# block 1

Block 1, signal wires on met4:
(2 px per µm)
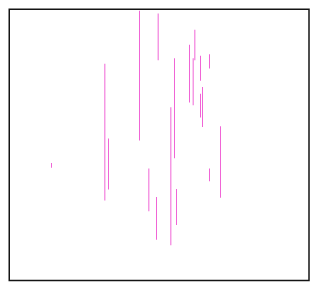
Block 1, wiring by layer:
(2 px per µm) Only two layers are drawn.
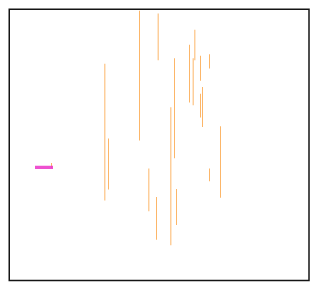
### src/rtl/rr_stage_pkg.sv
// Shared types and helpers for the round-robin request staging buffer.
package rr_stage_pkg;

    localparam int unsigned NUM_PORTS = 4;
    // Widest grant vector the helper functions accept.
    localparam int unsigned MAX_PORTS = 32;

    typedef logic [$clog2(NUM_PORTS)-1:0] port_idx_t;

    function automatic logic is_onehot(input logic [MAX_PORTS-1:0] v);
        return (v != '0) && ((v & (v - 32'd1)) == '0);
    endfunction

    function automatic int unsigned onehot_to_idx(input logic [MAX_PORTS-1:0] v);
        int unsigned idx;
        idx = 0;
        for (int unsigned i = 0; i < MAX_PORTS; i++) begin
            if (v[i]) idx = i;
        end
        return idx;
    endfunction

endpackage

### src/rtl/rr_port_fifo.sv
// Single-port payload FIFO feeding one request line of the staging buffer.
// Push/pop strobes are pre-qualified by the caller against full/empty.
module rr_port_fifo #(
    parameter int unsigned DATA_W = 8,
    parameter int unsigned DEPTH  = 4
) (
    input  logic              clk,
    input  logic              reset,
    input  logic              push_i,
    input  logic [DATA_W-1:0] push_data_i,
    input  logic              pop_i,
    output logic              full_o,
    output logic              empty_o,
    output logic [DATA_W-1:0] head_o
);

    localparam int unsigned PTR_W = $clog2(DEPTH);
    localparam int unsigned CNT_W = $clog2(DEPTH + 1);

    logic [DATA_W-1:0] mem_q [DEPTH];
    logic [DATA_W-1:0] mem_d [DEPTH];
    logic [PTR_W-1:0]  wr_ptr_q, wr_ptr_d;
    logic [PTR_W-1:0]  rd_ptr_q, rd_ptr_d;
    logic [CNT_W-1:0]  count_q, count_d;

    assign full_o  = (count_q == CNT_W'(DEPTH));
    assign empty_o = (count_q == '0);
    assign head_o  = mem_q[rd_ptr_q];

    // Next pointer, occupancy and storage state from the push/pop strobes.
    always_comb begin
        mem_d    = mem_q;
        wr_ptr_d = wr_ptr_q + PTR_W'(push_i);
        rd_ptr_d = rd_ptr_q + PTR_W'(pop_i);
        count_d  = count_q + CNT_W'(push_i) - CNT_W'(pop_i);
        if (push_i) mem_d[wr_ptr_q] = push_data_i;
    end

    // Storage is not reset; only the pointers and count define validity.
    always_ff @(posedge clk) begin
        mem_q <= mem_d;
        if (reset) begin
            wr_ptr_q <= '0;
            rd_ptr_q <= '0;
            count_q  <= '0;
        end else begin
            wr_ptr_q <= wr_ptr_d;
            rd_ptr_q <= rd_ptr_d;
            count_q  <= count_d;
        end
    end

endmodule

### src/rtl/rr_req_stage.sv
// Per-port request staging buffer upstream of a round-robin arbiter.
// Optional RR_STAGE_GRANT_CHECK_EN adds a sticky grant_err_o flag.
module rr_req_stage
    import rr_stage_pkg::*;
#(
    parameter int unsigned NUM_PORTS = 4,
    parameter int unsigned DATA_W    = 8,
    parameter int unsigned DEPTH     = 4
) (
    input  logic                          clk,
    input  logic                          reset,
    input  logic [NUM_PORTS-1:0]          in_valid_i,
    input  logic [NUM_PORTS*DATA_W-1:0]   in_data_i,
    output logic [NUM_PORTS-1:0]          in_ready_o,
    output logic [NUM_PORTS-1:0]          request_o,
    input  logic [NUM_PORTS-1:0]          grant_i,
    output logic                          out_valid_o,
    output logic [DATA_W-1:0]             out_data_o,
    output logic [$clog2(NUM_PORTS)-1:0]  out_port_o,
    input  logic                          out_ready_i
`ifdef RR_STAGE_GRANT_CHECK_EN
    ,
    output logic                          grant_err_o
`endif
);

    localparam int unsigned IDX_W = $clog2(NUM_PORTS);

    logic [NUM_PORTS-1:0] full, empty, push, pop;
    logic [DATA_W-1:0]    head [NUM_PORTS];
    logic [MAX_PORTS-1:0] grant_ext;
    logic                 grant_onehot;
    logic [IDX_W-1:0]     grant_idx;
    logic                 slot_free;

    logic                 out_valid_q, out_valid_d;
    logic [DATA_W-1:0]    out_data_q, out_data_d;
    logic [IDX_W-1:0]     out_port_q, out_port_d;

    // Ready is held low while reset is asserted so no word is taken in.
    assign in_ready_o = ~full & {NUM_PORTS{~reset}};
    assign push       = in_valid_i & in_ready_o;

    for (genvar p = 0; p < NUM_PORTS; p++) begin : g_port
        rr_port_fifo #(
            .DATA_W (DATA_W),
            .DEPTH  (DEPTH)
        ) u_fifo (
            .clk         (clk),
            .reset       (reset),
            .push_i      (push[p]),
            .push_data_i (in_data_i[p*DATA_W +: DATA_W]),
            .pop_i       (pop[p]),
            .full_o      (full[p]),
            .empty_o     (empty[p]),
            .head_o      (head[p])
        );
    end

    // Request gating and grant decode into per-port pop strobes.
    always_comb begin
        grant_ext                = '0;
        grant_ext[NUM_PORTS-1:0] = grant_i;
        grant_onehot             = is_onehot(grant_ext);
        grant_idx                = IDX_W'(onehot_to_idx(grant_ext));
        slot_free                = ~out_valid_q | out_ready_i;
        request_o                = ~empty & {NUM_PORTS{slot_free}};
        pop                      = (grant_onehot && slot_free) ? (grant_i & ~empty) : '0;
    end

    // Output slot: reload on pop (even while being accepted), else drain on accept.
    always_comb begin
        out_valid_d = out_valid_q;
        out_data_d  = out_data_q;
        out_port_d  = out_port_q;
        if (|pop) begin
            out_valid_d = 1'b1;
            out_data_d  = head[grant_idx];
            out_port_d  = grant_idx;
        end else if (out_valid_q && out_ready_i) begin
            out_valid_d = 1'b0;
        end
    end

    // Output slot registers.
    always_ff @(posedge clk) begin
        if (reset) begin
            out_valid_q <= 1'b0;
            out_data_q  <= '0;
            out_port_q  <= '0;
        end else begin
            out_valid_q <= out_valid_d;
            out_data_q  <= out_data_d;
            out_port_q  <= out_port_d;
        end
    end

    assign out_valid_o = out_valid_q;
    assign out_data_o  = out_data_q;
    assign out_port_o  = out_port_q;

`ifdef RR_STAGE_GRANT_CHECK_EN
    logic grant_err_q, grant_err_d;
    logic grant_bad;

    // Any non-zero grant that cannot pop raises a sticky error.
    always_comb begin
        grant_bad   = (grant_i != '0) &&
                      (!grant_onehot || ((grant_i & ~empty) == '0) || !slot_free);
        grant_err_d = grant_err_q | grant_bad;
    end

    // Sticky error flag, cleared only by reset.
    always_ff @(posedge clk) begin
        if (reset) grant_err_q <= 1'b0;
        else       grant_err_q <= grant_err_d;
    end

    assign grant_err_o = grant_err_q;
`endif

endmodule
### config.mk
export PLATFORM = sky130hd
export DESIGN_NAME = rr_req_stage
export DESIGN_NICKNAME = d
export VERILOG_FILES = /design/src/rtl/rr_stage_pkg.sv /design/src/rtl/rr_port_fifo.sv /design/src/rtl/rr_req_stage.sv
export SDC_FILE = /design/constraint.sdc
export NUM_CORES = 1
export LEC_CHECK = 0
export ABC_AREA = 1
export ABC_CLOCK_PERIOD_IN_PS = 2800
export CAP_MARGIN = 20
export CELL_PAD_IN_SITES_DETAIL_PLACEMENT = 1
export CELL_PAD_IN_SITES_GLOBAL_PLACEMENT = 1
export CORE_ASPECT_RATIO = 0.9
export CORE_MARGIN = 3
export CORE_UTILIZATION = 40
export CTS_BUF_LIST = sky130_fd_sc_hd__clkbuf_4
export DETAILED_ROUTE_END_ITERATION = 8
export GPL_TIMING_DRIVEN = 0
export HOLD_SLACK_MARGIN = 0.1
export PLACE_DENSITY = 0.83
export SYNTH_ARGS = -nofsm -noshare
export SYNTH_HDL_FRONTEND = slang
export SYNTH_SLANG_ARGS = --single-unit
### constraint.sdc
create_clock -name clk -period 2.8 [get_ports clk]
set_input_delay 0.56 -clock clk [delete_from_list [all_inputs] [get_ports clk]]
set_output_delay 0.56 -clock clk [all_outputs]
set_load 0.1 [all_outputs]
==> reports/results.tsv <==
metric	value	unit
yosysTopAreaCell	edfxtp_1	
vdd_drop_max	879.9	µV
drtIter0Drc	451	
worstPathArrival	2.18	ns
final_cell_area	8766	µm²
use_met2	0.3348	
post-cts-setup-buffer-count	0	
r2r_end	g_port[0].u_fifo.count_q[2]$_SDFF_PP0_	
edf_count	128	
synthTopCellsByArea	edfxtp_1 (52%), nand2_1 (11%), dfxtp_1 (11%)	
dp_slack	-0.6602	ns
seq_power	2.96	mW
holdCritPathClass	flip-flop to flip-flop	
status	finished clean	
final-hold-violation-count	0	
slew_violations	0	
wl_per_cell	17.27	µm
powerClk	1.44	mW
crit_start	reset	
timing.final.crit_period	2.738	ns
portBuffers	61	
n_clock_buffer	20	
hold-worst-slack	0.5616	ns
top_power_group	registers	
About 'signal wires on met4' of block 1:
nets with wire on the layer: 17
share of all routed wire: 2.7%

About 'wiring by layer' of block 1:
legend:
  orange:
    layer: M4
    wire_length: 520 µm
  magenta:
    layer: M5
    wire_length: 7.40 µm


# block 2

Block 2, gate-type map:
(2 px per µm)
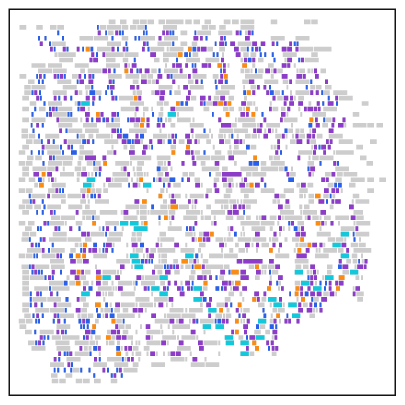
Block 2, wiring by layer:
(1.5 px per µm) Only two layers are drawn.
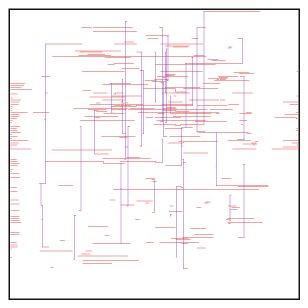
Block 2, pin placement:
(2 px per µm) Pins as bars across the die edge, other pins in grey.
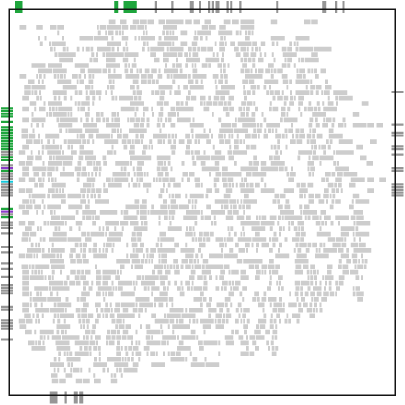
## config.mk

```make
export PLATFORM = sky130hd
export DESIGN_NAME = iter_divider
export DESIGN_NICKNAME = d
export VERILOG_FILES = /design/src/rtl/iter_divider.sv
export SDC_FILE = /design/constraint.sdc
export NUM_CORES = 1
export LEC_CHECK = 0
export CORE_MARGIN = 4
export CORE_UTILIZATION = 40
export DETAILED_ROUTE_END_ITERATION = 8
export PLACE_DENSITY = 0.62
export SYNTH_ARGS = -nofsm -noshare
export SYNTH_HDL_FRONTEND = slang
export SYNTH_SLANG_ARGS = --single-unit
```

## constraint.sdc

```tcl
create_clock -name clk -period 5.9 [get_ports clk]
set_clock_uncertainty 0.15 [all_clocks]
set_input_delay 0.59 -clock clk [delete_from_list [all_inputs] [get_ports clk]]
set_output_delay 0.59 -clock clk [all_outputs]
set_load 0.02 [all_outputs]
```

## src/rtl/iter_divider.sv

```systemverilog
// Multi-cycle restoring divider for RV32M DIV/DIVU/REM/REMU, with divide-by-zero and overflow flagged.
// Latency: response valid XLEN+1 edges after acceptance (normal), 1 edge after acceptance (zero/overflow).
// Backpressure: response held stable until out_ready; no new request accepted until the cycle after the handshake.
module iter_divider #(
  parameter int XLEN  = 32,
  parameter int CNT_W = 6
) (
  input  logic            clk,
  input  logic            rst_n,
  input  logic            in_valid,
  output logic            in_ready,
  input  logic [1:0]      op,
  input  logic [XLEN-1:0] dividend,
  input  logic [XLEN-1:0] divisor,
  input  logic            kill,
  output logic            out_valid,
  input  logic            out_ready,
  output logic [XLEN-1:0] result,
  output logic            div_by_zero,
  output logic            overflow
);

  // SETUP classifies the latched operands and prepares magnitudes, giving
  // the special cases their one-edge latency and the normal path XLEN+1.
  typedef enum logic [1:0] {S_IDLE, S_SETUP, S_CALC, S_DONE} state_t;

  state_t state_q, state_d;

  logic [1:0]      op_q;
  logic [XLEN-1:0] dvd_q, dvs_q;
  logic [XLEN-1:0] quo_q;
  logic [XLEN:0]   rem_q;
  logic [XLEN-1:0] mag_q;
  logic [CNT_W-1:0] cnt_q;
  logic [XLEN-1:0] result_q;
  logic            dbz_q, ovf_q;

  // Operand classification on the latched request.
  logic            is_signed, is_rem, dvd_neg, dvs_neg, dvs_zero, ovf_case;
  logic [XLEN-1:0] dvd_abs, dvs_abs, min_val;

  assign is_signed = ~op_q[0];
  assign is_rem    = op_q[1];
  assign dvd_neg   = is_signed & dvd_q[XLEN-1];
  assign dvs_neg   = is_signed & dvs_q[XLEN-1];
  assign dvd_abs   = dvd_neg ? -dvd_q : dvd_q;
  assign dvs_abs   = dvs_neg ? -dvs_q : dvs_q;
  assign min_val   = {1'b1, {(XLEN-1){1'b0}}};
  assign dvs_zero  = (dvs_q == '0);
  assign ovf_case  = is_signed && (dvd_q == min_val) && (dvs_q == '1);

  // One restoring step: shift the next dividend bit into the partial
  // remainder, keep the trial difference when it did not go negative.
  logic [XLEN:0]   shifted, trial, rem_step;
  logic [XLEN-1:0] quo_step, rem_mag, quo_fix, rem_fix;
  logic            take;

  assign shifted  = {rem_q[XLEN-1:0], quo_q[XLEN-1]};
  assign trial    = shifted - {1'b0, mag_q};
  assign take     = ~trial[XLEN];
  assign rem_step = take ? trial : shifted;
  assign quo_step = {quo_q[XLEN-2:0], take};
  assign rem_mag  = rem_step[XLEN-1:0];
  assign quo_fix  = (dvd_neg ^ dvs_neg) ? -quo_step : quo_step;
  assign rem_fix  = dvd_neg ? -rem_mag : rem_mag;

  // The remainder never reaches the divisor, so its top bit is always clear
  // between steps; it only exists to hold the trial-subtract width.
  logic rem_top_unused;
  assign rem_top_unused = rem_q[XLEN];

  // State register.
  always_ff @(posedge clk) begin
    if (!rst_n) state_q <= S_IDLE;
    else        state_q <= state_d;
  end

  // Next state and handshake outputs, decoded from state alone.
  always_comb begin
    state_d   = state_q;
    in_ready  = 1'b0;
    out_valid = 1'b0;
    case (state_q)
      S_IDLE: begin
        in_ready = 1'b1;
        if (in_valid && !kill) state_d = S_SETUP;
      end
      S_SETUP: begin
        if (kill)                      state_d = S_IDLE;
        else if (dvs_zero || ovf_case) state_d = S_DONE;
        else                           state_d = S_CALC;
      end
      S_CALC: begin
        if (kill)               state_d = S_IDLE;
        else if (cnt_q == '0)   state_d = S_DONE;
      end
      S_DONE: begin
        out_valid = 1'b1;
        if (kill || out_ready) state_d = S_IDLE;
      end
      default: state_d = S_IDLE;
    endcase
  end

  // Datapath: latch request, prepare magnitudes or special result, iterate, fix up signs.
  always_ff @(posedge clk) begin
    if (!rst_n) begin
      op_q     <= '0;
      dvd_q    <= '0;
      dvs_q    <= '0;
      quo_q    <= '0;
      rem_q    <= '0;
      mag_q    <= '0;
      cnt_q    <= '0;
      result_q <= '0;
      dbz_q    <= 1'b0;
      ovf_q    <= 1'b0;
    end else begin
      case (state_q)
        S_IDLE: begin
          if (in_valid && !kill) begin
            op_q  <= op;
            dvd_q <= dividend;
            dvs_q <= divisor;
          end
        end
        S_SETUP: begin
          if (!kill) begin
            if (dvs_zero) begin
              result_q <= is_rem ? dvd_q : '1;
              dbz_q    <= 1'b1;
              ovf_q    <= 1'b0;
            end else if (ovf_case) begin
              result_q <= is_rem ? '0 : min_val;
              dbz_q    <= 1'b0;
              ovf_q    <= 1'b1;
            end else begin
              quo_q <= dvd_abs;
              rem_q <= '0;
              mag_q <= dvs_abs;
              cnt_q <= CNT_W'(XLEN - 1);
              dbz_q <= 1'b0;
              ovf_q <= 1'b0;
            end
          end
        end
        S_CALC: begin
          if (!kill) begin
            quo_q <= quo_step;
            rem_q <= rem_step;
            cnt_q <= cnt_q - CNT_W'(1);
            if (cnt_q == '0) result_q <= is_rem ? rem_fix : quo_fix;
          end
        end
        default: ;
      endcase
    end
  end

  assign result      = result_q;
  assign div_by_zero = dbz_q;
  assign overflow    = ovf_q;

endmodule

```

==> reports/results.tsv <==
metric	value	unit
synth_stat.cells	1839	
synth.most_common_cell	nand2_1	
slew_violations	0	
top_power_group	clock	
crit_buf_inv	4	
logic_gates	1455	
internal-power	2.910	mW
buffer_area_frac	0.07962	
slowest_delay	0.50	ns
path_class	flip-flop to flip-flop	
crit_chain	inv_1 > ha_1 > fa_1 > nand2b_1 > a211oi_1 > o21ai_1 > buf_4 > o21ai_2 > a41oi_4 > xnor2_4 > buf_4 > inv_4 > ha_1 > and2_1 > nand3_1 > or3_1 > nor2_1 > nor2_1 > xor2_1 > o221ai_1 > nor2_1 > a21oi_1 > o21ai_0	
clock_path_buffers	3	
avgSynthCellArea	7.387	µm²
pwr-share-seq	0.335	
p_leak	5.929	nW
worstPathArrival	5.37	ns
critPathMostFrequentCell	nor2_1	
grt_pass1_vias	12600	
crit_fanout	12	
syn_area	13590	µm²
finalCritPeriodShare	0.8658	
setup_viol	0	
yosys_most_used_dff	dfxtp_1	
portBuffers	106	
nonClockInverterCount	59	
yosysTopAreaCell	dfxtp_1	
htree_num_levels	1	
total_power	4.536	mW
n_antenna_cell	0	
status	finished clean	
ys_ff	204	
nWellTaps	448	
wl_per_cell	19.46	µm
seq_power	1.52	mW
async_flop_share	0	
About 'gate-type map' of block 2:
legend:
  orange:
    family: and/or cells
    cells: 73
  purple:
    family: aoi and oai cells
    cells: 507
    most_used: a21oi_1
    where: all over the die
  blue:
    family: nand cells
    cells: 338
    most_used: nand2_1
    where: all over the die
  cyan:
    family: fa/ha/maj cells
    cells: 40
    most_used: ha_1
most numerous logic cell after layout: nand2_1
Comb area share: 0.5596
Post-Layout Cell Count: 2339

About 'wiring by layer' of block 2:
legend:
  purple:
    layer: M4
    wire_length: 1420 µm
  red:
    layer: M3
    wire_length: 3090 µm
GRT Overall Usage: 0.2393
via count: 13580
Routed WL: 45.51 mm

About 'pin placement' of block 2:
legend:
  green:
    port: `dividend`
    pins: 32
    direction: input
    edge: 19 left, 13 top
  purple:
    port: `op`
    pins: 2
    direction: input
    edge: left
  cyan:
    port: `out_valid`
    pins: 1
    direction: output
    edge: left
all pins by edge: 54 left, 30 top, 14 right, 9 bottom


# block 3

<file path="src/rtl/bit_deserializer_pkg.sv">
// Shared types and constants for the serial-to-parallel word assembler.
// Parity support in bit_deserializer is enabled by BIT_DESERIALIZER_PARITY_EN.
package deser_pkg;

  localparam int DESER_DEFAULT_WIDTH = 8;

  typedef enum logic {
    ST_DATA   = 1'b0,
    ST_PARITY = 1'b1
  } deser_state_t;

endpackage

</file>
<file path="src/rtl/bit_deserializer.sv">
// Serial bit stream to WIDTH-bit word assembler with a one-deep valid/ready output.
// Define BIT_DESERIALIZER_PARITY_EN to expect a trailing even-parity bit per word.
//
// state     | meaning
// ----------+-------------------------------------------------
// ST_DATA   | collecting the WIDTH data bits of a word
// ST_PARITY | data complete, waiting for the parity bit
module bit_deserializer
  import deser_pkg::*;
#(
  parameter int WIDTH     = DESER_DEFAULT_WIDTH,
  parameter int MSB_FIRST = 1
) (
  input  logic             clk,
  input  logic             rst,
  input  logic             bit_in,
  input  logic             bit_vld,
  output logic [WIDTH-1:0] word_out,
  output logic             word_vld,
  input  logic             word_rdy,
  output logic             busy,
  output logic             ovf,
  input  logic             ovf_clr
`ifdef BIT_DESERIALIZER_PARITY_EN
  , output logic           parity_err
`endif
);

  localparam int            CW        = $clog2(WIDTH + 1);
  localparam logic [CW-1:0] LAST_DATA = CW'(WIDTH - 1);

  deser_state_t     state;
  logic [CW-1:0]    bit_cnt;
  logic [WIDTH-1:0] shreg;
  logic [WIDTH-1:0] shreg_nxt;
  logic [WIDTH-1:0] word_new;
  logic             data_last;
  logic             word_done;
  logic             hold;

  always_comb begin
    shreg_nxt = shreg;
    if (MSB_FIRST != 0) shreg_nxt = {shreg[WIDTH-2:0], bit_in};
    else                shreg_nxt = {bit_in, shreg[WIDTH-1:1]};
  end

  assign data_last = bit_vld && (state == ST_DATA) && (bit_cnt == LAST_DATA);
  assign hold      = word_vld && !word_rdy;
  assign busy      = (bit_cnt != '0);

`ifdef BIT_DESERIALIZER_PARITY_EN
  logic par_acc;
  // Data bits are already in shreg when the parity bit arrives.
  assign word_done = bit_vld && (state == ST_PARITY);
  assign word_new  = shreg;
`else
  assign word_done = data_last;
  assign word_new  = shreg_nxt;
`endif

  always_ff @(posedge clk) begin
    if (rst) begin
      state    <= ST_DATA;
      bit_cnt  <= '0;
      shreg    <= '0;
      word_out <= '0;
      word_vld <= 1'b0;
      ovf      <= 1'b0;
`ifdef BIT_DESERIALIZER_PARITY_EN
      par_acc    <= 1'b0;
      parity_err <= 1'b0;
`endif
    end else begin
      if (bit_vld) begin
        if (state == ST_DATA) shreg <= shreg_nxt;
        if (word_done) bit_cnt <= '0;
        else           bit_cnt <= bit_cnt + 1'b1;
      end

`ifdef BIT_DESERIALIZER_PARITY_EN
      if (data_last)      state <= ST_PARITY;
      else if (word_done) state <= ST_DATA;
      if (bit_vld && (state == ST_DATA))
        par_acc <= (bit_cnt == '0) ? bit_in : (par_acc ^ bit_in);
`endif

      // A completing word replaces the held one only if the held one leaves this cycle.
      if (word_done && !hold) begin
        word_out <= word_new;
        word_vld <= 1'b1;
`ifdef BIT_DESERIALIZER_PARITY_EN
        parity_err <= par_acc ^ bit_in;
`endif
      end else if (word_vld && word_rdy) begin
        word_vld <= 1'b0;
      end

      if (word_done && hold) ovf <= 1'b1;
      else if (ovf_clr)      ovf <= 1'b0;
    end
  end

endmodule
</file>
<file path="config.mk">
export PLATFORM = sky130hd
export DESIGN_NAME = bit_deserializer
export DESIGN_NICKNAME = d
export VERILOG_FILES = /design/src/rtl/bit_deserializer_pkg.sv /design/src/rtl/bit_deserializer.sv
export SDC_FILE = /design/constraint.sdc
export NUM_CORES = 1
export LEC_CHECK = 0
export ABC_AREA = 1
export CAP_MARGIN = 20
export CORE_ASPECT_RATIO = 1.25
export CORE_UTILIZATION = 50
export CTS_CLUSTER_SIZE = 40
export DETAILED_ROUTE_END_ITERATION = 6
export GPL_TIMING_DRIVEN = 0
export PLACE_DENSITY_LB_ADDON = 0.12
export SYNTH_ARGS = -nofsm -noshare
export SYNTH_HDL_FRONTEND = slang
export SYNTH_SLANG_ARGS = --single-unit
</file>
<file path="constraint.sdc">
create_clock -name clk -period 1.5 [get_ports clk]
set_clock_uncertainty 0.2 [all_clocks]
set_input_delay 0.3 -clock clk [delete_from_list [all_inputs] [get_ports clk]]
set_output_delay 0.3 -clock clk [all_outputs]
set_load 0.1 [all_outputs]
</file>
==> reports/results.tsv <==
metric	value	unit
status	finished, violations left	
violations	setup timing	
ant_nets	0	
cts_tree	built	
wl_met2	955	µm
cp_top_family	flip-flops	
path_class	flip-flop to output pin	
htree_num_levels	1	
crit_end	busy	
setup_viol	1	
place_inst	166	
hold-worst-slack	0.1206	ns
m1WireLength	790	µm
synth_cell_types	19	
worstSetupPathDepth	4	
largest_registers	word_out x8, shreg x7, bit_cnt x4	
cts-resized-gates	76	
highest_layer	met4	
setup_slack	-0.1113	ns
layout_top_cells	inv_1 (27), nand2_1 (24), dfxtp_1 (18), buf_4 (15), a21oi_1 (12)	
final-hold-violation-count	0	
grt-ovfl-total	0	
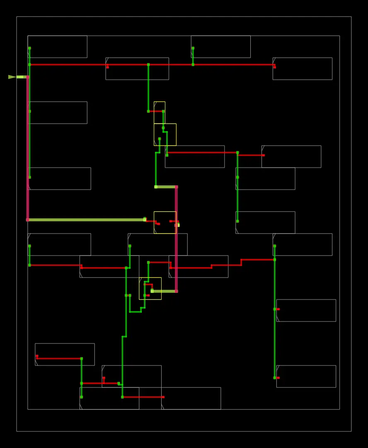
Block 3: clock wiring as the flow saved it
TritonCTS Buffers: 3
clock buffer count: 4
flop count: 21
Clock Sinks: 21
worst skew pair latency: 0.30 ns

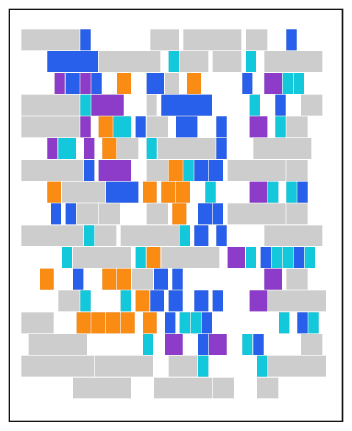
Block 3: gate-type map
(8 px per µm)
legend:
  cyan:
    family: inv cells
    cells: 32
    most_used: inv_1
    where: all over the die
  blue:
    family: nand cells
    cells: 38
    most_used: nand2_1
  orange:
    family: aoi and oai cells
    cells: 20
    most_used: a21oi_1
  purple:
    family: nor cells
    cells: 15
    most_used: nor2_2
Comb area share: 0.3512
Post-Layout Cell Count: 173
most numerous logic cell after layout: inv_1


# block 4

Block 4, wiring by layer:
(2 px per µm) Only two layers are drawn.
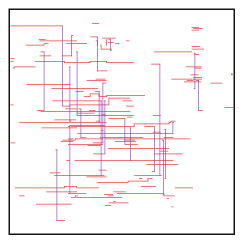
===== src/rtl/uart_tx_fifo.sv =====
// uart_tx_fifo: buffered UART transmitter (start, DATA_BITS LSB-first, optional parity, 1-2 stop bits).
// Latency: from idle and empty, the start bit reaches the line 2 edges after the edge that samples we.
// Backpressure: the line never stalls; writes while full are dropped and flagged by a 1-cycle overflow.
module uart_tx_fifo #(
  parameter int CLK_DIV    = 868,
  parameter int DATA_BITS  = 8,
  parameter int PARITY     = 0,
  parameter int STOP_BITS  = 1,
  parameter int FIFO_DEPTH = 16
) (
  input  logic                            clk,
  input  logic                            rst,
  input  logic [DATA_BITS-1:0]            data_in,
  input  logic                            we,
  output logic                            full,
  output logic                            empty,
  output logic [$clog2(FIFO_DEPTH+1)-1:0] level,
  output logic                            overflow,
  output logic                            data_out,
  output logic                            busy
);

  localparam int AW = $clog2(FIFO_DEPTH);
  localparam int LW = $clog2(FIFO_DEPTH + 1);
  localparam int WW = $clog2(CLK_DIV);
  localparam int BW = $clog2(DATA_BITS + 1);

  // Reject parameter sets the framing logic cannot produce.
  if (CLK_DIV < 2) begin : g_bad_clk_div
    $error("uart_tx_fifo: CLK_DIV must be >= 2");
  end
  if (DATA_BITS < 5 || DATA_BITS > 9) begin : g_bad_data_bits
    $error("uart_tx_fifo: DATA_BITS must be 5..9");
  end
  if (PARITY < 0 || PARITY > 2) begin : g_bad_parity
    $error("uart_tx_fifo: PARITY must be 0, 1 or 2");
  end
  if (STOP_BITS < 1 || STOP_BITS > 2) begin : g_bad_stop_bits
    $error("uart_tx_fifo: STOP_BITS must be 1 or 2");
  end
  if (FIFO_DEPTH < 2 || (FIFO_DEPTH & (FIFO_DEPTH - 1)) != 0) begin : g_bad_depth
    $error("uart_tx_fifo: FIFO_DEPTH must be a power of two >= 2");
  end

  typedef enum logic [2:0] {IDLE, START, DATA, PAR, STOP} state_t;

  // FIFO storage and bookkeeping
  logic [DATA_BITS-1:0] mem [FIFO_DEPTH];
  logic [AW-1:0]        wr_ptr;
  logic [AW-1:0]        rd_ptr;
  logic [LW-1:0]        count;
  logic                 push;
  logic                 pop;
  logic [DATA_BITS-1:0] head;
  logic                 head_par;

  // Serializer state
  state_t               state;
  state_t               state_nxt;
  logic [WW-1:0]        wait_cnt;
  logic [WW-1:0]        wait_nxt;
  logic [BW-1:0]        bit_cnt;
  logic [BW-1:0]        bit_nxt;
  logic [DATA_BITS-1:0] shreg;
  logic [DATA_BITS-1:0] shreg_nxt;
  logic                 par_bit;
  logic                 par_nxt;
  logic                 line_nxt;
  logic                 bit_end;

  // Status comes only from registered count, never from this cycle's we.
  assign full     = (count == LW'(FIFO_DEPTH));
  assign empty    = (count == '0);
  assign level    = count;
  assign push     = we & ~full;
  assign head     = mem[rd_ptr];
  // Parity is taken from the word as it leaves the FIFO; odd parity is the complement of even.
  assign head_par = (PARITY == 2) ? ^head : ~^head;
  assign bit_end  = (wait_cnt == WW'(CLK_DIV - 1));
  assign busy     = (state != IDLE) | ~empty;

  // Word storage; contents need no reset because count guards every read.
  always_ff @(posedge clk) begin
    if (push) begin
      mem[wr_ptr] <= data_in;
    end
  end

  // FIFO pointers, occupancy and the dropped-write flag.
  always_ff @(posedge clk or posedge rst) begin
    if (rst) begin
      wr_ptr   <= '0;
      rd_ptr   <= '0;
      count    <= '0;
      overflow <= 1'b0;
    end else begin
      overflow <= we & full;
      if (push) begin
        wr_ptr <= wr_ptr + AW'(1);
      end
      if (pop) begin
        rd_ptr <= rd_ptr + AW'(1);
      end
      case ({push, pop})
        2'b10:   count <= count + LW'(1);
        2'b01:   count <= count - LW'(1);
        default: count <= count;
      endcase
    end
  end

  // Frame sequencing: next state, FIFO pop, shift register and next line level.
  always_comb begin
    state_nxt = state;
    bit_nxt   = bit_cnt;
    shreg_nxt = shreg;
    par_nxt   = par_bit;
    pop       = 1'b0;
    line_nxt  = 1'b1;
    wait_nxt  = (state == IDLE || bit_end) ? '0 : wait_cnt + WW'(1);
    case (state)
      IDLE: begin
        if (!empty) begin
          pop       = 1'b1;
          shreg_nxt = head;
          par_nxt   = head_par;
          bit_nxt   = '0;
          state_nxt = START;
        end
      end
      START: begin
        line_nxt = 1'b0;
        if (bit_end) begin
          bit_nxt   = '0;
          state_nxt = DATA;
        end
      end
      DATA: begin
        line_nxt = shreg[0];
        if (bit_end) begin
          shreg_nxt = shreg >> 1;
          if (bit_cnt == BW'(DATA_BITS - 1)) begin
            bit_nxt = '0;
            if (PARITY != 0) begin
              state_nxt = PAR;
            end else begin
              state_nxt = STOP;
            end
          end else begin
            bit_nxt = bit_cnt + BW'(1);
          end
        end
      end
      PAR: begin
        line_nxt = par_bit;
        if (bit_end) begin
          bit_nxt   = '0;
          state_nxt = STOP;
        end
      end
      STOP: begin
        if (bit_end) begin
          if (bit_cnt == BW'(STOP_BITS - 1)) begin
            bit_nxt = '0;
            // Chain straight into the next start bit so queued frames leave with no idle gap.
            if (!empty) begin
              pop       = 1'b1;
              shreg_nxt = head;
              par_nxt   = head_par;
              state_nxt = START;
            end else begin
              state_nxt = IDLE;
            end
          end else begin
            bit_nxt = bit_cnt + BW'(1);
          end
        end
      end
      default: state_nxt = IDLE;
    endcase
  end

  // Serializer registers; the line is registered one cycle behind the state for a glitch-free pin.
  always_ff @(posedge clk or posedge rst) begin
    if (rst) begin
      state    <= IDLE;
      wait_cnt <= '0;
      bit_cnt  <= '0;
      shreg    <= '0;
      par_bit  <= 1'b0;
      data_out <= 1'b1;
    end else begin
      state    <= state_nxt;
      wait_cnt <= wait_nxt;
      bit_cnt  <= bit_nxt;
      shreg    <= shreg_nxt;
      par_bit  <= par_nxt;
      data_out <= line_nxt;
    end
  end

endmodule

===== config.mk =====
export PLATFORM = sky130hd
export DESIGN_NAME = uart_tx_fifo
export DESIGN_NICKNAME = d
export VERILOG_FILES = /design/src/rtl/uart_tx_fifo.sv
export SDC_FILE = /design/constraint.sdc
export NUM_CORES = 1
export LEC_CHECK = 0
export ABC_AREA = 1
export CORE_UTILIZATION = 65
export DETAILED_ROUTE_END_ITERATION = 16
export PLACE_DENSITY = 0.81
export SYNTH_ARGS = -nofsm -noshare
export SYNTH_HDL_FRONTEND = slang
export SYNTH_SLANG_ARGS = --single-unit

===== constraint.sdc =====
create_clock -name clk -period 3.82 [get_ports clk]
set_input_delay 0.955 -clock clk [delete_from_list [all_inputs] [get_ports clk]]
set_output_delay 0.955 -clock clk [all_outputs]
set_load 0.02 [all_outputs]

==> reports/results.tsv <==
metric	value	unit
cts_made_buffers	17	
highest_layer	met4	
post-cts-setup-buffer-count	0	
nNonClkBuffers	23	
status	finished clean	
path_class	flip-flop to output pin	
cp_top_family	simple AND/OR/NAND/NOR gates	
clkLatencyLatePin	0.43	ns
htree_num_levels	4	
whs_path_depth	1	
final-hold-violation-count	0	
synth.most_common_cell	nand2_1	
seq_power	2.54	mW
crit_end	busy	
fin_util	0.7446	
largest_register	mem	
ys_sh_adder	0.02176	
final_cell_area	8611	µm²
cp-end-kind	output pin	
grt.total_usage	0.2899	
p_leak	3.767	nW
yosys_most_used_dff	edfxtp_1	
xor_share	0.01008	
clock_path_buffers	2	
dieArea	12480	µm²
pwr-share-comb	0.397	
crit_chain	nor4_1 > nand2_1 > nor3_1 > inv_1 > clkdlybuf4s50_1	
dp_slack	0.8072	ns
common_cells	nand2_1 (260), edfxtp_1 (128), inv_1 (101)	
yosysChipArea	7821	µm²
setup_tns	0	ns
grtUsageMet1	0.3494	
timing.final.crit_period	3.358	ns
synthToLayoutAreaGrowth	10.09	%
worst_pin_slew	1.073	ns
synth_stat.cells	805	
About 'wiring by layer' of block 4:
legend:
  red:
    layer: M3
    wire_length: 1330 µm
  purple:
    layer: M4
    wire_length: 551 µm
WL per Instance: 17.25 µm
Routed WL: 16.84 mm


# block 5

## src/rtl/line_cmd_pkg.sv

```systemverilog
// Package: line_cmd_pkg
// Shared constants and types for the LineEngine command queue: MMIO register addresses, drain FSM
// state encodings, the 72-bit queue entry layout {color[71:40], x0, y0, x1, y1} and a packing
// helper. Imported by line_cmd_fifo and line_cmd_queue.

package line_cmd_pkg;

    // MMIO register map; address 7 has no register and is ignored.
    localparam logic [2:0] LQ_A_COLOR = 3'd0;
    localparam logic [2:0] LQ_A_X0    = 3'd1;
    localparam logic [2:0] LQ_A_Y0    = 3'd2;
    localparam logic [2:0] LQ_A_X1    = 3'd3;
    localparam logic [2:0] LQ_A_Y1    = 3'd4;
    localparam logic [2:0] LQ_A_GO    = 3'd5;
    localparam logic [2:0] LQ_A_CLR   = 3'd6;

    // Drain FSM states.
    localparam logic [2:0] LQ_ST_IDLE  = 3'd0;
    localparam logic [2:0] LQ_ST_COLOR = 3'd1;
    localparam logic [2:0] LQ_ST_X0    = 3'd2;
    localparam logic [2:0] LQ_ST_Y0    = 3'd3;
    localparam logic [2:0] LQ_ST_X1    = 3'd4;
    localparam logic [2:0] LQ_ST_Y1T   = 3'd5;
    localparam logic [2:0] LQ_ST_GAP   = 3'd6;

    // One-hot valid vector, MSB first: {color, x0, y0, x1, y1}.
    localparam logic [4:0] LQ_V_COLOR = 5'b10000;
    localparam logic [4:0] LQ_V_X0    = 5'b01000;
    localparam logic [4:0] LQ_V_Y0    = 5'b00100;
    localparam logic [4:0] LQ_V_X1    = 5'b00010;
    localparam logic [4:0] LQ_V_Y1    = 5'b00001;

    // Queue entry layout.
    localparam int unsigned LQ_ENTRY_W   = 72;
    localparam int unsigned LQ_COLOR_LSB = 40;
    localparam int unsigned LQ_X0_LSB    = 30;
    localparam int unsigned LQ_Y0_LSB    = 20;
    localparam int unsigned LQ_X1_LSB    = 10;
    localparam int unsigned LQ_Y1_LSB    = 0;

    typedef struct packed {
        logic [9:0] x0;
        logic [9:0] y0;
        logic [9:0] x1;
        logic [9:0] y1;
    } lq_pts_t;

    // Field order matches the *_LSB offsets above.
    typedef struct packed {
        logic [31:0] color;
        lq_pts_t     pts;
    } lq_entry_t;

    function automatic logic [LQ_ENTRY_W-1:0] lq_pack(
        input logic [31:0] color,
        input logic [9:0]  x0,
        input logic [9:0]  y0,
        input logic [9:0]  x1,
        input logic [9:0]  y1
    );
        logic [LQ_ENTRY_W-1:0] e;
        e                       = '0;
        e[LQ_COLOR_LSB +: 32]   = color;
        e[LQ_X0_LSB    +: 10]   = x0;
        e[LQ_Y0_LSB    +: 10]   = y0;
        e[LQ_X1_LSB    +: 10]   = x1;
        e[LQ_Y1_LSB    +: 10]   = y1;
        return e;
    endfunction

endpackage

```

## src/rtl/line_cmd_queue_if.sv

```systemverilog
// Interface: line_cmd_queue_if
// Serial load bus between the command queue (master) and LineEngine (slave).
//   LE_ready                 engine -> queue  engine can accept a new line
//   LE_color[31:0]           queue -> engine  colour word
//   LE_point[9:0]            queue -> engine  coordinate bus
//   LE_{color,x0,y0,x1,y1}_valid  queue -> engine  one-hot load strobes
//   LE_trigger               queue -> engine  start draw, asserted with LE_y1_valid

interface line_cmd_queue_if;
    logic        LE_ready;
    logic [31:0] LE_color;
    logic [9:0]  LE_point;
    logic        LE_color_valid;
    logic        LE_x0_valid;
    logic        LE_y0_valid;
    logic        LE_x1_valid;
    logic        LE_y1_valid;
    logic        LE_trigger;

    modport master (
        input  LE_ready,
        output LE_color, LE_point, LE_color_valid, LE_x0_valid, LE_y0_valid, LE_x1_valid,
               LE_y1_valid, LE_trigger
    );

    modport slave (
        output LE_ready,
        input  LE_color, LE_point, LE_color_valid, LE_x0_valid, LE_y0_valid, LE_x1_valid,
               LE_y1_valid, LE_trigger
    );
endinterface

```

## src/rtl/line_cmd_fifo.sv

```systemverilog
// Module: line_cmd_fifo
// Synchronous FIFO, DEPTH x W, first-word-fall-through read port.
//   clk, rst_n   clock, asynchronous active-low reset (empties the FIFO)
//   push, wdata  write request; accepted when not full, or when full and popping the same cycle
//   pop, rdata   read request; rdata always shows the head entry
//   full, empty  occupancy flags
//   count        entries held (AW+1 bits)

module line_cmd_fifo
    import line_cmd_pkg::*;
#(
    parameter int unsigned DEPTH = 8,
    parameter int unsigned AW    = 3,
    parameter int unsigned W     = LQ_ENTRY_W
) (
    input  logic         clk,
    input  logic         rst_n,
    input  logic         push,
    input  logic         pop,
    input  logic [W-1:0] wdata,
    output logic [W-1:0] rdata,
    output logic         full,
    output logic         empty,
    output logic [AW:0]  count
);

    localparam logic [AW:0]   FULL_CNT = (AW+1)'(DEPTH);
    localparam logic [AW:0]   CNT_ONE  = (AW+1)'(1);
    localparam logic [AW-1:0] PTR_ONE  = AW'(1);

    logic [W-1:0]  mem_q [DEPTH];
    logic [AW-1:0] wr_ptr_q;
    logic [AW-1:0] rd_ptr_q;
    logic [AW:0]   count_q;
    logic          do_push;
    logic          do_pop;

    assign full  = (count_q == FULL_CNT);
    assign empty = (count_q == '0);
    assign count = count_q;
    assign rdata = mem_q[rd_ptr_q];

    assign do_pop  = pop && !empty;
    // When full, a simultaneous pop frees the slot being written (wr_ptr == rd_ptr).
    assign do_push = push && (!full || do_pop);

    always_ff @(posedge clk) begin
        if (do_push) begin
            mem_q[wr_ptr_q] <= wdata;
        end
    end

    always_ff @(posedge clk or negedge rst_n) begin
        if (!rst_n) begin
            wr_ptr_q <= '0;
            rd_ptr_q <= '0;
            count_q  <= '0;
        end else begin
            if (do_push) begin
                wr_ptr_q <= wr_ptr_q + PTR_ONE;
            end
            if (do_pop) begin
                rd_ptr_q <= rd_ptr_q + PTR_ONE;
            end
            case ({do_push, do_pop})
                2'b10:   count_q <= count_q + CNT_ONE;
                2'b01:   count_q <= count_q - CNT_ONE;
                default: count_q <= count_q;
            endcase
        end
    end

endmodule

```

## src/rtl/line_cmd_queue.sv

```systemverilog
// Module: line_cmd_queue
// CPU-facing command queue in front of LineEngine. MMIO stores stage colour and endpoints; a GO
// store pushes the staged line into a FIFO. A drain FSM replays each entry over the serial load
// bus: colour, x0, y0, x1, then y1 with trigger, followed by one gap cycle.
//   clk, rst_n          clock, asynchronous active-low reset (abandons any in-flight command)
//   cpu_we/addr/wdata   MMIO store port (0 COLOR, 1 X0, 2 Y0, 3 X1, 4 Y1, 5 GO, 6 CLR)
//   q_full, q_count     FIFO status; q_count excludes the command being drained
//   q_overflow          sticky: a GO was dropped on a full FIFO; cleared by CLR
//   q_idle              FIFO empty, FSM idle and engine ready
//   le                  LineEngine load bus (master side)
// Build option: define LQ_SKIP_COLOR_EN to skip the colour cycle when a command's colour matches
// the last colour sent to the engine.

module line_cmd_queue
    import line_cmd_pkg::*;
#(
    parameter int unsigned DEPTH = 8,
    parameter int unsigned AW    = 3
) (
    input  logic             clk,
    input  logic             rst_n,
    input  logic             cpu_we,
    input  logic [2:0]       cpu_addr,
    input  logic [31:0]      cpu_wdata,
    output logic             q_full,
    output logic [AW:0]      q_count,
    output logic             q_overflow,
    output logic             q_idle,
    line_cmd_queue_if.master le
);

    // Staging registers.
    logic [31:0] color_q;
    logic [9:0]  x0_q, y0_q, x1_q, y1_q;
    logic        ovf_q;

    logic        go, clr;
    logic        fifo_pop, fifo_full, fifo_empty;
    logic [LQ_ENTRY_W-1:0] fifo_rdata;
    lq_entry_t   head;
    logic        skip_hit;

    // Drain FSM and registered engine outputs.
    logic [2:0]  state_q, state_d;
    lq_pts_t     cur_q, cur_d;
    logic [31:0] le_color_q, le_color_d;
    logic [9:0]  le_point_q, le_point_d;
    logic [4:0]  vld_q, vld_d;
    logic        trig_q, trig_d;

    assign go  = cpu_we && (cpu_addr == LQ_A_GO);
    assign clr = cpu_we && (cpu_addr == LQ_A_CLR);

    always_ff @(posedge clk or negedge rst_n) begin
        if (!rst_n) begin
            color_q <= '0;
            x0_q    <= '0;
            y0_q    <= '0;
            x1_q    <= '0;
            y1_q    <= '0;
        end else if (cpu_we) begin
            case (cpu_addr)
                LQ_A_COLOR: color_q <= cpu_wdata;
                LQ_A_X0:    x0_q    <= cpu_wdata[9:0];
                LQ_A_Y0:    y0_q    <= cpu_wdata[9:0];
                LQ_A_X1:    x1_q    <= cpu_wdata[9:0];
                LQ_A_Y1:    y1_q    <= cpu_wdata[9:0];
                default:    ;
            endcase
        end
    end

    // A GO on a full FIFO is only dropped if the FSM is not popping in the same cycle.
    always_ff @(posedge clk or negedge rst_n) begin
        if (!rst_n) begin
            ovf_q <= 1'b0;
        end else if (go && fifo_full && !fifo_pop) begin
            ovf_q <= 1'b1;
        end else if (clr) begin
            ovf_q <= 1'b0;
        end
    end

    line_cmd_fifo #(
        .DEPTH (DEPTH),
        .AW    (AW),
        .W     (LQ_ENTRY_W)
    ) u_fifo (
        .clk   (clk),
        .rst_n (rst_n),
        .push  (go),
        .pop   (fifo_pop),
        .wdata (lq_pack(color_q, x0_q, y0_q, x1_q, y1_q)),
        .rdata (fifo_rdata),
        .full  (fifo_full),
        .empty (fifo_empty),
        .count (q_count)
    );

    assign head     = lq_entry_t'(fifo_rdata);
    assign fifo_pop = (state_q == LQ_ST_IDLE) && !fifo_empty && le.LE_ready;

`ifdef LQ_SKIP_COLOR_EN
    logic [31:0] last_color_q;
    logic        last_color_vld_q;

    assign skip_hit = last_color_vld_q && (head.color == last_color_q);

    // Tracks the colour the engine last latched.
    always_ff @(posedge clk or negedge rst_n) begin
        if (!rst_n) begin
            last_color_q     <= '0;
            last_color_vld_q <= 1'b0;
        end else if (fifo_pop && !skip_hit) begin
            last_color_q     <= head.color;
            last_color_vld_q <= 1'b1;
        end
    end
`else
    assign skip_hit = 1'b0;
`endif

    // Next-state values load the outputs shown while in that state, so every LE_* is registered.
    always_comb begin
        state_d    = state_q;
        cur_d      = cur_q;
        le_color_d = le_color_q;
        le_point_d = le_point_q;
        vld_d      = '0;
        trig_d     = 1'b0;
        case (state_q)
            LQ_ST_IDLE: begin
                if (fifo_pop) begin
                    cur_d = head.pts;
                    if (skip_hit) begin
                        state_d    = LQ_ST_X0;
                        le_point_d = head.pts.x0;
                        vld_d      = LQ_V_X0;
                    end else begin
                        state_d    = LQ_ST_COLOR;
                        le_color_d = head.color;
                        vld_d      = LQ_V_COLOR;
                    end
                end
            end
            LQ_ST_COLOR: begin
                state_d    = LQ_ST_X0;
                le_point_d = cur_q.x0;
                vld_d      = LQ_V_X0;
            end
            LQ_ST_X0: begin
                state_d    = LQ_ST_Y0;
                le_point_d = cur_q.y0;
                vld_d      = LQ_V_Y0;
            end
            LQ_ST_Y0: begin
                state_d    = LQ_ST_X1;
                le_point_d = cur_q.x1;
                vld_d      = LQ_V_X1;
            end
            LQ_ST_X1: begin
                state_d    = LQ_ST_Y1T;
                le_point_d = cur_q.y1;
                vld_d      = LQ_V_Y1;
                trig_d     = 1'b1;
            end
            // Engine ready may still read high here, so the gap cycle never pops.
            LQ_ST_Y1T: state_d = LQ_ST_GAP;
            LQ_ST_GAP: state_d = LQ_ST_IDLE;
            default:   state_d = LQ_ST_IDLE;
        endcase
    end

    always_ff @(posedge clk or negedge rst_n) begin
        if (!rst_n) begin
            state_q    <= LQ_ST_IDLE;
            cur_q      <= '0;
            le_color_q <= '0;
            le_point_q <= '0;
            vld_q      <= '0;
            trig_q     <= 1'b0;
        end else begin
            state_q    <= state_d;
            cur_q      <= cur_d;
            le_color_q <= le_color_d;
            le_point_q <= le_point_d;
            vld_q      <= vld_d;
            trig_q     <= trig_d;
        end
    end

    assign le.LE_color       = le_color_q;
    assign le.LE_point       = le_point_q;
    assign le.LE_color_valid = vld_q[4];
    assign le.LE_x0_valid    = vld_q[3];
    assign le.LE_y0_valid    = vld_q[2];
    assign le.LE_x1_valid    = vld_q[1];
    assign le.LE_y1_valid    = vld_q[0];
    assign le.LE_trigger     = trig_q;

    assign q_full     = fifo_full;
    assign q_overflow = ovf_q;
    assign q_idle     = fifo_empty && (state_q == LQ_ST_IDLE) && le.LE_ready;

endmodule

```

## src/flat_wrapper.sv

```systemverilog
// flat-port wrapper written by rule: the top's interface ports become plain ports
module line_cmd_queue_flat import line_cmd_pkg::*;
#(
    parameter int unsigned DEPTH = 8,
    parameter int unsigned AW    = 3
)
  (clk, rst_n, cpu_we, cpu_addr, cpu_wdata, q_full, q_count, q_overflow, q_idle, le_LE_ready, le_LE_color, le_LE_point, le_LE_color_valid, le_LE_x0_valid, le_LE_y0_valid, le_LE_x1_valid, le_LE_y1_valid, le_LE_trigger);
  line_cmd_queue_if le_i ();
  input  logic clk;
  input  logic rst_n;
  input  logic cpu_we;
  input  logic [2:0] cpu_addr;
  input  logic [31:0] cpu_wdata;
  output logic q_full;
  output logic [AW:0] q_count;
  output logic q_overflow;
  output logic q_idle;
  input wire logic [$bits(le_i.LE_ready)-1:0] le_LE_ready;
  output wire logic [$bits(le_i.LE_color)-1:0] le_LE_color;
  output wire logic [$bits(le_i.LE_point)-1:0] le_LE_point;
  output wire logic [$bits(le_i.LE_color_valid)-1:0] le_LE_color_valid;
  output wire logic [$bits(le_i.LE_x0_valid)-1:0] le_LE_x0_valid;
  output wire logic [$bits(le_i.LE_y0_valid)-1:0] le_LE_y0_valid;
  output wire logic [$bits(le_i.LE_x1_valid)-1:0] le_LE_x1_valid;
  output wire logic [$bits(le_i.LE_y1_valid)-1:0] le_LE_y1_valid;
  output wire logic [$bits(le_i.LE_trigger)-1:0] le_LE_trigger;
  assign le_i.LE_ready = le_LE_ready;
  assign le_LE_color = le_i.LE_color;
  assign le_LE_point = le_i.LE_point;
  assign le_LE_color_valid = le_i.LE_color_valid;
  assign le_LE_x0_valid = le_i.LE_x0_valid;
  assign le_LE_y0_valid = le_i.LE_y0_valid;
  assign le_LE_x1_valid = le_i.LE_x1_valid;
  assign le_LE_y1_valid = le_i.LE_y1_valid;
  assign le_LE_trigger = le_i.LE_trigger;
  line_cmd_queue #(.DEPTH(DEPTH), .AW(AW)) u_core (.clk(clk), .rst_n(rst_n), .cpu_we(cpu_we), .cpu_addr(cpu_addr), .cpu_wdata(cpu_wdata), .q_full(q_full), .q_count(q_count), .q_overflow(q_overflow), .q_idle(q_idle), .le(le_i));
endmodule
```

## config.mk

```make
export PLATFORM = sky130hd
export DESIGN_NAME = line_cmd_queue_flat
export DESIGN_NICKNAME = d
export VERILOG_FILES = /design/src/rtl/line_cmd_pkg.sv /design/src/rtl/line_cmd_queue_if.sv /design/src/rtl/line_cmd_fifo.sv /design/src/rtl/line_cmd_queue.sv /design/src/flat_wrapper.sv
export SDC_FILE = /design/constraint.sdc
export NUM_CORES = 1
export LEC_CHECK = 0
export CAP_MARGIN = 20
export CORE_MARGIN = 4
export CORE_UTILIZATION = 60
export DETAILED_ROUTE_END_ITERATION = 8
export PLACE_DENSITY = 0.86
export SYNTH_ARGS = -nofsm -noshare
export SYNTH_HDL_FRONTEND = slang
export SYNTH_HIERARCHICAL = 1
export SYNTH_SLANG_ARGS = --single-unit
```

## constraint.sdc

```tcl
create_clock -name clk -period 10 [get_ports clk]
set_input_delay 2 -clock clk [delete_from_list [all_inputs] [get_ports clk]]
set_output_delay 2 -clock clk [all_outputs]
set_load 0.01 [all_outputs]
```

==> reports/results.tsv <==
metric	value	unit
clkLatencyLatePin	0.60	ns
setup_viol	0	
drtIter0Drc	1484	
synthTopCellsByArea	edfxtp_1 (59%), dfrtp_1 (15%), mux4_2 (11%)	
status	finished clean	
synth_stat.cells	1398	
p_leak	11.46	nW
cp_top_family	buffers and inverters	
yosysChipArea	29260	µm²
start_kind	input port	
clock_path_buffers	3	
cts_tree	built	
nonClockInverterCount	25	
critPathMostFrequentCell	clkdlybuf4s50_1	
crit_end	q_idle	
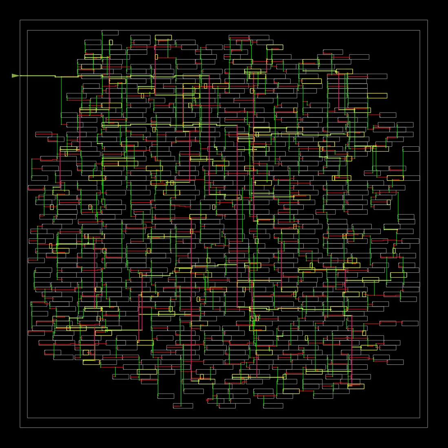
Block 5: clock wiring as the flow saved it
clock buffer count: 93
Clock Skew: 0.01548 ns


# block 6

Block 6, clock wiring as the flow saved it:
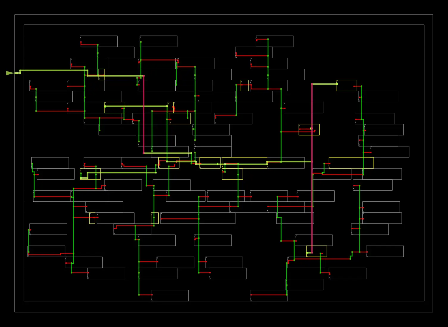
Block 6, clock distribution:
(4 px per µm)
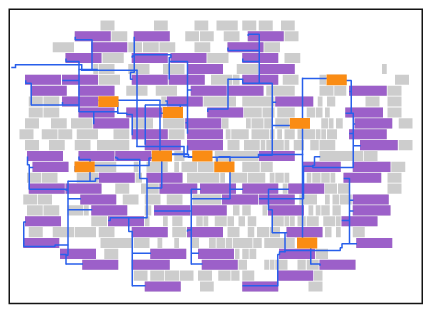
Block 6, gate-type map:
(4 px per µm)
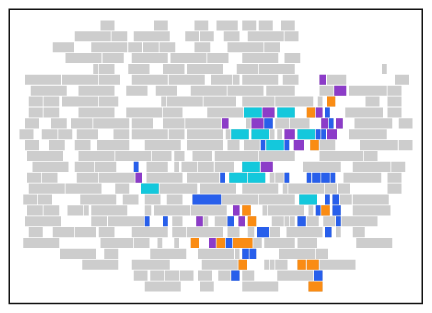
`config.mk`:
```
export PLATFORM = sky130hd
export DESIGN_NAME = seg_scan_display
export DESIGN_NICKNAME = d
export VERILOG_FILES = /design/src/rtl/seg_scan_display.sv
export SDC_FILE = /design/constraint.sdc
export NUM_CORES = 1
export LEC_CHECK = 0
export CORE_ASPECT_RATIO = 0.7
export CORE_MARGIN = 2
export CORE_UTILIZATION = 53
export DETAILED_ROUTE_END_ITERATION = 16
export PLACE_DENSITY = 0.82
export SLEW_MARGIN = 5
export SYNTH_ARGS = -nofsm -noshare
export SYNTH_HDL_FRONTEND = slang
export SYNTH_SLANG_ARGS = --single-unit
```
`constraint.sdc`:
```
create_clock -name clk -period 3.35 [get_ports clk]
set_input_delay 0.67 -clock clk [delete_from_list [all_inputs] [get_ports clk]]
set_output_delay 0.67 -clock clk [all_outputs]
set_load 0.01 [all_outputs]
```
`src/rtl/seg_scan_display.sv`:
```
// Four-digit multiplexed common-anode seven-segment driver with frame-aligned commit.
// Optional feature macro: LEADING_ZERO_BLANK_EN (auto-blank leading zero digits).
module seg_scan_display #(
    parameter int unsigned SCAN_DIV = 100000
) (
    input  logic        clk,
    input  logic        rst,
    input  logic        load,
    input  logic [15:0] hex_in,
    input  logic [3:0]  dp_in,
    input  logic [3:0]  blank_in,
    output logic [3:0]  an,
    output logic [7:0]  seg,
    output logic        frame_done
);

    localparam int unsigned PW = (SCAN_DIV > 2) ? $clog2(SCAN_DIV) : 1;
    localparam logic [PW-1:0] LAST = PW'(SCAN_DIV - 1);

    logic [PW-1:0] pcnt_q, pcnt_d;
    logic [1:0]    dig_q, dig_d;
    logic          pend_q, pend_d;
    logic [15:0]   sh_hex_q, sh_hex_d, act_hex_q, act_hex_d;
    logic [3:0]    sh_dp_q, sh_dp_d, act_dp_q, act_dp_d;
    logic [3:0]    sh_bl_q, sh_bl_d, act_bl_q, act_bl_d;
    logic [3:0]    an_q, an_d;
    logic [7:0]    seg_q, seg_d;
    logic          fd_q;
    logic          tick, boundary;
    logic [3:0]    nib, lz, eff_bl;

    function automatic logic [6:0] font(input logic [3:0] v);
        case (v)
            4'h0: font = 7'h40;  4'h1: font = 7'h79;
            4'h2: font = 7'h24;  4'h3: font = 7'h30;
            4'h4: font = 7'h19;  4'h5: font = 7'h12;
            4'h6: font = 7'h02;  4'h7: font = 7'h78;
            4'h8: font = 7'h00;  4'h9: font = 7'h10;
            4'hA: font = 7'h08;  4'hB: font = 7'h03;
            4'hC: font = 7'h46;  4'hD: font = 7'h21;
            4'hE: font = 7'h06;  default: font = 7'h0E;
        endcase
    endfunction

    always_comb begin
        tick      = (pcnt_q == LAST);
        boundary  = tick && (dig_q == 2'd3);
        pcnt_d    = tick ? '0 : pcnt_q + PW'(1);
        dig_d     = tick ? dig_q + 2'd1 : dig_q;
        sh_hex_d  = sh_hex_q;
        sh_dp_d   = sh_dp_q;
        sh_bl_d   = sh_bl_q;
        act_hex_d = act_hex_q;
        act_dp_d  = act_dp_q;
        act_bl_d  = act_bl_q;
        pend_d    = pend_q;
        if (load) begin
            sh_hex_d = hex_in;
            sh_dp_d  = dp_in;
            sh_bl_d  = blank_in;
        end
        // A load coinciding with the boundary bypasses the shadow entirely
        if (boundary) begin
            pend_d = 1'b0;
            if (load) begin
                act_hex_d = hex_in;
                act_dp_d  = dp_in;
                act_bl_d  = blank_in;
            end else if (pend_q) begin
                act_hex_d = sh_hex_q;
                act_dp_d  = sh_dp_q;
                act_bl_d  = sh_bl_q;
            end
        end else if (load) begin
            pend_d = 1'b1;
        end
    end

    always_comb begin
        nib = act_hex_q[dig_q*4 +: 4];
`ifdef LEADING_ZERO_BLANK_EN
        lz[3] = (act_hex_q[15:12] == 4'h0);
        lz[2] = lz[3] && (act_hex_q[11:8] == 4'h0);
        lz[1] = lz[2] && (act_hex_q[7:4] == 4'h0);
        lz[0] = 1'b0;
`else
        lz = 4'b0000;
`endif
        eff_bl = act_bl_q | lz;
        if (eff_bl[dig_q]) begin
            an_d  = 4'b1111;
            seg_d = 8'hFF;
        end else begin
            an_d  = ~(4'b0001 << dig_q);
            seg_d = {~act_dp_q[dig_q], font(nib)};
        end
    end

    always_ff @(posedge clk or posedge rst) begin
        if (rst) begin
            pcnt_q    <= '0;
            dig_q     <= 2'd0;
            pend_q    <= 1'b0;
            sh_hex_q  <= 16'h0;
            sh_dp_q   <= 4'h0;
            sh_bl_q   <= 4'h0;
            act_hex_q <= 16'h0;
            act_dp_q  <= 4'h0;
            act_bl_q  <= 4'h0;
            an_q      <= 4'b1111;
            seg_q     <= 8'hFF;
            fd_q      <= 1'b0;
        end else begin
            pcnt_q    <= pcnt_d;
            dig_q     <= dig_d;
            pend_q    <= pend_d;
            sh_hex_q  <= sh_hex_d;
            sh_dp_q   <= sh_dp_d;
            sh_bl_q   <= sh_bl_d;
            act_hex_q <= act_hex_d;
            act_dp_q  <= act_dp_d;
            act_bl_q  <= act_bl_d;
            an_q      <= an_d;
            seg_q     <= seg_d;
            fd_q      <= boundary;
        end
    end

    assign an         = an_q;
    assign seg        = seg_q;
    assign frame_done = fd_q;

endmodule

```
==> reports/results.tsv <==
metric	value	unit
rrSetupSlack	0.91	ns
min-delay-start	pcnt_q[0]$_DFF_PP0_	
core	6694	µm²
clock_path_buffers	2	
finalCritPeriodShare	0.7274	
final_nets	342	
cts_tree	built	
worstPathArrival	2.66	ns
seq_power	1.01	mW
setup_tns	0	ns
timing.final.crit_period	2.437	ns
vdd_drop_max	279.2	µV
sh_comb_area	0.3468	
place_inst	387	
p_switching	0.3726	mW
slew_violations	0	
start_kind	flip-flop	
clkCellAreaFrac	0.04740	
via_per_inst	5.293	
crit_start	pcnt_q[6]$_DFF_PP0_	
nWellTaps	94	
required	3.57	ns
nonClockInverterCount	8	
grt_pass1_wl	10.58	mm
worstSetupPathDepth	5	
yosysTopAreaCell	dfrtp_1	
highest_layer	met4	
rsz0062_at_grt	no	
synthCells	260	
fp-utilization	0.5419	
status	finished clean	
hold-worst-slack	0.4899	ns
ant_nets	0	
logic_area	1501	µm²
pwr-share-comb	0.054	
lay_top_count	dfrtp_1	
grt-ovfl-total	0	
top_cell_area_share	0.4760	
setup_viol	0	
fill_cells	519	
async_flop_share	1.000	
antenna_found_initial	0	
m1WireLength	2.987	mm
About 'clock wiring as the flow saved it' of block 6:
Clock Skew: 0.008685 ns
clk pwr: 0.740 mW
worst skew pair latency: 0.34 ns
Clock Sinks: 81
TritonCTS Buffers: 9

About 'clock distribution' of block 6:
legend:
  orange:
    item: clock-net drivers
    count: 9
  purple:
    item: flip-flops
    count: 81
  blue:
    item: clock wires
    length: 852 µm
routed clock nets: 10
flops lie: all over the die
Clock Power Share: 0.399

About 'gate-type map' of block 6:
legend:
  cyan:
    family: fa/ha/maj cells
    cells: 11
    most_used: ha_1
    where: middle
  purple:
    family: aoi and oai cells
    cells: 17
    most_used: o21ai_0
  blue:
    family: nand cells
    cells: 31
    most_used: nand2_1
  orange:
    family: and/or cells
    cells: 13


# block 7

[src/rtl/button_debouncer.sv]
`default_nettype none
// ============================================================================
// Module   : button_debouncer
// Brief    : Synchronises and debounces one raw button input into a clean
//            level, one-cycle press/release pulses and a rejected-bounce count.
// Revision : 1.0 - initial release
// ============================================================================

module button_debouncer #(
    parameter int SYNC_STAGES     = 2,
    parameter int DEBOUNCE_CYCLES = 16
) (
    input  logic       clk,
    input  logic       resetb,
    input  logic       btn_raw,
    output logic       btn_level,
    output logic       btn_press,
    output logic       btn_release,
    output logic       busy,
    output logic [7:0] bounce_cnt
);

    localparam int                 c_cnt_w    = $clog2(DEBOUNCE_CYCLES + 1);
    localparam logic [c_cnt_w-1:0] c_cnt_last = c_cnt_w'(DEBOUNCE_CYCLES - 1);
    localparam logic [c_cnt_w-1:0] c_cnt_one  = c_cnt_w'(1);
    localparam logic [c_cnt_w-1:0] c_cnt_zero = '0;

    typedef enum logic [1:0] {
        ST_RELEASED     = 2'd0,
        ST_PRESS_WAIT   = 2'd1,
        ST_PRESSED      = 2'd2,
        ST_RELEASE_WAIT = 2'd3
    } state_t;

    logic [SYNC_STAGES-1:0] r_sync;
    logic                   w_sync;

    state_t                 r_state;
    state_t                 w_state_nxt;
    logic [c_cnt_w-1:0]     r_cnt;
    logic [c_cnt_w-1:0]     w_cnt_nxt;
    logic                   w_press_nxt;
    logic                   w_release_nxt;
    logic                   w_bounce_inc;
    logic                   w_level_nxt;
    logic                   w_busy_nxt;

    logic                   r_press;
    logic                   r_release;
    logic                   r_level;
    logic                   r_busy;
    logic [7:0]             r_bounce;

    always_ff @(posedge clk or negedge resetb) begin
        if (!resetb) begin
            r_sync <= '0;
        end else begin
            r_sync <= {r_sync[SYNC_STAGES-2:0], btn_raw};
        end
    end

    assign w_sync = r_sync[SYNC_STAGES-1];

    // Each *_WAIT state counts consecutive samples of the candidate level;
    // the sample that entered the state is already count 1.
    always_comb begin
        w_state_nxt   = r_state;
        w_cnt_nxt     = r_cnt;
        w_press_nxt   = 1'b0;
        w_release_nxt = 1'b0;
        w_bounce_inc  = 1'b0;
        case (r_state)
            ST_RELEASED: begin
                if (w_sync) begin
                    w_state_nxt = ST_PRESS_WAIT;
                    w_cnt_nxt   = c_cnt_one;
                end
            end
            ST_PRESS_WAIT: begin
                if (!w_sync) begin
                    w_state_nxt  = ST_RELEASED;
                    w_cnt_nxt    = c_cnt_zero;
                    w_bounce_inc = 1'b1;
                end else if (r_cnt == c_cnt_last) begin
                    w_state_nxt = ST_PRESSED;
                    w_cnt_nxt   = c_cnt_zero;
                    w_press_nxt = 1'b1;
                end else begin
                    w_cnt_nxt = r_cnt + c_cnt_one;
                end
            end
            ST_PRESSED: begin
                if (!w_sync) begin
                    w_state_nxt = ST_RELEASE_WAIT;
                    w_cnt_nxt   = c_cnt_one;
                end
            end
            ST_RELEASE_WAIT: begin
                if (w_sync) begin
                    w_state_nxt  = ST_PRESSED;
                    w_cnt_nxt    = c_cnt_zero;
                    w_bounce_inc = 1'b1;
                end else if (r_cnt == c_cnt_last) begin
                    w_state_nxt   = ST_RELEASED;
                    w_cnt_nxt     = c_cnt_zero;
                    w_release_nxt = 1'b1;
                end else begin
                    w_cnt_nxt = r_cnt + c_cnt_one;
                end
            end
            default: begin
                w_state_nxt = ST_RELEASED;
                w_cnt_nxt   = c_cnt_zero;
            end
        endcase
        w_level_nxt = (w_state_nxt == ST_PRESSED) || (w_state_nxt == ST_RELEASE_WAIT);
        w_busy_nxt  = (w_state_nxt == ST_PRESS_WAIT) || (w_state_nxt == ST_RELEASE_WAIT);
    end

    always_ff @(posedge clk or negedge resetb) begin
        if (!resetb) begin
            r_state   <= ST_RELEASED;
            r_cnt     <= '0;
            r_press   <= 1'b0;
            r_release <= 1'b0;
            r_level   <= 1'b0;
            r_busy    <= 1'b0;
            r_bounce  <= 8'd0;
        end else begin
            r_state   <= w_state_nxt;
            r_cnt     <= w_cnt_nxt;
            r_press   <= w_press_nxt;
            r_release <= w_release_nxt;
            r_level   <= w_level_nxt;
            r_busy    <= w_busy_nxt;
            if (w_bounce_inc && (r_bounce != 8'hFF)) begin
                r_bounce <= r_bounce + 8'd1;
            end
        end
    end

    assign btn_level   = r_level;
    assign btn_press   = r_press;
    assign btn_release = r_release;
    assign busy        = r_busy;
    assign bounce_cnt  = r_bounce;

endmodule

`default_nettype wire

[config.mk]
export PLATFORM = sky130hd
export DESIGN_NAME = button_debouncer
export DESIGN_NICKNAME = d
export VERILOG_FILES = /design/src/rtl/button_debouncer.sv
export SDC_FILE = /design/constraint.sdc
export NUM_CORES = 1
export LEC_CHECK = 0
export ABC_CLOCK_PERIOD_IN_PS = 1650
export CORE_UTILIZATION = 30
export CTS_BUF_LIST = sky130_fd_sc_hd__clkbuf_8
export DETAILED_ROUTE_END_ITERATION = 8
export PLACE_DENSITY = 0.58
export SLEW_MARGIN = 20
export SYNTH_ARGS = -nofsm -noshare
export SYNTH_HDL_FRONTEND = slang
export SYNTH_SLANG_ARGS = --single-unit
[constraint.sdc]
create_clock -name clk -period 1.65 [get_ports clk]
set_input_delay 0.33 -clock clk [delete_from_list [all_inputs] [get_ports clk]]
set_output_delay 0.33 -clock clk [all_outputs]
set_load 0.005 [all_outputs]
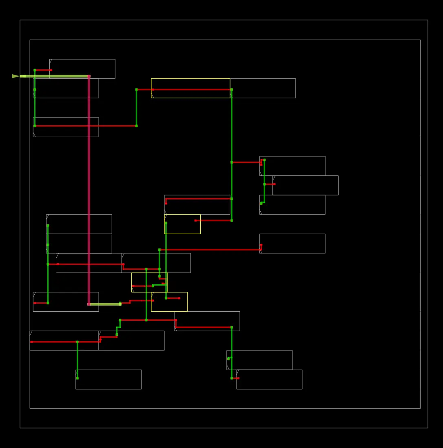
Block 7: clock wiring as the flow saved it
TritonCTS Buffers: 3
Clock Sinks: 20
worst skew pair latency: 0.25 ns
flop count: 20
Clock Skew: 0.003874 ns

==> reports/results.tsv <==
metric	value	unit
status	finished clean	
p_sw_frac	0.2602	
rrSetupSlack	0.10	ns
cts-resized-gates	1	
htree_num_levels	1	
yosysChipArea	913.4	µm²
logic_area	409.1	µm²
syn_area	913.4	µm²
ys_seq_frac	0.5479	
core	2829	µm²
synth_stat.cells	80	
seq_share	0.4016	
die_w	57.18	µm
power_frac_clock	0.302	
final_cell_area	1252	µm²
drtIter0Drc	9	
ant_nets	0	
totalWireLength	1.760	mm
fin_util	0.4427	
fill_cells	260	
common_cells	dfrtp_1 (20), nand2_1 (8), nand3_1 (5)	
num_vias	692	
seq_power	0.664	mW
cp-end-kind	output pin	
antenna_found_initial	0	
r2r_cells	4	
logic_gates	57	
logic_family	simple AND/OR/NAND/NOR gates	
layout_top_cells	dfrtp_1 (18), clkdlybuf4s50_1 (14), buf_4 (11), nand2_1 (8), nand3_1 (5)	
portBuffers	14	
synth_cell_types	31	
crit_fanout	4	
n_antenna_cell	0	
floorplan.nets	85	
yosysTopAreaCell	dfrtp_1	
top_power_group	registers	
dp_slack	0.08693	ns
powerClk	0.483	mW

# block 8

Block 8, gate-type map:
(2 px per µm)
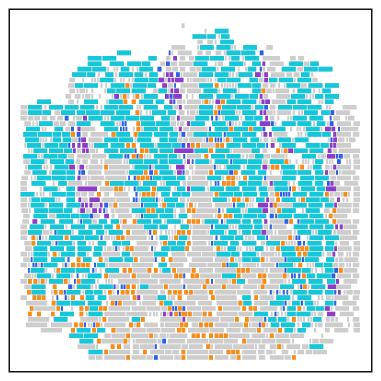
### config.mk
export PLATFORM = sky130hd
export DESIGN_NAME = systolic_fir_array
export DESIGN_NICKNAME = d
export VERILOG_FILES = /design/src/rtl/systolic_fir_array.sv
export SDC_FILE = /design/constraint.sdc
export NUM_CORES = 1
export LEC_CHECK = 0
export CAP_MARGIN = 30
export CORE_MARGIN = 5
export CORE_UTILIZATION = 69
export CTS_CLUSTER_SIZE = 14
export DETAILED_ROUTE_END_ITERATION = 16
export GPL_TIMING_DRIVEN = 1
export PLACE_DENSITY = 0.94
export SKIP_CTS_REPAIR_TIMING = 1
export SLEW_MARGIN = 20
export SYNTH_ARGS = -nofsm -noshare
export SYNTH_HDL_FRONTEND = slang
export SYNTH_SLANG_ARGS = --single-unit
### constraint.sdc
create_clock -name clk -period 14.89 [get_ports clk]
set_clock_uncertainty 0.15 [all_clocks]
set_input_delay 3.7225 -clock clk [delete_from_list [all_inputs] [get_ports clk]]
set_output_delay 3.7225 -clock clk [all_outputs]
set_load 0.05 [all_outputs]
### src/rtl/systolic_fir_array.sv
// systolic_fir_array: TAPS-stage systolic FIR with a cascade partial-sum input.
// Each accepted sample launches a partial sum that walks one PE per cycle and
// picks up w[k]*x(n-k) at PE k. A result register adds the final cycle, so
// y_valid follows the accept by TAPS+1 cycles regardless of input gaps.
// Optional feature macro: SYSTOLIC_FIR_SAT_EN (saturate the final sum to ACC_W
// bits instead of wrapping).
module systolic_fir_array #(
  parameter  int WIDTH = 8,
  parameter  int TAPS  = 4,
  localparam int ACC_W = 2*WIDTH + $clog2(TAPS) + 1
) (
  input  logic                    clk,
  input  logic                    rst_n,
  input  logic signed [WIDTH-1:0] x_data,
  input  logic                    x_valid,
  output logic                    x_ready,
  input  logic signed [ACC_W-1:0] yin,
  input  logic                    w_load,
  input  logic signed [WIDTH-1:0] w_data,
  input  logic                    w_valid,
  output logic signed [ACC_W-1:0] y,
  output logic                    y_valid,
  output logic                    busy
);

`ifdef SYSTOLIC_FIR_SAT_EN
  // One guard bit so the clamp can see overflow of the final sum.
  localparam int SUM_W = ACC_W + 1;
`else
  localparam int SUM_W = ACC_W;
`endif
  localparam int CNT_W = $clog2(TAPS);

  typedef enum logic [1:0] {StRun, StDrain, StLoad} state_e;

  state_e                  state_q;
  logic                    x_ready_q;
  logic                    busy_q;
  logic [CNT_W-1:0]        cnt_q;
  logic signed [WIDTH-1:0] w_q    [TAPS];
  logic signed [WIDTH-1:0] hist_q [TAPS-1];
  // Sample window travelling with each partial sum: win_q[k][j] = x(n-j).
  logic signed [WIDTH-1:0] win_q  [TAPS-1][TAPS];
  logic signed [SUM_W-1:0] psum_q [TAPS];
  logic [TAPS-1:0]         vld_q;
  logic signed [ACC_W-1:0] y_q;
  logic signed [ACC_W-1:0] y_d;
  logic                    y_valid_q;
  logic signed [2*WIDTH-1:0] prod [TAPS];
  logic                    accept;
  logic                    last_beat;

  assign accept    = x_valid && x_ready_q;
  assign last_beat = (state_q == StLoad) && w_valid && (cnt_q == CNT_W'(TAPS - 1));

  // Full-precision products, one per PE.
  always_comb begin
    prod[0] = (2*WIDTH)'(w_q[0]) * (2*WIDTH)'(x_data);
    for (int k = 1; k < TAPS; k++) begin
      prod[k] = (2*WIDTH)'(w_q[k]) * (2*WIDTH)'(win_q[k-1][k]);
    end
  end

  // Control FSM with registered x_ready/busy.
  always_ff @(posedge clk) begin
    if (!rst_n) begin
      state_q   <= StRun;
      x_ready_q <= 1'b1;
      busy_q    <= 1'b0;
    end else begin
      unique case (state_q)
        StRun: begin
          if (w_load) begin
            state_q   <= StDrain;
            x_ready_q <= 1'b0;
            busy_q    <= 1'b1;
          end
        end
        StDrain: begin
          // Empty PE chain means the last in-flight result is in y_q this cycle.
          if (vld_q == '0) state_q <= StLoad;
        end
        StLoad: begin
          if (last_beat) begin
            state_q   <= StRun;
            x_ready_q <= 1'b1;
            busy_q    <= 1'b0;
          end
        end
        default: begin
          state_q   <= StRun;
          x_ready_q <= 1'b1;
          busy_q    <= 1'b0;
        end
      endcase
    end
  end

  // Weight loading and sample history; history only moves on accept.
  always_ff @(posedge clk) begin
    if (!rst_n) begin
      cnt_q <= '0;
      for (int i = 0; i < TAPS; i++) w_q[i] <= '0;
      for (int j = 0; j < TAPS - 1; j++) hist_q[j] <= '0;
    end else if ((state_q == StLoad) && w_valid) begin
      for (int i = 0; i < TAPS; i++) begin
        if (cnt_q == CNT_W'(i)) w_q[i] <= w_data;
      end
      if (last_beat) begin
        cnt_q <= '0;
        for (int j = 0; j < TAPS - 1; j++) hist_q[j] <= '0;
      end else begin
        cnt_q <= cnt_q + 1'b1;
      end
    end else if (accept) begin
      hist_q[0] <= x_data;
      for (int j = 1; j < TAPS - 1; j++) hist_q[j] <= hist_q[j-1];
    end
  end

  // PE chain; data advances every cycle, only vld_q marks live entries.
  always_ff @(posedge clk) begin
    if (!rst_n) begin
      vld_q <= '0;
      for (int k = 0; k < TAPS; k++) psum_q[k] <= '0;
      for (int k = 0; k < TAPS - 1; k++) begin
        for (int j = 0; j < TAPS; j++) win_q[k][j] <= '0;
      end
    end else begin
      vld_q       <= {vld_q[TAPS-2:0], accept};
      psum_q[0]   <= SUM_W'(yin) + SUM_W'(prod[0]);
      win_q[0][0] <= x_data;
      for (int j = 1; j < TAPS; j++) win_q[0][j] <= hist_q[j-1];
      for (int k = 1; k < TAPS; k++) psum_q[k] <= psum_q[k-1] + SUM_W'(prod[k]);
      for (int k = 1; k < TAPS - 1; k++) win_q[k] <= win_q[k-1];
    end
  end

  // Final sum: clamp on guard-bit disagreement, or plain two's-complement wrap.
  always_comb begin
`ifdef SYSTOLIC_FIR_SAT_EN
    if (psum_q[TAPS-1][SUM_W-1] != psum_q[TAPS-1][SUM_W-2]) begin
      y_d = psum_q[TAPS-1][SUM_W-1] ? {1'b1, {(ACC_W-1){1'b0}}} : {1'b0, {(ACC_W-1){1'b1}}};
    end else begin
      y_d = psum_q[TAPS-1][ACC_W-1:0];
    end
`else
    y_d = psum_q[TAPS-1];
`endif
  end

  // Result register; y holds its last value between pulses.
  always_ff @(posedge clk) begin
    if (!rst_n) begin
      y_q       <= '0;
      y_valid_q <= 1'b0;
    end else begin
      y_valid_q <= vld_q[TAPS-1];
      if (vld_q[TAPS-1]) y_q <= y_d;
    end
  end

  assign x_ready = x_ready_q;
  assign busy    = busy_q;
  assign y       = y_q;
  assign y_valid = y_valid_q;

endmodule
==> reports/results.tsv <==
metric	value	unit
largest_reg_flops	76	
reg2reg_from	win_q[0][16]$_SDFF_PN0_	
seq_share	0.2180	
pwr-share-comb	0.518	
p_comb	1.42	mW
status	finished clean	
final-hold-violation-count	0	
crit_end	psum_q[0][16]$_SDFF_PN0_	
floorplan.nets	2478	
rsz0062_at_grt	no	
grt_pass1_vias	15740	
largest_register	psum_q	
ys_ff	210	
regArea	4765	µm²
top_cell_area_share	0.3352	
timing.fmax	110.1	MHz
largest_class	combinational gates	
drtIter0Drc	688	
worstSetupPathDepth	16	
p_switching	1.086	mW
pwr-share-seq	0.266	
cts_sinks	210	
logic_gates	1309	
fin_util	0.7614	
via_per_inst	5.672	
crit_chain	clkdlybuf4s50_1 > and2_1 > inv_1 > fa_1 > inv_1 > fa_1 > fa_1 > fa_1 > fa_1 > ha_1 > o21a_1 > o31a_1 > o41ai_4 > o21ai_2 > a31oi_1 > mux2i_1	
holdCritPathClass	flip-flop to flip-flop	
finalCritPeriodShare	0.6098	
Notes on 'gate-type map' of block 8 above:
legend:
  orange:
    family: and/or cells
    cells: 271
    most_used: and2_1
  cyan:
    family: fa/ha/maj cells
    cells: 516
    most_used: fa_1
  purple:
    family: aoi and oai cells
    cells: 99
    most_used: a21oi_1
  blue:
    family: nand cells
    cells: 162
    most_used: nand2_1
most numerous logic cell after layout: inv_1
Post-Layout Cell Count: 2385
Comb area share: 0.6303


# block 9

Block 9, clock distribution:
(4 px per µm)
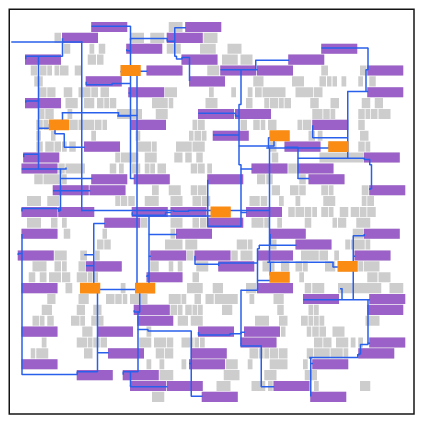
Block 9, clock wiring as the flow saved it:
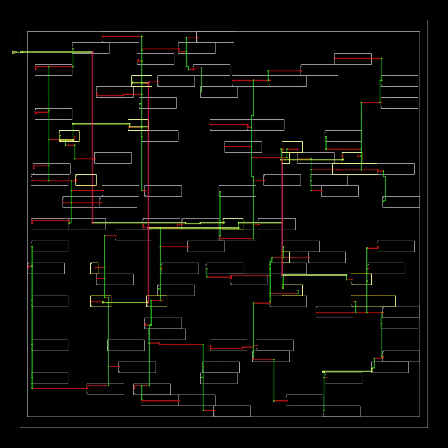
Block 9, wiring by layer:
(3 px per µm) Only two layers are drawn.
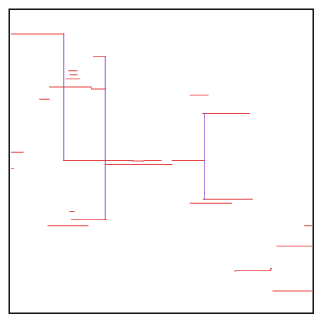
File: src/rtl/sw_debouncer_pkg.sv
`default_nettype none
// ============================================================================
//  Module      : sw_debouncer_pkg
//  Description : Shared constants and helpers for the switch debouncer.
//                Holds the default width and timing values and the
//                prescaler width helper.
//  Revision    : 1.0 - initial release
// ============================================================================
package sw_debouncer_pkg;

    localparam int SW_WIDTH         = 6;
    localparam int SYNC_STAGES_DEF  = 2;
    localparam int TICK_DIV_DEF     = 1000;
    localparam int STABLE_TICKS_DEF = 500;

    // Width of a counter that runs 0..n-1. A value of n=1 would give a
    // zero-width counter, so the result never drops below one bit.
    function automatic int tick_cnt_width(input int n);
        int w;
        w = $clog2(n);
        return (w < 1) ? 1 : w;
    endfunction

endpackage : sw_debouncer_pkg
`default_nettype wire

File: src/rtl/sw_debouncer_debounce_bit.sv
`default_nettype none
// ============================================================================
//  Module      : debounce_bit
//  Description : One switch bit's debounce counter and stable flop. The
//                counter only advances on prescaler ticks while the
//                synchronised input disagrees with the stable value; any
//                agreement clears it. The stable value changes once the
//                disagreement has lasted STABLE_TICKS ticks.
//  Ports       : clock       - system clock
//                reset       - asynchronous active-low reset
//                sync_in     - synchronised switch bit
//                tick        - shared prescaler tick
//                stable_out  - registered debounced bit
//                stable_next - next-state of stable_out, used by the top to
//                              raise its change strobe in the same cycle the
//                              new value becomes visible
//  Revision    : 1.0 - initial release
// ============================================================================
module debounce_bit #(
    parameter int STABLE_TICKS = 500
) (
    input  logic clock,
    input  logic reset,
    input  logic sync_in,
    input  logic tick,
    output logic stable_out,
    output logic stable_next
);

    localparam int                 c_cnt_w    = $clog2(STABLE_TICKS + 1);
    localparam logic [c_cnt_w-1:0] c_cnt_last = c_cnt_w'(STABLE_TICKS - 1);

    logic [c_cnt_w-1:0] r_cnt;
    logic               r_stable;
    logic [c_cnt_w-1:0] w_cnt_next;
    logic               w_stable_next;

    always_comb begin
        w_cnt_next    = r_cnt;
        w_stable_next = r_stable;
        if (sync_in == r_stable) begin
            // Agreement throws away any partial progress.
            w_cnt_next = '0;
        end else if (tick) begin
            if (r_cnt == c_cnt_last) begin
                w_stable_next = sync_in;
                w_cnt_next    = '0;
            end else begin
                w_cnt_next = r_cnt + c_cnt_w'(1);
            end
        end
    end

    always_ff @(posedge clock or negedge reset) begin
        if (!reset) begin
            r_cnt    <= '0;
            r_stable <= 1'b0;
        end else begin
            r_cnt    <= w_cnt_next;
            r_stable <= w_stable_next;
        end
    end

    assign stable_out  = r_stable;
    assign stable_next = w_stable_next;

endmodule : debounce_bit
`default_nettype wire

File: src/rtl/sw_debouncer.sv
`default_nettype none
// ============================================================================
//  Module      : sw_debouncer
//  Description : Conditions raw board switches for the RGB controller.
//                Each bit is synchronised through a flop chain, then
//                debounced against a free-running shared tick prescaler.
//                Produces a registered switch word and a one-cycle strobe
//                in the cycle that word changes.
//  Ports       : clock      - system clock (100 MHz)
//                reset      - asynchronous active-low reset
//                sw_raw     - asynchronous switch pins
//                sw_out     - debounced switch word (to rgb_controller SW)
//                sw_changed - one-cycle pulse when sw_out takes a new value
//  Revision    : 1.0 - initial release
// ============================================================================
module sw_debouncer
    import sw_debouncer_pkg::*;
#(
    parameter int WIDTH        = SW_WIDTH,
    parameter int SYNC_STAGES  = SYNC_STAGES_DEF,
    parameter int TICK_DIV     = TICK_DIV_DEF,
    parameter int STABLE_TICKS = STABLE_TICKS_DEF
) (
    input  logic             clock,
    input  logic             reset,
    input  logic [WIDTH-1:0] sw_raw,
    output logic [WIDTH-1:0] sw_out,
    output logic             sw_changed
);

    // ------------------------------------------------------------------
    // Synchroniser: plain flop chain, nothing between stages.
    // ------------------------------------------------------------------
    logic [WIDTH-1:0] r_sync [SYNC_STAGES];
    logic [WIDTH-1:0] w_sync;

    always_ff @(posedge clock or negedge reset) begin
        if (!reset) begin
            for (int s = 0; s < SYNC_STAGES; s++) begin
                r_sync[s] <= '0;
            end
        end else begin
            r_sync[0] <= sw_raw;
            for (int s = 1; s < SYNC_STAGES; s++) begin
                r_sync[s] <= r_sync[s-1];
            end
        end
    end

    assign w_sync = r_sync[SYNC_STAGES-1];

    // ------------------------------------------------------------------
    // Prescaler: free-running, never restarted by switch activity, so
    // every bit sees the same tick phase.
    // ------------------------------------------------------------------
    logic w_tick;

    if (TICK_DIV == 1) begin : g_tick_always
        assign w_tick = 1'b1;
    end else begin : g_tick_presc
        localparam int                   c_presc_w    = tick_cnt_width(TICK_DIV);
        localparam logic [c_presc_w-1:0] c_presc_last = c_presc_w'(TICK_DIV - 1);

        logic [c_presc_w-1:0] r_presc;

        always_ff @(posedge clock or negedge reset) begin
            if (!reset) begin
                r_presc <= '0;
            end else if (r_presc == c_presc_last) begin
                r_presc <= '0;
            end else begin
                r_presc <= r_presc + c_presc_w'(1);
            end
        end

        assign w_tick = (r_presc == c_presc_last);
    end

    // ------------------------------------------------------------------
    // Per-bit debounce.
    // ------------------------------------------------------------------
    logic [WIDTH-1:0] w_stable;
    logic [WIDTH-1:0] w_stable_next;

    for (genvar i = 0; i < WIDTH; i++) begin : g_bit
        debounce_bit #(
            .STABLE_TICKS (STABLE_TICKS)
        ) u_debounce_bit (
            .clock       (clock),
            .reset       (reset),
            .sync_in     (w_sync[i]),
            .tick        (w_tick),
            .stable_out  (w_stable[i]),
            .stable_next (w_stable_next[i])
        );
    end

    // ------------------------------------------------------------------
    // Change strobe: registered from the next-state so it rises together
    // with the new sw_out; simultaneous commits merge into one pulse.
    // ------------------------------------------------------------------
    logic r_changed;

    always_ff @(posedge clock or negedge reset) begin
        if (!reset) begin
            r_changed <= 1'b0;
        end else begin
            r_changed <= |(w_stable_next ^ w_stable);
        end
    end

    assign sw_out     = w_stable;
    assign sw_changed = r_changed;

endmodule : sw_debouncer
`default_nettype wire

File: config.mk
export PLATFORM = sky130hd
export DESIGN_NAME = sw_debouncer
export DESIGN_NICKNAME = d
export VERILOG_FILES = /design/src/rtl/sw_debouncer_pkg.sv /design/src/rtl/sw_debouncer_debounce_bit.sv /design/src/rtl/sw_debouncer.sv
export SDC_FILE = /design/constraint.sdc
export NUM_CORES = 1
export LEC_CHECK = 0
export CELL_PAD_IN_SITES_DETAIL_PLACEMENT = 0
export CELL_PAD_IN_SITES_GLOBAL_PLACEMENT = 2
export CORE_MARGIN = 1.5
export CORE_UTILIZATION = 42
export DETAILED_ROUTE_END_ITERATION = 8
export PLACE_DENSITY = 0.83
export SLEW_MARGIN = 20
export SYNTH_ARGS = -nofsm -noshare
export SYNTH_HDL_FRONTEND = slang
export SYNTH_SLANG_ARGS = --single-unit
File: constraint.sdc
create_clock -name clock -period 6.75 [get_ports clock]
set_input_delay 1.0125 -clock clock [delete_from_list [all_inputs] [get_ports clock]]
set_output_delay 1.0125 -clock clock [all_outputs]
set_load 0.05 [all_outputs]
==> reports/results.tsv <==
metric	value	unit
worstSetupPathDepth	1	
logic_area	1843	µm²
crit_start	g_bit[2].u_debounce_bit.stable_out$_DFF_PN0_	
ys_ff	83	
drive_gt1_frac	0.07586	
lay_top_count	dfrtp_1	
num_vias	2971	
yosysTopAreaCell	dfrtp_1	
nonClockInverterCount	6	
cts-resized-gates	0	
aoi_share	0.1261	
clkLatencyLatePin	0.36	ns
power.density	206.9	nW/µm²
status	finished clean	
wl_met3	240	µm
timing.fmax	383.5	MHz
dp_slack	4.205	ns
Notes on 'clock distribution' of block 9 above:
legend:
  blue:
    item: clock wires
    length: 1130 µm
  orange:
    item: clock-net drivers
    count: 9
  purple:
    item: flip-flops
    count: 83
routed clock nets: 10

Notes on 'clock wiring as the flow saved it' of block 9 above:
TritonCTS Buffers: 9
clk pwr: 0.404 mW
clock buffer count: 11
Clock Skew: 0.007531 ns

Notes on 'wiring by layer' of block 9 above:
legend:
  red:
    layer: M3
    wire_length: 241 µm
  purple:
    layer: M4
    wire_length: 125 µm


# block 10

Block 10, pin placement:
(4 px per µm) Pins as bars across the die edge, other pins in grey.
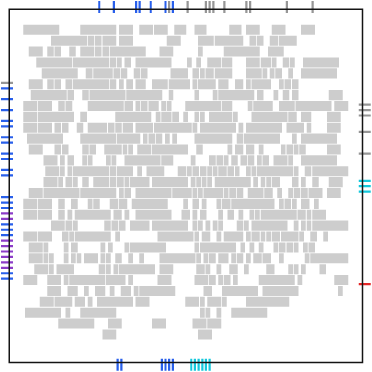
==> src/rtl/instr_loader.sv <==
// Instruction loader: assembles little-endian bytes into 32-bit words
// and writes them to instruction memory while holding the CPU in reset.
module instr_loader #(
    parameter int ADDRESS_WIDTH = 8,
    parameter int DATA_WIDTH    = 32
) (
    input  logic                     clk,
    input  logic                     rst_n,
    input  logic                     start,
    input  logic [ADDRESS_WIDTH:0]   len,
    input  logic                     byte_valid,
    input  logic [7:0]               byte_data,
    output logic                     byte_ready,
    output logic                     WE,
    output logic [ADDRESS_WIDTH-1:0] A,
    output logic [DATA_WIDTH-1:0]    WD,
    output logic                     busy,
    output logic                     done,
    output logic                     cpu_rst_n
);

    localparam logic [ADDRESS_WIDTH:0] MAX_LEN =
        {1'b1, {ADDRESS_WIDTH{1'b0}}};
    localparam logic [ADDRESS_WIDTH:0]   CNT_ONE  = (ADDRESS_WIDTH+1)'(1);
    localparam logic [ADDRESS_WIDTH-1:0] ADDR_ONE = ADDRESS_WIDTH'(1);

    typedef enum logic [1:0] {
        IDLE,
        RECV,
        WRITE,
        DONE
    } state_e;

    state_e                   state_q, state_d;
    logic [ADDRESS_WIDTH:0]   len_q, len_d;
    logic [ADDRESS_WIDTH:0]   cnt_q, cnt_d;
    logic [ADDRESS_WIDTH:0]   len_sat;
    logic [ADDRESS_WIDTH-1:0] addr_q, addr_d;
    logic [1:0]               idx_q, idx_d;
    logic [DATA_WIDTH-1:0]    wd_q, wd_d;

    // A load never exceeds the memory size, so no address is written twice
    assign len_sat = (len > MAX_LEN) ? MAX_LEN : len;

    // State and datapath registers; reset aborts any load in flight
    always_ff @(posedge clk or negedge rst_n) begin
        if (!rst_n) begin
            state_q <= IDLE;
            len_q   <= '0;
            cnt_q   <= '0;
            addr_q  <= '0;
            idx_q   <= '0;
            wd_q    <= '0;
        end else begin
            state_q <= state_d;
            len_q   <= len_d;
            cnt_q   <= cnt_d;
            addr_q  <= addr_d;
            idx_q   <= idx_d;
            wd_q    <= wd_d;
        end
    end

    // Next-state: start only in IDLE/DONE, byte packing in RECV, step in WRITE
    always_comb begin
        state_d = state_q;
        len_d   = len_q;
        cnt_d   = cnt_q;
        addr_d  = addr_q;
        idx_d   = idx_q;
        wd_d    = wd_q;
        unique case (state_q)
            IDLE, DONE: begin
                if (start) begin
                    len_d   = len_sat;
                    cnt_d   = '0;
                    addr_d  = '0;
                    idx_d   = '0;
                    state_d = (len_sat == '0) ? DONE : RECV;
                end
            end
            RECV: begin
                if (byte_valid) begin
                    wd_d[{idx_q, 3'b000} +: 8] = byte_data;
                    idx_d = idx_q + 2'd1;
                    if (idx_q == 2'd3) begin
                        state_d = WRITE;
                    end
                end
            end
            WRITE: begin
                addr_d  = addr_q + ADDR_ONE;
                cnt_d   = cnt_q + CNT_ONE;
                state_d = (cnt_q + CNT_ONE == len_q) ? DONE : RECV;
            end
            default: state_d = IDLE;
        endcase
    end

    assign byte_ready = (state_q == RECV);
    assign WE         = (state_q == WRITE);
    assign A          = addr_q;
    assign WD         = wd_q;
    assign busy       = (state_q == RECV) || (state_q == WRITE);
    assign done       = (state_q == DONE);
    assign cpu_rst_n  = rst_n & ~busy;

endmodule

==> config.mk <==
export PLATFORM = sky130hd
export DESIGN_NAME = instr_loader
export DESIGN_NICKNAME = d
export VERILOG_FILES = /design/src/rtl/instr_loader.sv
export SDC_FILE = /design/constraint.sdc
export NUM_CORES = 1
export LEC_CHECK = 0
export ABC_AREA = 1
export CAP_MARGIN = 20
export CORE_MARGIN = 3
export CORE_UTILIZATION = 46
export DETAILED_ROUTE_END_ITERATION = 8
export GPL_TIMING_DRIVEN = 0
export MAX_ROUTING_LAYER = met4
export PLACE_DENSITY = 0.76
export RECOVER_POWER = 25
export SYNTH_ARGS = -nofsm -noshare
export SYNTH_HDL_FRONTEND = slang
export SYNTH_SLANG_ARGS = --single-unit
export TNS_END_PERCENT = 10
==> constraint.sdc <==
create_clock -name clk -period 1.8 [get_ports clk]
set_input_delay 0.18 -clock clk [delete_from_list [all_inputs] [get_ports clk]]
set_output_delay 0.18 -clock clk [all_outputs]
set_load 0.02 [all_outputs]
==> reports/results.tsv <==
metric	value	unit
status	finished clean	
dieArea	7729	µm²
top_power_group	combinational logic	
grt_pass1_wl	13.14	mm
ys_sh_mux	0	
pwr-share-comb	0.458	
n_clock_buffer	12	
synth_cell_types	27	
lay_top_count	nand2_1	
buffer_area_frac	0.1781	
dp_hpwl	5.599	mm
ys_seq_frac	0.5026	
instances_no_fill	548	
largest_class	flip-flops and latches	
clock_skew	0.007447	ns
xor_share	0	
power_frac_clock	0.223	
nonClockInverterCount	62	
post-cts-setup-buffer-count	1	
rsz0062_at_grt	yes	
logic_family	simple AND/OR/NAND/NOR gates	
cp-end-kind	flip-flop	
reg2reg_from	state_q[1]$_DFFE_PN0P_	
layout_top_cells	nand2_1 (72), dfrtp_1 (59), clkdlybuf4s50_1 (59), inv_1 (57), o21ai_0 (48)	
dp_slack	-0.3145	ns
num_vias	2935	
total_power	6.093	mW
grt-ovfl-total	0	
vdd_drop_max	745.9	µV
fp-utilization	0.4806	
min-delay-start	byte_data[1]	
p_leak	2.017	nW
setup_viol	0	
largest_reg_flops	32	
edf_count	0	
ys_warn_count	0	
clock_path_buffers	2	
grt_max_degree	64	
busiest_layer	met2	
grt.total_usage	0.2249	
ant_nets	0	
core	6422	µm²
## Picture notes: 'pin placement' of block 10
legend:
  purple:
    port: `byte_data`
    pins: 8
    direction: input
    edge: left
  blue:
    port: `WD`
    pins: 32
    direction: output
    edge: 19 left, 7 top, 6 bottom
  cyan:
    port: `len`
    pins: 9
    direction: input
    edge: 6 bottom, 3 right
  red:
    port: `rst_n`
    pins: 1
    direction: input
    edge: right
all pins by edge: 28 left, 17 top, 12 bottom, 9 right
Chip Width: 87.92 µm
Die Ht: 87.92 µm
I/O Buffers: 65


# block 11

## src/rtl/btn_event_ctrl.sv

```systemverilog
// Push-button event controller: synchronise, debounce on tick, detect press and
// hold-to-repeat per button, then serialise events onto one valid/ready stream.
//
// state     | meaning
// ----------+-----------------------------------------------------------
// ST_IDLE   | button released; a debounced high emits a press event
// ST_HOLD   | held after press; counting ticks toward the first repeat
// ST_REPEAT | auto-repeating; one repeat event every REPEAT_TICKS ticks
module btn_event_ctrl #(
  parameter int N            = 5,
  parameter int DEB_LEN      = 4,
  parameter int HOLD_TICKS   = 100,
  parameter int REPEAT_TICKS = 25,
  parameter int IDX_W        = 3
) (
  input  logic             clk,
  input  logic             rst,
  input  logic             tick,
  input  logic [N-1:0]     btn_in,
  input  logic             evt_ready,
  output logic             evt_valid,
  output logic [IDX_W-1:0] evt_idx,
  output logic             evt_rep,
  output logic [N-1:0]     btn_level,
  output logic             overrun
);

  typedef enum logic [1:0] {
    ST_IDLE   = 2'd0,
    ST_HOLD   = 2'd1,
    ST_REPEAT = 2'd2
  } state_t;

  localparam logic [15:0] HOLD_LAST = 16'(HOLD_TICKS - 1);
  localparam logic [15:0] REP_LAST  = (REPEAT_TICKS > 0) ? 16'(REPEAT_TICKS - 1) : 16'd0;
  localparam bit          REP_EN    = (REPEAT_TICKS > 0);

  logic [N-1:0]       sync_a;
  logic [N-1:0]       sync_b;
  logic [DEB_LEN-1:0] deb_sh [N];
  logic [DEB_LEN-1:0] deb_nx [N];

  state_t      state_q [N];
  state_t      state_d [N];
  logic [15:0] cnt_q   [N];
  logic [15:0] cnt_d   [N];
  logic [N-1:0] emit;
  logic [N-1:0] emit_rep;

  logic [N-1:0]     pend_q;
  logic [N-1:0]     prep_q;
  logic [N-1:0]     grant_oh;
  logic [N-1:0]     take;
  logic             grant_any;
  logic             grant_rep;
  logic [IDX_W-1:0] grant_idx;
  logic             load;

  always_ff @(posedge clk or posedge rst) begin
    if (rst) begin
      sync_a <= '0;
      sync_b <= '0;
    end else begin
      sync_a <= btn_in;
      sync_b <= sync_a;
    end
  end

  always_comb begin
    for (int i = 0; i < N; i++) begin
      deb_nx[i] = {deb_sh[i][DEB_LEN-2:0], sync_b[i]};
    end
  end

  // Level changes only on a full run of equal samples; anything else holds.
  always_ff @(posedge clk or posedge rst) begin
    if (rst) begin
      for (int i = 0; i < N; i++) begin
        deb_sh[i] <= '0;
      end
      btn_level <= '0;
    end else if (tick) begin
      for (int i = 0; i < N; i++) begin
        deb_sh[i] <= deb_nx[i];
        if (&deb_nx[i]) begin
          btn_level[i] <= 1'b1;
        end else if (~|deb_nx[i]) begin
          btn_level[i] <= 1'b0;
        end
      end
    end
  end

  always_ff @(posedge clk or posedge rst) begin
    if (rst) begin
      for (int i = 0; i < N; i++) begin
        state_q[i] <= ST_IDLE;
        cnt_q[i]   <= '0;
      end
    end else begin
      for (int i = 0; i < N; i++) begin
        state_q[i] <= state_d[i];
        cnt_q[i]   <= cnt_d[i];
      end
    end
  end

  // Release is checked first so it beats a same-cycle counter match.
  always_comb begin
    for (int i = 0; i < N; i++) begin
      state_d[i]  = state_q[i];
      cnt_d[i]    = cnt_q[i];
      emit[i]     = 1'b0;
      emit_rep[i] = 1'b0;
      case (state_q[i])
        ST_IDLE: begin
          if (btn_level[i]) begin
            emit[i]    = 1'b1;
            cnt_d[i]   = '0;
            state_d[i] = ST_HOLD;
          end
        end
        ST_HOLD: begin
          if (!btn_level[i]) begin
            cnt_d[i]   = '0;
            state_d[i] = ST_IDLE;
          end else if (tick) begin
            if (cnt_q[i] == HOLD_LAST) begin
              if (REP_EN) begin
                emit[i]     = 1'b1;
                emit_rep[i] = 1'b1;
                cnt_d[i]    = '0;
                state_d[i]  = ST_REPEAT;
              end
            end else begin
              cnt_d[i] = cnt_q[i] + 16'd1;
            end
          end
        end
        ST_REPEAT: begin
          if (!btn_level[i]) begin
            cnt_d[i]   = '0;
            state_d[i] = ST_IDLE;
          end else if (tick) begin
            if (cnt_q[i] == REP_LAST) begin
              emit[i]     = 1'b1;
              emit_rep[i] = 1'b1;
              cnt_d[i]    = '0;
            end else begin
              cnt_d[i] = cnt_q[i] + 16'd1;
            end
          end
        end
        default: begin
          cnt_d[i]   = '0;
          state_d[i] = ST_IDLE;
        end
      endcase
    end
  end

  // Lowest set pend bit wins; scanning downward leaves the lowest one last.
  always_comb begin
    grant_any = 1'b0;
    grant_rep = 1'b0;
    grant_idx = '0;
    grant_oh  = '0;
    for (int i = N - 1; i >= 0; i--) begin
      if (pend_q[i]) begin
        grant_any   = 1'b1;
        grant_rep   = prep_q[i];
        grant_idx   = IDX_W'(i);
        grant_oh    = '0;
        grant_oh[i] = 1'b1;
      end
    end
  end

  assign load = !evt_valid || evt_ready;
  assign take = load ? grant_oh : '0;

  always_ff @(posedge clk or posedge rst) begin
    if (rst) begin
      pend_q  <= '0;
      prep_q  <= '0;
      overrun <= 1'b0;
    end else begin
      for (int i = 0; i < N; i++) begin
        if (emit[i]) begin
          if (pend_q[i] && !take[i]) begin
            overrun <= 1'b1;
          end else begin
            pend_q[i] <= 1'b1;
            prep_q[i] <= emit_rep[i];
          end
        end else if (take[i]) begin
          pend_q[i] <= 1'b0;
        end
      end
    end
  end

  always_ff @(posedge clk or posedge rst) begin
    if (rst) begin
      evt_valid <= 1'b0;
      evt_idx   <= '0;
      evt_rep   <= 1'b0;
    end else if (load) begin
      if (grant_any) begin
        evt_valid <= 1'b1;
        evt_idx   <= grant_idx;
        evt_rep   <= grant_rep;
      end else begin
        evt_valid <= 1'b0;
      end
    end
  end

endmodule

```

## config.mk

```make
export PLATFORM = sky130hd
export DESIGN_NAME = btn_event_ctrl
export DESIGN_NICKNAME = d
export VERILOG_FILES = /design/src/rtl/btn_event_ctrl.sv
export SDC_FILE = /design/constraint.sdc
export NUM_CORES = 1
export LEC_CHECK = 0
export CAP_MARGIN = 25
export CORE_UTILIZATION = 62
export DETAILED_ROUTE_END_ITERATION = 16
export PLACE_DENSITY = 0.8
export SLEW_MARGIN = 20
export SYNTH_ARGS = -nofsm -noshare
export SYNTH_HDL_FRONTEND = slang
export SYNTH_SLANG_ARGS = --single-unit
```

## constraint.sdc

```tcl
create_clock -name clk -period 6.2 [get_ports clk]
set_input_delay 1.55 -clock clk [delete_from_list [all_inputs] [get_ports clk]]
set_output_delay 1.55 -clock clk [all_outputs]
set_load 0.005 [all_outputs]
```

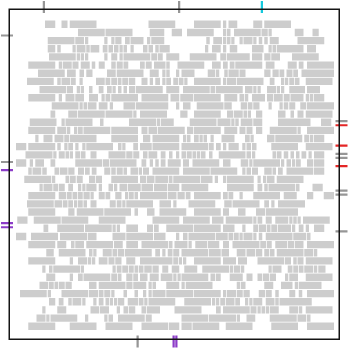
Block 11: pin placement
(3 px per µm) Pins as bars across the die edge, other pins in grey.
legend:
  purple:
    port: `btn_in`
    pins: 5
    direction: input
    edge: 3 left, 2 bottom
  cyan:
    port: `tick`
    pins: 1
    direction: input
    edge: top
  red:
    port: `evt_idx`
    pins: 3
    direction: output
    edge: right
all pins by edge: 9 right, 5 left, 3 bottom, 3 top

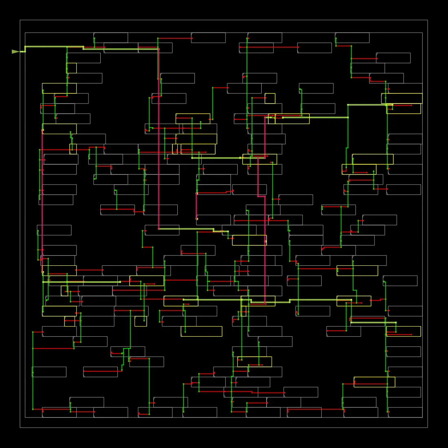
Block 11: clock wiring as the flow saved it
flop count: 136
worst skew pair latency: 0.41 ns

==> reports/results.tsv <==
metric	value	unit
p_switching	0.7733	mW
instances_no_fill	938	
path_clk_slew	0.06	ns
timing.final.crit_period	4.084	ns
floorplan.nets	796	
yosys_most_used_dff	dfrtp_1	
post-cts-setup-buffer-count	0	
common_cells	dfrtp_1 (136), nor2_1 (110), nand2_1 (61)	
rrSetupSlack	3.62	ns
powerClk	1.12	mW
timing.fmax	244.8	MHz
cp-end-kind	flip-flop	
start_kind	input port	
power.density	327.7	nW/µm²
htree_num_levels	4	
dp_slack	1.729	ns
worst_pin_slew	0.9912	ns
reg2reg_from	state_q[8]$_DFFE_PP0P_	
pwr-share-seq	0.379	
synth_cell_types	56	
final_nets	824	
top_cell_area_share	0.4751	
busiest_layer	met2	
grt.total_usage	0.2618	
top_power_group	clock	
status	finished clean	
layout_top_cells	dfrtp_1 (136), nor2_1 (110), nand2_1 (61), inv_1 (53), nand3_1 (40)	
use_met2	0.4178	
n_antenna_cell	0	
slowest_delay	0.92	ns
internal-power	1.895	mW
slew_headroom	0.3308	
nNonClkBuffers	22	
clkCellAreaFrac	0.08098	
grt-ovfl-total	0	
drive_gt1_frac	0.08145	
largest_register	cnt_q	
p_leak	3.546	nW
highest_layer	met4	
nonClockInverterCount	54	
ys_warn_count	0	

# block 12

Block 12, pin placement:
(3 px per µm) Pins as bars across the die edge, other pins in grey.
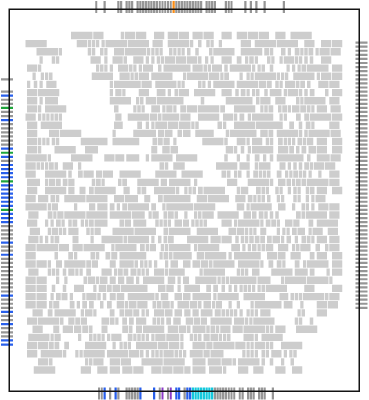
File: src/rtl/mem_access_ctrl.sv
// ============================================================================
// mem_access_ctrl
// ----------------------------------------------------------------------------
// Purpose:
//   Sequences one decoded load / store / cache-op from the EX stage onto the
//   data-side SRAM-style bus (req / addr_ok / data_ok). It returns an aligned,
//   sign- or zero-extended load result to the pipeline. At most one
//   transaction is in flight. While busy, the controller holds off EX through
//   mem_ready.
//
// Optional feature:
//   MEM_CACOP_EN - when defined, CACOP issues a bus request with
//                  data_cacop=1. When undefined, CACOP retires as a
//                  one-cycle nop and data_cacop is tied low.
//
// Ports:
//   clk, reset        core clock; synchronous active-high reset
//   ex_valid          EX holds a valid instruction
//   ex_op[7:0]        decoded op code (OP_LD / OP_LDU / OP_ST / OP_CACOP)
//   ex_size[1:0]      00 byte, 01 half, 10 word, 11 treated as word
//   ex_addr[31:0]     effective address
//   ex_wdata[31:0]    store data
//   ex_flush          cancel the current or accepted op
//   mem_ready         controller can accept (EX allowin term)
//   mem_done          one-cycle completion pulse
//   mem_rdata[31:0]   extended load data (0 for ST / CACOP), held between dones
//   mem_ale           address misaligned, valid with mem_done
//   data_req/_wr      bus request / write
//   data_size[1:0]    0 byte, 1 half, 2 word
//   data_addr/_wdata  bus address / replicated write data
//   data_wstrb[3:0]   byte-lane write strobes
//   data_cacop        request is a cache op
//   data_addr_ok      bus accepted the request
//   data_data_ok      bus returned / committed data
//   data_rdata[31:0]  bus read data
// ============================================================================
module mem_access_ctrl (
    input  logic        clk,
    input  logic        reset,
    input  logic        ex_valid,
    input  logic [7:0]  ex_op,
    input  logic [1:0]  ex_size,
    input  logic [31:0] ex_addr,
    input  logic [31:0] ex_wdata,
    input  logic        ex_flush,
    output logic        mem_ready,
    output logic        mem_done,
    output logic [31:0] mem_rdata,
    output logic        mem_ale,
    output logic        data_req,
    output logic        data_wr,
    output logic [1:0]  data_size,
    output logic [31:0] data_addr,
    output logic [31:0] data_wdata,
    output logic [3:0]  data_wstrb,
    output logic        data_cacop,
    input  logic        data_addr_ok,
    input  logic        data_data_ok,
    input  logic [31:0] data_rdata
);

    // Op encodings shared with the ID-stage decoder (defs.v).
    localparam logic [7:0] OP_LD    = 8'h01;
    localparam logic [7:0] OP_LDU   = 8'h02;
    localparam logic [7:0] OP_ST    = 8'h03;
    localparam logic [7:0] OP_CACOP = 8'h04;

    localparam logic [1:0] SZ_BYTE = 2'b00;
    localparam logic [1:0] SZ_HALF = 2'b01;
    localparam logic [1:0] SZ_WORD = 2'b10;

    typedef enum logic [1:0] {
        S_IDLE = 2'd0,
        S_REQ  = 2'd1,
        S_WAIT = 2'd2
    } state_t;

    // ------------------------------------------------------------------
    // Helper functions
    // ------------------------------------------------------------------

    // Size code 11 is folded onto word.
    function automatic logic [1:0] norm_size(input logic [1:0] sz);
        logic [1:0] r;
        r = (sz == 2'b11) ? SZ_WORD : sz;
        return r;
    endfunction

    function automatic logic is_misaligned(input logic [1:0] sz, input logic [1:0] off);
        logic r;
        case (sz)
            SZ_HALF: r = off[0];
            SZ_WORD: r = (off != 2'b00);
            default: r = 1'b0;
        endcase
        return r;
    endfunction

    function automatic logic [3:0] calc_wstrb(input logic [1:0] sz, input logic [1:0] off);
        logic [3:0] r;
        case (sz)
            SZ_BYTE: r = 4'b0001 << off;
            SZ_HALF: r = 4'b0011 << off;
            default: r = 4'b1111;
        endcase
        return r;
    endfunction

    // Replicate narrow store data onto every lane, so the strobes alone
    // select which lane the memory commits.
    function automatic logic [31:0] calc_wdata(input logic [1:0] sz, input logic [31:0] wd);
        logic [31:0] r;
        case (sz)
            SZ_BYTE: r = {4{wd[7:0]}};
            SZ_HALF: r = {2{wd[15:0]}};
            default: r = wd;
        endcase
        return r;
    endfunction

    function automatic logic [31:0] extend_load(input logic [31:0] rd,
                                                input logic [1:0]  sz,
                                                input logic [1:0]  off,
                                                input logic        sgn);
        logic [7:0]  b;
        logic [15:0] h;
        logic [31:0] r;
        case (off)
            2'd0:    b = rd[7:0];
            2'd1:    b = rd[15:8];
            2'd2:    b = rd[23:16];
            default: b = rd[31:24];
        endcase
        h = off[1] ? rd[31:16] : rd[15:0];
        case (sz)
            SZ_BYTE: r = {{24{sgn & b[7]}}, b};
            SZ_HALF: r = {{16{sgn & h[15]}}, h};
            default: r = rd;
        endcase
        return r;
    endfunction

    // ------------------------------------------------------------------
    // State and datapath registers
    // ------------------------------------------------------------------
    state_t      state_q, state_d;
    logic        discard_q, discard_d;
    logic [31:0] req_addr_q, req_addr_d;
    logic [1:0]  req_size_q, req_size_d;
    logic [31:0] req_wdata_q, req_wdata_d;
    logic [3:0]  req_wstrb_q, req_wstrb_d;
    logic        op_st_q, op_st_d;
    logic        op_load_q, op_load_d;
    logic        op_sign_q, op_sign_d;
`ifdef MEM_CACOP_EN
    logic        op_cacop_q, op_cacop_d;
`endif
    logic        mem_done_q, mem_done_d;
    logic        mem_ale_q, mem_ale_d;
    logic [31:0] mem_rdata_q, mem_rdata_d;

    // ------------------------------------------------------------------
    // Accept decode
    // ------------------------------------------------------------------
    logic       is_ld, is_ldu, is_st, is_cacop, is_mem_op;
    logic       accept, acc_bus, accept_bus, accept_quick, acc_mis;
    logic [1:0] acc_size;
    logic       bus_done, deliver;

    always_comb begin
        is_ld     = (ex_op == OP_LD);
        is_ldu    = (ex_op == OP_LDU);
        is_st     = (ex_op == OP_ST);
        is_cacop  = (ex_op == OP_CACOP);
        is_mem_op = is_ld | is_ldu | is_st | is_cacop;

        accept    = ex_valid & mem_ready & ~ex_flush & is_mem_op;
        acc_size  = norm_size(ex_size);
        // Cache ops carry a line address, so they are never alignment-checked.
        acc_mis   = ~is_cacop & is_misaligned(acc_size, ex_addr[1:0]);
`ifdef MEM_CACOP_EN
        acc_bus   = ~acc_mis;
`else
        acc_bus   = ~acc_mis & ~is_cacop;
`endif
        accept_bus   = accept & acc_bus;
        // Misaligned ops (and CACOP when disabled) retire without touching the bus.
        accept_quick = accept & ~acc_bus;

        // data_ok only counts once the address phase has been accepted,
        // either in WAIT or together with addr_ok in REQ.
        bus_done = ((state_q == S_REQ) & data_addr_ok & data_data_ok) |
                   ((state_q == S_WAIT) & data_data_ok);
        // A flush seen earlier (discard) or in the completion cycle itself
        // swallows the result; the bus transaction has still finished.
        deliver  = bus_done & ~discard_q & ~ex_flush;
    end

    // ------------------------------------------------------------------
    // FSM: state register
    // ------------------------------------------------------------------
    always_ff @(posedge clk) begin
        if (reset) begin
            state_q <= S_IDLE;
        end else begin
            state_q <= state_d;
        end
    end

    // ------------------------------------------------------------------
    // FSM: next-state logic
    // ------------------------------------------------------------------
    always_comb begin
        state_d = state_q;
        case (state_q)
            S_IDLE: begin
                if (accept_bus) begin
                    state_d = S_REQ;
                end
            end
            S_REQ: begin
                // The request is never withdrawn, even on flush.
                if (data_addr_ok) begin
                    state_d = data_data_ok ? S_IDLE : S_WAIT;
                end
            end
            S_WAIT: begin
                if (data_data_ok) begin
                    state_d = S_IDLE;
                end
            end
            default: state_d = S_IDLE;
        endcase
    end

    // ------------------------------------------------------------------
    // FSM: outputs
    // ------------------------------------------------------------------
    always_comb begin
        // Gated by reset so every output reads 0 while reset is held.
        mem_ready  = (state_q == S_IDLE) & ~reset;
        data_req   = (state_q == S_REQ);
        data_wr    = data_req & op_st_q;
`ifdef MEM_CACOP_EN
        data_cacop = data_req & op_cacop_q;
`else
        data_cacop = 1'b0;
`endif
        data_addr  = req_addr_q;
        data_size  = req_size_q;
        data_wdata = req_wdata_q;
        data_wstrb = req_wstrb_q;
        mem_done   = mem_done_q;
        mem_ale    = mem_ale_q;
        mem_rdata  = mem_rdata_q;
    end

    // ------------------------------------------------------------------
    // Datapath next-value logic
    // ------------------------------------------------------------------
    always_comb begin
        req_addr_d  = req_addr_q;
        req_size_d  = req_size_q;
        req_wdata_d = req_wdata_q;
        req_wstrb_d = req_wstrb_q;
        op_st_d     = op_st_q;
        op_load_d   = op_load_q;
        op_sign_d   = op_sign_q;
`ifdef MEM_CACOP_EN
        op_cacop_d  = op_cacop_q;
`endif
        mem_rdata_d = mem_rdata_q;
        discard_d   = discard_q;

        // Latch the request on accept; it stays stable through the REQ stall.
        if (accept_bus) begin
            req_addr_d  = ex_addr;
            req_size_d  = acc_size;
            req_wdata_d = calc_wdata(acc_size, ex_wdata);
            req_wstrb_d = is_st ? calc_wstrb(acc_size, ex_addr[1:0]) : 4'b0000;
            op_st_d     = is_st;
            op_load_d   = is_ld | is_ldu;
            op_sign_d   = is_ld;
`ifdef MEM_CACOP_EN
            op_cacop_d  = is_cacop;
            if (is_cacop) begin
                req_size_d  = SZ_WORD;
                req_wdata_d = 32'h0;
            end
`endif
        end

        mem_done_d = accept_quick | deliver;
        mem_ale_d  = accept_quick & acc_mis;

        if (accept_quick) begin
            mem_rdata_d = 32'h0;
        end else if (deliver) begin
            mem_rdata_d = op_load_q ? extend_load(data_rdata, req_size_q,
                                                  req_addr_q[1:0], op_sign_q)
                                    : 32'h0;
        end

        if ((state_q == S_IDLE) || bus_done) begin
            discard_d = 1'b0;
        end else if (ex_flush) begin
            discard_d = 1'b1;
        end
    end

    // ------------------------------------------------------------------
    // Datapath registers
    // ------------------------------------------------------------------
    always_ff @(posedge clk) begin
        if (reset) begin
            discard_q   <= 1'b0;
            req_addr_q  <= 32'h0;
            req_size_q  <= 2'b00;
            req_wdata_q <= 32'h0;
            req_wstrb_q <= 4'b0000;
            op_st_q     <= 1'b0;
            op_load_q   <= 1'b0;
            op_sign_q   <= 1'b0;
`ifdef MEM_CACOP_EN
            op_cacop_q  <= 1'b0;
`endif
            mem_done_q  <= 1'b0;
            mem_ale_q   <= 1'b0;
            mem_rdata_q <= 32'h0;
        end else begin
            discard_q   <= discard_d;
            req_addr_q  <= req_addr_d;
            req_size_q  <= req_size_d;
            req_wdata_q <= req_wdata_d;
            req_wstrb_q <= req_wstrb_d;
            op_st_q     <= op_st_d;
            op_load_q   <= op_load_d;
            op_sign_q   <= op_sign_d;
`ifdef MEM_CACOP_EN
            op_cacop_q  <= op_cacop_d;
`endif
            mem_done_q  <= mem_done_d;
            mem_ale_q   <= mem_ale_d;
            mem_rdata_q <= mem_rdata_d;
        end
    end

endmodule
File: config.mk
export PLATFORM = sky130hd
export DESIGN_NAME = mem_access_ctrl
export DESIGN_NICKNAME = d
export VERILOG_FILES = /design/src/rtl/mem_access_ctrl.sv
export SDC_FILE = /design/constraint.sdc
export NUM_CORES = 1
export LEC_CHECK = 0
export ABC_AREA = 1
export CORE_ASPECT_RATIO = 1.1
export CORE_MARGIN = 5
export CORE_UTILIZATION = 44
export DETAILED_ROUTE_END_ITERATION = 10
export PLACE_DENSITY = 0.81
export SLEW_MARGIN = 20
export SYNTH_ARGS = -nofsm -noshare
export SYNTH_HDL_FRONTEND = slang
export SYNTH_SLANG_ARGS = --single-unit
File: constraint.sdc
create_clock -name clk -period 1.71 [get_ports clk]
set_input_delay 0.342 -clock clk [delete_from_list [all_inputs] [get_ports clk]]
set_output_delay 0.342 -clock clk [all_outputs]
set_load 0.02 [all_outputs]
==> reports/results.tsv <==
metric	value	unit
status	finished clean	
async_flop_share	0	
synthTopCellsByArea	dfxtp_1 (40%), nand2_1 (19%), nor2_1 (11%)	
edf_count	0	
crit_end	data_addr[11]	
slew_violations	0	
hold-path-endpoint	op_sign_q$_SDFFE_PP0P_	
rows	42	
crit_start	data_addr[11]$_SDFFE_PP0P_	
ys_ff	110	
nWellTaps	154	
dieArea	14730	µm²
reg2reg_from	state_q[0]$_SDFFE_PP0P_	
aoi_share	0.09858	
portBuffers	218	
logic_area	2791	µm²
finalCritPeriodShare	0.9831	
rrSetupSlack	0.06	ns
dp_hpwl	13.27	mm
n_antenna_cell	0	
syn_area	5458	µm²
setup_tns	0	ns
drv_cap	0	
synth_cell_types	28	
top_cell_area_share	0.4035	
crit_fanout	2	
clkLatencyLatePin	0.35	ns
p_switching	1.254	mW
core	12090	µm²
met3_usage	0.07861	
fin_util	0.7199	
logic_family	simple AND/OR/NAND/NOR gates	
num_vias	6415	
die-height	126.8	µm
ys_sh_adder	0	
cts_sinks	110	
nonClockInverterCount	70	
cp-end-kind	output pin	
r2r_end	data_addr[15]$_SDFFE_PP0P_	
ys_sh_mux	0	
grtUsageMet1	0.2840	
instances_no_fill	1246	
m1WireLength	7.366	mm
synthCells	849	
## Picture notes: 'pin placement' of block 12
legend:
  orange:
    port: `data_data_ok`
    pins: 1
    direction: input
    edge: top
  purple:
    port: `ex_size`
    pins: 2
    direction: input
    edge: bottom
  cyan:
    port: `ex_op`
    pins: 8
    direction: input
    edge: bottom
  green:
    port: `data_wstrb`
    pins: 4
    direction: output
    edge: left
  blue:
    port: `data_wdata`
    pins: 32
    direction: output
    edge: 24 left, 8 bottom


# block 13

Block 13, wiring by layer:
(4 px per µm) Only two layers are drawn.
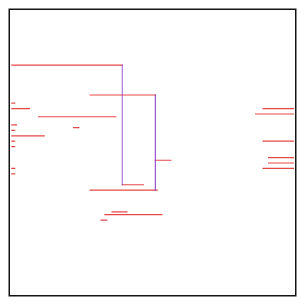
Block 13, pin placement:
(6 px per µm) Pins as bars across the die edge, other pins in grey.
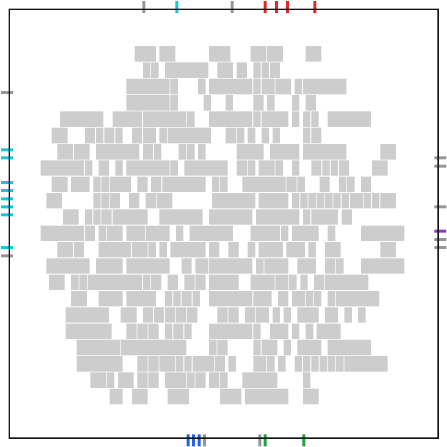
**config.mk**
```make
export PLATFORM = sky130hd
export DESIGN_NAME = round_judge
export DESIGN_NICKNAME = d
export VERILOG_FILES = /design/src/rtl/game_pkg.sv /design/src/rtl/key_press_edge.sv /design/src/rtl/round_judge.sv
export SDC_FILE = /design/constraint.sdc
export NUM_CORES = 1
export LEC_CHECK = 0
export ABC_AREA = 1
export CORE_MARGIN = 5
export CORE_UTILIZATION = 47
export DETAILED_ROUTE_END_ITERATION = 16
export MAX_ROUTING_LAYER = met4
export PLACE_DENSITY = 0.77
export SYNTH_ARGS = -nofsm -noshare
export SYNTH_HDL_FRONTEND = slang
export SYNTH_SLANG_ARGS = --single-unit
```
**constraint.sdc**
```tcl
create_clock -name clk -period 2.1 [get_ports clk]
set_input_delay 0.21 -clock clk [delete_from_list [all_inputs] [get_ports clk]]
set_output_delay 0.21 -clock clk [all_outputs]
set_load 0.1 [all_outputs]
```
**src/rtl/game_pkg.sv**
```systemverilog
// Shared cat/dog/chicken codes, round FSM states and
// the win/scenario helpers used by the game-logic stage.
package game_pkg;

  localparam logic [2:0] CAT     = 3'b001;
  localparam logic [2:0] DOG     = 3'b010;
  localparam logic [2:0] CHICKEN = 3'b100;

  typedef enum logic [2:0] {
    P1_WAIT,
    P2_WAIT,
    RESOLVE,
    SHOW,
    SCORE,
    OVER
  } state_t;

  function automatic logic is_animal(
    input logic [2:0] c
  );
    return (c == CAT) || (c == DOG) ||
           (c == CHICKEN);
  endfunction

  function automatic logic [1:0] code(
    input logic [2:0] c
  );
    logic [1:0] r;
    r = 2'd2;
    unique case (1'b1)
      c[0]:    r = 2'd0;
      c[1]:    r = 2'd1;
      default: r = 2'd2;
    endcase
    return r;
  endfunction

  function automatic logic beats(
    input logic [2:0] a,
    input logic [2:0] b
  );
    return (a == DOG && b == CAT) ||
           (a == CAT && b == CHICKEN) ||
           (a == CHICKEN && b == DOG);
  endfunction

  // cat/cat lands on bit 8, chicken/chicken on bit 0
  function automatic logic [8:0] scenario_bit(
    input logic [2:0] p1,
    input logic [2:0] p2
  );
    logic [3:0] idx;
    logic [8:0] top;
    idx = {2'b00, code(p1)} * 4'd3 +
          {2'b00, code(p2)};
    top = 9'b1_0000_0000;
    return top >> idx;
  endfunction

endpackage

```
**src/rtl/key_press_edge.sv**
```systemverilog
// Two-flop synchronizer plus registered rising-edge detect;
// a key already high when clear releases never fires.
module key_press_edge (
  input  logic clk,
  input  logic i_clr,
  input  logic i_key,
  output logic o_press
);

  logic r_s1;
  logic r_s2;
  logic r_prev;
  logic r_press;
  logic [2:0] r_vld;

  always_ff @(posedge clk) begin
    if (i_clr) begin
      r_s1    <= 1'b0;
      r_s2    <= 1'b0;
      r_prev  <= 1'b0;
      r_press <= 1'b0;
      r_vld   <= 3'b000;
    end else begin
      r_s1    <= i_key;
      r_s2    <= r_s1;
      r_prev  <= r_s2;
      r_vld   <= {r_vld[1:0], 1'b1};
      // only compare once r_prev holds a real sample
      r_press <= r_s2 & ~r_prev & r_vld[2];
    end
  end

  assign o_press = r_press;

endmodule

```
**src/rtl/round_judge.sv**
```systemverilog
// One round of cat/dog/chicken: latch both players, show the
// scenario until drawn, then score and detect match end.
module round_judge
  import game_pkg::*;
#(
  parameter int WIN_SCORE = 5
) (
  input  logic       clk,
  input  logic       stateReset,
  input  logic [2:0] choice,
  input  logic       userCont,
  input  logic       draw_done,
  output logic [8:0] scenario,
  output logic       scenario_valid,
  output logic       winner1,
  output logic       winner2,
  output logic [3:0] player1,
  output logic [3:0] player2,
  output logic [1:0] phase,
  output logic       bad_choice
);

  localparam logic [3:0] WIN = 4'(WIN_SCORE);

  state_t     r_state;
  state_t     w_next;
  logic [2:0] r_p1;
  logic [2:0] r_p2;
  logic [8:0] r_scen;
  logic       r_w1;
  logic       r_w2;
  logic [3:0] r_sc1;
  logic [3:0] r_sc2;
  logic       w_press;
  logic       w_ok;
  logic       w_wait;
  logic [3:0] w_inc1;
  logic [3:0] w_inc2;

  key_press_edge u_key (
    .clk     (clk),
    .i_clr   (stateReset),
    .i_key   (userCont),
    .o_press (w_press)
  );

  assign w_ok   = is_animal(choice);
  assign w_inc1 = r_sc1 + 4'd1;
  assign w_inc2 = r_sc2 + 4'd1;
  assign w_wait = (r_state == P1_WAIT) ||
                  (r_state == P2_WAIT);

  always_ff @(posedge clk) begin
    if (stateReset) begin
      r_state <= P1_WAIT;
      r_p1    <= 3'b000;
      r_p2    <= 3'b000;
      r_scen  <= 9'b0;
      r_w1    <= 1'b0;
      r_w2    <= 1'b0;
      r_sc1   <= 4'd0;
      r_sc2   <= 4'd0;
    end else begin
      r_state <= w_next;
      case (r_state)
        P1_WAIT:
          if (w_press && w_ok) r_p1 <= choice;
        P2_WAIT:
          if (w_press && w_ok) r_p2 <= choice;
        RESOLVE: begin
          r_scen <= scenario_bit(r_p1, r_p2);
          r_w1   <= beats(r_p1, r_p2);
          r_w2   <= beats(r_p2, r_p1);
        end
        SHOW:
          if (draw_done) r_scen <= 9'b0;
        SCORE: begin
          if (r_w1) r_sc1 <= w_inc1;
          if (r_w2) r_sc2 <= w_inc2;
        end
        OVER:
          if (w_press) begin
            r_sc1 <= 4'd0;
            r_sc2 <= 4'd0;
          end
        default: ;
      endcase
    end
  end

  always_comb begin
    w_next = r_state;
    case (r_state)
      P1_WAIT:
        if (w_press && w_ok) w_next = P2_WAIT;
      P2_WAIT:
        if (w_press && w_ok) w_next = RESOLVE;
      RESOLVE:
        w_next = SHOW;
      SHOW:
        if (draw_done) w_next = SCORE;
      SCORE:
        if ((r_w1 && w_inc1 == WIN) ||
            (r_w2 && w_inc2 == WIN))
          w_next = OVER;
        else
          w_next = P1_WAIT;
      OVER:
        if (w_press) w_next = P1_WAIT;
      default:
        w_next = P1_WAIT;
    endcase
  end

  always_comb begin
    phase = 2'b10;
    case (r_state)
      P1_WAIT: phase = 2'b00;
      P2_WAIT: phase = 2'b01;
      OVER:    phase = 2'b11;
      default: phase = 2'b10;
    endcase
  end

  assign scenario       = r_scen;
  assign scenario_valid = (r_state == SHOW);
  assign winner1        = (r_state == SCORE) & r_w1;
  assign winner2        = (r_state == SCORE) & r_w2;
  assign player1        = r_sc1;
  assign player2        = r_sc2;
  assign bad_choice     = w_press & ~w_ok & w_wait;

endmodule

```
==> reports/results.tsv <==
metric	value	unit
grt_pass1_wl	6.499	mm
pwr-share-comb	0.121	
internal-power	1.115	mW
finalCritPeriodShare	0.9637	
rrSetupSlack	0.08	ns
grt-ovfl-total	0	
status	finished clean	
r2r_end	scenario[7]$_SDFFE_PP0P_	
yosysChipArea	1762	µm²
cpMaxStageDelayCell	fa_1	
p_switching	0.3865	mW
die-height	71.23	µm
busiest_layer	met2	
lay_top_count	nand2_1	
hold-path-endpoint	u_key.o_press$_SDFF_PP0_	
antenna_found_initial	0	
post-route-drc-count	0	
ys_ff	35	
sh_comb_area	0.4084	
cts_sinks	35	
path_class	flip-flop to flip-flop	
Notes on 'wiring by layer' of block 13 above:
legend:
  red:
    layer: M3
    wire_length: 172 µm
  purple:
    layer: M4
    wire_length: 53.7 µm
GRT Overall Usage: 0.1648
Routed WL: 3.806 mm
WL per Instance: 11.53 µm
via count: 1607

Notes on 'pin placement' of block 13 above:
legend:
  blue:
    port: `choice`
    pins: 3
    direction: input
    edge: bottom
  green:
    port: `phase`
    pins: 2
    direction: output
    edge: bottom
  purple:
    port: `winner1`
    pins: 1
    direction: output
    edge: right
  red:
    port: `player1`
    pins: 4
    direction: output
    edge: top
  cyan:
    port: `scenario`
    pins: 9
    direction: output
    edge: 8 left, 1 top


# block 14

## config.mk

```make
export PLATFORM = sky130hd
export DESIGN_NAME = macro_reduction_xor_accum
export DESIGN_NICKNAME = d
export VERILOG_FILES = /design/src/rtl/macro_reduction_xor_accum.sv
export SDC_FILE = /design/constraint.sdc
export NUM_CORES = 1
export LEC_CHECK = 0
export CAP_MARGIN = 20
export CORE_MARGIN = 8
export CORE_UTILIZATION = 55
export DETAILED_ROUTE_END_ITERATION = 16
export PLACE_DENSITY = 0.82
export SETUP_SLACK_MARGIN = 0.2
export SLEW_MARGIN = 20
export SYNTH_ARGS = -nofsm -noshare
export SYNTH_HDL_FRONTEND = slang
export SYNTH_SLANG_ARGS = --single-unit
```

## constraint.sdc

```tcl
create_clock -name clk -period 3.2 [get_ports clk]
set_input_delay 0.48 -clock clk [delete_from_list [all_inputs] [get_ports clk]]
set_output_delay 0.48 -clock clk [all_outputs]
set_load 0.02 [all_outputs]
```

## src/rtl/macro_reduction_xor_accum.sv

```systemverilog
// Frame-wise XOR reduction: folds every lane of every beat into one word and counts beats.
// The result is held as a single registered output until the consumer accepts it.
module macro_reduction_xor_accum #(
  parameter int unsigned INPUT_WIDTH = 1,
  parameter int unsigned INPUT_COUNT = 1,
  parameter int unsigned CNT_WIDTH   = 8
) (
  input  logic                               clk,
  input  logic                               reset,
  input  logic                               clear,
  input  logic                               s_valid,
  output logic                               s_ready,
  input  logic [INPUT_WIDTH*INPUT_COUNT-1:0] s_data,
  input  logic                               s_last,
  output logic                               m_valid,
  input  logic                               m_ready,
  output logic [INPUT_WIDTH-1:0]             m_data,
  output logic [CNT_WIDTH-1:0]               m_beats
);

  typedef enum logic [0:0] {StAcc, StOut} state_e;

  state_e                 state_q, state_d;
  logic [INPUT_WIDTH-1:0] acc_q, acc_d;
  logic [INPUT_WIDTH-1:0] m_data_q, m_data_d;
  logic [CNT_WIDTH-1:0]   cnt_q, cnt_d;
  logic [CNT_WIDTH-1:0]   m_beats_q, m_beats_d;
  logic [INPUT_WIDTH-1:0] fold;
  logic [CNT_WIDTH-1:0]   cnt_inc;

  always_comb begin
    fold = '0;
    for (int unsigned i = 0; i < INPUT_COUNT; i++) begin
      fold = fold ^ s_data[i*INPUT_WIDTH +: INPUT_WIDTH];
    end
  end

  // Beat count sticks at all-ones once saturated.
  assign cnt_inc = (&cnt_q) ? cnt_q : cnt_q + CNT_WIDTH'(1);

  always_comb begin
    state_d   = state_q;
    acc_d     = acc_q;
    cnt_d     = cnt_q;
    m_data_d  = m_data_q;
    m_beats_d = m_beats_q;
    unique case (state_q)
      StAcc: begin
        if (s_valid) begin
          if (s_last) begin
            m_data_d  = acc_q ^ fold;
            m_beats_d = cnt_inc;
            acc_d     = '0;
            cnt_d     = '0;
            state_d   = StOut;
          end else begin
            acc_d = acc_q ^ fold;
            cnt_d = cnt_inc;
          end
        end
      end
      StOut: begin
        if (m_ready) state_d = StAcc;
      end
      default: state_d = StAcc;
    endcase
    // Flush wins over any handshake; the held result word is left as-is but invalidated.
    if (clear) begin
      acc_d   = '0;
      cnt_d   = '0;
      state_d = StAcc;
    end
  end

  always_ff @(posedge clk) begin
    if (reset) begin
      state_q   <= StAcc;
      acc_q     <= '0;
      cnt_q     <= '0;
      m_data_q  <= '0;
      m_beats_q <= '0;
    end else begin
      state_q   <= state_d;
      acc_q     <= acc_d;
      cnt_q     <= cnt_d;
      m_data_q  <= m_data_d;
      m_beats_q <= m_beats_d;
    end
  end

  assign s_ready = (state_q == StAcc);
  assign m_valid = (state_q == StOut);
  assign m_data  = m_data_q;
  assign m_beats = m_beats_q;

endmodule

```

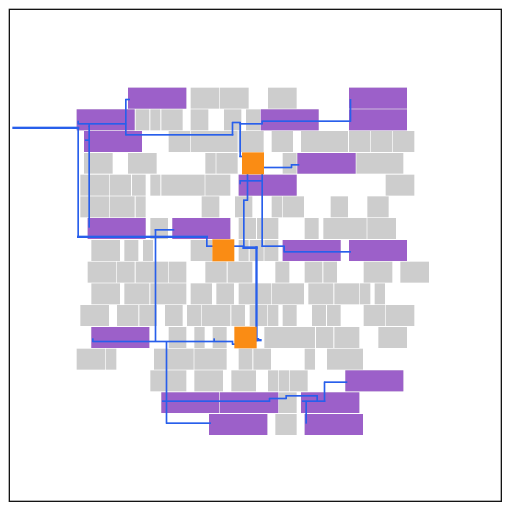
Block 14: clock distribution
(8 px per µm)
legend:
  orange:
    item: clock-net drivers
    count: 3
  blue:
    item: clock wires
    length: 245 µm
  purple:
    item: flip-flops
    count: 19
routed clock nets: 4

==> reports/results.tsv <==
metric	value	unit
final_cell_area	1296	µm²
via_per_inst	6.400	
xor_share	0.007752	
simple_gate_share	0.3023	
syn_area	1130	µm²
ys_warn_count	0	
fill_cells	176	
lay_top_count	dfxtp_1	
worstPathArrival	1.43	ns
clock_skew	0.003686	ns
n_antenna_cell	0	
top_power_group	registers	
slew_violations	0	
start_kind	flip-flop	
logic_family	simple AND/OR/NAND/NOR gates	
r2r_end	m_beats[0]$_SDFFE_PP0P_	
timing.final.crit_period	1.912	ns
top_cell_area_share	0.3367	
status	finished clean	
synth_cell_types	50	
internal-power	0.3152	mW
rsz0062_at_grt	no	
core	1942	µm²
path_class	flip-flop to output pin	
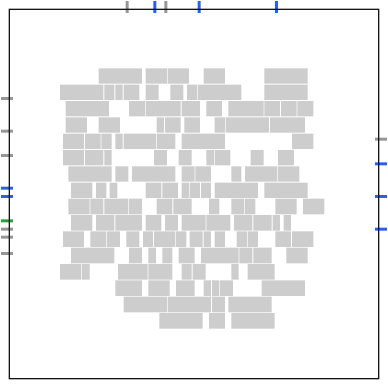
Block 14: pin placement
(6 px per µm) Pins as bars across the die edge, other pins in grey.
legend:
  blue:
    port: `m_beats`
    pins: 8
    direction: output
    edge: 3 right, 3 top, 2 left
  green:
    port: `m_ready`
    pins: 1
    direction: input
    edge: left
all pins by edge: 9 left, 5 top, 4 right
Chip Width: 61.33 µm
Die Ht: 61.33 µm


# block 15

Block 15, signal wires on met4:
(2 px per µm)
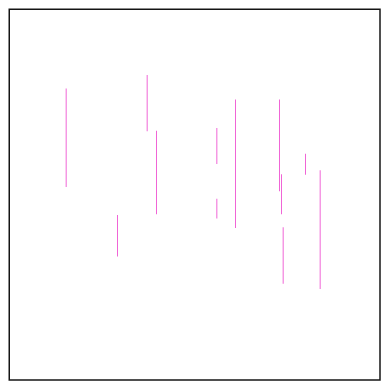
Block 15, pin placement:
(2 px per µm) Pins as bars across the die edge, other pins in grey.
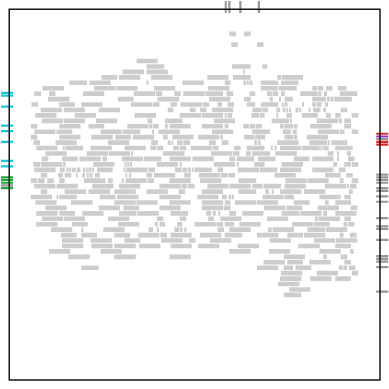
==> src/rtl/instr_fetch_queue_if.sv <==
`default_nettype none
// ============================================================================
//  Module   : instr_fetch_queue_if
//  Brief    : Bus bundle between the fetch queue and its upstream controller
//             and downstream core: program load, redirect, run control and
//             the valid/ready instruction stream.
//  Revision : 1.0 - initial release
// ============================================================================
interface instr_fetch_queue_if #(
    parameter int AW         = 4,
    parameter int FIFO_DEPTH = 4
);
    localparam int CW = $clog2(FIFO_DEPTH) + 1;

    logic          run;
    logic          load_en;
    logic [AW-1:0] load_addr;
    logic [7:0]    load_data;
    logic          redirect_valid;
    logic [AW-1:0] redirect_pc;
    logic          instr_valid;
    logic [7:0]    instr_data;
    logic [AW-1:0] instr_pc;
    logic          instr_ready;
    logic [CW-1:0] fifo_count;
    logic          halted;

    // Controller / consumer side
    modport master (
        output run, load_en, load_addr, load_data,
        output redirect_valid, redirect_pc, instr_ready,
        input  instr_valid, instr_data, instr_pc, fifo_count, halted
    );

    // Fetch queue side
    modport slave (
        input  run, load_en, load_addr, load_data,
        input  redirect_valid, redirect_pc, instr_ready,
        output instr_valid, instr_data, instr_pc, fifo_count, halted
    );
endinterface
`default_nettype wire

==> src/rtl/instr_fetch_queue.sv <==
`default_nettype none
// ============================================================================
//  Module   : instr_fetch_queue
//  Brief    : Instruction-supply stage: loadable byte program memory, PC,
//             one-deep read pipeline and a prefetch FIFO presenting one byte
//             per valid/ready handshake. Supports redirect and HALT stop.
//  Revision : 1.0 - initial release
// ============================================================================
module instr_fetch_queue #(
    parameter int         AW          = 4,
    parameter int         FIFO_DEPTH  = 4,
    parameter logic [7:0] HALT_OPCODE = 8'hFF
) (
    input  wire logic          clk,
    input  wire logic          reset,
    instr_fetch_queue_if.slave bus
);
    localparam int PW        = $clog2(FIFO_DEPTH);
    localparam int CW        = PW + 1;
    localparam int MEM_WORDS = 1 << AW;

    localparam logic [1:0] S_IDLE   = 2'd0;
    localparam logic [1:0] S_FETCH  = 2'd1;
    localparam logic [1:0] S_HALTED = 2'd2;

    logic [1:0]    state_q, state_d;
    logic [AW-1:0] pc_q;
    logic [7:0]    mem_q [MEM_WORDS];

    // Read pipeline stage: memory output register plus its tag
    logic [7:0]    rd_data_q;
    logic [AW-1:0] rd_pc_q;
    logic          rd_valid_q;

    // Prefetch FIFO
    logic [7:0]    fifo_data_q [FIFO_DEPTH];
    logic [AW-1:0] fifo_pc_q   [FIFO_DEPTH];
    logic [PW-1:0] wptr_q, rptr_q;
    logic [CW-1:0] count_q;

    logic          fetching;
    logic          halted;
    logic [CW-1:0] occupancy;
    logic          issue;
    logic          push;
    logic          push_halt;
    logic          head_valid;
    logic          out_valid;
    logic          pop;

    // Entries queued plus the read still in flight must leave room, so the
    // FIFO can never overflow regardless of consumer behaviour.
    assign occupancy  = count_q + CW'(rd_valid_q);
    assign issue      = fetching && !bus.redirect_valid &&
                        (occupancy < CW'(FIFO_DEPTH));
    // Reads completing after the halt byte was queued are dropped.
    assign push       = rd_valid_q && (state_q != S_HALTED) && !bus.redirect_valid;
    assign push_halt  = push && (rd_data_q == HALT_OPCODE);
    assign head_valid = (count_q != '0);
    // A redirect hides the head so nothing transfers in the flush cycle.
    assign out_valid  = head_valid && !bus.redirect_valid;
    assign pop        = out_valid && bus.instr_ready;

    // FSM state register
    always_ff @(posedge clk or posedge reset) begin
        if (reset) state_q <= S_IDLE;
        else       state_q <= state_d;
    end

    // FSM next-state logic; redirect outranks halt, halt outranks run=0
    always_comb begin
        state_d = state_q;
        case (state_q)
            S_IDLE: begin
                if (bus.redirect_valid) state_d = S_IDLE;
                else if (push_halt)     state_d = S_HALTED;
                else if (bus.run)       state_d = S_FETCH;
            end
            S_FETCH: begin
                if (bus.redirect_valid) state_d = bus.run ? S_FETCH : S_IDLE;
                else if (push_halt)     state_d = S_HALTED;
                else if (!bus.run)      state_d = S_IDLE;
            end
            S_HALTED: begin
                if (bus.redirect_valid) state_d = bus.run ? S_FETCH : S_IDLE;
            end
            default: state_d = S_IDLE;
        endcase
    end

    // FSM outputs decoded from the current state
    always_comb begin
        fetching = (state_q == S_FETCH);
        halted   = (state_q == S_HALTED);
    end

    // Program memory: synchronous write, registered read (old data on collision)
    always_ff @(posedge clk) begin
        if (bus.load_en) mem_q[bus.load_addr] <= bus.load_data;
        if (issue)       rd_data_q <= mem_q[pc_q];
    end

    // PC, in-flight tag and FIFO pointers; redirect flushes everything
    always_ff @(posedge clk or posedge reset) begin
        if (reset) begin
            pc_q       <= '0;
            rd_pc_q    <= '0;
            rd_valid_q <= 1'b0;
            wptr_q     <= '0;
            rptr_q     <= '0;
            count_q    <= '0;
        end else begin
            rd_valid_q <= issue;
            if (issue) rd_pc_q <= pc_q;
            if (bus.redirect_valid) begin
                pc_q    <= bus.redirect_pc;
                wptr_q  <= '0;
                rptr_q  <= '0;
                count_q <= '0;
            end else begin
                if (issue) pc_q   <= pc_q + AW'(1);
                if (push)  wptr_q <= wptr_q + PW'(1);
                if (pop)   rptr_q <= rptr_q + PW'(1);
                case ({push, pop})
                    2'b10:   count_q <= count_q + CW'(1);
                    2'b01:   count_q <= count_q - CW'(1);
                    default: count_q <= count_q;
                endcase
            end
        end
    end

    // FIFO storage; contents are only observed through a nonzero count
    always_ff @(posedge clk) begin
        if (push) begin
            fifo_data_q[wptr_q] <= rd_data_q;
            fifo_pc_q[wptr_q]   <= rd_pc_q;
        end
    end

    assign bus.instr_valid = out_valid;
    assign bus.instr_data  = head_valid ? fifo_data_q[rptr_q] : 8'h00;
    assign bus.instr_pc    = head_valid ? fifo_pc_q[rptr_q] : '0;
    assign bus.fifo_count  = count_q;
    assign bus.halted      = halted;
endmodule
`default_nettype wire

==> src/flat_wrapper.sv <==
// flat-port wrapper written by rule: the top's interface ports become plain ports
module instr_fetch_queue_flat 
#(
    parameter int         AW          = 4,
    parameter int         FIFO_DEPTH  = 4,
    parameter logic [7:0] HALT_OPCODE = 8'hFF
)
  (clk, reset, bus_run, bus_load_en, bus_load_addr, bus_load_data, bus_redirect_valid, bus_redirect_pc, bus_instr_ready, bus_instr_valid, bus_instr_data, bus_instr_pc, bus_fifo_count, bus_halted);
  instr_fetch_queue_if #(.AW(AW), .FIFO_DEPTH(FIFO_DEPTH)) bus_i ();
  input  wire logic clk;
  input  wire logic reset;
  input wire logic [$bits(bus_i.run)-1:0] bus_run;
  input wire logic [$bits(bus_i.load_en)-1:0] bus_load_en;
  input wire logic [$bits(bus_i.load_addr)-1:0] bus_load_addr;
  input wire logic [$bits(bus_i.load_data)-1:0] bus_load_data;
  input wire logic [$bits(bus_i.redirect_valid)-1:0] bus_redirect_valid;
  input wire logic [$bits(bus_i.redirect_pc)-1:0] bus_redirect_pc;
  input wire logic [$bits(bus_i.instr_ready)-1:0] bus_instr_ready;
  output wire logic [$bits(bus_i.instr_valid)-1:0] bus_instr_valid;
  output wire logic [$bits(bus_i.instr_data)-1:0] bus_instr_data;
  output wire logic [$bits(bus_i.instr_pc)-1:0] bus_instr_pc;
  output wire logic [$bits(bus_i.fifo_count)-1:0] bus_fifo_count;
  output wire logic [$bits(bus_i.halted)-1:0] bus_halted;
  assign bus_i.run = bus_run;
  assign bus_i.load_en = bus_load_en;
  assign bus_i.load_addr = bus_load_addr;
  assign bus_i.load_data = bus_load_data;
  assign bus_i.redirect_valid = bus_redirect_valid;
  assign bus_i.redirect_pc = bus_redirect_pc;
  assign bus_i.instr_ready = bus_instr_ready;
  assign bus_instr_valid = bus_i.instr_valid;
  assign bus_instr_data = bus_i.instr_data;
  assign bus_instr_pc = bus_i.instr_pc;
  assign bus_fifo_count = bus_i.fifo_count;
  assign bus_halted = bus_i.halted;
  instr_fetch_queue #(.AW(AW), .FIFO_DEPTH(FIFO_DEPTH), .HALT_OPCODE(HALT_OPCODE)) u_core (.clk(clk), .reset(reset), .bus(bus_i));
endmodule
==> config.mk <==
export PLATFORM = sky130hd
export DESIGN_NAME = instr_fetch_queue_flat
export DESIGN_NICKNAME = d
export VERILOG_FILES = /design/src/rtl/instr_fetch_queue_if.sv /design/src/rtl/instr_fetch_queue.sv /design/src/flat_wrapper.sv
export SDC_FILE = /design/constraint.sdc
export NUM_CORES = 1
export LEC_CHECK = 0
export CAP_MARGIN = 20
export CORE_MARGIN = 10
export CORE_UTILIZATION = 30
export CTS_CLUSTER_DIAMETER = 60
export DETAILED_ROUTE_END_ITERATION = 8
export SLEW_MARGIN = 20
export SYNTH_ARGS = -nofsm -noshare
export SYNTH_HDL_FRONTEND = slang
export SYNTH_SLANG_ARGS = --single-unit
==> constraint.sdc <==
create_clock -name clk -period 5.2 [get_ports clk]
set_input_delay 1.04 -clock clk [delete_from_list [all_inputs] [get_ports clk]]
set_output_delay 1.04 -clock clk [all_outputs]
set_load 0.01 [all_outputs]
==> reports/results.tsv <==
metric	value	unit
wl_met3	975	µm
final_cell_area	9528	µm²
cts-resized-gates	0	
reg2reg_from	u_core.pc_q[0]$_DFFE_PP0P_	
seq_share	0.6273	
r2r_cells	5	
path_clk_slew	0.06	ns
largest_reg_flops	128	
clockRootBuffer	clkbuf_16	
yosysChipArea	8130	µm²
crit_start	u_core.rptr_q[0]$_DFFE_PP0P_	
holdCritPathClass	flip-flop to flip-flop	
logic_area	1976	µm²
syn_area	8130	µm²
slew_violations	0	
fp-utilization	0.3034	
synthTopCellsByArea	edfxtp_1 (68%), mux4_2 (7.8%), dfrtp_1 (5.5%)	
fin_util	0.3555	
cpMaxStageDelayCell	dfrtp_1	
setup_viol	0	
async_flop_share	0.08911	
synthCells	439	
synthToLayoutAreaGrowth	17.19	%
top_power_group	registers	
crit_end	bus_instr_data[7]	
powerClk	1.51	mW
path_class	flip-flop to output pin	
status	finished clean	
Notes on 'signal wires on met4' of block 15 above:
longest straight run: 63.9 µm
nets with wire on the layer: 6
wire length on this layer: 392 µm

Notes on 'pin placement' of block 15 above:
legend:
  red:
    port: `bus_fifo_count`
    pins: 3
    direction: output
    edge: right
  purple:
    port: `bus_halted`
    pins: 1
    direction: output
    edge: right
  cyan:
    port: `bus_load_data`
    pins: 8
    direction: input
    edge: left
  green:
    port: `bus_load_addr`
    pins: 4
    direction: input
    edge: left
I/O Buffers: 38
Chip Width: 184.6 µm


# block 16

Block 16, wiring by layer:
(2 px per µm) Only two layers are drawn.
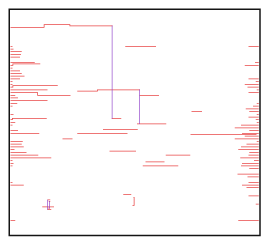
Block 16, gate-type map:
(3 px per µm)
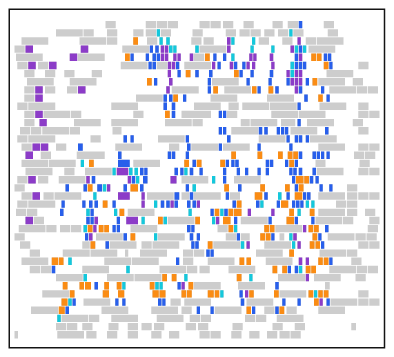
Block 16, clock distribution:
(4 px per µm)
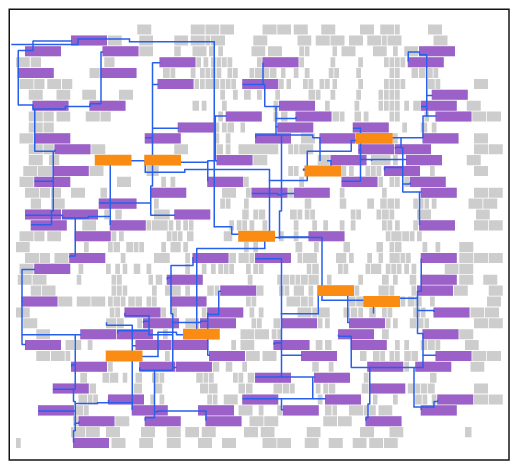
### src/rtl/mem_pkg.sv
// Shared definitions for the load/store sequencer.
// Contents: request size codes, RAM access-mode codes, FSM state type and a
// helper that flags illegal or misaligned requests.
package mem_pkg;

  localparam logic [1:0] SZ_BYTE = 2'b00;
  localparam logic [1:0] SZ_HALF = 2'b01;
  localparam logic [1:0] SZ_WORD = 2'b10;
  localparam logic [1:0] SZ_ILL  = 2'b11;

  localparam logic [2:0] RAM_CTRL_WORD = 3'b000;
  localparam logic [2:0] RAM_CTRL_HALF = 3'b101;

  typedef enum logic [2:0] {
    IDLE  = 3'd0,
    ISSUE = 3'd1,
    WAIT  = 3'd2,
    WRITE = 3'd3,
    DONE  = 3'd4
  } state_e;

  // True when the request cannot be executed: illegal size, or an address
  // not aligned to the access size.
  function automatic logic req_illegal(input logic [1:0] size, input logic [1:0] addr_lo);
    logic bad;
    bad = 1'b0;
    case (size)
      SZ_HALF: bad = addr_lo[0];
      SZ_WORD: bad = (addr_lo != 2'b00);
      SZ_ILL:  bad = 1'b1;
      default: bad = 1'b0;
    endcase
    return bad;
  endfunction

endpackage

### src/rtl/mau_lane.sv
// Combinational lane logic for the load/store sequencer.
// Ports:
//   size_i    request size code
//   signed_i  sign-extend loads
//   odd_i     byte address bit 0 (1 = low byte lane [7:0], big-endian)
//   rdata_i   RAM read data (word, or halfword in [15:0])
//   wbyte_i   byte to merge for a byte store
//   load_o    aligned and extended load result
//   merged_o  halfword with wbyte_i merged into the addressed lane
module mau_lane
  import mem_pkg::*;
(
  input  logic [1:0]  size_i,
  input  logic        signed_i,
  input  logic        odd_i,
  input  logic [31:0] rdata_i,
  input  logic [7:0]  wbyte_i,
  output logic [31:0] load_o,
  output logic [15:0] merged_o
);

  logic [7:0] byte_lane;

  // Even byte address lives in the upper half of the halfword.
  assign byte_lane = odd_i ? rdata_i[7:0] : rdata_i[15:8];

  always_comb begin
    load_o = '0;
    case (size_i)
      SZ_BYTE: load_o = {{24{signed_i & byte_lane[7]}}, byte_lane};
      SZ_HALF: load_o = {{16{signed_i & rdata_i[15]}}, rdata_i[15:0]};
      SZ_WORD: load_o = rdata_i;
      default: load_o = '0;
    endcase
  end

  always_comb begin
    merged_o = odd_i ? {rdata_i[15:8], wbyte_i} : {wbyte_i, rdata_i[7:0]};
  end

endmodule

### src/rtl/mem_access_unit.sv
// Load/store sequencer between the CPU memory stage and the halfword RAM.
// Accepts one byte/half/word load or store, drives the RAM address, mode and
// write-enable sequence, and returns aligned, extended load data. Byte stores
// are done as a halfword read-modify-write.
// Ports:
//   clk, rst_n                      clock, async active-low reset
//   req_valid/req_ready             request handshake (ready only in IDLE)
//   req_we/req_size/req_signed      store flag, size code, load extension
//   req_addr/req_wdata              byte address, right-justified store data
//   resp_valid/resp_err/resp_rdata  one-cycle completion, error, load data
//   ram_addr/ram_ctrl/ram_din/ram_we  RAM request side (all registered)
//   ram_dout                        RAM read data, one cycle after address
module mem_access_unit
  import mem_pkg::*;
#(
  parameter int unsigned ADDR_W = 11
) (
  input  logic              clk,
  input  logic              rst_n,
  input  logic              req_valid,
  output logic              req_ready,
  input  logic              req_we,
  input  logic [1:0]        req_size,
  input  logic              req_signed,
  input  logic [ADDR_W-1:0] req_addr,
  input  logic [31:0]       req_wdata,
  output logic              resp_valid,
  output logic              resp_err,
  output logic [31:0]       resp_rdata,
  output logic [ADDR_W-2:0] ram_addr,
  output logic [2:0]        ram_ctrl,
  output logic [31:0]       ram_din,
  output logic              ram_we,
  input  logic [31:0]       ram_dout
);

  state_e            state_q;
  logic              we_q;
  logic [1:0]        size_q;
  logic              signed_q;
  logic              odd_q;
  logic [7:0]        wbyte_q;
  logic [ADDR_W-2:0] haddr_q;

  logic              req_ready_q;
  logic              resp_valid_q;
  logic              resp_err_q;
  logic [31:0]       resp_rdata_q;
  logic [ADDR_W-2:0] ram_addr_q;
  logic [2:0]        ram_ctrl_q;
  logic [31:0]       ram_din_q;
  logic              ram_we_q;

  logic              req_bad;
  logic [ADDR_W-2:0] req_haddr;
  logic [31:0]       lane_load;
  logic [15:0]       lane_merged;

  assign req_bad   = req_illegal(req_size, req_addr[1:0]);
  // Word accesses always start on the even halfword.
  assign req_haddr = (req_size == SZ_WORD) ? {req_addr[ADDR_W-1:2], 1'b0}
                                           : req_addr[ADDR_W-1:1];

  mau_lane u_lane (
    .size_i   (size_q),
    .signed_i (signed_q),
    .odd_i    (odd_q),
    .rdata_i  (ram_dout),
    .wbyte_i  (wbyte_q),
    .load_o   (lane_load),
    .merged_o (lane_merged)
  );

  always_ff @(posedge clk or negedge rst_n) begin
    if (!rst_n) begin
      state_q      <= IDLE;
      we_q         <= 1'b0;
      size_q       <= SZ_BYTE;
      signed_q     <= 1'b0;
      odd_q        <= 1'b0;
      wbyte_q      <= '0;
      haddr_q      <= '0;
      req_ready_q  <= 1'b1;
      resp_valid_q <= 1'b0;
      resp_err_q   <= 1'b0;
      resp_rdata_q <= '0;
      ram_addr_q   <= '0;
      ram_ctrl_q   <= '0;
      ram_din_q    <= '0;
      ram_we_q     <= 1'b0;
    end else begin
      // RAM outputs are only non-zero during ISSUE and WRITE.
      resp_valid_q <= 1'b0;
      ram_addr_q   <= '0;
      ram_ctrl_q   <= '0;
      ram_din_q    <= '0;
      ram_we_q     <= 1'b0;
      unique case (state_q)
        IDLE: begin
          if (req_valid) begin
            we_q        <= req_we;
            size_q      <= req_size;
            signed_q    <= req_signed;
            odd_q       <= req_addr[0];
            wbyte_q     <= req_wdata[7:0];
            haddr_q     <= req_haddr;
            req_ready_q <= 1'b0;
            if (req_bad) begin
              state_q      <= DONE;
              resp_valid_q <= 1'b1;
              resp_err_q   <= 1'b1;
              resp_rdata_q <= '0;
            end else begin
              state_q    <= ISSUE;
              ram_addr_q <= req_haddr;
              ram_ctrl_q <= (req_size == SZ_WORD) ? RAM_CTRL_WORD : RAM_CTRL_HALF;
              // Byte stores read first; only word/half stores write directly.
              ram_we_q   <= req_we && (req_size != SZ_BYTE);
              if (req_we) begin
                ram_din_q <= (req_size == SZ_WORD) ? req_wdata : {16'h0000, req_wdata[15:0]};
              end
            end
          end
        end
        ISSUE: begin
          if (we_q && (size_q != SZ_BYTE)) begin
            state_q      <= DONE;
            resp_valid_q <= 1'b1;
            resp_err_q   <= 1'b0;
            resp_rdata_q <= '0;
          end else begin
            state_q <= WAIT;
          end
        end
        WAIT: begin
          if (we_q) begin
            state_q    <= WRITE;
            ram_addr_q <= haddr_q;
            ram_ctrl_q <= RAM_CTRL_HALF;
            ram_din_q  <= {16'h0000, lane_merged};
            ram_we_q   <= 1'b1;
          end else begin
            state_q      <= DONE;
            resp_valid_q <= 1'b1;
            resp_err_q   <= 1'b0;
            resp_rdata_q <= lane_load;
          end
        end
        WRITE: begin
          state_q      <= DONE;
          resp_valid_q <= 1'b1;
          resp_err_q   <= 1'b0;
          resp_rdata_q <= '0;
        end
        DONE: begin
          state_q     <= IDLE;
          req_ready_q <= 1'b1;
        end
        default: begin
          state_q     <= IDLE;
          req_ready_q <= 1'b1;
        end
      endcase
    end
  end

  assign req_ready  = req_ready_q;
  assign resp_valid = resp_valid_q;
  assign resp_err   = resp_err_q;
  assign resp_rdata = resp_rdata_q;
  assign ram_addr   = ram_addr_q;
  assign ram_ctrl   = ram_ctrl_q;
  assign ram_din    = ram_din_q;
  assign ram_we     = ram_we_q;

endmodule
### config.mk
export PLATFORM = sky130hd
export DESIGN_NAME = mem_access_unit
export DESIGN_NICKNAME = d
export VERILOG_FILES = /design/src/rtl/mem_pkg.sv /design/src/rtl/mau_lane.sv /design/src/rtl/mem_access_unit.sv
export SDC_FILE = /design/constraint.sdc
export NUM_CORES = 1
export LEC_CHECK = 0
export ABC_AREA = 1
export CAP_MARGIN = 30
export CORE_ASPECT_RATIO = 0.9
export CORE_UTILIZATION = 35
export DETAILED_ROUTE_END_ITERATION = 8
export PLACE_DENSITY_LB_ADDON = 0.1
export RECOVER_POWER = 100
export SETUP_SLACK_MARGIN = 0.2
export SLEW_MARGIN = 30
export SYNTH_ARGS = -nofsm -noshare
export SYNTH_HDL_FRONTEND = slang
export SYNTH_SLANG_ARGS = --single-unit
### constraint.sdc
create_clock -name clk -period 4.1 [get_ports clk]
set_clock_uncertainty 0.2 [all_clocks]
set_input_delay 0.82 -clock clk [delete_from_list [all_inputs] [get_ports clk]]
set_output_delay 0.82 -clock clk [all_outputs]
set_load 0.01 [all_outputs]
==> reports/results.tsv <==
metric	value	unit
simple_gate_share	0.2419	
worstPathArrival	3.08	ns
seq_power	1.43	mW
total_power	3.708	mW
r2r_end	resp_rdata[20]$_DFFE_PN0P_	
buffer_area_frac	0.2468	
violations	capacitance limit, slew limit	
ys_warn_count	0	
pwr-share-seq	0.385	
top_cell_area_share	0.5498	
aoi_share	0.1176	
yosysTopAreaCell	dfrtp_1	
whs_path_depth	2	
edf_count	0	
rows	39	
dp_slack	0.9695	ns
p_comb	1.47	mW
grt_pass1_wl	20.48	mm
ant_nets	0	
totalWireLength	12.17	mm
lay_top_count	nand2_1	
avgSynthCellArea	8.289	µm²
synthTopCellsByArea	dfrtp_1 (55%), nand2_1 (15%), o21ai_0 (5.9%)	
slew_violations	63	
drv_cap	1	
status	finished, violations left	
hold-worst-slack	0.2765	ns
logic_gates	380	
crit_fanout	40	
yosys_most_used_dff	dfrtp_1	
drive_gt1_frac	0.04011	
path_class	input port to flip-flop	
p_sw_frac	0.3833	
nWellTaps	164	
hold-path-endpoint	resp_rdata[4]$_DFFE_PN0P_	
async_flop_share	1.000	
## Picture notes: 'wiring by layer' of block 16
legend:
  red:
    layer: M3
    wire_length: 783 µm
  purple:
    layer: M4
    wire_length: 71.4 µm

## Picture notes: 'gate-type map' of block 16
legend:
  blue:
    family: nand cells
    cells: 198
    most_used: nand2_1
  purple:
    family: nor cells
    cells: 75
    most_used: nor2_1
  orange:
    family: aoi and oai cells
    cells: 105
    most_used: o21ai_0
  cyan:
    family: inv cells
    cells: 58
    most_used: inv_1

## Picture notes: 'clock distribution' of block 16
legend:
  orange:
    item: clock-net drivers
    count: 9
  blue:
    item: clock wires
    length: 1280 µm
  purple:
    item: flip-flops
    count: 105
flops lie: all over the die
Clock Power Share: 0.219
clk pwr: 0.811 mW


# block 17

Block 17, pin placement:
(3 px per µm) Pins as bars across the die edge, other pins in grey.
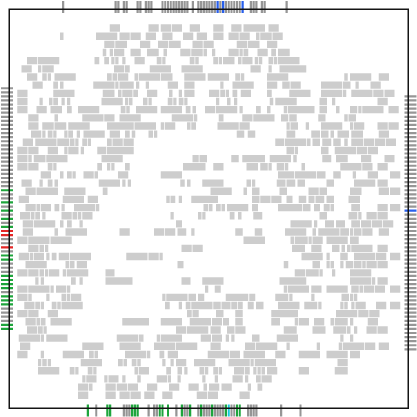
Block 17, clock wiring as the flow saved it:
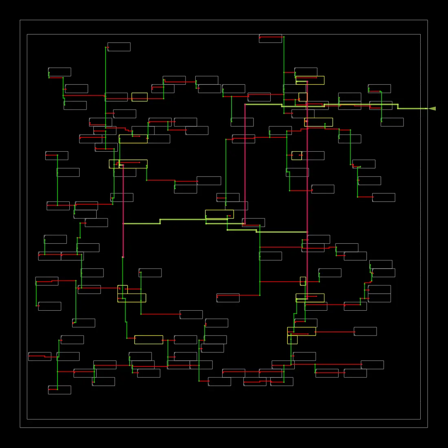
[src/rtl/load_store_unit_if.sv]
// Core/memory handshake bundle for the load/store unit.
// The slave modport is the LSU's view; the master modport is the core plus memory side.
interface load_store_unit_if;
   logic        ld_req_i;
   logic        st_req_i;
   logic [2:0]  funct3_i;
   logic [31:0] addr_i;
   logic [31:0] wdata_i;
   logic        mem_req_o;
   logic        mem_we_o;
   logic [31:0] mem_addr_o;
   logic [3:0]  mem_be_o;
   logic [31:0] mem_wdata_o;
   logic        mem_gnt_i;
   logic        mem_rvalid_i;
   logic [31:0] mem_rdata_i;
   logic        busy_o;
   logic        done_o;
   logic [31:0] rdata_o;
   logic        err_o;

   modport slave (
      input  ld_req_i, st_req_i, funct3_i, addr_i, wdata_i,
             mem_gnt_i, mem_rvalid_i, mem_rdata_i,
      output mem_req_o, mem_we_o, mem_addr_o, mem_be_o, mem_wdata_o,
             busy_o, done_o, rdata_o, err_o
   );

   modport master (
      output ld_req_i, st_req_i, funct3_i, addr_i, wdata_i,
             mem_gnt_i, mem_rvalid_i, mem_rdata_i,
      input  mem_req_o, mem_we_o, mem_addr_o, mem_be_o, mem_wdata_o,
             busy_o, done_o, rdata_o, err_o
   );
endinterface

[src/rtl/load_store_unit.sv]
// Single-request load/store unit: byte/half/word access, lane replication and load extension.
// Define LSU_TIMEOUT_EN to add a 4-bit watchdog that aborts stalled REQ/WAIT_R to ERR.
module load_store_unit (
   input  logic               clk_i,
   input  logic               rst_i,
   load_store_unit_if.slave   bus
);
   typedef enum logic [2:0] {IDLE, REQ, WAIT_R, DONE, ERR} state_e;

   state_e      state_q, state_d;
   logic [31:0] addr_q, addr_d;
   logic [2:0]  funct3_q, funct3_d;
   logic [31:0] wdata_q, wdata_d;
   logic        we_q, we_d;
   logic        mem_req_q, mem_req_d;
   logic        busy_q, busy_d;
   logic        done_q, done_d;
   logic        err_q, err_d;
   logic [31:0] rdata_q, rdata_d;
`ifdef LSU_TIMEOUT_EN
   localparam logic [3:0] TMO_LAST = 4'd14;  // 15th waiting cycle aborts
   logic [3:0]  tmo_q, tmo_d;
`endif

   logic        illegal, misaligned;
   logic [7:0]  byte_sel;
   logic [15:0] half_sel;
   logic [31:0] ld_ext;

   always_comb begin
      illegal    = (bus.funct3_i == 3'b011) || (bus.funct3_i[2:1] == 2'b11);
      misaligned = ((bus.funct3_i[1:0] == 2'b01) && bus.addr_i[0]) ||
                   ((bus.funct3_i[1:0] == 2'b10) && (bus.addr_i[1:0] != 2'b00));
   end

   always_comb begin
      case (addr_q[1:0])
         2'd0:    byte_sel = bus.mem_rdata_i[7:0];
         2'd1:    byte_sel = bus.mem_rdata_i[15:8];
         2'd2:    byte_sel = bus.mem_rdata_i[23:16];
         default: byte_sel = bus.mem_rdata_i[31:24];
      endcase
      half_sel = addr_q[1] ? bus.mem_rdata_i[31:16] : bus.mem_rdata_i[15:0];
      case (funct3_q)
         3'b000:  ld_ext = {{24{byte_sel[7]}}, byte_sel};
         3'b100:  ld_ext = {24'h0, byte_sel};
         3'b001:  ld_ext = {{16{half_sel[15]}}, half_sel};
         3'b101:  ld_ext = {16'h0, half_sel};
         default: ld_ext = bus.mem_rdata_i;
      endcase
   end

   always_comb begin
      state_d  = state_q;
      addr_d   = addr_q;
      funct3_d = funct3_q;
      wdata_d  = wdata_q;
      we_d     = we_q;
      rdata_d  = rdata_q;
`ifdef LSU_TIMEOUT_EN
      tmo_d    = tmo_q;
`endif
      case (state_q)
         IDLE: begin
            if (bus.ld_req_i || bus.st_req_i) begin
               addr_d   = bus.addr_i;
               funct3_d = bus.funct3_i;
               wdata_d  = bus.wdata_i;
               we_d     = !bus.ld_req_i;  // load wins a simultaneous request
               state_d  = (illegal || misaligned) ? ERR : REQ;
`ifdef LSU_TIMEOUT_EN
               tmo_d    = 4'd0;
`endif
            end
         end
         REQ: begin
            if (bus.mem_gnt_i) begin
               state_d = we_q ? DONE : WAIT_R;
`ifdef LSU_TIMEOUT_EN
               tmo_d   = 4'd0;
`endif
            end
`ifdef LSU_TIMEOUT_EN
            else if (tmo_q == TMO_LAST) state_d = ERR;
            else tmo_d = tmo_q + 4'd1;
`endif
         end
         WAIT_R: begin
            if (bus.mem_rvalid_i) begin
               rdata_d = ld_ext;
               state_d = DONE;
`ifdef LSU_TIMEOUT_EN
               tmo_d   = 4'd0;
`endif
            end
`ifdef LSU_TIMEOUT_EN
            else if (tmo_q == TMO_LAST) state_d = ERR;
            else tmo_d = tmo_q + 4'd1;
`endif
         end
         default: state_d = IDLE;
      endcase
      // outputs are decoded from the next state so they appear registered
      mem_req_d = (state_d == REQ);
      busy_d    = (state_d != IDLE);
      done_d    = (state_d == DONE) || (state_d == ERR);
      err_d     = (state_d == ERR);
   end

   always_ff @(posedge clk_i) begin
      if (rst_i) begin
         state_q   <= IDLE;
         addr_q    <= '0;
         funct3_q  <= '0;
         wdata_q   <= '0;
         we_q      <= 1'b0;
         mem_req_q <= 1'b0;
         busy_q    <= 1'b0;
         done_q    <= 1'b0;
         err_q     <= 1'b0;
         rdata_q   <= '0;
`ifdef LSU_TIMEOUT_EN
         tmo_q     <= '0;
`endif
      end else begin
         state_q   <= state_d;
         addr_q    <= addr_d;
         funct3_q  <= funct3_d;
         wdata_q   <= wdata_d;
         we_q      <= we_d;
         mem_req_q <= mem_req_d;
         busy_q    <= busy_d;
         done_q    <= done_d;
         err_q     <= err_d;
         rdata_q   <= rdata_d;
`ifdef LSU_TIMEOUT_EN
         tmo_q     <= tmo_d;
`endif
      end
   end

   always_comb begin
      bus.mem_req_o  = mem_req_q;
      bus.mem_we_o   = we_q;
      bus.mem_addr_o = {addr_q[31:2], 2'b00};
      case (funct3_q[1:0])
         2'b00: begin
            bus.mem_be_o    = 4'b0001 << addr_q[1:0];
            bus.mem_wdata_o = {4{wdata_q[7:0]}};
         end
         2'b01: begin
            bus.mem_be_o    = 4'b0011 << {addr_q[1], 1'b0};
            bus.mem_wdata_o = {2{wdata_q[15:0]}};
         end
         default: begin
            bus.mem_be_o    = 4'b1111;
            bus.mem_wdata_o = wdata_q;
         end
      endcase
      bus.busy_o  = busy_q;
      bus.done_o  = done_q;
      bus.err_o   = err_q;
      bus.rdata_o = rdata_q;
   end
endmodule

[src/flat_wrapper.sv]
// flat-port wrapper written by rule: the top's interface ports become plain ports
module load_store_unit_flat 
  (clk_i, rst_i, bus_ld_req_i, bus_st_req_i, bus_funct3_i, bus_addr_i, bus_wdata_i, bus_mem_gnt_i, bus_mem_rvalid_i, bus_mem_rdata_i, bus_mem_req_o, bus_mem_we_o, bus_mem_addr_o, bus_mem_be_o, bus_mem_wdata_o, bus_busy_o, bus_done_o, bus_rdata_o, bus_err_o);
  load_store_unit_if bus_i ();
  input  logic clk_i;
  input  logic rst_i;
  input wire logic [$bits(bus_i.ld_req_i)-1:0] bus_ld_req_i;
  input wire logic [$bits(bus_i.st_req_i)-1:0] bus_st_req_i;
  input wire logic [$bits(bus_i.funct3_i)-1:0] bus_funct3_i;
  input wire logic [$bits(bus_i.addr_i)-1:0] bus_addr_i;
  input wire logic [$bits(bus_i.wdata_i)-1:0] bus_wdata_i;
  input wire logic [$bits(bus_i.mem_gnt_i)-1:0] bus_mem_gnt_i;
  input wire logic [$bits(bus_i.mem_rvalid_i)-1:0] bus_mem_rvalid_i;
  input wire logic [$bits(bus_i.mem_rdata_i)-1:0] bus_mem_rdata_i;
  output wire logic [$bits(bus_i.mem_req_o)-1:0] bus_mem_req_o;
  output wire logic [$bits(bus_i.mem_we_o)-1:0] bus_mem_we_o;
  output wire logic [$bits(bus_i.mem_addr_o)-1:0] bus_mem_addr_o;
  output wire logic [$bits(bus_i.mem_be_o)-1:0] bus_mem_be_o;
  output wire logic [$bits(bus_i.mem_wdata_o)-1:0] bus_mem_wdata_o;
  output wire logic [$bits(bus_i.busy_o)-1:0] bus_busy_o;
  output wire logic [$bits(bus_i.done_o)-1:0] bus_done_o;
  output wire logic [$bits(bus_i.rdata_o)-1:0] bus_rdata_o;
  output wire logic [$bits(bus_i.err_o)-1:0] bus_err_o;
  assign bus_i.ld_req_i = bus_ld_req_i;
  assign bus_i.st_req_i = bus_st_req_i;
  assign bus_i.funct3_i = bus_funct3_i;
  assign bus_i.addr_i = bus_addr_i;
  assign bus_i.wdata_i = bus_wdata_i;
  assign bus_i.mem_gnt_i = bus_mem_gnt_i;
  assign bus_i.mem_rvalid_i = bus_mem_rvalid_i;
  assign bus_i.mem_rdata_i = bus_mem_rdata_i;
  assign bus_mem_req_o = bus_i.mem_req_o;
  assign bus_mem_we_o = bus_i.mem_we_o;
  assign bus_mem_addr_o = bus_i.mem_addr_o;
  assign bus_mem_be_o = bus_i.mem_be_o;
  assign bus_mem_wdata_o = bus_i.mem_wdata_o;
  assign bus_busy_o = bus_i.busy_o;
  assign bus_done_o = bus_i.done_o;
  assign bus_rdata_o = bus_i.rdata_o;
  assign bus_err_o = bus_i.err_o;
  load_store_unit u_core (.clk_i(clk_i), .rst_i(rst_i), .bus(bus_i));
endmodule
[config.mk]
export PLATFORM = sky130hd
export DESIGN_NAME = load_store_unit_flat
export DESIGN_NICKNAME = d
export VERILOG_FILES = /design/src/rtl/load_store_unit_if.sv /design/src/rtl/load_store_unit.sv /design/src/flat_wrapper.sv
export SDC_FILE = /design/constraint.sdc
export NUM_CORES = 1
export LEC_CHECK = 0
export ABC_CLOCK_PERIOD_IN_PS = 4500
export CAP_MARGIN = 20
export CORE_MARGIN = 2
export CORE_UTILIZATION = 30
export DETAILED_ROUTE_END_ITERATION = 10
export SYNTH_ARGS = -nofsm -noshare
export SYNTH_HDL_FRONTEND = slang
export SYNTH_SLANG_ARGS = --single-unit
[constraint.sdc]
create_clock -name clk_i -period 4.5 [get_ports clk_i]
set_clock_uncertainty 0.15 [all_clocks]
set_input_delay 0.675 -clock clk_i [delete_from_list [all_inputs] [get_ports clk_i]]
set_output_delay 0.675 -clock clk_i [all_outputs]
set_load 0.03 [all_outputs]
==> reports/results.tsv <==
metric	value	unit
rrSetupSlack	2.02	ns
fill_cells	1611	
clkCellAreaFrac	0.04019	
synth.most_common_cell	nand2_1	
status	finished clean	
pwr-share-seq	0.410	
path_clk_slew	0.07	ns
r2r_end	u_core.bus.rdata_o[1]$_SDFFE_PP0P_	
post-cts-setup-buffer-count	0	
crit_chain	nor2_2 > mux2_2 > clkdlybuf4s50_1	
dieArea	17550	µm²
aoi_share	0.2036	
power.density	374.9	nW/µm²
hold-worst-slack	0.3046	ns
syn_area	4954	µm²
worstPathArrival	2.72	ns
ys_sh_adder	0	
rows	46	
layout_top_cells	clkdlybuf4s50_1 (206), nand2_1 (167), dfxtp_1 (106), a21oi_1 (70), nor2_1 (39)	
place_area	6843	µm²
common_cells	nand2_1 (167), dfxtp_1 (107), a21oi_1 (70)	
async_flop_share	0	
gp_congestion	0.8425	
Notes on 'pin placement' of block 17 above:
legend:
  blue:
    port: `bus_mem_be_o`
    pins: 4
    direction: output
    edge: 3 top, 1 right
  red:
    port: `bus_funct3_i`
    pins: 3
    direction: input
    edge: left
  cyan:
    port: `bus_busy_o`
    pins: 1
    direction: output
    edge: bottom
  green:
    port: `bus_addr_i`
    pins: 32
    direction: input
    edge: 16 bottom, 16 left

Notes on 'clock wiring as the flow saved it' of block 17 above:
TritonCTS Buffers: 9
flop count: 107
worst skew pair latency: 0.35 ns
clock buffer count: 10
clk pwr: 0.765 mW


# block 18

Block 18, clock wiring as the flow saved it:
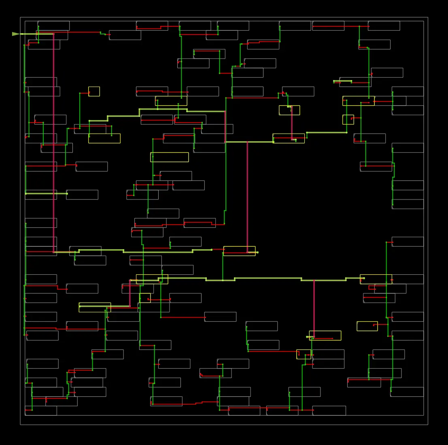
Block 18, gate-type map:
(3 px per µm)
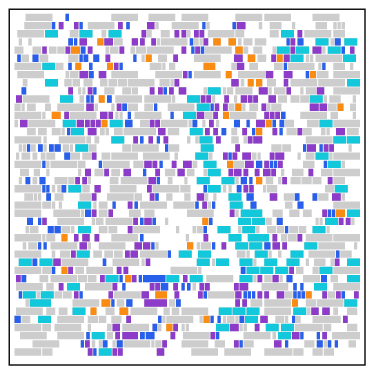
Block 18, wiring by layer:
(2 px per µm) Only two layers are drawn.
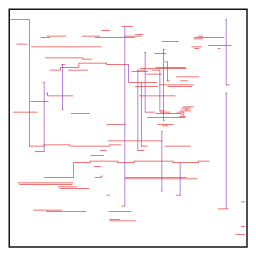
**config.mk**
```make
export PLATFORM = sky130hd
export DESIGN_NAME = note_classifier
export DESIGN_NICKNAME = d
export VERILOG_FILES = /design/src/rtl/tuner_pkg.sv /design/src/rtl/period_meter.sv /design/src/rtl/note_classifier.sv
export SDC_FILE = /design/constraint.sdc
export NUM_CORES = 1
export LEC_CHECK = 0
export ABC_CLOCK_PERIOD_IN_PS = 9200
export CORE_UTILIZATION = 65
export DETAILED_ROUTE_END_ITERATION = 10
export PLACE_DENSITY_LB_ADDON = 0.1
export SETUP_SLACK_MARGIN = 0.15
export SYNTH_ARGS = -nofsm -noshare
export SYNTH_HDL_FRONTEND = slang
export SYNTH_SLANG_ARGS = --single-unit
```
**constraint.sdc**
```tcl
create_clock -name clk_i -period 9.2 [get_ports clk_i]
set_input_delay 1.84 -clock clk_i [delete_from_list [all_inputs] [get_ports clk_i]]
set_output_delay 1.84 -clock clk_i [all_outputs]
set_load 0.1 [all_outputs]
```
**src/rtl/tuner_pkg.sv**
```systemverilog
// Shared constants for the note classifier: note codes, FSM states and the
// reference-octave period table derived from the system clock.
package tuner_pkg;

  localparam int unsigned NUM_NOTES = 7;

  localparam logic [3:0] NOTE_A    = 4'd0;
  localparam logic [3:0] NOTE_B    = 4'd1;
  localparam logic [3:0] NOTE_C    = 4'd2;
  localparam logic [3:0] NOTE_D    = 4'd3;
  localparam logic [3:0] NOTE_E    = 4'd4;
  localparam logic [3:0] NOTE_F    = 4'd5;
  localparam logic [3:0] NOTE_G    = 4'd6;
  localparam logic [3:0] NOTE_NONE = 4'hF;

  typedef enum logic [2:0] {
    StIdle,
    StMeasure,
    StFold,
    StSearch,
    StReport
  } state_e;

  // A4..G5 in millihertz
  localparam longint unsigned NOTE_MHZ [NUM_NOTES] = '{
    64'd440000, 64'd493883, 64'd523251, 64'd587330, 64'd659255, 64'd698456, 64'd783991
  };

  function automatic longint unsigned center_period(input longint unsigned clk_hz,
                                                    input int unsigned idx);
    return clk_hz * 64'd1000 / NOTE_MHZ[idx];
  endfunction

  // Half a semitone above A4: anything longer folds down an octave.
  function automatic longint unsigned p_max(input longint unsigned clk_hz);
    return center_period(clk_hz, 0) * 64'd1029 / 64'd1000;
  endfunction

  function automatic longint unsigned p_min(input longint unsigned clk_hz);
    return p_max(clk_hz) / 64'd2;
  endfunction

endpackage

```
**src/rtl/period_meter.sv**
```systemverilog
// Synchronizes the comparator input, detects rising edges, rejects glitches
// and counts cycles between accepted edges with saturation.
module period_meter #(
  parameter int unsigned CNT_W   = 20,
  parameter int unsigned MIN_PER = 64,
  parameter int unsigned TIMEOUT = 2**CNT_W - 1
) (
  input  logic             clk_i,
  input  logic             rst_ni,
  input  logic             sig_i,
  output logic             edge_o,
  output logic [CNT_W-1:0] period_o,
  output logic             timeout_o
);

  localparam logic [CNT_W-1:0] MinPer   = CNT_W'(MIN_PER);
  localparam logic [CNT_W-1:0] TimeoutC = CNT_W'(TIMEOUT);

  logic [1:0]       sync_q;
  logic             prev_q;
  logic [CNT_W-1:0] cnt_q, cnt_d;
  logic             rise;

  assign rise      = sync_q[1] & ~prev_q;
  assign edge_o    = rise && (cnt_q >= MinPer);
  assign period_o  = cnt_q;
  assign timeout_o = (cnt_q == TimeoutC);

  always_comb begin
    cnt_d = cnt_q;
    if (edge_o) begin
      cnt_d = CNT_W'(1);
    end else if (cnt_q != TimeoutC) begin
      cnt_d = cnt_q + CNT_W'(1);
    end
  end

  always_ff @(posedge clk_i or negedge rst_ni) begin
    if (!rst_ni) begin
      sync_q <= 2'b00;
      prev_q <= 1'b0;
      cnt_q  <= '0;
    end else begin
      sync_q <= {sync_q[0], sig_i};
      prev_q <= sync_q[1];
      cnt_q  <= cnt_d;
    end
  end

endmodule

```
**src/rtl/note_classifier.sv**
```systemverilog
// Averages the input period, folds it into the A4..G5 octave and reports the
// nearest natural note with flat / sharp / in-tune flags.
module note_classifier
  import tuner_pkg::*;
#(
  parameter int unsigned CLK_HZ    = 1_000_000,
  parameter int unsigned AVG_LOG2  = 2,
  parameter int unsigned CNT_W     = 20,
  parameter int unsigned MIN_PER   = 64,
  parameter int unsigned TIMEOUT   = 2**CNT_W - 1,
  parameter int unsigned TOL_SHIFT = 6
) (
  input  logic       clk_i,
  input  logic       rst_ni,
  input  logic       sig_i,
  output logic [3:0] note_o,
  output logic       valid_o,
  output logic       flat_o,
  output logic       sharp_o,
  output logic       in_tune_o
);

  localparam int unsigned ACC_W  = CNT_W + AVG_LOG2;
  localparam int unsigned FOLD_W = $clog2(CNT_W + 1);
  localparam logic [CNT_W-1:0] PMax = CNT_W'(p_max(64'(CLK_HZ)));
  localparam logic [CNT_W-1:0] PMin = CNT_W'(p_min(64'(CLK_HZ)));

  logic             meas_edge, meas_timeout;
  logic [CNT_W-1:0] meas_period;

  period_meter #(
    .CNT_W  (CNT_W),
    .MIN_PER(MIN_PER),
    .TIMEOUT(TIMEOUT)
  ) u_period_meter (
    .clk_i    (clk_i),
    .rst_ni   (rst_ni),
    .sig_i    (sig_i),
    .edge_o   (meas_edge),
    .period_o (meas_period),
    .timeout_o(meas_timeout)
  );

  // Entry 7 pads the table to a power of two; the search never reaches it.
  logic [CNT_W-1:0] center_tbl [8];
  for (genvar i = 0; i < NUM_NOTES; i++) begin : g_center
    assign center_tbl[i] = CNT_W'(center_period(64'(CLK_HZ), i));
  end
  assign center_tbl[7] = '0;

  state_e              state_q;
  logic [ACC_W-1:0]    acc_q;
  logic [AVG_LOG2-1:0] idx_q;
  logic [CNT_W-1:0]    avg_q;
  logic [FOLD_W-1:0]   fold_cnt_q;
  logic [2:0]          srch_idx_q, best_idx_q;
  logic [CNT_W-1:0]    best_diff_q;

  logic [ACC_W-1:0] sum;
  logic [CNT_W-1:0] cur_center, cur_diff, best_center, tol;
  logic             fold_needed;

  assign sum         = acc_q + ACC_W'(meas_period);
  assign cur_center  = center_tbl[srch_idx_q];
  assign cur_diff    = (avg_q >= cur_center) ? avg_q - cur_center : cur_center - avg_q;
  assign best_center = center_tbl[best_idx_q];
  assign tol         = best_center >> TOL_SHIFT;
  assign fold_needed = (avg_q > PMax) || (avg_q < PMin);

  always_ff @(posedge clk_i or negedge rst_ni) begin
    if (!rst_ni) begin
      state_q     <= StIdle;
      acc_q       <= '0;
      idx_q       <= '0;
      avg_q       <= '0;
      fold_cnt_q  <= '0;
      srch_idx_q  <= '0;
      best_idx_q  <= '0;
      best_diff_q <= '0;
      note_o      <= NOTE_NONE;
      valid_o     <= 1'b0;
      flat_o      <= 1'b0;
      sharp_o     <= 1'b0;
      in_tune_o   <= 1'b0;
    end else begin
      valid_o <= 1'b0;
      // A runaway fold is treated exactly like a lost signal.
      if (meas_timeout || (state_q == StFold && fold_needed &&
                           fold_cnt_q == FOLD_W'(CNT_W))) begin
        state_q   <= StIdle;
        valid_o   <= (note_o != NOTE_NONE);
        note_o    <= NOTE_NONE;
        flat_o    <= 1'b0;
        sharp_o   <= 1'b0;
        in_tune_o <= 1'b0;
      end else begin
        unique case (state_q)
          StIdle: begin
            if (meas_edge) begin
              acc_q   <= '0;
              idx_q   <= '0;
              state_q <= StMeasure;
            end
          end
          StMeasure: begin
            if (meas_edge) begin
              if (idx_q == '1) begin
                avg_q      <= CNT_W'(sum >> AVG_LOG2);
                fold_cnt_q <= '0;
                state_q    <= StFold;
              end else begin
                acc_q <= sum;
                idx_q <= idx_q + 1'b1;
              end
            end
          end
          StFold: begin
            if (avg_q > PMax) begin
              avg_q      <= avg_q >> 1;
              fold_cnt_q <= fold_cnt_q + 1'b1;
            end else if (avg_q < PMin) begin
              avg_q      <= avg_q << 1;
              fold_cnt_q <= fold_cnt_q + 1'b1;
            end else begin
              srch_idx_q <= '0;
              state_q    <= StSearch;
            end
          end
          StSearch: begin
            // Strict less-than keeps the lower index on ties.
            if (srch_idx_q == 3'd0 || cur_diff < best_diff_q) begin
              best_idx_q  <= srch_idx_q;
              best_diff_q <= cur_diff;
            end
            if (srch_idx_q == 3'd6) begin
              state_q <= StReport;
            end else begin
              srch_idx_q <= srch_idx_q + 3'd1;
            end
          end
          StReport: begin
            note_o    <= {1'b0, best_idx_q};
            valid_o   <= 1'b1;
            in_tune_o <= (best_diff_q <= tol);
            flat_o    <= (best_diff_q > tol) && (avg_q > best_center);
            sharp_o   <= (best_diff_q > tol) && (avg_q < best_center);
            acc_q     <= '0;
            idx_q     <= '0;
            state_q   <= StMeasure;
          end
          default: state_q <= StIdle;
        endcase
      end
    end
  end

endmodule

```
==> reports/results.tsv <==
metric	value	unit
drv_cap	0	
cts_hold_buf	0	
sh_comb_area	0.6014	
status	finished clean	
n_antenna_cell	0	
synthCells	1026	
busiest_layer	met2	
edf_count	0	
synth.most_common_cell	nand2_1	
drive_gt1_frac	0.05929	
cp-end-kind	flip-flop	
fp-utilization	0.6640	
holdCritPathClass	flip-flop to flip-flop	
clock_skew	0.01144	ns
regArea	2733	µm²
p_sw_frac	0.2366	
ant_nets	0	
place_area	8912	µm²
rows	42	
ys_warn_count	0	
top_cell_area_share	0.3000	
nonClockInverterCount	73	
hold-worst-slack	0.3542	ns
seq_power	0.480	mW
crit_start	srch_idx_q[1]$_DFFE_PN0P_	
Notes on 'clock wiring as the flow saved it' of block 18 above:
Clock Sinks: 109
worst skew pair latency: 0.37 ns

Notes on 'gate-type map' of block 18 above:
legend:
  cyan:
    family: fa/ha/maj cells
    cells: 99
    most_used: ha_1
    where: all over the die
  blue:
    family: nand cells
    cells: 164
    most_used: nand2_1
    where: all over the die
  orange:
    family: and/or cells
    cells: 39
    most_used: or3_1
    where: all over the die
  purple:
    family: aoi and oai cells
    cells: 227
    most_used: o21ai_0
    where: all over the die

Notes on 'wiring by layer' of block 18 above:
legend:
  purple:
    layer: M4
    wire_length: 530 µm
  red:
    layer: M3
    wire_length: 958 µm


# block 19

$ cat src/rtl/mem_arbiter_pkg.sv
// Purpose: shared types for the two-requester memory arbiter (request/response payloads, requester ids).
// Latency: n/a (types and constants only).
// Backpressure: n/a.
// Contents: N_REQ, REQ_IF/REQ_LS, req_id_t, mreq_t, mtrans_t, arb_state_t, other_req().
package mem_arbiter_pkg;

  localparam int N_REQ = 2;

  typedef logic [0:0] req_id_t;

  localparam req_id_t REQ_IF = 1'b0;  // instruction fetch
  localparam req_id_t REQ_LS = 1'b1;  // load/store

  typedef struct packed {
    logic [31:0] a;
    logic        we;
    logic [31:0] d;
    logic [3:0]  be;
  } mreq_t;

  typedef struct packed {
    logic [31:0] data;
  } mtrans_t;

  localparam int MREQ_W   = $bits(mreq_t);
  localparam int MTRANS_W = $bits(mtrans_t);

  // ARB_HOLD: a request was offered but not taken, so the grant is pinned.
  typedef enum logic [0:0] {
    ARB_OPEN = 1'b0,
    ARB_HOLD = 1'b1
  } arb_state_t;

  function automatic req_id_t other_req(input req_id_t id);
    return ~id;
  endfunction

endpackage

$ cat src/rtl/mem_arbiter_tag_fifo.sv
// Purpose: small FIFO of tags; here it remembers which requester owns each in-flight memory request.
// Latency: push visible at head the cycle after the push; head is read combinationally.
// Backpressure: push ignored when full (no same-cycle pop bypass), pop ignored when empty.
// Ports: clk, rst (sync, active-high), push/push_dat, pop, head, full, empty.
module tag_fifo #(
  parameter int DEPTH = 2,
  parameter int WIDTH = 1,
  localparam int PTR_W = (DEPTH > 1) ? $clog2(DEPTH) : 1,
  localparam int CNT_W = $clog2(DEPTH) + 1
) (
  input  logic             clk,
  input  logic             rst,
  input  logic             push,
  input  logic [WIDTH-1:0] push_dat,
  input  logic             pop,
  output logic [WIDTH-1:0] head,
  output logic             full,
  output logic             empty
);

  logic [WIDTH-1:0] mem [DEPTH];
  logic [PTR_W-1:0] wr_ptr;
  logic [PTR_W-1:0] rd_ptr;
  logic [CNT_W-1:0] count;
  logic             push_ok;
  logic             pop_ok;

  assign full    = (count == CNT_W'(DEPTH));
  assign empty   = (count == '0);
  assign push_ok = push && !full;
  assign pop_ok  = pop && !empty;
  assign head    = mem[rd_ptr];

  // Explicit wrap so a depth of 1 (pointer stuck at 0) behaves like the power-of-two cases.
  function automatic logic [PTR_W-1:0] ptr_inc(input logic [PTR_W-1:0] p);
    return (p == PTR_W'(DEPTH - 1)) ? '0 : p + 1'b1;
  endfunction

  always_ff @(posedge clk) begin
    if (push_ok) begin
      mem[wr_ptr] <= push_dat;
    end
  end

  always_ff @(posedge clk) begin
    if (rst) begin
      wr_ptr <= '0;
      rd_ptr <= '0;
      count  <= '0;
    end else begin
      if (push_ok) begin
        wr_ptr <= ptr_inc(wr_ptr);
      end
      if (pop_ok) begin
        rd_ptr <= ptr_inc(rd_ptr);
      end
      case ({push_ok, pop_ok})
        2'b10:   count <= count + 1'b1;
        2'b01:   count <= count - 1'b1;
        default: count <= count;
      endcase
    end
  end

endmodule

$ cat src/rtl/mem_arbiter.sv
// Purpose: round-robin arbiter sharing one in-order memory port between fetch (0) and load/store (1).
// Latency: zero-cycle request path and zero-cycle response routing (both combinational).
// Backpressure: grant pinned while mem_req is stalled; all requests held off while OUTSTANDING tags are in flight.
// Ports: clk, rst; m_req_{vld,rdy,dat}[N_REQ], m_resp_{vld,rdy,dat}[N_REQ] toward requesters;
//        mem_req_{vld,rdy,dat}, mem_resp_{vld,rdy,dat} toward memory.
module mem_arbiter
  import mem_arbiter_pkg::*;
#(
  parameter int OUTSTANDING = 2
) (
  input  logic                             clk,
  input  logic                             rst,
  input  logic [N_REQ-1:0]                 m_req_vld,
  output logic [N_REQ-1:0]                 m_req_rdy,
  input  logic [N_REQ-1:0][MREQ_W-1:0]     m_req_dat,
  output logic [N_REQ-1:0]                 m_resp_vld,
  input  logic [N_REQ-1:0]                 m_resp_rdy,
  output logic [N_REQ-1:0][MTRANS_W-1:0]   m_resp_dat,
  output logic                             mem_req_vld,
  input  logic                             mem_req_rdy,
  output logic [MREQ_W-1:0]                mem_req_dat,
  input  logic                             mem_resp_vld,
  output logic                             mem_resp_rdy,
  input  logic [MTRANS_W-1:0]              mem_resp_dat
);

  arb_state_t state;
  arb_state_t state_nxt;
  req_id_t    rr_ptr;
  req_id_t    lock_id;
  req_id_t    gnt;
  req_id_t    fifo_head;
  logic       fifo_full;
  logic       fifo_empty;
  logic       accept;
  logic       stalled;
  logic       resp_pop;

  // Grant selection: a stalled offer keeps its grant so the payload cannot change mid-handshake.
  always_comb begin
    gnt = REQ_IF;
    if (state == ARB_HOLD) begin
      gnt = lock_id;
    end else if (m_req_vld[REQ_IF] && m_req_vld[REQ_LS]) begin
      gnt = rr_ptr;
    end else if (m_req_vld[REQ_LS]) begin
      gnt = REQ_LS;
    end
  end

  // Request path. A full tag FIFO blocks issue outright, even if a response pops this cycle.
  always_comb begin
    mem_req_vld    = m_req_vld[gnt] && !fifo_full;
    mem_req_dat    = m_req_dat[gnt];
    m_req_rdy      = '0;
    m_req_rdy[gnt] = mem_req_rdy && !fifo_full;
  end

  assign accept  = mem_req_vld && mem_req_rdy;
  assign stalled = mem_req_vld && !mem_req_rdy;

  // Arbitration state: next-state logic.
  always_comb begin
    state_nxt = ARB_OPEN;
    if (stalled) begin
      state_nxt = ARB_HOLD;
    end
  end

  always_ff @(posedge clk) begin
    if (rst) begin
      state   <= ARB_OPEN;
      rr_ptr  <= REQ_IF;
      lock_id <= REQ_IF;
    end else begin
      state <= state_nxt;
      if (accept) begin
        rr_ptr <= other_req(gnt);
      end
      if (stalled) begin
        lock_id <= gnt;
      end
    end
  end

  // Response routing: memory answers in order, so the oldest tag names the owner.
  // With no tag in flight the memory side is never acknowledged.
  always_comb begin
    m_resp_vld   = '0;
    mem_resp_rdy = 1'b0;
    for (int i = 0; i < N_REQ; i++) begin
      m_resp_dat[i] = mem_resp_dat;
    end
    if (!fifo_empty) begin
      m_resp_vld[fifo_head] = mem_resp_vld;
      mem_resp_rdy          = m_resp_rdy[fifo_head];
    end
  end

  assign resp_pop = mem_resp_vld && mem_resp_rdy;

  tag_fifo #(
    .DEPTH (OUTSTANDING),
    .WIDTH ($bits(req_id_t))
  ) u_tag_fifo (
    .clk      (clk),
    .rst      (rst),
    .push     (accept),
    .push_dat (gnt),
    .pop      (resp_pop),
    .head     (fifo_head),
    .full     (fifo_full),
    .empty    (fifo_empty)
  );

endmodule

$ cat config.mk
export PLATFORM = sky130hd
export DESIGN_NAME = mem_arbiter
export DESIGN_NICKNAME = d
export VERILOG_FILES = /design/src/rtl/mem_arbiter_pkg.sv /design/src/rtl/mem_arbiter_tag_fifo.sv /design/src/rtl/mem_arbiter.sv
export SDC_FILE = /design/constraint.sdc
export NUM_CORES = 1
export LEC_CHECK = 0
export CELL_PAD_IN_SITES_DETAIL_PLACEMENT = 1
export CELL_PAD_IN_SITES_GLOBAL_PLACEMENT = 1
export CORE_MARGIN = 4
export CORE_UTILIZATION = 11
export CTS_BUF_LIST = sky130_fd_sc_hd__clkbuf_8
export CTS_CLUSTER_DIAMETER = 30
export CTS_CLUSTER_SIZE = 25
export DETAILED_ROUTE_END_ITERATION = 6
export PLACE_DENSITY_LB_ADDON = 0.25
export SYNTH_ARGS = -nofsm -noshare
export SYNTH_HDL_FRONTEND = slang
export SYNTH_SLANG_ARGS = --single-unit
$ cat constraint.sdc
create_clock -name clk -period 1.75 [get_ports clk]
set_clock_uncertainty 0.05 [all_clocks]
set_input_delay 0.2625 -clock clk [delete_from_list [all_inputs] [get_ports clk]]
set_output_delay 0.2625 -clock clk [all_outputs]
set_load 0.02 [all_outputs]
==> reports/results.tsv <==
metric	value	unit
status	finished, violations left	
violations	setup timing	
worstPathArrival	1.74	ns
setup_viol	74	
antenna_found_initial	0	
path_class	flip-flop to output pin	
floorplan.nets	381	
ys_ff	10	
start_kind	flip-flop	
nWellTaps	220	
hold-path-endpoint	u_tag_fifo.wr_ptr$_SDFFE_PP0P_	
warnings	28	
internal-power	1.601	mW
power.density	520.4	nW/µm²
crit_start	state$_SDFF_PP0_	
setup_slack	-0.3016	ns
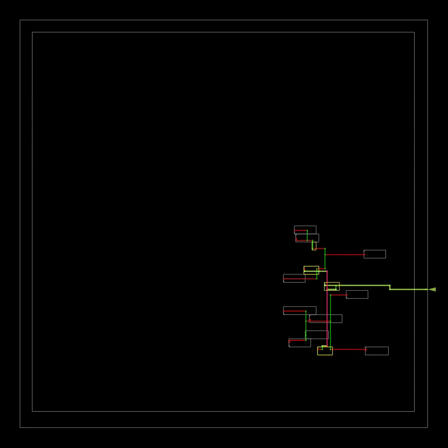
Block 19: clock wiring as the flow saved it
TritonCTS Buffers: 3
clk pwr: 0.254 mW
Clock Sinks: 10
worst skew pair latency: 0.24 ns
flop count: 10

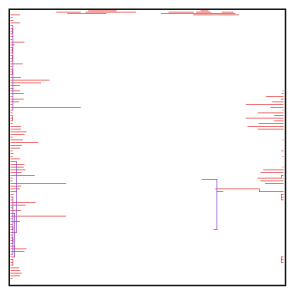
Block 19: wiring by layer
(2 px per µm) Only two layers are drawn.
legend:
  red:
    layer: M3
    wire_length: 811 µm
  purple:
    layer: M4
    wire_length: 153 µm
WL per Instance: 17.22 µm
GRT Overall Usage: 0.09970
Routed WL: 10.54 mm

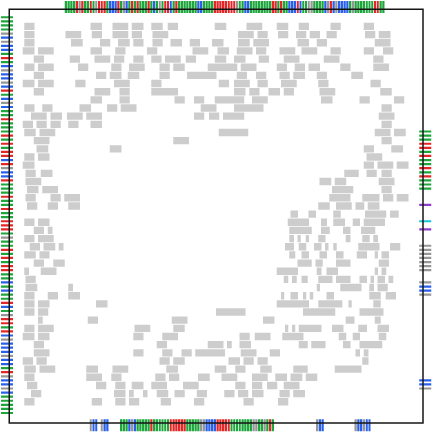
Block 19: pin placement
(3 px per µm) Pins as bars across the die edge, other pins in grey.
legend:
  blue:
    port: `m_resp_dat`
    pins: 64
    direction: output
    edge: 24 left, 20 top, 16 bottom, 4 right
  red:
    port: `mem_req_dat`
    pins: 69
    direction: output
    edge: 28 top, 23 left, 13 bottom, 5 right
  purple:
    port: `m_req_vld`
    pins: 2
    direction: input
    edge: right
  cyan:
    port: `mem_req_vld`
    pins: 1
    direction: output
    edge: right
  green:
    port: `m_req_dat`
    pins: 138
    direction: input
    edge: 58 top, 39 left, 31 bottom, 10 right
all pins by edge: 116 top, 98 left, 71 bottom, 32 right
I/O Buffers: 220
Chip Width: 137.4 µm
Die Ht: 137.4 µm


# block 20

Block 20, clock wiring as the flow saved it:
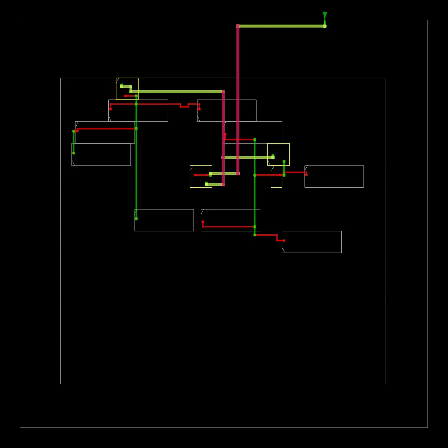
Block 20, clock distribution:
(10 px per µm)
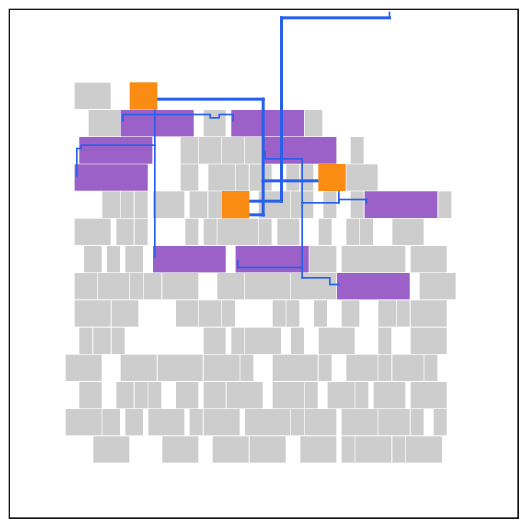
==> config.mk <==
export PLATFORM = sky130hd
export DESIGN_NAME = seq_ctrl
export DESIGN_NICKNAME = d
export VERILOG_FILES = /design/src/rtl/seq_ctrl.sv
export SDC_FILE = /design/constraint.sdc
export NUM_CORES = 1
export LEC_CHECK = 0
export CAP_MARGIN = 20
export CORE_MARGIN = 5
export CORE_UTILIZATION = 48
export DETAILED_ROUTE_END_ITERATION = 12
export PLACE_DENSITY = 0.9
export SYNTH_ARGS = -nofsm -noshare
export SYNTH_HDL_FRONTEND = slang
export SYNTH_SLANG_ARGS = --single-unit
==> constraint.sdc <==
create_clock -name clk -period 4.6 [get_ports clk]
set_input_delay 1.38 -clock clk [delete_from_list [all_inputs] [get_ports clk]]
set_output_delay 1.38 -clock clk [all_outputs]
set_load 0.03 [all_outputs]
==> src/rtl/seq_ctrl.sv <==
// seq_ctrl: sequencer for the regfile/ALU/RAM series computation.
// Optional freeze input enabled by defining SEQ_CTRL_HOLD_EN.
module seq_ctrl #(
  parameter int ADDR_W    = 6,
  parameter int START_IDX = 2,
  parameter int LAST_IDX  = 63
) (
  input  logic              clk,
  input  logic              rst,
  input  logic              start,
  input  logic              hold,
  output logic              src,
  output logic              wer,
  output logic              wea,
  output logic [ADDR_W-1:0] addr1,
  output logic [ADDR_W-1:0] addr2,
  output logic [ADDR_W-1:0] addr3,
  output logic              busy,
  output logic              done
);

  typedef enum logic [2:0] {
    IDLE,
    CALC,
    RD_ADDR,
    RD_WB,
    DONE
  } state_t;

  localparam logic [ADDR_W-1:0] FIRST = ADDR_W'(START_IDX);
  localparam logic [ADDR_W-1:0] LAST  = ADDR_W'(LAST_IDX);
  localparam logic [ADDR_W-1:0] ONE   = ADDR_W'(1);
  localparam logic [ADDR_W-1:0] TWO   = ADDR_W'(2);

  if (START_IDX < 2) begin : g_bad_start
    $error("seq_ctrl: START_IDX must be >= 2");
  end
  if (LAST_IDX < START_IDX || LAST_IDX > (1 << ADDR_W) - 1) begin : g_bad_last
    $error("seq_ctrl: LAST_IDX out of range");
  end

  state_t            state_q, state_d;
  logic [ADDR_W-1:0] idx_q, idx_d;
  logic              is_last;
  logic              st_calc, st_rda, st_rwb, st_done;
  logic              frz;

  assign is_last = (idx_q == LAST);
  assign st_calc = (state_q == CALC);
  assign st_rda  = (state_q == RD_ADDR);
  assign st_rwb  = (state_q == RD_WB);
  assign st_done = (state_q == DONE);

`ifdef SEQ_CTRL_HOLD_EN
  // Freeze only inside the working states; IDLE and DONE ignore hold.
  assign frz = hold & (st_calc | st_rda | st_rwb);
`else
  logic unused_hold;
  assign unused_hold = hold;
  assign frz = 1'b0;
`endif

  // State and index registers with synchronous reset.
  always_ff @(posedge clk) begin
    if (rst) begin
      state_q <= IDLE;
      idx_q   <= '0;
    end else begin
      state_q <= state_d;
      idx_q   <= idx_d;
    end
  end

  // Next-state and index sequencing.
  always_comb begin
    state_d = state_q;
    idx_d   = idx_q;
    if (!frz) begin
      unique case (state_q)
        IDLE: begin
          if (start) begin
            idx_d   = FIRST;
            state_d = CALC;
          end
        end
        CALC: begin
          if (is_last) begin
            idx_d   = FIRST;
            state_d = RD_ADDR;
          end else begin
            idx_d = idx_q + ONE;
          end
        end
        RD_ADDR: begin
          state_d = RD_WB;
        end
        RD_WB: begin
          if (is_last) begin
            state_d = DONE;
          end else begin
            idx_d   = idx_q + ONE;
            state_d = RD_ADDR;
          end
        end
        DONE: begin
          state_d = IDLE;
        end
        default: begin
          state_d = IDLE;
          idx_d   = '0;
        end
      endcase
    end
  end

  // Moore output decode; enables drop while frozen.
  always_comb begin
    src   = 1'b0;
    wer   = 1'b0;
    wea   = 1'b0;
    addr1 = '0;
    addr2 = '0;
    addr3 = '0;
    busy  = 1'b0;
    done  = 1'b0;
    unique case (1'b1)
      st_calc: begin
        addr1 = idx_q - TWO;
        addr2 = idx_q - ONE;
        addr3 = idx_q;
        wer   = ~frz;
        wea   = ~frz;
        busy  = 1'b1;
      end
      st_rda: begin
        addr3 = idx_q;
        src   = 1'b1;
        busy  = 1'b1;
      end
      st_rwb: begin
        addr3 = idx_q;
        src   = 1'b1;
        wer   = ~frz;
        busy  = 1'b1;
      end
      st_done: begin
        done = 1'b1;
        busy = 1'b1;
      end
      default: begin
      end
    endcase
  end

endmodule

==> reports/results.tsv <==
metric	value	unit
avgSynthCellArea	7.116	µm²
clkCellAreaFrac	0.02527	
grt-ovfl-total	0	
flops	9	
slew_violations	0	
m1WireLength	920	µm
worst_pin_slew	0.4539	ns
r2r_end	idx_q[5]$_SDFFE_PP0P_	
cpMaxStageDelayCell	clkdlybuf4s50_1	
rows	14	
ant_nets	0	
cts_tree	built	
grt_max_degree	15	
logic_area	540.5	µm²
htree_num_levels	1	
ys_sh_mux	0	
xor_share	0.08791	
required	3.22	ns
p_leak	0.4186	nW
total_power	0.2460	mW
drtIter0Drc	24	
rsz0062_at_grt	no	
r2r_cells	5	
status	finished clean	
timing.fmax	264.4	MHz
reg2reg_from	idx_q[1]$_SDFFE_PP0P_	
setup_slack	0.8178	ns
synth.most_common_cell	nor2_1	
About 'clock wiring as the flow saved it' of block 20:
worst skew pair latency: 0.26 ns
Clock Sinks: 9
Clock Skew: 0.002751 ns
clk pwr: 0.0621 mW
TritonCTS Buffers: 3

About 'clock distribution' of block 20:
legend:
  blue:
    item: clock wires
    length: 146 µm
  purple:
    item: flip-flops
    count: 9
  orange:
    item: clock-net drivers
    count: 3
routed clock nets: 4


# block 21

Block 21, signal wires on met4:
(1.5 px per µm)
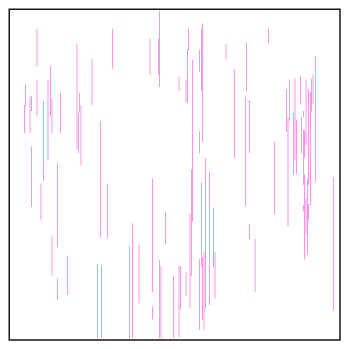
Block 21, clock wiring as the flow saved it:
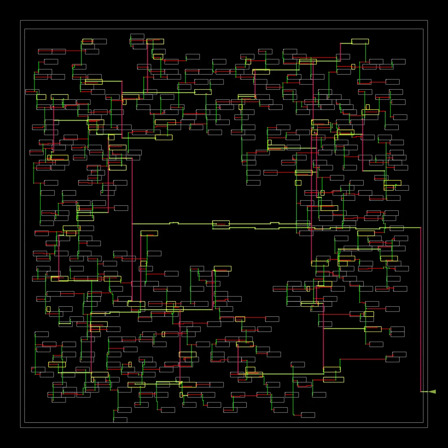
`src/rtl/cn_reg_pkg.sv`:
```
// Shared constants for the cn_reg register slave: word address map,
// CTRL/STATUS bit positions and the control FSM state type.
package cn_reg_pkg;

  localparam int unsigned ADDR_AX0    = 0;
  localparam int unsigned ADDR_BX0    = 4;
  localparam int unsigned ADDR_BX1    = 8;
  localparam int unsigned ADDR_CTRL   = 12;
  localparam int unsigned ADDR_STATUS = 13;
  localparam int unsigned ADDR_CYCLES = 14;

  // ax0, bx0 and bx1 occupy words 0..11 contiguously
  localparam int unsigned SEED_WORDS  = 12;

  localparam int CTRL_START_BIT = 0;
  localparam int CTRL_CLEAR_BIT = 1;

  localparam int STS_BUSY_BIT = 0;
  localparam int STS_DONE_BIT = 1;
  localparam int STS_ERR_BIT  = 2;

  typedef enum logic [1:0] {
    ST_IDLE  = 2'd0,
    ST_START = 2'd1,
    ST_BUSY  = 2'd2,
    ST_DONE  = 2'd3
  } cn_state_e;

endpackage

```
`src/rtl/cn_reg_ctrl_fsm.sv`:
```
// Run-control FSM for the core: start pulse, busy/done tracking, sticky
// error flag for host writes that arrive while the core is running.
// Optional BUSY-cycle counter enabled by CN_REG_CYCLE_CNT_EN.
module cn_reg_ctrl_fsm
  import cn_reg_pkg::*;
(
  input  logic        clk,
  input  logic        reset,
  input  logic        ctrl_wr,     // host write to CTRL
  input  logic        ctrl_start,  // CTRL bit0 of that write
  input  logic        ctrl_clear,  // CTRL bit1 of that write
  input  logic        seed_wr,     // host write to any seed word
  input  logic        ml_finished,
  output logic        ml_start,
  output logic        sts_busy,
  output logic        sts_done,
  output logic        sts_err,
  output logic [31:0] cycle_cnt
);

  cn_state_e state_q, state_d;
  logic      err_q, err_d;

  // State and sticky error registers
  always_ff @(posedge clk) begin
    if (reset) begin
      state_q <= ST_IDLE;
      err_q   <= 1'b0;
    end else begin
      state_q <= state_d;
      err_q   <= err_d;
    end
  end

  // Next state, error update and decoded outputs
  always_comb begin
    state_d  = state_q;
    err_d    = err_q;
    ml_start = 1'b0;
    sts_busy = 1'b0;
    sts_done = 1'b0;
    case (state_q)
      ST_IDLE: begin
        if (ctrl_wr && ctrl_start) state_d = ST_START;
      end
      ST_START: begin
        ml_start = 1'b1;
        sts_busy = 1'b1;
        state_d  = ST_BUSY;
      end
      ST_BUSY: begin
        sts_busy = 1'b1;
        if (ml_finished) state_d = ST_DONE;
      end
      ST_DONE: begin
        sts_done = 1'b1;
        if (ctrl_wr && ctrl_start)      state_d = ST_START;
        else if (ctrl_wr && ctrl_clear) state_d = ST_IDLE;
      end
      default: state_d = ST_IDLE;
    endcase
    // A rejected write while running sets ERR; that wins over a clear
    // carried in the same CTRL write.
    if (sts_busy && (seed_wr || (ctrl_wr && ctrl_start))) err_d = 1'b1;
    else if (ctrl_wr && ctrl_clear)                        err_d = 1'b0;
  end

  assign sts_err = err_q;

`ifdef CN_REG_CYCLE_CNT_EN
  logic [31:0] cnt_q;

  // Count BUSY cycles of the current run; restart on entry to START, saturate
  always_ff @(posedge clk) begin
    if (reset)                                    cnt_q <= '0;
    else if (state_d == ST_START && state_q != ST_START) cnt_q <= '0;
    else if (state_q == ST_BUSY && cnt_q != '1)   cnt_q <= cnt_q + 32'd1;
  end

  assign cycle_cnt = cnt_q;
`else
  assign cycle_cnt = '0;
`endif

endmodule

```
`src/rtl/cn_reg_slave.sv`:
```
// Host register slave for the core: 12 seed words (ax0/bx0/bx1), CTRL,
// STATUS and an optional BUSY-cycle count word. Reads are registered and
// return pre-write data when read and write hit the same address.
// Optional feature macro: CN_REG_CYCLE_CNT_EN (address 14 cycle count).
module cn_reg_slave
  import cn_reg_pkg::*;
#(
  parameter int REG_AW = 8
) (
  input  logic              clk,
  input  logic              reset,
  input  logic [REG_AW-1:0] reg_address,
  input  logic              reg_write,
  input  logic              reg_read,
  input  logic [31:0]       reg_wrdata,
  output logic [31:0]       reg_rddata,
  output logic [127:0]      ax0,
  output logic [127:0]      bx0,
  output logic [127:0]      bx1,
  output logic              ml_start,
  input  logic              ml_finished,
  output logic              sts_busy
);

  logic [SEED_WORDS-1:0][31:0] seed_q;
  logic                        in_seed;
  logic                        is_ctrl;
  logic                        sts_done;
  logic                        sts_err;
  logic [31:0]                 cycle_cnt;
  logic [31:0]                 status;
  logic [31:0]                 rd_mux;

  assign in_seed = (reg_address < REG_AW'(SEED_WORDS));
  assign is_ctrl = (reg_address == REG_AW'(ADDR_CTRL));

  assign ax0 = seed_q[ADDR_AX0+3:ADDR_AX0];
  assign bx0 = seed_q[ADDR_BX0+3:ADDR_BX0];
  assign bx1 = seed_q[ADDR_BX1+3:ADDR_BX1];

  cn_reg_ctrl_fsm u_fsm (
    .clk         (clk),
    .reset       (reset),
    .ctrl_wr     (reg_write && is_ctrl),
    .ctrl_start  (reg_wrdata[CTRL_START_BIT]),
    .ctrl_clear  (reg_wrdata[CTRL_CLEAR_BIT]),
    .seed_wr     (reg_write && in_seed),
    .ml_finished (ml_finished),
    .ml_start    (ml_start),
    .sts_busy    (sts_busy),
    .sts_done    (sts_done),
    .sts_err     (sts_err),
    .cycle_cnt   (cycle_cnt)
  );

  // Seed words; writes are dropped while the core is running
  always_ff @(posedge clk) begin
    if (reset)                                  seed_q <= '0;
    else if (reg_write && in_seed && !sts_busy) seed_q[reg_address[3:0]] <= reg_wrdata;
  end

  // STATUS word assembly
  always_comb begin
    status               = '0;
    status[STS_BUSY_BIT] = sts_busy;
    status[STS_DONE_BIT] = sts_done;
    status[STS_ERR_BIT]  = sts_err;
  end

  // Read mux; CTRL and unmapped addresses read as zero
  always_comb begin
    rd_mux = '0;
    if (in_seed)                                     rd_mux = seed_q[reg_address[3:0]];
    else if (reg_address == REG_AW'(ADDR_STATUS))    rd_mux = status;
    else if (reg_address == REG_AW'(ADDR_CYCLES))    rd_mux = cycle_cnt;
  end

  // Registered read data, held between reads
  always_ff @(posedge clk) begin
    if (reset)         reg_rddata <= '0;
    else if (reg_read) reg_rddata <= rd_mux;
  end

endmodule

```
`config.mk`:
```
export PLATFORM = sky130hd
export DESIGN_NAME = cn_reg_slave
export DESIGN_NICKNAME = d
export VERILOG_FILES = /design/src/rtl/cn_reg_pkg.sv /design/src/rtl/cn_reg_ctrl_fsm.sv /design/src/rtl/cn_reg_slave.sv
export SDC_FILE = /design/constraint.sdc
export NUM_CORES = 1
export LEC_CHECK = 0
export CAP_MARGIN = 20
export CORE_MARGIN = 2
export CORE_UTILIZATION = 38
export DETAILED_ROUTE_END_ITERATION = 16
export PLACE_DENSITY = 0.67
export SLEW_MARGIN = 20
export SYNTH_ARGS = -nofsm -noshare
export SYNTH_HDL_FRONTEND = slang
export SYNTH_SLANG_ARGS = --single-unit
export TNS_END_PERCENT = 100
```
`constraint.sdc`:
```
create_clock -name clk -period 2.3 [get_ports clk]
set_input_delay 0.69 -clock clk [delete_from_list [all_inputs] [get_ports clk]]
set_output_delay 0.69 -clock clk [all_outputs]
set_load 0.03 [all_outputs]
```
==> reports/results.tsv <==
metric	value	unit
status	finished clean	
slowest_delay	0.56	ns
highest_layer	met4	
via_per_inst	5.577	
clockRootBuffer	clkbuf_16	
setup_tns	0	ns
cts_tree	built	
grtUsageMet1	0.3598	
start_kind	input port	
dp_slack	-0.5349	ns
finalCritPeriodShare	0.9881	
fill_cells	4162	
critPathMostFrequentCell	buf_6	
cts_sinks	419	
clock_skew	0.02997	ns
r2r_cells	8	
worstSetupPathDepth	8	
power_frac_clock	0.472	
top_power_group	clock	
slew_headroom	0.5297	
pwr-share-seq	0.471	
top_cell_area_share	0.4754	
simple_gate_share	0.1934	
final_nets	2536	
cp_top_family	buffers and inverters	
cpMaxStageDelayCell	or4_4	
pwr-share-comb	0.057	
crit_end	ax0[61]$_SDFFE_PP0P_	
busiest_layer	met2	
total_power	15.47	mW
About 'signal wires on met4' of block 21:
wire length on this layer: 3650 µm
main direction: vertical
via count: 17400
Routed WL: 73.98 mm

About 'clock wiring as the flow saved it' of block 21:
flop count: 419
worst skew pair latency: 0.58 ns


# block 22

### config.mk
export PLATFORM = sky130hd
export DESIGN_NAME = phase_gen_multi
export DESIGN_NICKNAME = d
export VERILOG_FILES = /design/src/rtl/phase_gen_multi.sv
export SDC_FILE = /design/constraint.sdc
export NUM_CORES = 1
export LEC_CHECK = 0
export CAP_MARGIN = 20
export CORE_MARGIN = 10
export CORE_UTILIZATION = 50
export DETAILED_ROUTE_END_ITERATION = 7
export GPL_TIMING_DRIVEN = 0
export PLACE_DENSITY_LB_ADDON = 0.25
export SLEW_MARGIN = 20
export SYNTH_ARGS = -nofsm -noshare
export SYNTH_HDL_FRONTEND = slang
export SYNTH_SLANG_ARGS = --single-unit
### constraint.sdc
create_clock -name clk_100M -period 4.6 [get_ports clk_100M]
set_clock_uncertainty 0.1 [all_clocks]
set_input_delay 0.46 -clock clk_100M [delete_from_list [all_inputs] [get_ports clk_100M]]
set_output_delay 0.46 -clock clk_100M [all_outputs]
set_load 0.02 [all_outputs]
### src/rtl/phase_gen_multi.sv
`default_nettype none
// ============================================================================
//  Module   : phase_gen_multi
//  Purpose  : Multi-channel phase/strobe generator. A shared frame counter
//             runs 0..period-1 while run is high; each channel is high inside
//             its own [rise, fall) window, which may wrap past the frame end.
//             Period and windows are staged in shadow registers and committed
//             only on the wrap edge so a frame never glitches.
//  Revision : 1.0 - initial release
// ============================================================================
module phase_gen_multi #(
  parameter int                          NUM_CH     = 4,
  parameter int                          CNT_W      = 6,
  parameter int                          DEF_PERIOD = 21,
  parameter logic [NUM_CH*CNT_W-1:0]     DEF_RISE   = {6'd16, 6'd9, 6'd1, 6'd7},
  parameter logic [NUM_CH*CNT_W-1:0]     DEF_FALL   = {6'd2, 6'd14, 6'd2, 6'd14}
) (
  input  logic                 clk_100M,
  input  logic                 rst_n,
  input  logic                 run,
  input  logic                 cfg_we,
  input  logic [4:0]           cfg_addr,
  input  logic [2*CNT_W-1:0]   cfg_wdata,
  output logic [NUM_CH-1:0]    phase_out,
  output logic                 frame_start,
  output logic                 cfg_pending,
  output logic [CNT_W-1:0]     cnt_out
);

  localparam logic [CNT_W-1:0] C_ONE        = CNT_W'(1);
  localparam logic [CNT_W-1:0] C_ZERO       = '0;
  localparam logic [CNT_W-1:0] C_MIN_PERIOD = CNT_W'(2);
  localparam logic [CNT_W-1:0] C_DEF_PERIOD = CNT_W'(DEF_PERIOD);
  localparam logic [4:0]       C_MAX_ADDR   = 5'(NUM_CH);

  // Frame counter and registered outputs
  logic [CNT_W-1:0]        cnt_q, cnt_d;
  logic [NUM_CH-1:0]       phase_q, phase_d;
  logic                    fs_q, fs_d;
  logic                    pend_q, pend_d;

  // Active configuration (drives the windows) and its shadow copy
  logic [CNT_W-1:0]        per_act_q, per_act_d;
  logic [CNT_W-1:0]        per_sh_q, per_sh_d;
  logic [NUM_CH*CNT_W-1:0] rise_act_q, rise_act_d;
  logic [NUM_CH*CNT_W-1:0] fall_act_q, fall_act_d;
  logic [NUM_CH*CNT_W-1:0] rise_sh_q, rise_sh_d;
  logic [NUM_CH*CNT_W-1:0] fall_sh_q, fall_sh_d;

  logic [NUM_CH-1:0]       win_hit;
  logic                    wrap;
  logic                    wr_valid;
  logic [CNT_W-1:0]        wr_period;

  // Per-channel window decode against the current count; raw compares, so a
  // fall point at or beyond the period simply keeps the channel high to wrap.
  always_comb begin
    win_hit = '0;
    for (int i = 0; i < NUM_CH; i++) begin
      if (rise_act_q[i*CNT_W +: CNT_W] < fall_act_q[i*CNT_W +: CNT_W]) begin
        win_hit[i] = (cnt_q >= rise_act_q[i*CNT_W +: CNT_W]) &&
                     (cnt_q <  fall_act_q[i*CNT_W +: CNT_W]);
      end else if (rise_act_q[i*CNT_W +: CNT_W] > fall_act_q[i*CNT_W +: CNT_W]) begin
        win_hit[i] = (cnt_q >= rise_act_q[i*CNT_W +: CNT_W]) ||
                     (cnt_q <  fall_act_q[i*CNT_W +: CNT_W]);
      end
    end
  end

  // Next-state logic: counter advance, output update, commit and shadow writes.
  always_comb begin
    cnt_d      = cnt_q;
    phase_d    = phase_q;
    fs_d       = fs_q;
    pend_d     = pend_q;
    per_act_d  = per_act_q;
    per_sh_d   = per_sh_q;
    rise_act_d = rise_act_q;
    fall_act_d = fall_act_q;
    rise_sh_d  = rise_sh_q;
    fall_sh_d  = fall_sh_q;

    wrap      = run && (cnt_q == (per_act_q - C_ONE));
    wr_valid  = cfg_we && (cfg_addr <= C_MAX_ADDR);
    wr_period = (cfg_wdata[CNT_W-1:0] < C_MIN_PERIOD) ? C_MIN_PERIOD
                                                      : cfg_wdata[CNT_W-1:0];

    if (run) begin
      cnt_d   = wrap ? C_ZERO : (cnt_q + C_ONE);
      phase_d = win_hit;
      fs_d    = (cnt_q == C_ZERO);
    end else begin
      // Frozen: counter and strobes hold, but the start pulse must not stretch.
      fs_d = 1'b0;
    end

    // Commit copies the shadow as it stood before any same-cycle write, so a
    // write landing on the wrap edge stays pending for one more frame.
    if (wrap) begin
      per_act_d  = per_sh_q;
      rise_act_d = rise_sh_q;
      fall_act_d = fall_sh_q;
      pend_d     = 1'b0;
    end

    if (wr_valid) begin
      if (cfg_addr == 5'd0) begin
        per_sh_d = wr_period;
      end
      for (int i = 0; i < NUM_CH; i++) begin
        if (cfg_addr == 5'(i + 1)) begin
          rise_sh_d[i*CNT_W +: CNT_W] = cfg_wdata[2*CNT_W-1:CNT_W];
          fall_sh_d[i*CNT_W +: CNT_W] = cfg_wdata[CNT_W-1:0];
        end
      end
      pend_d = 1'b1;
    end
  end

  // State registers with synchronous active-low reset to the default config.
  always_ff @(posedge clk_100M) begin
    if (!rst_n) begin
      cnt_q      <= C_ZERO;
      phase_q    <= '0;
      fs_q       <= 1'b0;
      pend_q     <= 1'b0;
      per_act_q  <= C_DEF_PERIOD;
      per_sh_q   <= C_DEF_PERIOD;
      rise_act_q <= DEF_RISE;
      fall_act_q <= DEF_FALL;
      rise_sh_q  <= DEF_RISE;
      fall_sh_q  <= DEF_FALL;
    end else begin
      cnt_q      <= cnt_d;
      phase_q    <= phase_d;
      fs_q       <= fs_d;
      pend_q     <= pend_d;
      per_act_q  <= per_act_d;
      per_sh_q   <= per_sh_d;
      rise_act_q <= rise_act_d;
      fall_act_q <= fall_act_d;
      rise_sh_q  <= rise_sh_d;
      fall_sh_q  <= fall_sh_d;
    end
  end

  assign phase_out   = phase_q;
  assign frame_start = fs_q;
  assign cfg_pending = pend_q;
  assign cnt_out     = cnt_q;

endmodule
`default_nettype wire
==> reports/results.tsv <==
metric	value	unit
status	finished clean	
highest_layer	met4	
yosysChipArea	6360	µm²
cts_tree	built	
crit_chain	clkdlybuf4s50_1	
wl_met2	8.073	mm
warnings	27	
worst_pin_slew	0.8616	ns
slowest_delay	0.88	ns
grt_pass1_wl	27.31	mm
crit_buf_inv	1	
nNonClkBuffers	63	
setup_viol	0	
holdCritPathClass	flip-flop to flip-flop	
grt-ovfl-total	0	
die-height	132.8	µm
floorplan.nets	810	
buffer_area_frac	0.07047	
timing.fmax	381.9	MHz
final-hold-violation-count	0	
synth_stat.cells	718	
layout_top_cells	nand2_1 (123), dfxtp_1 (120), mux2i_1 (91), ha_1 (71), nor2_1 (69)	
drtIter0Drc	410	
min-delay-start	fall_sh_q[17]$_SDFFE_PN0P_	
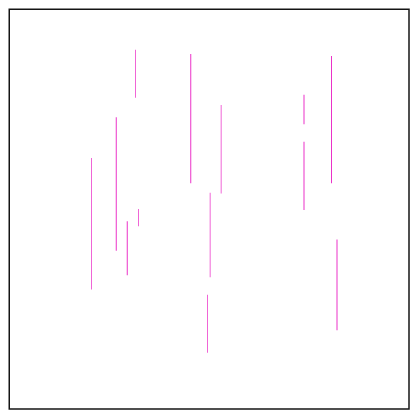
Block 22: signal wires on met4
(3 px per µm)
share of all routed wire: 2.0%
longest straight run: 44.2 µm

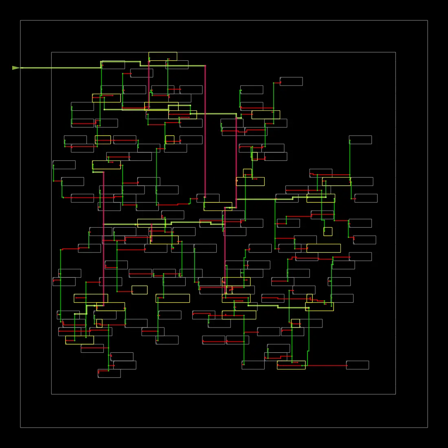
Block 22: clock wiring as the flow saved it
clk pwr: 1.46 mW
worst skew pair latency: 0.42 ns
Clock Sinks: 120
flop count: 120
TritonCTS Buffers: 17

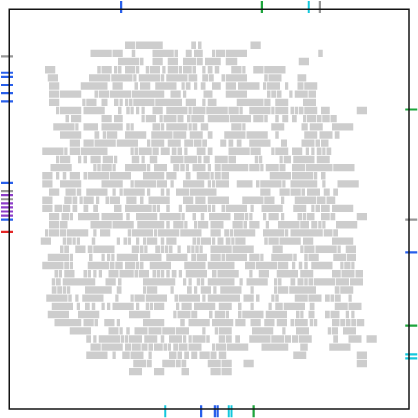
Block 22: pin placement
(3 px per µm) Pins as bars across the die edge, other pins in grey.
legend:
  red:
    port: `rst_n`
    pins: 1
    direction: input
    edge: left
  cyan:
    port: `cnt_out`
    pins: 6
    direction: output
    edge: 3 bottom, 2 right, 1 top
  blue:
    port: `cfg_wdata`
    pins: 12
    direction: input
    edge: 7 left, 3 bottom, 1 right, 1 top
  green:
    port: `phase_out`
    pins: 4
    direction: output
    edge: 2 right, 1 bottom, 1 top
  purple:
    port: `cfg_addr`
    pins: 5
    direction: input
    edge: left


# block 23

Block 23, wiring by layer:
(2 px per µm) Only two layers are drawn.
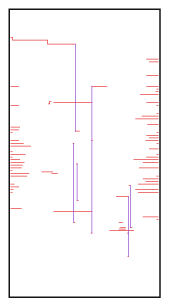
Block 23, gate-type map:
(3 px per µm)
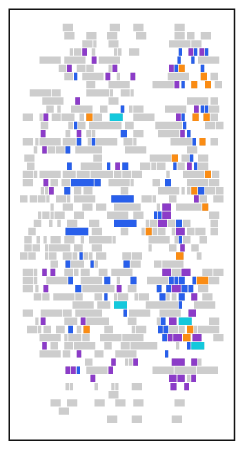
Block 23, pin placement:
(3 px per µm) Pins as bars across the die edge, other pins in grey.
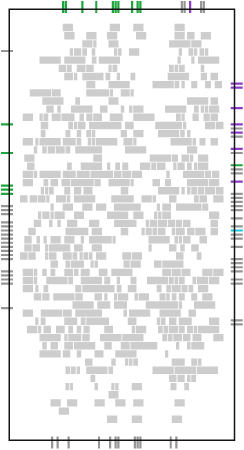
## src/rtl/dma_ctrl_pkg.sv

```systemverilog
// Shared definitions for the DMA controller: default widths and state encoding.
// The encodings IDLE..REL are fixed; STEAL is only reachable when the
// DMA_CTRL_BURST_EN macro is left undefined (cycle-steal operation).
package dma_ctrl_pkg;

  localparam int DEF_ADDR_WIDTH = 16;
  localparam int DEF_DATA_WIDTH = 8;
  localparam int DEF_LEN_WIDTH  = 8;

  typedef enum logic [2:0] {
    ST_IDLE  = 3'd0,
    ST_REQ   = 3'd1,
    ST_READ  = 3'd2,
    ST_WRITE = 3'd3,
    ST_REL   = 3'd4,
    ST_STEAL = 3'd5
  } dma_state_e;

endpackage

```

## src/rtl/dma_addr_counter.sv

```systemverilog
// Loadable, incrementing address counter; wraps modulo 2^ADDR_WIDTH silently.
module dma_addr_counter
  import dma_ctrl_pkg::*;
#(
  parameter int ADDR_WIDTH = DEF_ADDR_WIDTH
) (
  input  logic                  clk,
  input  logic                  reset,
  input  logic                  load,
  input  logic                  inc,
  input  logic [ADDR_WIDTH-1:0] load_val,
  output logic [ADDR_WIDTH-1:0] count
);

  localparam logic [ADDR_WIDTH-1:0] ADDR_ONE = {{(ADDR_WIDTH-1){1'b0}}, 1'b1};

  logic [ADDR_WIDTH-1:0] count_r;

  // Load has priority over increment; natural overflow provides the wrap.
  always_ff @(posedge clk) begin
    if (reset) begin
      count_r <= {ADDR_WIDTH{1'b0}};
    end else if (load) begin
      count_r <= load_val;
    end else if (inc) begin
      count_r <= count_r + ADDR_ONE;
    end else begin
      count_r <= count_r;
    end
  end

  assign count = count_r;

endmodule

```

## src/rtl/dma_controller.sv

```systemverilog
// Single-channel memory-to-memory DMA controller.
// Build option DMA_CTRL_BURST_EN: when defined the bus is held for the whole
// block; when undefined the bus is released for one cycle between bytes.
module dma_controller
  import dma_ctrl_pkg::*;
#(
  parameter int ADDR_WIDTH = DEF_ADDR_WIDTH,
  parameter int DATA_WIDTH = DEF_DATA_WIDTH,
  parameter int LEN_WIDTH  = DEF_LEN_WIDTH
) (
  input  logic                  clk,
  input  logic                  reset,
  input  logic                  start,
  input  logic [ADDR_WIDTH-1:0] src_addr,
  input  logic [ADDR_WIDTH-1:0] dst_addr,
  input  logic [LEN_WIDTH-1:0]  len,
  output logic                  bus_req,
  input  logic                  bus_gnt,
  output logic [ADDR_WIDTH-1:0] addr,
  output logic                  addr_oe,
  input  logic [DATA_WIDTH-1:0] data_in,
  output logic [DATA_WIDTH-1:0] data_out,
  output logic                  data_oe,
  output logic                  mem_oe,
  output logic                  mem_we,
  output logic                  busy,
  output logic                  done
);

  localparam logic [LEN_WIDTH-1:0] LEN_ZERO = {LEN_WIDTH{1'b0}};
  localparam logic [LEN_WIDTH-1:0] LEN_ONE  = {{(LEN_WIDTH-1){1'b0}}, 1'b1};

  dma_state_e            state_r;
  dma_state_e            state_next_s;
  logic [LEN_WIDTH-1:0]  len_cnt_r;
  logic [DATA_WIDTH-1:0] hold_r;
  logic                  busy_r;
  logic [ADDR_WIDTH-1:0] src_cnt_s;
  logic [ADDR_WIDTH-1:0] dst_cnt_s;
  logic                  launch_s;
  logic                  capture_s;
  logic                  advance_s;
  logic                  last_byte_s;

  // Start is honoured only from IDLE, so a start while busy is ignored.
  assign launch_s    = (state_r == ST_IDLE) && start && (len != LEN_ZERO);
  // A byte only counts when the grant is still held at the end of the cycle.
  assign capture_s   = (state_r == ST_READ) && bus_gnt;
  assign advance_s   = (state_r == ST_WRITE) && bus_gnt;
  assign last_byte_s = (len_cnt_r == LEN_ONE);

  dma_addr_counter #(.ADDR_WIDTH(ADDR_WIDTH)) u_src_cnt (
    .clk      (clk),
    .reset    (reset),
    .load     (launch_s),
    .inc      (advance_s),
    .load_val (src_addr),
    .count    (src_cnt_s)
  );

  dma_addr_counter #(.ADDR_WIDTH(ADDR_WIDTH)) u_dst_cnt (
    .clk      (clk),
    .reset    (reset),
    .load     (launch_s),
    .inc      (advance_s),
    .load_val (dst_addr),
    .count    (dst_cnt_s)
  );

  // State register.
  always_ff @(posedge clk) begin
    if (reset) begin
      state_r <= ST_IDLE;
    end else begin
      state_r <= state_next_s;
    end
  end

  // Next-state logic; a lost grant in READ/WRITE sends the byte back to REQ.
  always_comb begin
    state_next_s = state_r;
    case (state_r)
      ST_IDLE: begin
        if (start) begin
          state_next_s = (len != LEN_ZERO) ? ST_REQ : ST_REL;
        end else begin
          state_next_s = ST_IDLE;
        end
      end
      ST_REQ: begin
        if (bus_gnt) begin
          state_next_s = ST_READ;
        end else begin
          state_next_s = ST_REQ;
        end
      end
      ST_READ: begin
        if (bus_gnt) begin
          state_next_s = ST_WRITE;
        end else begin
          state_next_s = ST_REQ;
        end
      end
      ST_WRITE: begin
        if (!bus_gnt) begin
          state_next_s = ST_REQ;
        end else if (last_byte_s) begin
          state_next_s = ST_REL;
        end else begin
`ifdef DMA_CTRL_BURST_EN
          state_next_s = ST_READ;
`else
          state_next_s = ST_STEAL;
`endif
        end
      end
      ST_STEAL: state_next_s = ST_REQ;
      ST_REL:   state_next_s = ST_IDLE;
      default:  state_next_s = ST_IDLE;
    endcase
  end

  // Remaining byte count and the read-to-write holding register.
  always_ff @(posedge clk) begin
    if (reset) begin
      len_cnt_r <= LEN_ZERO;
      hold_r    <= {DATA_WIDTH{1'b0}};
    end else begin
      if (launch_s) begin
        len_cnt_r <= len;
      end else if (advance_s) begin
        len_cnt_r <= len_cnt_r - LEN_ONE;
      end else begin
        len_cnt_r <= len_cnt_r;
      end
      if (capture_s) begin
        hold_r <= data_in;
      end else begin
        hold_r <= hold_r;
      end
    end
  end

  // Busy covers REQ through REL; a zero-length start never raises it.
  always_ff @(posedge clk) begin
    if (reset) begin
      busy_r <= 1'b0;
    end else if (launch_s) begin
      busy_r <= 1'b1;
    end else if (state_r == ST_REL) begin
      busy_r <= 1'b0;
    end else begin
      busy_r <= busy_r;
    end
  end

  // Bus outputs decoded from the state register; enables only in READ/WRITE.
  always_comb begin
    bus_req  = 1'b0;
    addr_oe  = 1'b0;
    addr     = {ADDR_WIDTH{1'b0}};
    data_oe  = 1'b0;
    data_out = {DATA_WIDTH{1'b0}};
    mem_oe   = 1'b0;
    mem_we   = 1'b0;
    done     = 1'b0;
    case (state_r)
      ST_REQ: begin
        bus_req = 1'b1;
      end
      ST_READ: begin
        bus_req = 1'b1;
        addr_oe = 1'b1;
        addr    = src_cnt_s;
        mem_oe  = 1'b1;
      end
      ST_WRITE: begin
        bus_req  = 1'b1;
        addr_oe  = 1'b1;
        addr     = dst_cnt_s;
        data_oe  = 1'b1;
        data_out = hold_r;
        mem_we   = 1'b1;
      end
      ST_REL: begin
        done = 1'b1;
      end
      default: begin
        bus_req = 1'b0;
      end
    endcase
  end

  assign busy = busy_r;

endmodule

```

## config.mk

```make
export PLATFORM = sky130hd
export DESIGN_NAME = dma_controller
export DESIGN_NICKNAME = d
export VERILOG_FILES = /design/src/rtl/dma_ctrl_pkg.sv /design/src/rtl/dma_addr_counter.sv /design/src/rtl/dma_controller.sv
export SDC_FILE = /design/constraint.sdc
export NUM_CORES = 1
export LEC_CHECK = 0
export CORE_ASPECT_RATIO = 2
export CORE_MARGIN = 3
export CORE_UTILIZATION = 35
export DETAILED_ROUTE_END_ITERATION = 12
export PLACE_DENSITY_LB_ADDON = 0.2
export SYNTH_ARGS = -nofsm -noshare
export SYNTH_HDL_FRONTEND = slang
export SYNTH_HIERARCHICAL = 1
export SYNTH_SLANG_ARGS = --single-unit
export TNS_END_PERCENT = 100
```

## constraint.sdc

```tcl
create_clock -name clk -period 2.9 [get_ports clk]
set_input_delay 0.87 -clock clk [delete_from_list [all_inputs] [get_ports clk]]
set_output_delay 0.87 -clock clk [all_outputs]
set_load 0.03 [all_outputs]
```

==> reports/results.tsv <==
metric	value	unit
met3_usage	0.02889	
p_switching	0.5672	mW
p_leak	1.822	nW
dieArea	10680	µm²
grtUsageMet1	0.1901	
nonClockInverterCount	32	
reg2reg_from	state_r[0]$_SDFF_PP0_	
final_cell_area	4359	µm²
cp-end-kind	output pin	
m1WireLength	3.377	mm
min-delay-start	hold_r[0]$_SDFFE_PP0N_	
ys_sh_adder	0.01519	
holdCritPathClass	flip-flop to flip-flop	
n_clock_buffer	5	
dr.pass1.iters	4	
setup_slack	0.1989	ns
synth.most_common_cell	dfxtp_1	
hold-worst-slack	0.4516	ns
status	finished clean	
yosysTopAreaCell	dfxtp_1	
timing.fmax	370.2	MHz
rows	49	
clock_skew	0.004778	ns
worstPathArrival	1.83	ns
crit_fanout	7	
About 'wiring by layer' of block 23:
legend:
  purple:
    layer: M4
    wire_length: 226 µm
  red:
    layer: M3
    wire_length: 398 µm
Routed WL: 8.914 mm
via count: 3018
WL per Instance: 15.42 µm
GRT Overall Usage: 0.1744

About 'gate-type map' of block 23:
legend:
  cyan:
    family: fa/ha/maj cells
    cells: 4
    most_used: ha_1
  blue:
    family: nand cells
    cells: 68
    most_used: nand2_1
  orange:
    family: and/or cells
    cells: 18
    most_used: and3_1
  purple:
    family: aoi and oai cells
    cells: 58
    most_used: a21oi_1
    where: all over the die
most numerous logic cell after layout: clkdlybuf4s50_1
Post-Layout Cell Count: 578

About 'pin placement' of block 23:
legend:
  green:
    port: `dst_addr`
    pins: 16
    direction: input
    edge: 10 top, 5 left, 1 right
  purple:
    port: `data_out`
    pins: 8
    direction: output
    edge: 7 right, 1 top
  cyan:
    port: `data_oe`
    pins: 1
    direction: output
    edge: right
all pins by edge: 32 right, 24 left, 15 top, 12 bottom
Chip Width: 74.60 µm
I/O Buffers: 82
Die Ht: 143.2 µm


# block 24

Block 24, wiring by layer:
(2 px per µm) Only two layers are drawn.
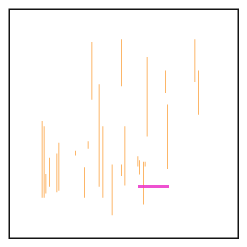
Block 24, gate-type map:
(3 px per µm)
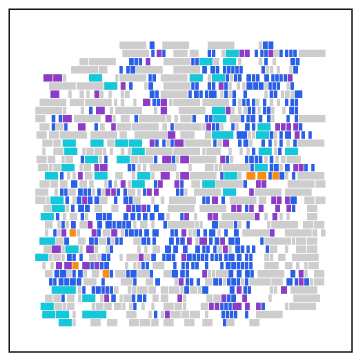
Block 24, signal wires on met4:
(3 px per µm)
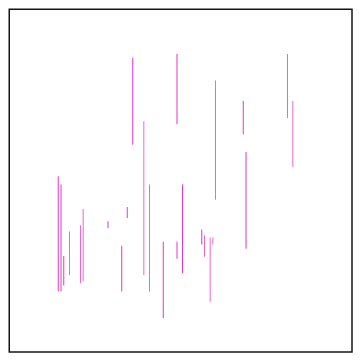
===== src/rtl/alu_pkg.sv =====
// Shared opcode map and FSM encoding for the sequential ALU.
package alu_pkg;

  localparam int unsigned OPW = 4;

  localparam logic [OPW-1:0] OP_ADD  = 4'd0;
  localparam logic [OPW-1:0] OP_SUB  = 4'd1;
  localparam logic [OPW-1:0] OP_AND  = 4'd2;
  localparam logic [OPW-1:0] OP_OR   = 4'd3;
  localparam logic [OPW-1:0] OP_SLL  = 4'd4;
  localparam logic [OPW-1:0] OP_SEQ  = 4'd5;
  localparam logic [OPW-1:0] OP_NOR  = 4'd6;
  localparam logic [OPW-1:0] OP_SGT  = 4'd7;
  localparam logic [OPW-1:0] OP_SLTU = 4'd8;
  localparam logic [OPW-1:0] OP_SRA  = 4'd9;
  localparam logic [OPW-1:0] OP_MUL  = 4'd10;
  localparam logic [OPW-1:0] OP_SGE  = 4'd11;

  typedef enum logic [1:0] {
    IDLE     = 2'd0,
    MUL_BUSY = 2'd1,
    DONE     = 2'd2
  } state_t;

endpackage


===== src/rtl/alu_seq_param_if.sv =====
// Issue-side and writeback-side handshake bundle of the sequential ALU.
interface alu_seq_param_if
  import alu_pkg::*;
#(
  parameter int unsigned WIDTH = 8,
  parameter int unsigned SHW   = 5
);

  logic             in_valid;
  logic             in_ready;
  logic [OPW-1:0]   opcode;
  logic [WIDTH-1:0] input1;
  logic [WIDTH-1:0] input2;
  logic [SHW-1:0]   shiftValue;
  logic             out_valid;
  logic             out_ready;
  logic [WIDTH-1:0] result;
  logic             carryFlag;
  logic             err_illegal;

  modport master (
    output in_valid, opcode, input1, input2, shiftValue, out_ready,
    input  in_ready, out_valid, result, carryFlag, err_illegal
  );

  modport slave (
    input  in_valid, opcode, input1, input2, shiftValue, out_ready,
    output in_ready, out_valid, result, carryFlag, err_illegal
  );

endinterface


===== src/rtl/alu_mul_iter.sv =====
// Iterative shift-add multiplier: one partial product per cycle, WIDTH steps.
module alu_mul_iter #(
  parameter int unsigned WIDTH = 8
) (
  input  logic                 clk,
  input  logic                 rst_n,
  input  logic                 start,
  input  logic [WIDTH-1:0]     a,
  input  logic [WIDTH-1:0]     b,
  output logic                 done,
  output logic [2*WIDTH-1:0]   product
);

  localparam int unsigned PW = 2 * WIDTH;
  localparam int unsigned CW = (WIDTH > 2) ? $clog2(WIDTH) : 1;

  logic          busy;
  logic [CW-1:0] cnt;
  logic [PW-1:0] mcand;
  logic [WIDTH-1:0] mplier;
  logic [PW-1:0] acc;

  // Load operands on start, then add the shifted multiplicand for each set multiplier bit.
  always_ff @(posedge clk or negedge rst_n) begin
    if (!rst_n) begin
      busy   <= 1'b0;
      cnt    <= '0;
      mcand  <= '0;
      mplier <= '0;
      acc    <= '0;
      done   <= 1'b0;
    end else begin
      done <= 1'b0;
      if (start) begin
        busy   <= 1'b1;
        cnt    <= '0;
        mcand  <= PW'(a);
        mplier <= b;
        acc    <= '0;
      end else if (busy) begin
        if (mplier[0]) begin
          acc <= acc + mcand;
        end
        mcand  <= mcand << 1;
        mplier <= mplier >> 1;
        cnt    <= cnt + CW'(1);
        if (cnt == CW'(WIDTH - 1)) begin
          busy <= 1'b0;
          done <= 1'b1;
        end
      end
    end
  end

  assign product = acc;

endmodule


===== src/rtl/alu_seq_param.sv =====
// Handshaked parametrised ALU: single-cycle ops plus an iterative MUL.
module alu_seq_param
  import alu_pkg::*;
#(
  parameter int unsigned WIDTH = 8,
  parameter int unsigned SHW   = 5
) (
  input  logic          clk,
  input  logic          rst_n,
  alu_seq_param_if.slave bus
);

  localparam int unsigned PW = 2 * WIDTH;

  state_t state_q, state_d;

  logic             accept;
  logic             is_mul;
  logic             mul_start;
  logic             mul_done;
  logic             load_alu;
  logic             load_mul;
  logic [PW-1:0]    product;

  logic [WIDTH-1:0] a;
  logic [WIDTH-1:0] b;
  logic [SHW-1:0]   sh;
  logic             sh_big;
  logic [WIDTH:0]   sum;
  logic [WIDTH:0]   diff;
  logic [WIDTH-1:0] res_c;
  logic             cy_c;
  logic             ill_c;

  logic [WIDTH-1:0] result_q;
  logic             carry_q;
  logic             err_q;
  logic             out_valid_q;
  logic             in_ready_q;

  assign a      = bus.input1;
  assign b      = bus.input2;
  assign sh     = bus.shiftValue;
  assign accept = bus.in_valid & in_ready_q;
  assign is_mul = (bus.opcode == OP_MUL);

  alu_mul_iter #(.WIDTH(WIDTH)) u_mul (
    .clk     (clk),
    .rst_n   (rst_n),
    .start   (mul_start),
    .a       (a),
    .b       (b),
    .done    (mul_done),
    .product (product)
  );

  // Single-cycle result for every non-MUL opcode; shifts saturate at WIDTH.
  always_comb begin
    res_c  = '0;
    cy_c   = 1'b0;
    ill_c  = 1'b0;
    sum    = {1'b0, a} + {1'b0, b};
    diff   = {1'b0, a} - {1'b0, b};
    sh_big = (32'(sh) >= 32'(WIDTH));
    case (bus.opcode)
      OP_ADD:  begin res_c = sum[WIDTH-1:0];  cy_c = sum[WIDTH];  end
      OP_SUB:  begin res_c = diff[WIDTH-1:0]; cy_c = diff[WIDTH]; end
      OP_AND:  res_c = a & b;
      OP_OR:   res_c = a | b;
      OP_NOR:  res_c = ~(a | b);
      OP_SLL:  res_c = sh_big ? '0 : (a << sh);
      OP_SRA:  res_c = sh_big ? {WIDTH{a[WIDTH-1]}} : WIDTH'($signed(a) >>> sh);
      OP_SEQ:  res_c = {{(WIDTH-1){1'b0}}, (a == b)};
      OP_SGT:  res_c = {{(WIDTH-1){1'b0}}, ($signed(a) > $signed(b))};
      OP_SLTU: res_c = {{(WIDTH-1){1'b0}}, (a < b)};
      OP_SGE:  res_c = {{(WIDTH-1){1'b0}}, ($signed(a) >= $signed(b))};
      OP_MUL:  res_c = '0;
      default: ill_c = 1'b1;
    endcase
  end

  // Next-state and load strobes.
  always_comb begin
    state_d   = state_q;
    mul_start = 1'b0;
    load_alu  = 1'b0;
    load_mul  = 1'b0;
    case (state_q)
      IDLE: begin
        if (accept) begin
          if (is_mul) begin
            mul_start = 1'b1;
            state_d   = MUL_BUSY;
          end else begin
            load_alu  = 1'b1;
            state_d   = DONE;
          end
        end
      end
      MUL_BUSY: begin
        if (mul_done) begin
          load_mul = 1'b1;
          state_d  = DONE;
        end
      end
      DONE: begin
        if (bus.out_ready) begin
          state_d = IDLE;
        end
      end
      default: state_d = IDLE;
    endcase
  end

  // State register.
  always_ff @(posedge clk or negedge rst_n) begin
    if (!rst_n) begin
      state_q <= IDLE;
    end else begin
      state_q <= state_d;
    end
  end

  // Registered handshake flags and result payload; payload holds while in DONE.
  always_ff @(posedge clk or negedge rst_n) begin
    if (!rst_n) begin
      result_q    <= '0;
      carry_q     <= 1'b0;
      err_q       <= 1'b0;
      out_valid_q <= 1'b0;
      in_ready_q  <= 1'b0;
    end else begin
      out_valid_q <= (state_d == DONE);
      in_ready_q  <= (state_d == IDLE);
      if (load_alu) begin
        result_q <= res_c;
        carry_q  <= cy_c;
        err_q    <= ill_c;
      end else if (load_mul) begin
        result_q <= product[WIDTH-1:0];
        carry_q  <= |product[PW-1:WIDTH];
        err_q    <= 1'b0;
      end
    end
  end

  assign bus.in_ready    = in_ready_q;
  assign bus.out_valid   = out_valid_q;
  assign bus.result      = result_q;
  assign bus.carryFlag   = carry_q;
  assign bus.err_illegal = err_q;

endmodule


===== src/flat_wrapper.sv =====
// flat-port wrapper written by rule: the top's interface ports become plain ports
module alu_seq_param_flat import alu_pkg::*;
#(
  parameter int unsigned WIDTH = 8,
  parameter int unsigned SHW   = 5
)
  (clk, rst_n, bus_in_valid, bus_opcode, bus_input1, bus_input2, bus_shiftValue, bus_out_ready, bus_in_ready, bus_out_valid, bus_result, bus_carryFlag, bus_err_illegal);
  alu_seq_param_if #(.WIDTH(WIDTH), .SHW(SHW)) bus_i ();
  input  logic clk;
  input  logic rst_n;
  input wire logic [$bits(bus_i.in_valid)-1:0] bus_in_valid;
  input wire logic [$bits(bus_i.opcode)-1:0] bus_opcode;
  input wire logic [$bits(bus_i.input1)-1:0] bus_input1;
  input wire logic [$bits(bus_i.input2)-1:0] bus_input2;
  input wire logic [$bits(bus_i.shiftValue)-1:0] bus_shiftValue;
  input wire logic [$bits(bus_i.out_ready)-1:0] bus_out_ready;
  output wire logic [$bits(bus_i.in_ready)-1:0] bus_in_ready;
  output wire logic [$bits(bus_i.out_valid)-1:0] bus_out_valid;
  output wire logic [$bits(bus_i.result)-1:0] bus_result;
  output wire logic [$bits(bus_i.carryFlag)-1:0] bus_carryFlag;
  output wire logic [$bits(bus_i.err_illegal)-1:0] bus_err_illegal;
  assign bus_i.in_valid = bus_in_valid;
  assign bus_i.opcode = bus_opcode;
  assign bus_i.input1 = bus_input1;
  assign bus_i.input2 = bus_input2;
  assign bus_i.shiftValue = bus_shiftValue;
  assign bus_i.out_ready = bus_out_ready;
  assign bus_in_ready = bus_i.in_ready;
  assign bus_out_valid = bus_i.out_valid;
  assign bus_result = bus_i.result;
  assign bus_carryFlag = bus_i.carryFlag;
  assign bus_err_illegal = bus_i.err_illegal;
  alu_seq_param #(.WIDTH(WIDTH), .SHW(SHW)) u_core (.clk(clk), .rst_n(rst_n), .bus(bus_i));
endmodule

===== config.mk =====
export PLATFORM = sky130hd
export DESIGN_NAME = alu_seq_param_flat
export DESIGN_NICKNAME = d
export VERILOG_FILES = /design/src/rtl/alu_pkg.sv /design/src/rtl/alu_seq_param_if.sv /design/src/rtl/alu_mul_iter.sv /design/src/rtl/alu_seq_param.sv /design/src/flat_wrapper.sv
export SDC_FILE = /design/constraint.sdc
export NUM_CORES = 1
export LEC_CHECK = 0
export ABC_AREA = 1
export CORE_MARGIN = 8
export CORE_UTILIZATION = 55
export DETAILED_ROUTE_END_ITERATION = 7
export GPL_ROUTABILITY_DRIVEN = 0
export HOLD_SLACK_MARGIN = 0.1
export PLACE_DENSITY = 0.76
export RECOVER_POWER = 100
export SKIP_LAST_GASP = 1
export SYNTH_ARGS = -nofsm -noshare
export SYNTH_HDL_FRONTEND = slang
export SYNTH_HIERARCHICAL = 1
export SYNTH_SLANG_ARGS = --single-unit

===== constraint.sdc =====
create_clock -name clk -period 2.3 [get_ports clk]
set_clock_uncertainty 0.2 [all_clocks]
set_input_delay 0.23 -clock clk [delete_from_list [all_inputs] [get_ports clk]]
set_output_delay 0.23 -clock clk [all_outputs]
set_load 0.005 [all_outputs]

==> reports/results.tsv <==
metric	value	unit
ys_sh_adder	0.1090	
clkCellAreaFrac	0.03224	
htree_num_levels	3	
wl_met3	1.366	mm
dieArea	12940	µm²
cp_top_family	buffers and inverters	
slowest_delay	0.49	ns
highest_layer	met5	
p_sw_frac	0.4228	
power.density	852.1	nW/µm²
logic_area	3207	µm²
hold-worst-slack	0.1923	ns
core	9240	µm²
synthTopCellsByArea	dfrtp_1 (28%), nand2_1 (19%), ha_1 (9.8%)	
p_switching	2.321	mW
layout_top_cells	nand2_1 (261), inv_1 (112), nand3_1 (84), buf_4 (63), dfrtp_1 (59)	
synth.most_common_cell	nand2_1	
cts-resized-gates	0	
status	finished clean	
slew_headroom	0.04994	
die-height	113.7	µm
yosysChipArea	5255	µm²
p_comb	2.67	mW
n_antenna_cell	0	
largest_class	combinational gates	
About 'wiring by layer' of block 24:
legend:
  orange:
    layer: M4
    wire_length: 518 µm
  magenta:
    layer: M5
    wire_length: 13.8 µm
Routed WL: 15.73 mm
GRT Overall Usage: 0.2511
WL per Instance: 15.06 µm
via count: 5787

About 'gate-type map' of block 24:
legend:
  purple:
    family: aoi and oai cells
    cells: 103
    most_used: a21oi_1
  orange:
    family: and/or cells
    cells: 6
    most_used: or2_2
  blue:
    family: nand cells
    cells: 368
    most_used: nand2_1
  cyan:
    family: fa/ha/maj cells
    cells: 44
    most_used: ha_1
most numerous logic cell after layout: nand2_1
Post-Layout Cell Count: 1044
Comb area share: 0.4978

About 'signal wires on met4' of block 24:
share of all routed wire: 3.3%
longest straight run: 51.0 µm
wire length on this layer: 518 µm
main direction: vertical
nets with wire on the layer: 24


# block 25

<file path="src/rtl/pixel_packer_pkg.sv">
// Shared definitions for pixel_packer: FSM state encoding and active-low strobe levels.
package pixel_packer_pkg;

  typedef enum logic [1:0] {
    IDLE = 2'd0,
    PACK = 2'd1,
    DONE = 2'd2
  } state_t;

  localparam logic ASSERT_L   = 1'b0;
  localparam logic DEASSERT_L = 1'b1;

endpackage

</file>
<file path="src/rtl/pixel_packer.sv">
// Packs a pixel stream into DATA_WIDTH words for a frame buffer whose first two addresses are reserved.
// Define PIXEL_PACKER_FLUSH_EN to zero-pad and emit a partial word at end of frame instead of dropping it.
module pixel_packer
  import pixel_packer_pkg::*;
#(
  parameter int PIX_WIDTH  = 8,
  parameter int DATA_WIDTH = 32,
  parameter int ADDR_WIDTH = 3
) (
  input  logic                  clk,
  input  logic                  reset,
  input  logic                  pix_valid,
  input  logic                  pix_sof,
  input  logic                  pix_eof,
  input  logic [PIX_WIDTH-1:0]  pix_data,
  output logic                  pix_ready,
  output logic                  wr_en_out,
  output logic [DATA_WIDTH-1:0] data_out,
  output logic                  frame_done,
  output logic                  drop_err
);

  localparam int PIX_PER_WORD = DATA_WIDTH / PIX_WIDTH;
  localparam int LANE_W       = (PIX_PER_WORD > 2) ? $clog2(PIX_PER_WORD) : 1;
  localparam int MEM_DEPTH    = 1 << ADDR_WIDTH;
  localparam int FRAME_WORDS  = MEM_DEPTH - 2;
  localparam logic [LANE_W-1:0]     LAST_LANE = LANE_W'(PIX_PER_WORD - 1);
  localparam logic [ADDR_WIDTH-1:0] LAST_WORD = ADDR_WIDTH'(FRAME_WORDS - 1);

  state_t                state;
  logic [LANE_W-1:0]     lane_cnt;
  logic [ADDR_WIDTH-1:0] word_cnt;
  logic [DATA_WIDTH-1:0] pack_reg;
  logic [DATA_WIDTH-1:0] lane_word;
  logic [DATA_WIDTH-1:0] first_word;
  logic                  xfer;

  assign pix_ready = (state != DONE);
  assign xfer      = pix_valid && pix_ready;

  // pack_reg keeps unfilled lanes at zero, so lane_word is already padded for a flush
  always_comb begin
    lane_word = pack_reg;
    lane_word[int'(lane_cnt) * PIX_WIDTH +: PIX_WIDTH] = pix_data;
    first_word = '0;
    first_word[PIX_WIDTH-1:0] = pix_data;
  end

  always_ff @(posedge clk or posedge reset) begin
    if (reset) begin
      state      <= IDLE;
      lane_cnt   <= '0;
      word_cnt   <= '0;
      pack_reg   <= '0;
      data_out   <= '0;
      wr_en_out  <= DEASSERT_L;
      frame_done <= 1'b0;
      drop_err   <= 1'b0;
    end else begin
      wr_en_out  <= DEASSERT_L;
      frame_done <= 1'b0;
      case (state)
        IDLE, PACK: begin
          if (xfer) begin
            if (pix_sof) begin
              if ((state == PACK) && (lane_cnt != '0)) drop_err <= 1'b1;
              word_cnt <= '0;
              if (pix_eof) begin
`ifdef PIXEL_PACKER_FLUSH_EN
                data_out  <= first_word;
                wr_en_out <= ASSERT_L;
`endif
                pack_reg   <= '0;
                lane_cnt   <= '0;
                frame_done <= 1'b1;
                state      <= DONE;
              end else begin
                pack_reg <= first_word;
                lane_cnt <= LANE_W'(1);
                state    <= PACK;
              end
            end else if (state == IDLE) begin
              drop_err <= 1'b1;
            end else if (lane_cnt == LAST_LANE) begin
              data_out  <= lane_word;
              wr_en_out <= ASSERT_L;
              pack_reg  <= '0;
              lane_cnt  <= '0;
              word_cnt  <= word_cnt + 1'b1;
              if (pix_eof || (word_cnt == LAST_WORD)) begin
                frame_done <= 1'b1;
                state      <= DONE;
              end
            end else if (pix_eof) begin
`ifdef PIXEL_PACKER_FLUSH_EN
              data_out  <= lane_word;
              wr_en_out <= ASSERT_L;
`endif
              pack_reg   <= '0;
              lane_cnt   <= '0;
              frame_done <= 1'b1;
              state      <= DONE;
            end else begin
              pack_reg <= lane_word;
              lane_cnt <= lane_cnt + 1'b1;
            end
          end
        end
        DONE: begin
          word_cnt <= '0;
          state    <= IDLE;
        end
        default: state <= IDLE;
      endcase
    end
  end

endmodule

</file>
<file path="config.mk">
export PLATFORM = sky130hd
export DESIGN_NAME = pixel_packer
export DESIGN_NICKNAME = d
export VERILOG_FILES = /design/src/rtl/pixel_packer_pkg.sv /design/src/rtl/pixel_packer.sv
export SDC_FILE = /design/constraint.sdc
export NUM_CORES = 1
export LEC_CHECK = 0
export ABC_AREA = 1
export CORE_AREA = 2 2 108 110
export CTS_CLUSTER_DIAMETER = 50
export CTS_CLUSTER_SIZE = 12
export DETAILED_ROUTE_END_ITERATION = 12
export DIE_AREA = 0 0 110 112
export GPL_TIMING_DRIVEN = 1
export SYNTH_ARGS = -nofsm -noshare
export SYNTH_HDL_FRONTEND = slang
export SYNTH_SLANG_ARGS = --single-unit
</file>
<file path="constraint.sdc">
create_clock -name clk -period 2.8 [get_ports clk]
set_clock_uncertainty 0.15 [all_clocks]
set_input_delay 0.28 -clock clk [delete_from_list [all_inputs] [get_ports clk]]
set_output_delay 0.28 -clock clk [all_outputs]
set_load 0.02 [all_outputs]
</file>
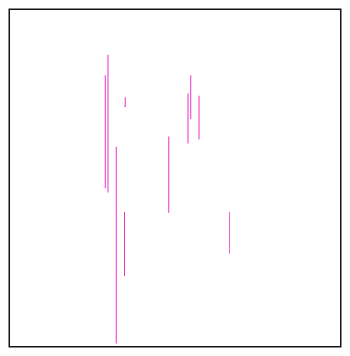
Block 25: signal wires on met4
(3 px per µm)
nets with wire on the layer: 6
longest straight run: 65.3 µm

==> reports/results.tsv <==
metric	value	unit
synthToLayoutAreaGrowth	24.04	%
fin_util	0.4264	
worstPathArrival	2.18	ns
die-height	112	µm
path_class	flip-flop to flip-flop	
rows	39	
drtIter0Drc	132	
total_power	2.851	mW
rrSetupSlack	0.73	ns
place_inst	718	
instances_no_fill	734	
nonClockInverterCount	58	
pwr-share-seq	0.399	
ant_nets	0	
cts_sinks	74	
final-hold-violation-count	0	
seq_share	0.3889	
ys_sh_mux	0	
hold-worst-slack	0.1194	ns
status	finished clean	
worst_pin_slew	0.5626	ns
slew_violations	0	
slew_headroom	0.6244	
die_w	110	µm
highest_layer	met4	
ys_seq_frac	0.4824	
yosysChipArea	3841	µm²
finalCritPeriodShare	0.7380	

# block 26

$ cat config.mk
export PLATFORM = sky130hd
export DESIGN_NAME = key_seq_tx
export DESIGN_NICKNAME = d
export VERILOG_FILES = /design/src/rtl/key_seq_tx.sv
export SDC_FILE = /design/constraint.sdc
export NUM_CORES = 1
export LEC_CHECK = 0
export CORE_ASPECT_RATIO = 0.7
export CORE_UTILIZATION = 50
export CTS_BUF_LIST = sky130_fd_sc_hd__clkbuf_8 sky130_fd_sc_hd__clkbuf_16
export DETAILED_ROUTE_END_ITERATION = 12
export PLACE_DENSITY = 0.83
export SLEW_MARGIN = 10
export SYNTH_ARGS = -nofsm -noshare
export SYNTH_HDL_FRONTEND = slang
export SYNTH_SLANG_ARGS = --single-unit
$ cat constraint.sdc
create_clock -name clk -period 3.8 [get_ports clk]
set_clock_uncertainty 0.1 [all_clocks]
set_input_delay 0.76 -clock clk [delete_from_list [all_inputs] [get_ports clk]]
set_output_delay 0.76 -clock clk [all_outputs]
set_load 0.01 [all_outputs]
$ cat src/rtl/key_seq_tx.sv
// Streams the 19-byte unlock key sequence over a valid/ready bus and monitors the checker response.
// Optional KEY_SEQ_TX_ABORT_EN: abort the sequence on the first rejected byte.
module key_seq_tx #(
    parameter int LEN = 19,
    parameter int GAP = 0
) (
    input  logic           clk,
    input  logic           rst_n,
    input  logic           start,
    output logic [7:0]     key,
    output logic           key_valid,
    input  logic           key_ready,
    input  logic [LEN-1:0] unlock,
    output logic           busy,
    output logic [4:0]     idx,
    output logic           done,
    output logic           mismatch
);

    // state | meaning
    // IDLE  | waiting for start
    // SEND  | offering ROM[idx] on key
    // GAP   | idle cycles after an accepted byte
    // FIN   | one-cycle done pulse
    typedef enum logic [1:0] {
        IDLE = 2'd0,
        SEND = 2'd1,
        GAPS = 2'd2,
        FIN  = 2'd3
    } state_t;

    state_t     state;
    state_t     state_nxt;
    logic [3:0] gap_cnt;
    logic       hs;
    logic       bad;
    logic       last;

    function automatic logic [7:0] rom_byte(input logic [4:0] i);
        case (i)
            5'd0:    rom_byte = 8'd83;
            5'd1:    rom_byte = 8'd52;
            5'd2:    rom_byte = 8'd116;
            5'd3:    rom_byte = 8'd95;
            5'd4:    rom_byte = 8'd115;
            5'd5:    rom_byte = 8'd48;
            5'd6:    rom_byte = 8'd49;
            5'd7:    rom_byte = 8'd118;
            5'd8:    rom_byte = 8'd101;
            5'd9:    rom_byte = 8'd82;
            5'd10:   rom_byte = 8'd95;
            5'd11:   rom_byte = 8'd105;
            5'd12:   rom_byte = 8'd53;
            5'd13:   rom_byte = 8'd95;
            5'd14:   rom_byte = 8'd71;
            5'd15:   rom_byte = 8'd114;
            5'd16:   rom_byte = 8'd57;
            5'd17:   rom_byte = 8'd97;
            5'd18:   rom_byte = 8'd55;
            default: rom_byte = 8'd0;
        endcase
    endfunction

    assign hs   = (state == SEND) && key_ready;
    assign bad  = !unlock[idx];
    assign last = (idx == 5'(LEN - 1));

    always_ff @(posedge clk or negedge rst_n) begin
        if (!rst_n) begin
            state <= IDLE;
        end else begin
            state <= state_nxt;
        end
    end

    always_comb begin
        state_nxt = state;
        case (state)
            IDLE: begin
                if (start) state_nxt = SEND;
            end
            SEND: begin
                if (hs) begin
`ifdef KEY_SEQ_TX_ABORT_EN
                    if (bad)           state_nxt = IDLE;
                    else if (last)     state_nxt = FIN;
                    else if (GAP > 0)  state_nxt = GAPS;
                    else               state_nxt = SEND;
`else
                    if (last)          state_nxt = FIN;
                    else if (GAP > 0)  state_nxt = GAPS;
                    else               state_nxt = SEND;
`endif
                end
            end
            GAPS: begin
                if (gap_cnt <= 4'd1) state_nxt = SEND;
            end
            FIN:     state_nxt = IDLE;
            default: state_nxt = IDLE;
        endcase
    end

    always_comb begin
        key_valid = (state == SEND);
        key       = key_valid ? rom_byte(idx) : 8'd0;
        busy      = (state == SEND) || (state == GAPS);
        done      = (state == FIN);
    end

    // idx advances only on an accepted non-final byte; on abort it keeps the failing index
    always_ff @(posedge clk or negedge rst_n) begin
        if (!rst_n) begin
            idx      <= 5'd0;
            mismatch <= 1'b0;
            gap_cnt  <= 4'd0;
        end else begin
            case (state)
                IDLE: begin
                    if (start) begin
                        idx      <= 5'd0;
                        mismatch <= 1'b0;
                    end
                end
                SEND: begin
                    if (hs) begin
                        if (bad) mismatch <= 1'b1;
`ifdef KEY_SEQ_TX_ABORT_EN
                        if (!last && !bad) idx <= idx + 5'd1;
`else
                        if (!last) idx <= idx + 5'd1;
`endif
                        gap_cnt <= 4'(GAP);
                    end
                end
                GAPS: begin
                    gap_cnt <= gap_cnt - 4'd1;
                end
                default: ;
            endcase
        end
    end

endmodule

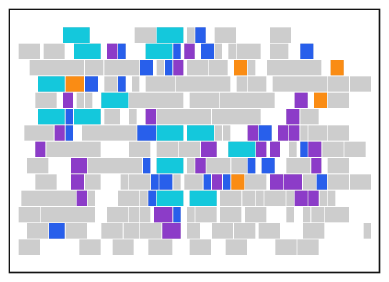
Block 26: gate-type map
(6 px per µm)
legend:
  orange:
    family: and/or cells
    cells: 5
    most_used: and2_1
  cyan:
    family: fa/ha/maj cells
    cells: 14
    most_used: ha_1
  purple:
    family: aoi and oai cells
    cells: 28
    most_used: o21ai_0
  blue:
    family: nand cells
    cells: 25
    most_used: nand2_1

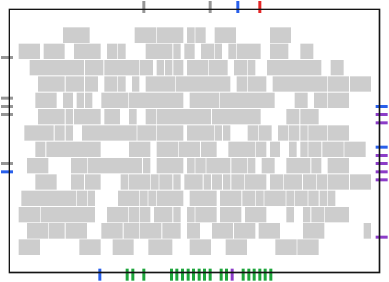
Block 26: pin placement
(6 px per µm) Pins as bars across the die edge, other pins in grey.
legend:
  purple:
    port: `key`
    pins: 8
    direction: output
    edge: 7 right, 1 bottom
  green:
    port: `unlock`
    pins: 19
    direction: input
    edge: bottom
  blue:
    port: `idx`
    pins: 5
    direction: output
    edge: 2 right, 1 bottom, 1 left, 1 top
  red:
    port: `rst_n`
    pins: 1
    direction: input
    edge: top
all pins by edge: 21 bottom, 9 right, 6 left, 4 top
I/O Buffers: 38
Chip Width: 61.46 µm
Die Ht: 43.62 µm

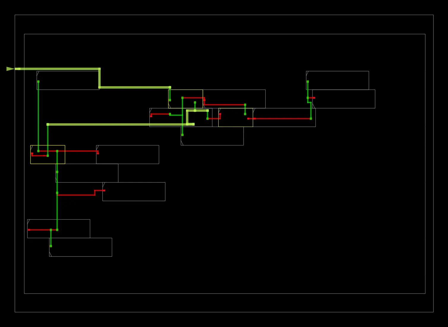
Block 26: clock wiring as the flow saved it
clock buffer count: 3
clk pwr: 0.111 mW
TritonCTS Buffers: 3

==> reports/results.tsv <==
metric	value	unit
largest_register	idx	
via_per_inst	5.848	
pwr-share-seq	0.177	
htree_num_levels	1	
timing.final.crit_period	3.264	ns
crit_chain	inv_1 > ha_1 > mux2_2 > a221oi_1 > a31oi_1 > nor2b_1 > clkdlybuf4s50_1	
start_kind	flip-flop	
min-delay-start	gap_cnt[0]$_DFFE_PN0P_	
place_area	1627	µm²
post-cts-setup-buffer-count	0	
gp_congestion	0.9365	
status	finished clean	
dieArea	2681	µm²
finalCritPeriodShare	0.8590	
internal-power	0.6967	mW

# block 27

--- config.mk ---
export PLATFORM = sky130hd
export DESIGN_NAME = prog_timer_counter
export DESIGN_NICKNAME = d
export VERILOG_FILES = /design/src/rtl/prog_timer_counter.sv
export SDC_FILE = /design/constraint.sdc
export NUM_CORES = 1
export LEC_CHECK = 0
export CAP_MARGIN = 20
export CORE_MARGIN = 5
export CORE_UTILIZATION = 40
export CTS_BUF_LIST = sky130_fd_sc_hd__clkbuf_4 sky130_fd_sc_hd__clkbuf_8
export DETAILED_ROUTE_END_ITERATION = 10
export PLACE_DENSITY = 0.67
export SLEW_MARGIN = 10
export SYNTH_ARGS = -nofsm -noshare
export SYNTH_HDL_FRONTEND = slang
export SYNTH_SLANG_ARGS = --single-unit
--- constraint.sdc ---
create_clock -name clk -period 2.1 [get_ports clk]
set_input_delay 0.42 -clock clk [delete_from_list [all_inputs] [get_ports clk]]
set_output_delay 0.42 -clock clk [all_outputs]
set_load 0.03 [all_outputs]
--- src/rtl/prog_timer_counter.sv ---
// Programmable interval timer/counter: loadable reload value, prescaler, up/down,
// one-shot or auto-reload, start/stop control and a one-cycle terminal-count pulse.
module prog_timer_counter #(
  parameter int WIDTH   = 8,
  parameter int PRESC_W = 4
) (
  input  logic               clk,
  input  logic               rst,
  input  logic               load,
  input  logic [WIDTH-1:0]   load_val,
  input  logic               start,
  input  logic               stop,
  input  logic               dir_down,
  input  logic               mode_reload,
  input  logic [PRESC_W-1:0] prescale,
  output logic [WIDTH-1:0]   count,
  output logic               running,
  output logic               tc
);

  logic [WIDTH-1:0]   reload_reg;
  logic [PRESC_W-1:0] presc_cnt;

  logic [WIDTH-1:0]   count_n;
  logic [WIDTH-1:0]   reload_n;
  logic [PRESC_W-1:0] presc_n;
  logic               running_n;
  logic               tc_n;

  logic tick;
  logic terminal;

  // >= rather than == so that lowering prescale mid-run cannot skip the wrap.
  assign tick     = running && (presc_cnt >= prescale);
  assign terminal = dir_down ? (count == '0) : (count == reload_reg);

  always_comb begin
    // NOTE: every next-state signal gets a default first so no path infers a latch.
    count_n   = count;
    reload_n  = reload_reg;
    presc_n   = presc_cnt;
    running_n = running;
    tc_n      = 1'b0;

    if (load) begin
      reload_n  = load_val;
      count_n   = dir_down ? load_val : '0;
      presc_n   = '0;
      running_n = 1'b0;
    end else begin
      // A tick due on a stop edge is still applied; otherwise stop freezes the phase.
      if (running) begin
        if (tick)
          presc_n = '0;
        else if (!stop)
          presc_n = presc_cnt + 1'b1;
      end

      if (tick) begin
        if (terminal) begin
          tc_n = 1'b1;
          if (mode_reload)
            count_n = dir_down ? reload_reg : '0;
          else
            running_n = 1'b0;
        end else begin
          count_n = dir_down ? (count - 1'b1) : (count + 1'b1);
        end
      end

      if (stop)
        running_n = 1'b0;
      else if (start && !running)
        running_n = 1'b1;
    end
  end

  // NOTE: sequential state uses non-blocking assignments so all registers update together.
  always_ff @(posedge clk or posedge rst) begin
    if (rst) begin
      count      <= '0;
      reload_reg <= '0;
      presc_cnt  <= '0;
      running    <= 1'b0;
      tc         <= 1'b0;
    end else begin
      count      <= count_n;
      reload_reg <= reload_n;
      presc_cnt  <= presc_n;
      running    <= running_n;
      tc         <= tc_n;
    end
  end

endmodule
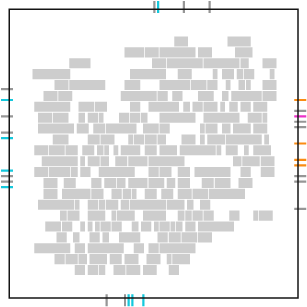
Block 27: pin placement
(4 px per µm) Pins as bars across the die edge, other pins in grey.
legend:
  cyan:
    port: `count`
    pins: 8
    direction: output
    edge: 4 left, 3 bottom, 1 top
  orange:
    port: `prescale`
    pins: 4
    direction: input
    edge: right
  magenta:
    port: `load`
    pins: 1
    direction: input
    edge: right
Chip Width: 71.80 µm
Die Ht: 71.80 µm

==> reports/results.tsv <==
metric	value	unit
ys_seq_frac	0.3604	
grt.total_usage	0.1738	
ys_sh_mux	0.1229	
p_sw_frac	0.3993	
synth.most_common_cell	dfrtp_1	
grt_pass1_wl	7.196	mm
wl_met3	196	µm
crit_chain	xor2_1 > nor4_2 > a31oi_4 > o31ai_4 > mux2_2	
pwr-share-seq	0.273	
setup_slack	-0.006254	ns
p_comb	1.33	mW
portBuffers	28	
n_antenna_cell	0	
antenna_found_initial	0	
totalWireLength	4.268	mm
slowest_delay	0.42	ns
violations	setup timing	
aoi_share	0.1646	
cpMaxStageDelayCell	nor4_2	
post-route-drc-count	0	
hold-worst-slack	0.4910	ns
status	finished, violations left	
setup_viol	3	
core	3689	µm²
pin_count	29	
crit_end	count[5]$_DFFE_PP0P_	
rows	22	
ys_sh_adder	0.1032	
buffer_area_frac	0.2392	
clockRootBuffer	clkbuf_8	
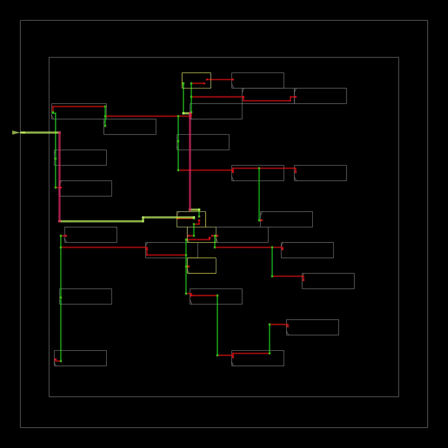
Block 27: clock wiring as the flow saved it
worst skew pair latency: 0.27 ns
Clock Skew: 0.005845 ns
clock buffer count: 4



==> gallery <==
Signal wires on met4.
(a)
(2 px per µm)
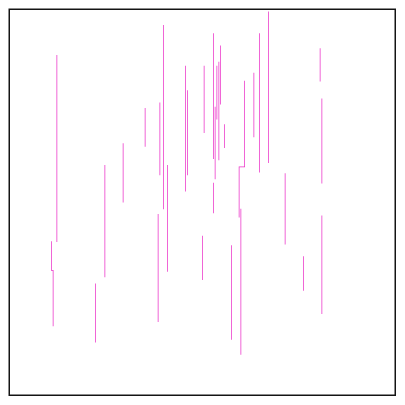
(b)
(3 px per µm)
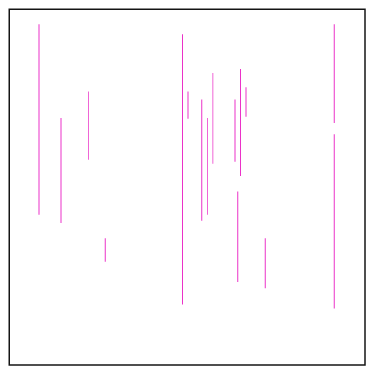
(c)
(2 px per µm)
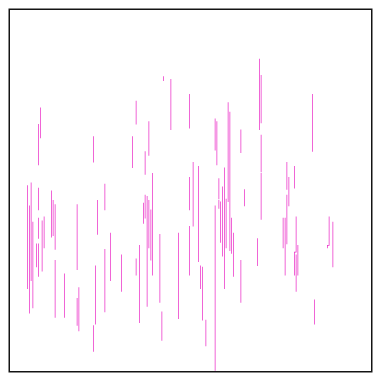
(d)
(3 px per µm)
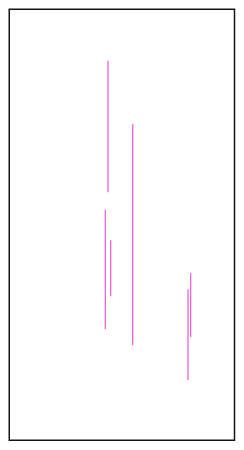
(e)
(3 px per µm)
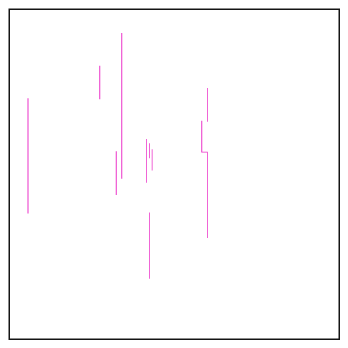
(f)
(3 px per µm)
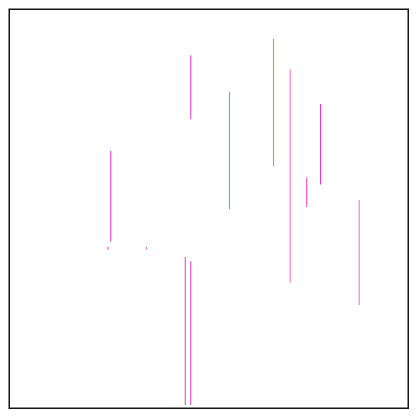
- (f) = block 17
- (d) = block 23
- (c) = block 8
- (a) = block 2
- (e) = block 11
- (b) = block 18


==> layout pictures side by side <==
Gate-type map.
image #1
(3 px per µm)
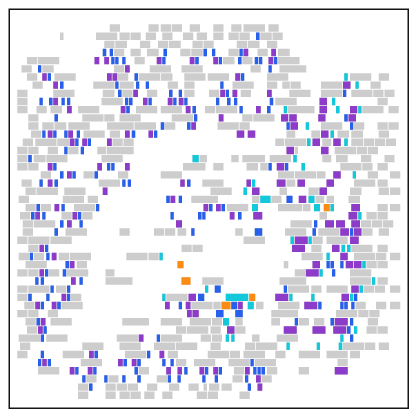
image #2
(4 px per µm)
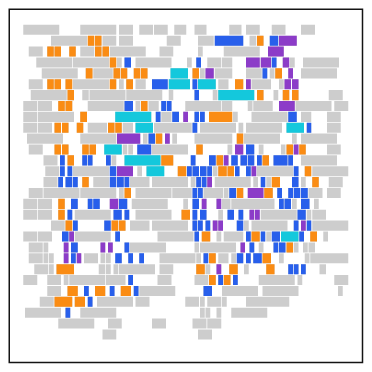
image #3
(3 px per µm)
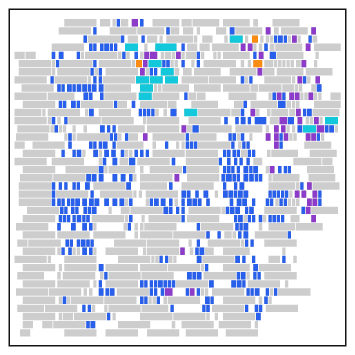
image #4
(1.5 px per µm)
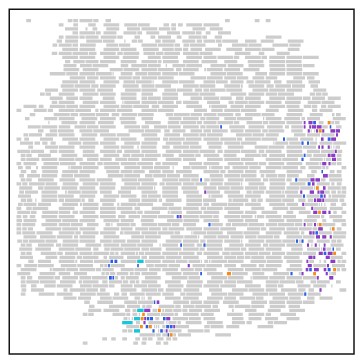
image #5
(3 px per µm)
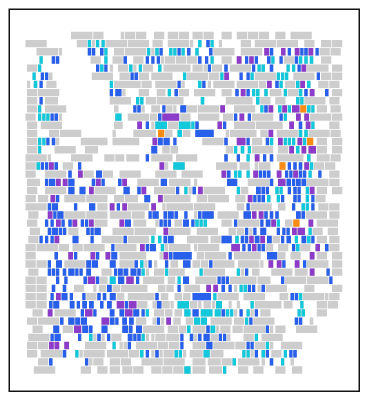
image #6
(6 px per µm)
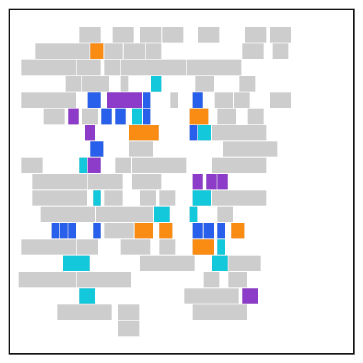
- block 10 = image #2
- block 17 = image #1
- block 12 = image #5
- block 4 = image #3
- block 5 = image #4
- block 7 = image #6
Of these, fewest cells: image #6
Of these, largest die: image #4

Power figures rest on the tool's default switching activity, not on a simulated workload.
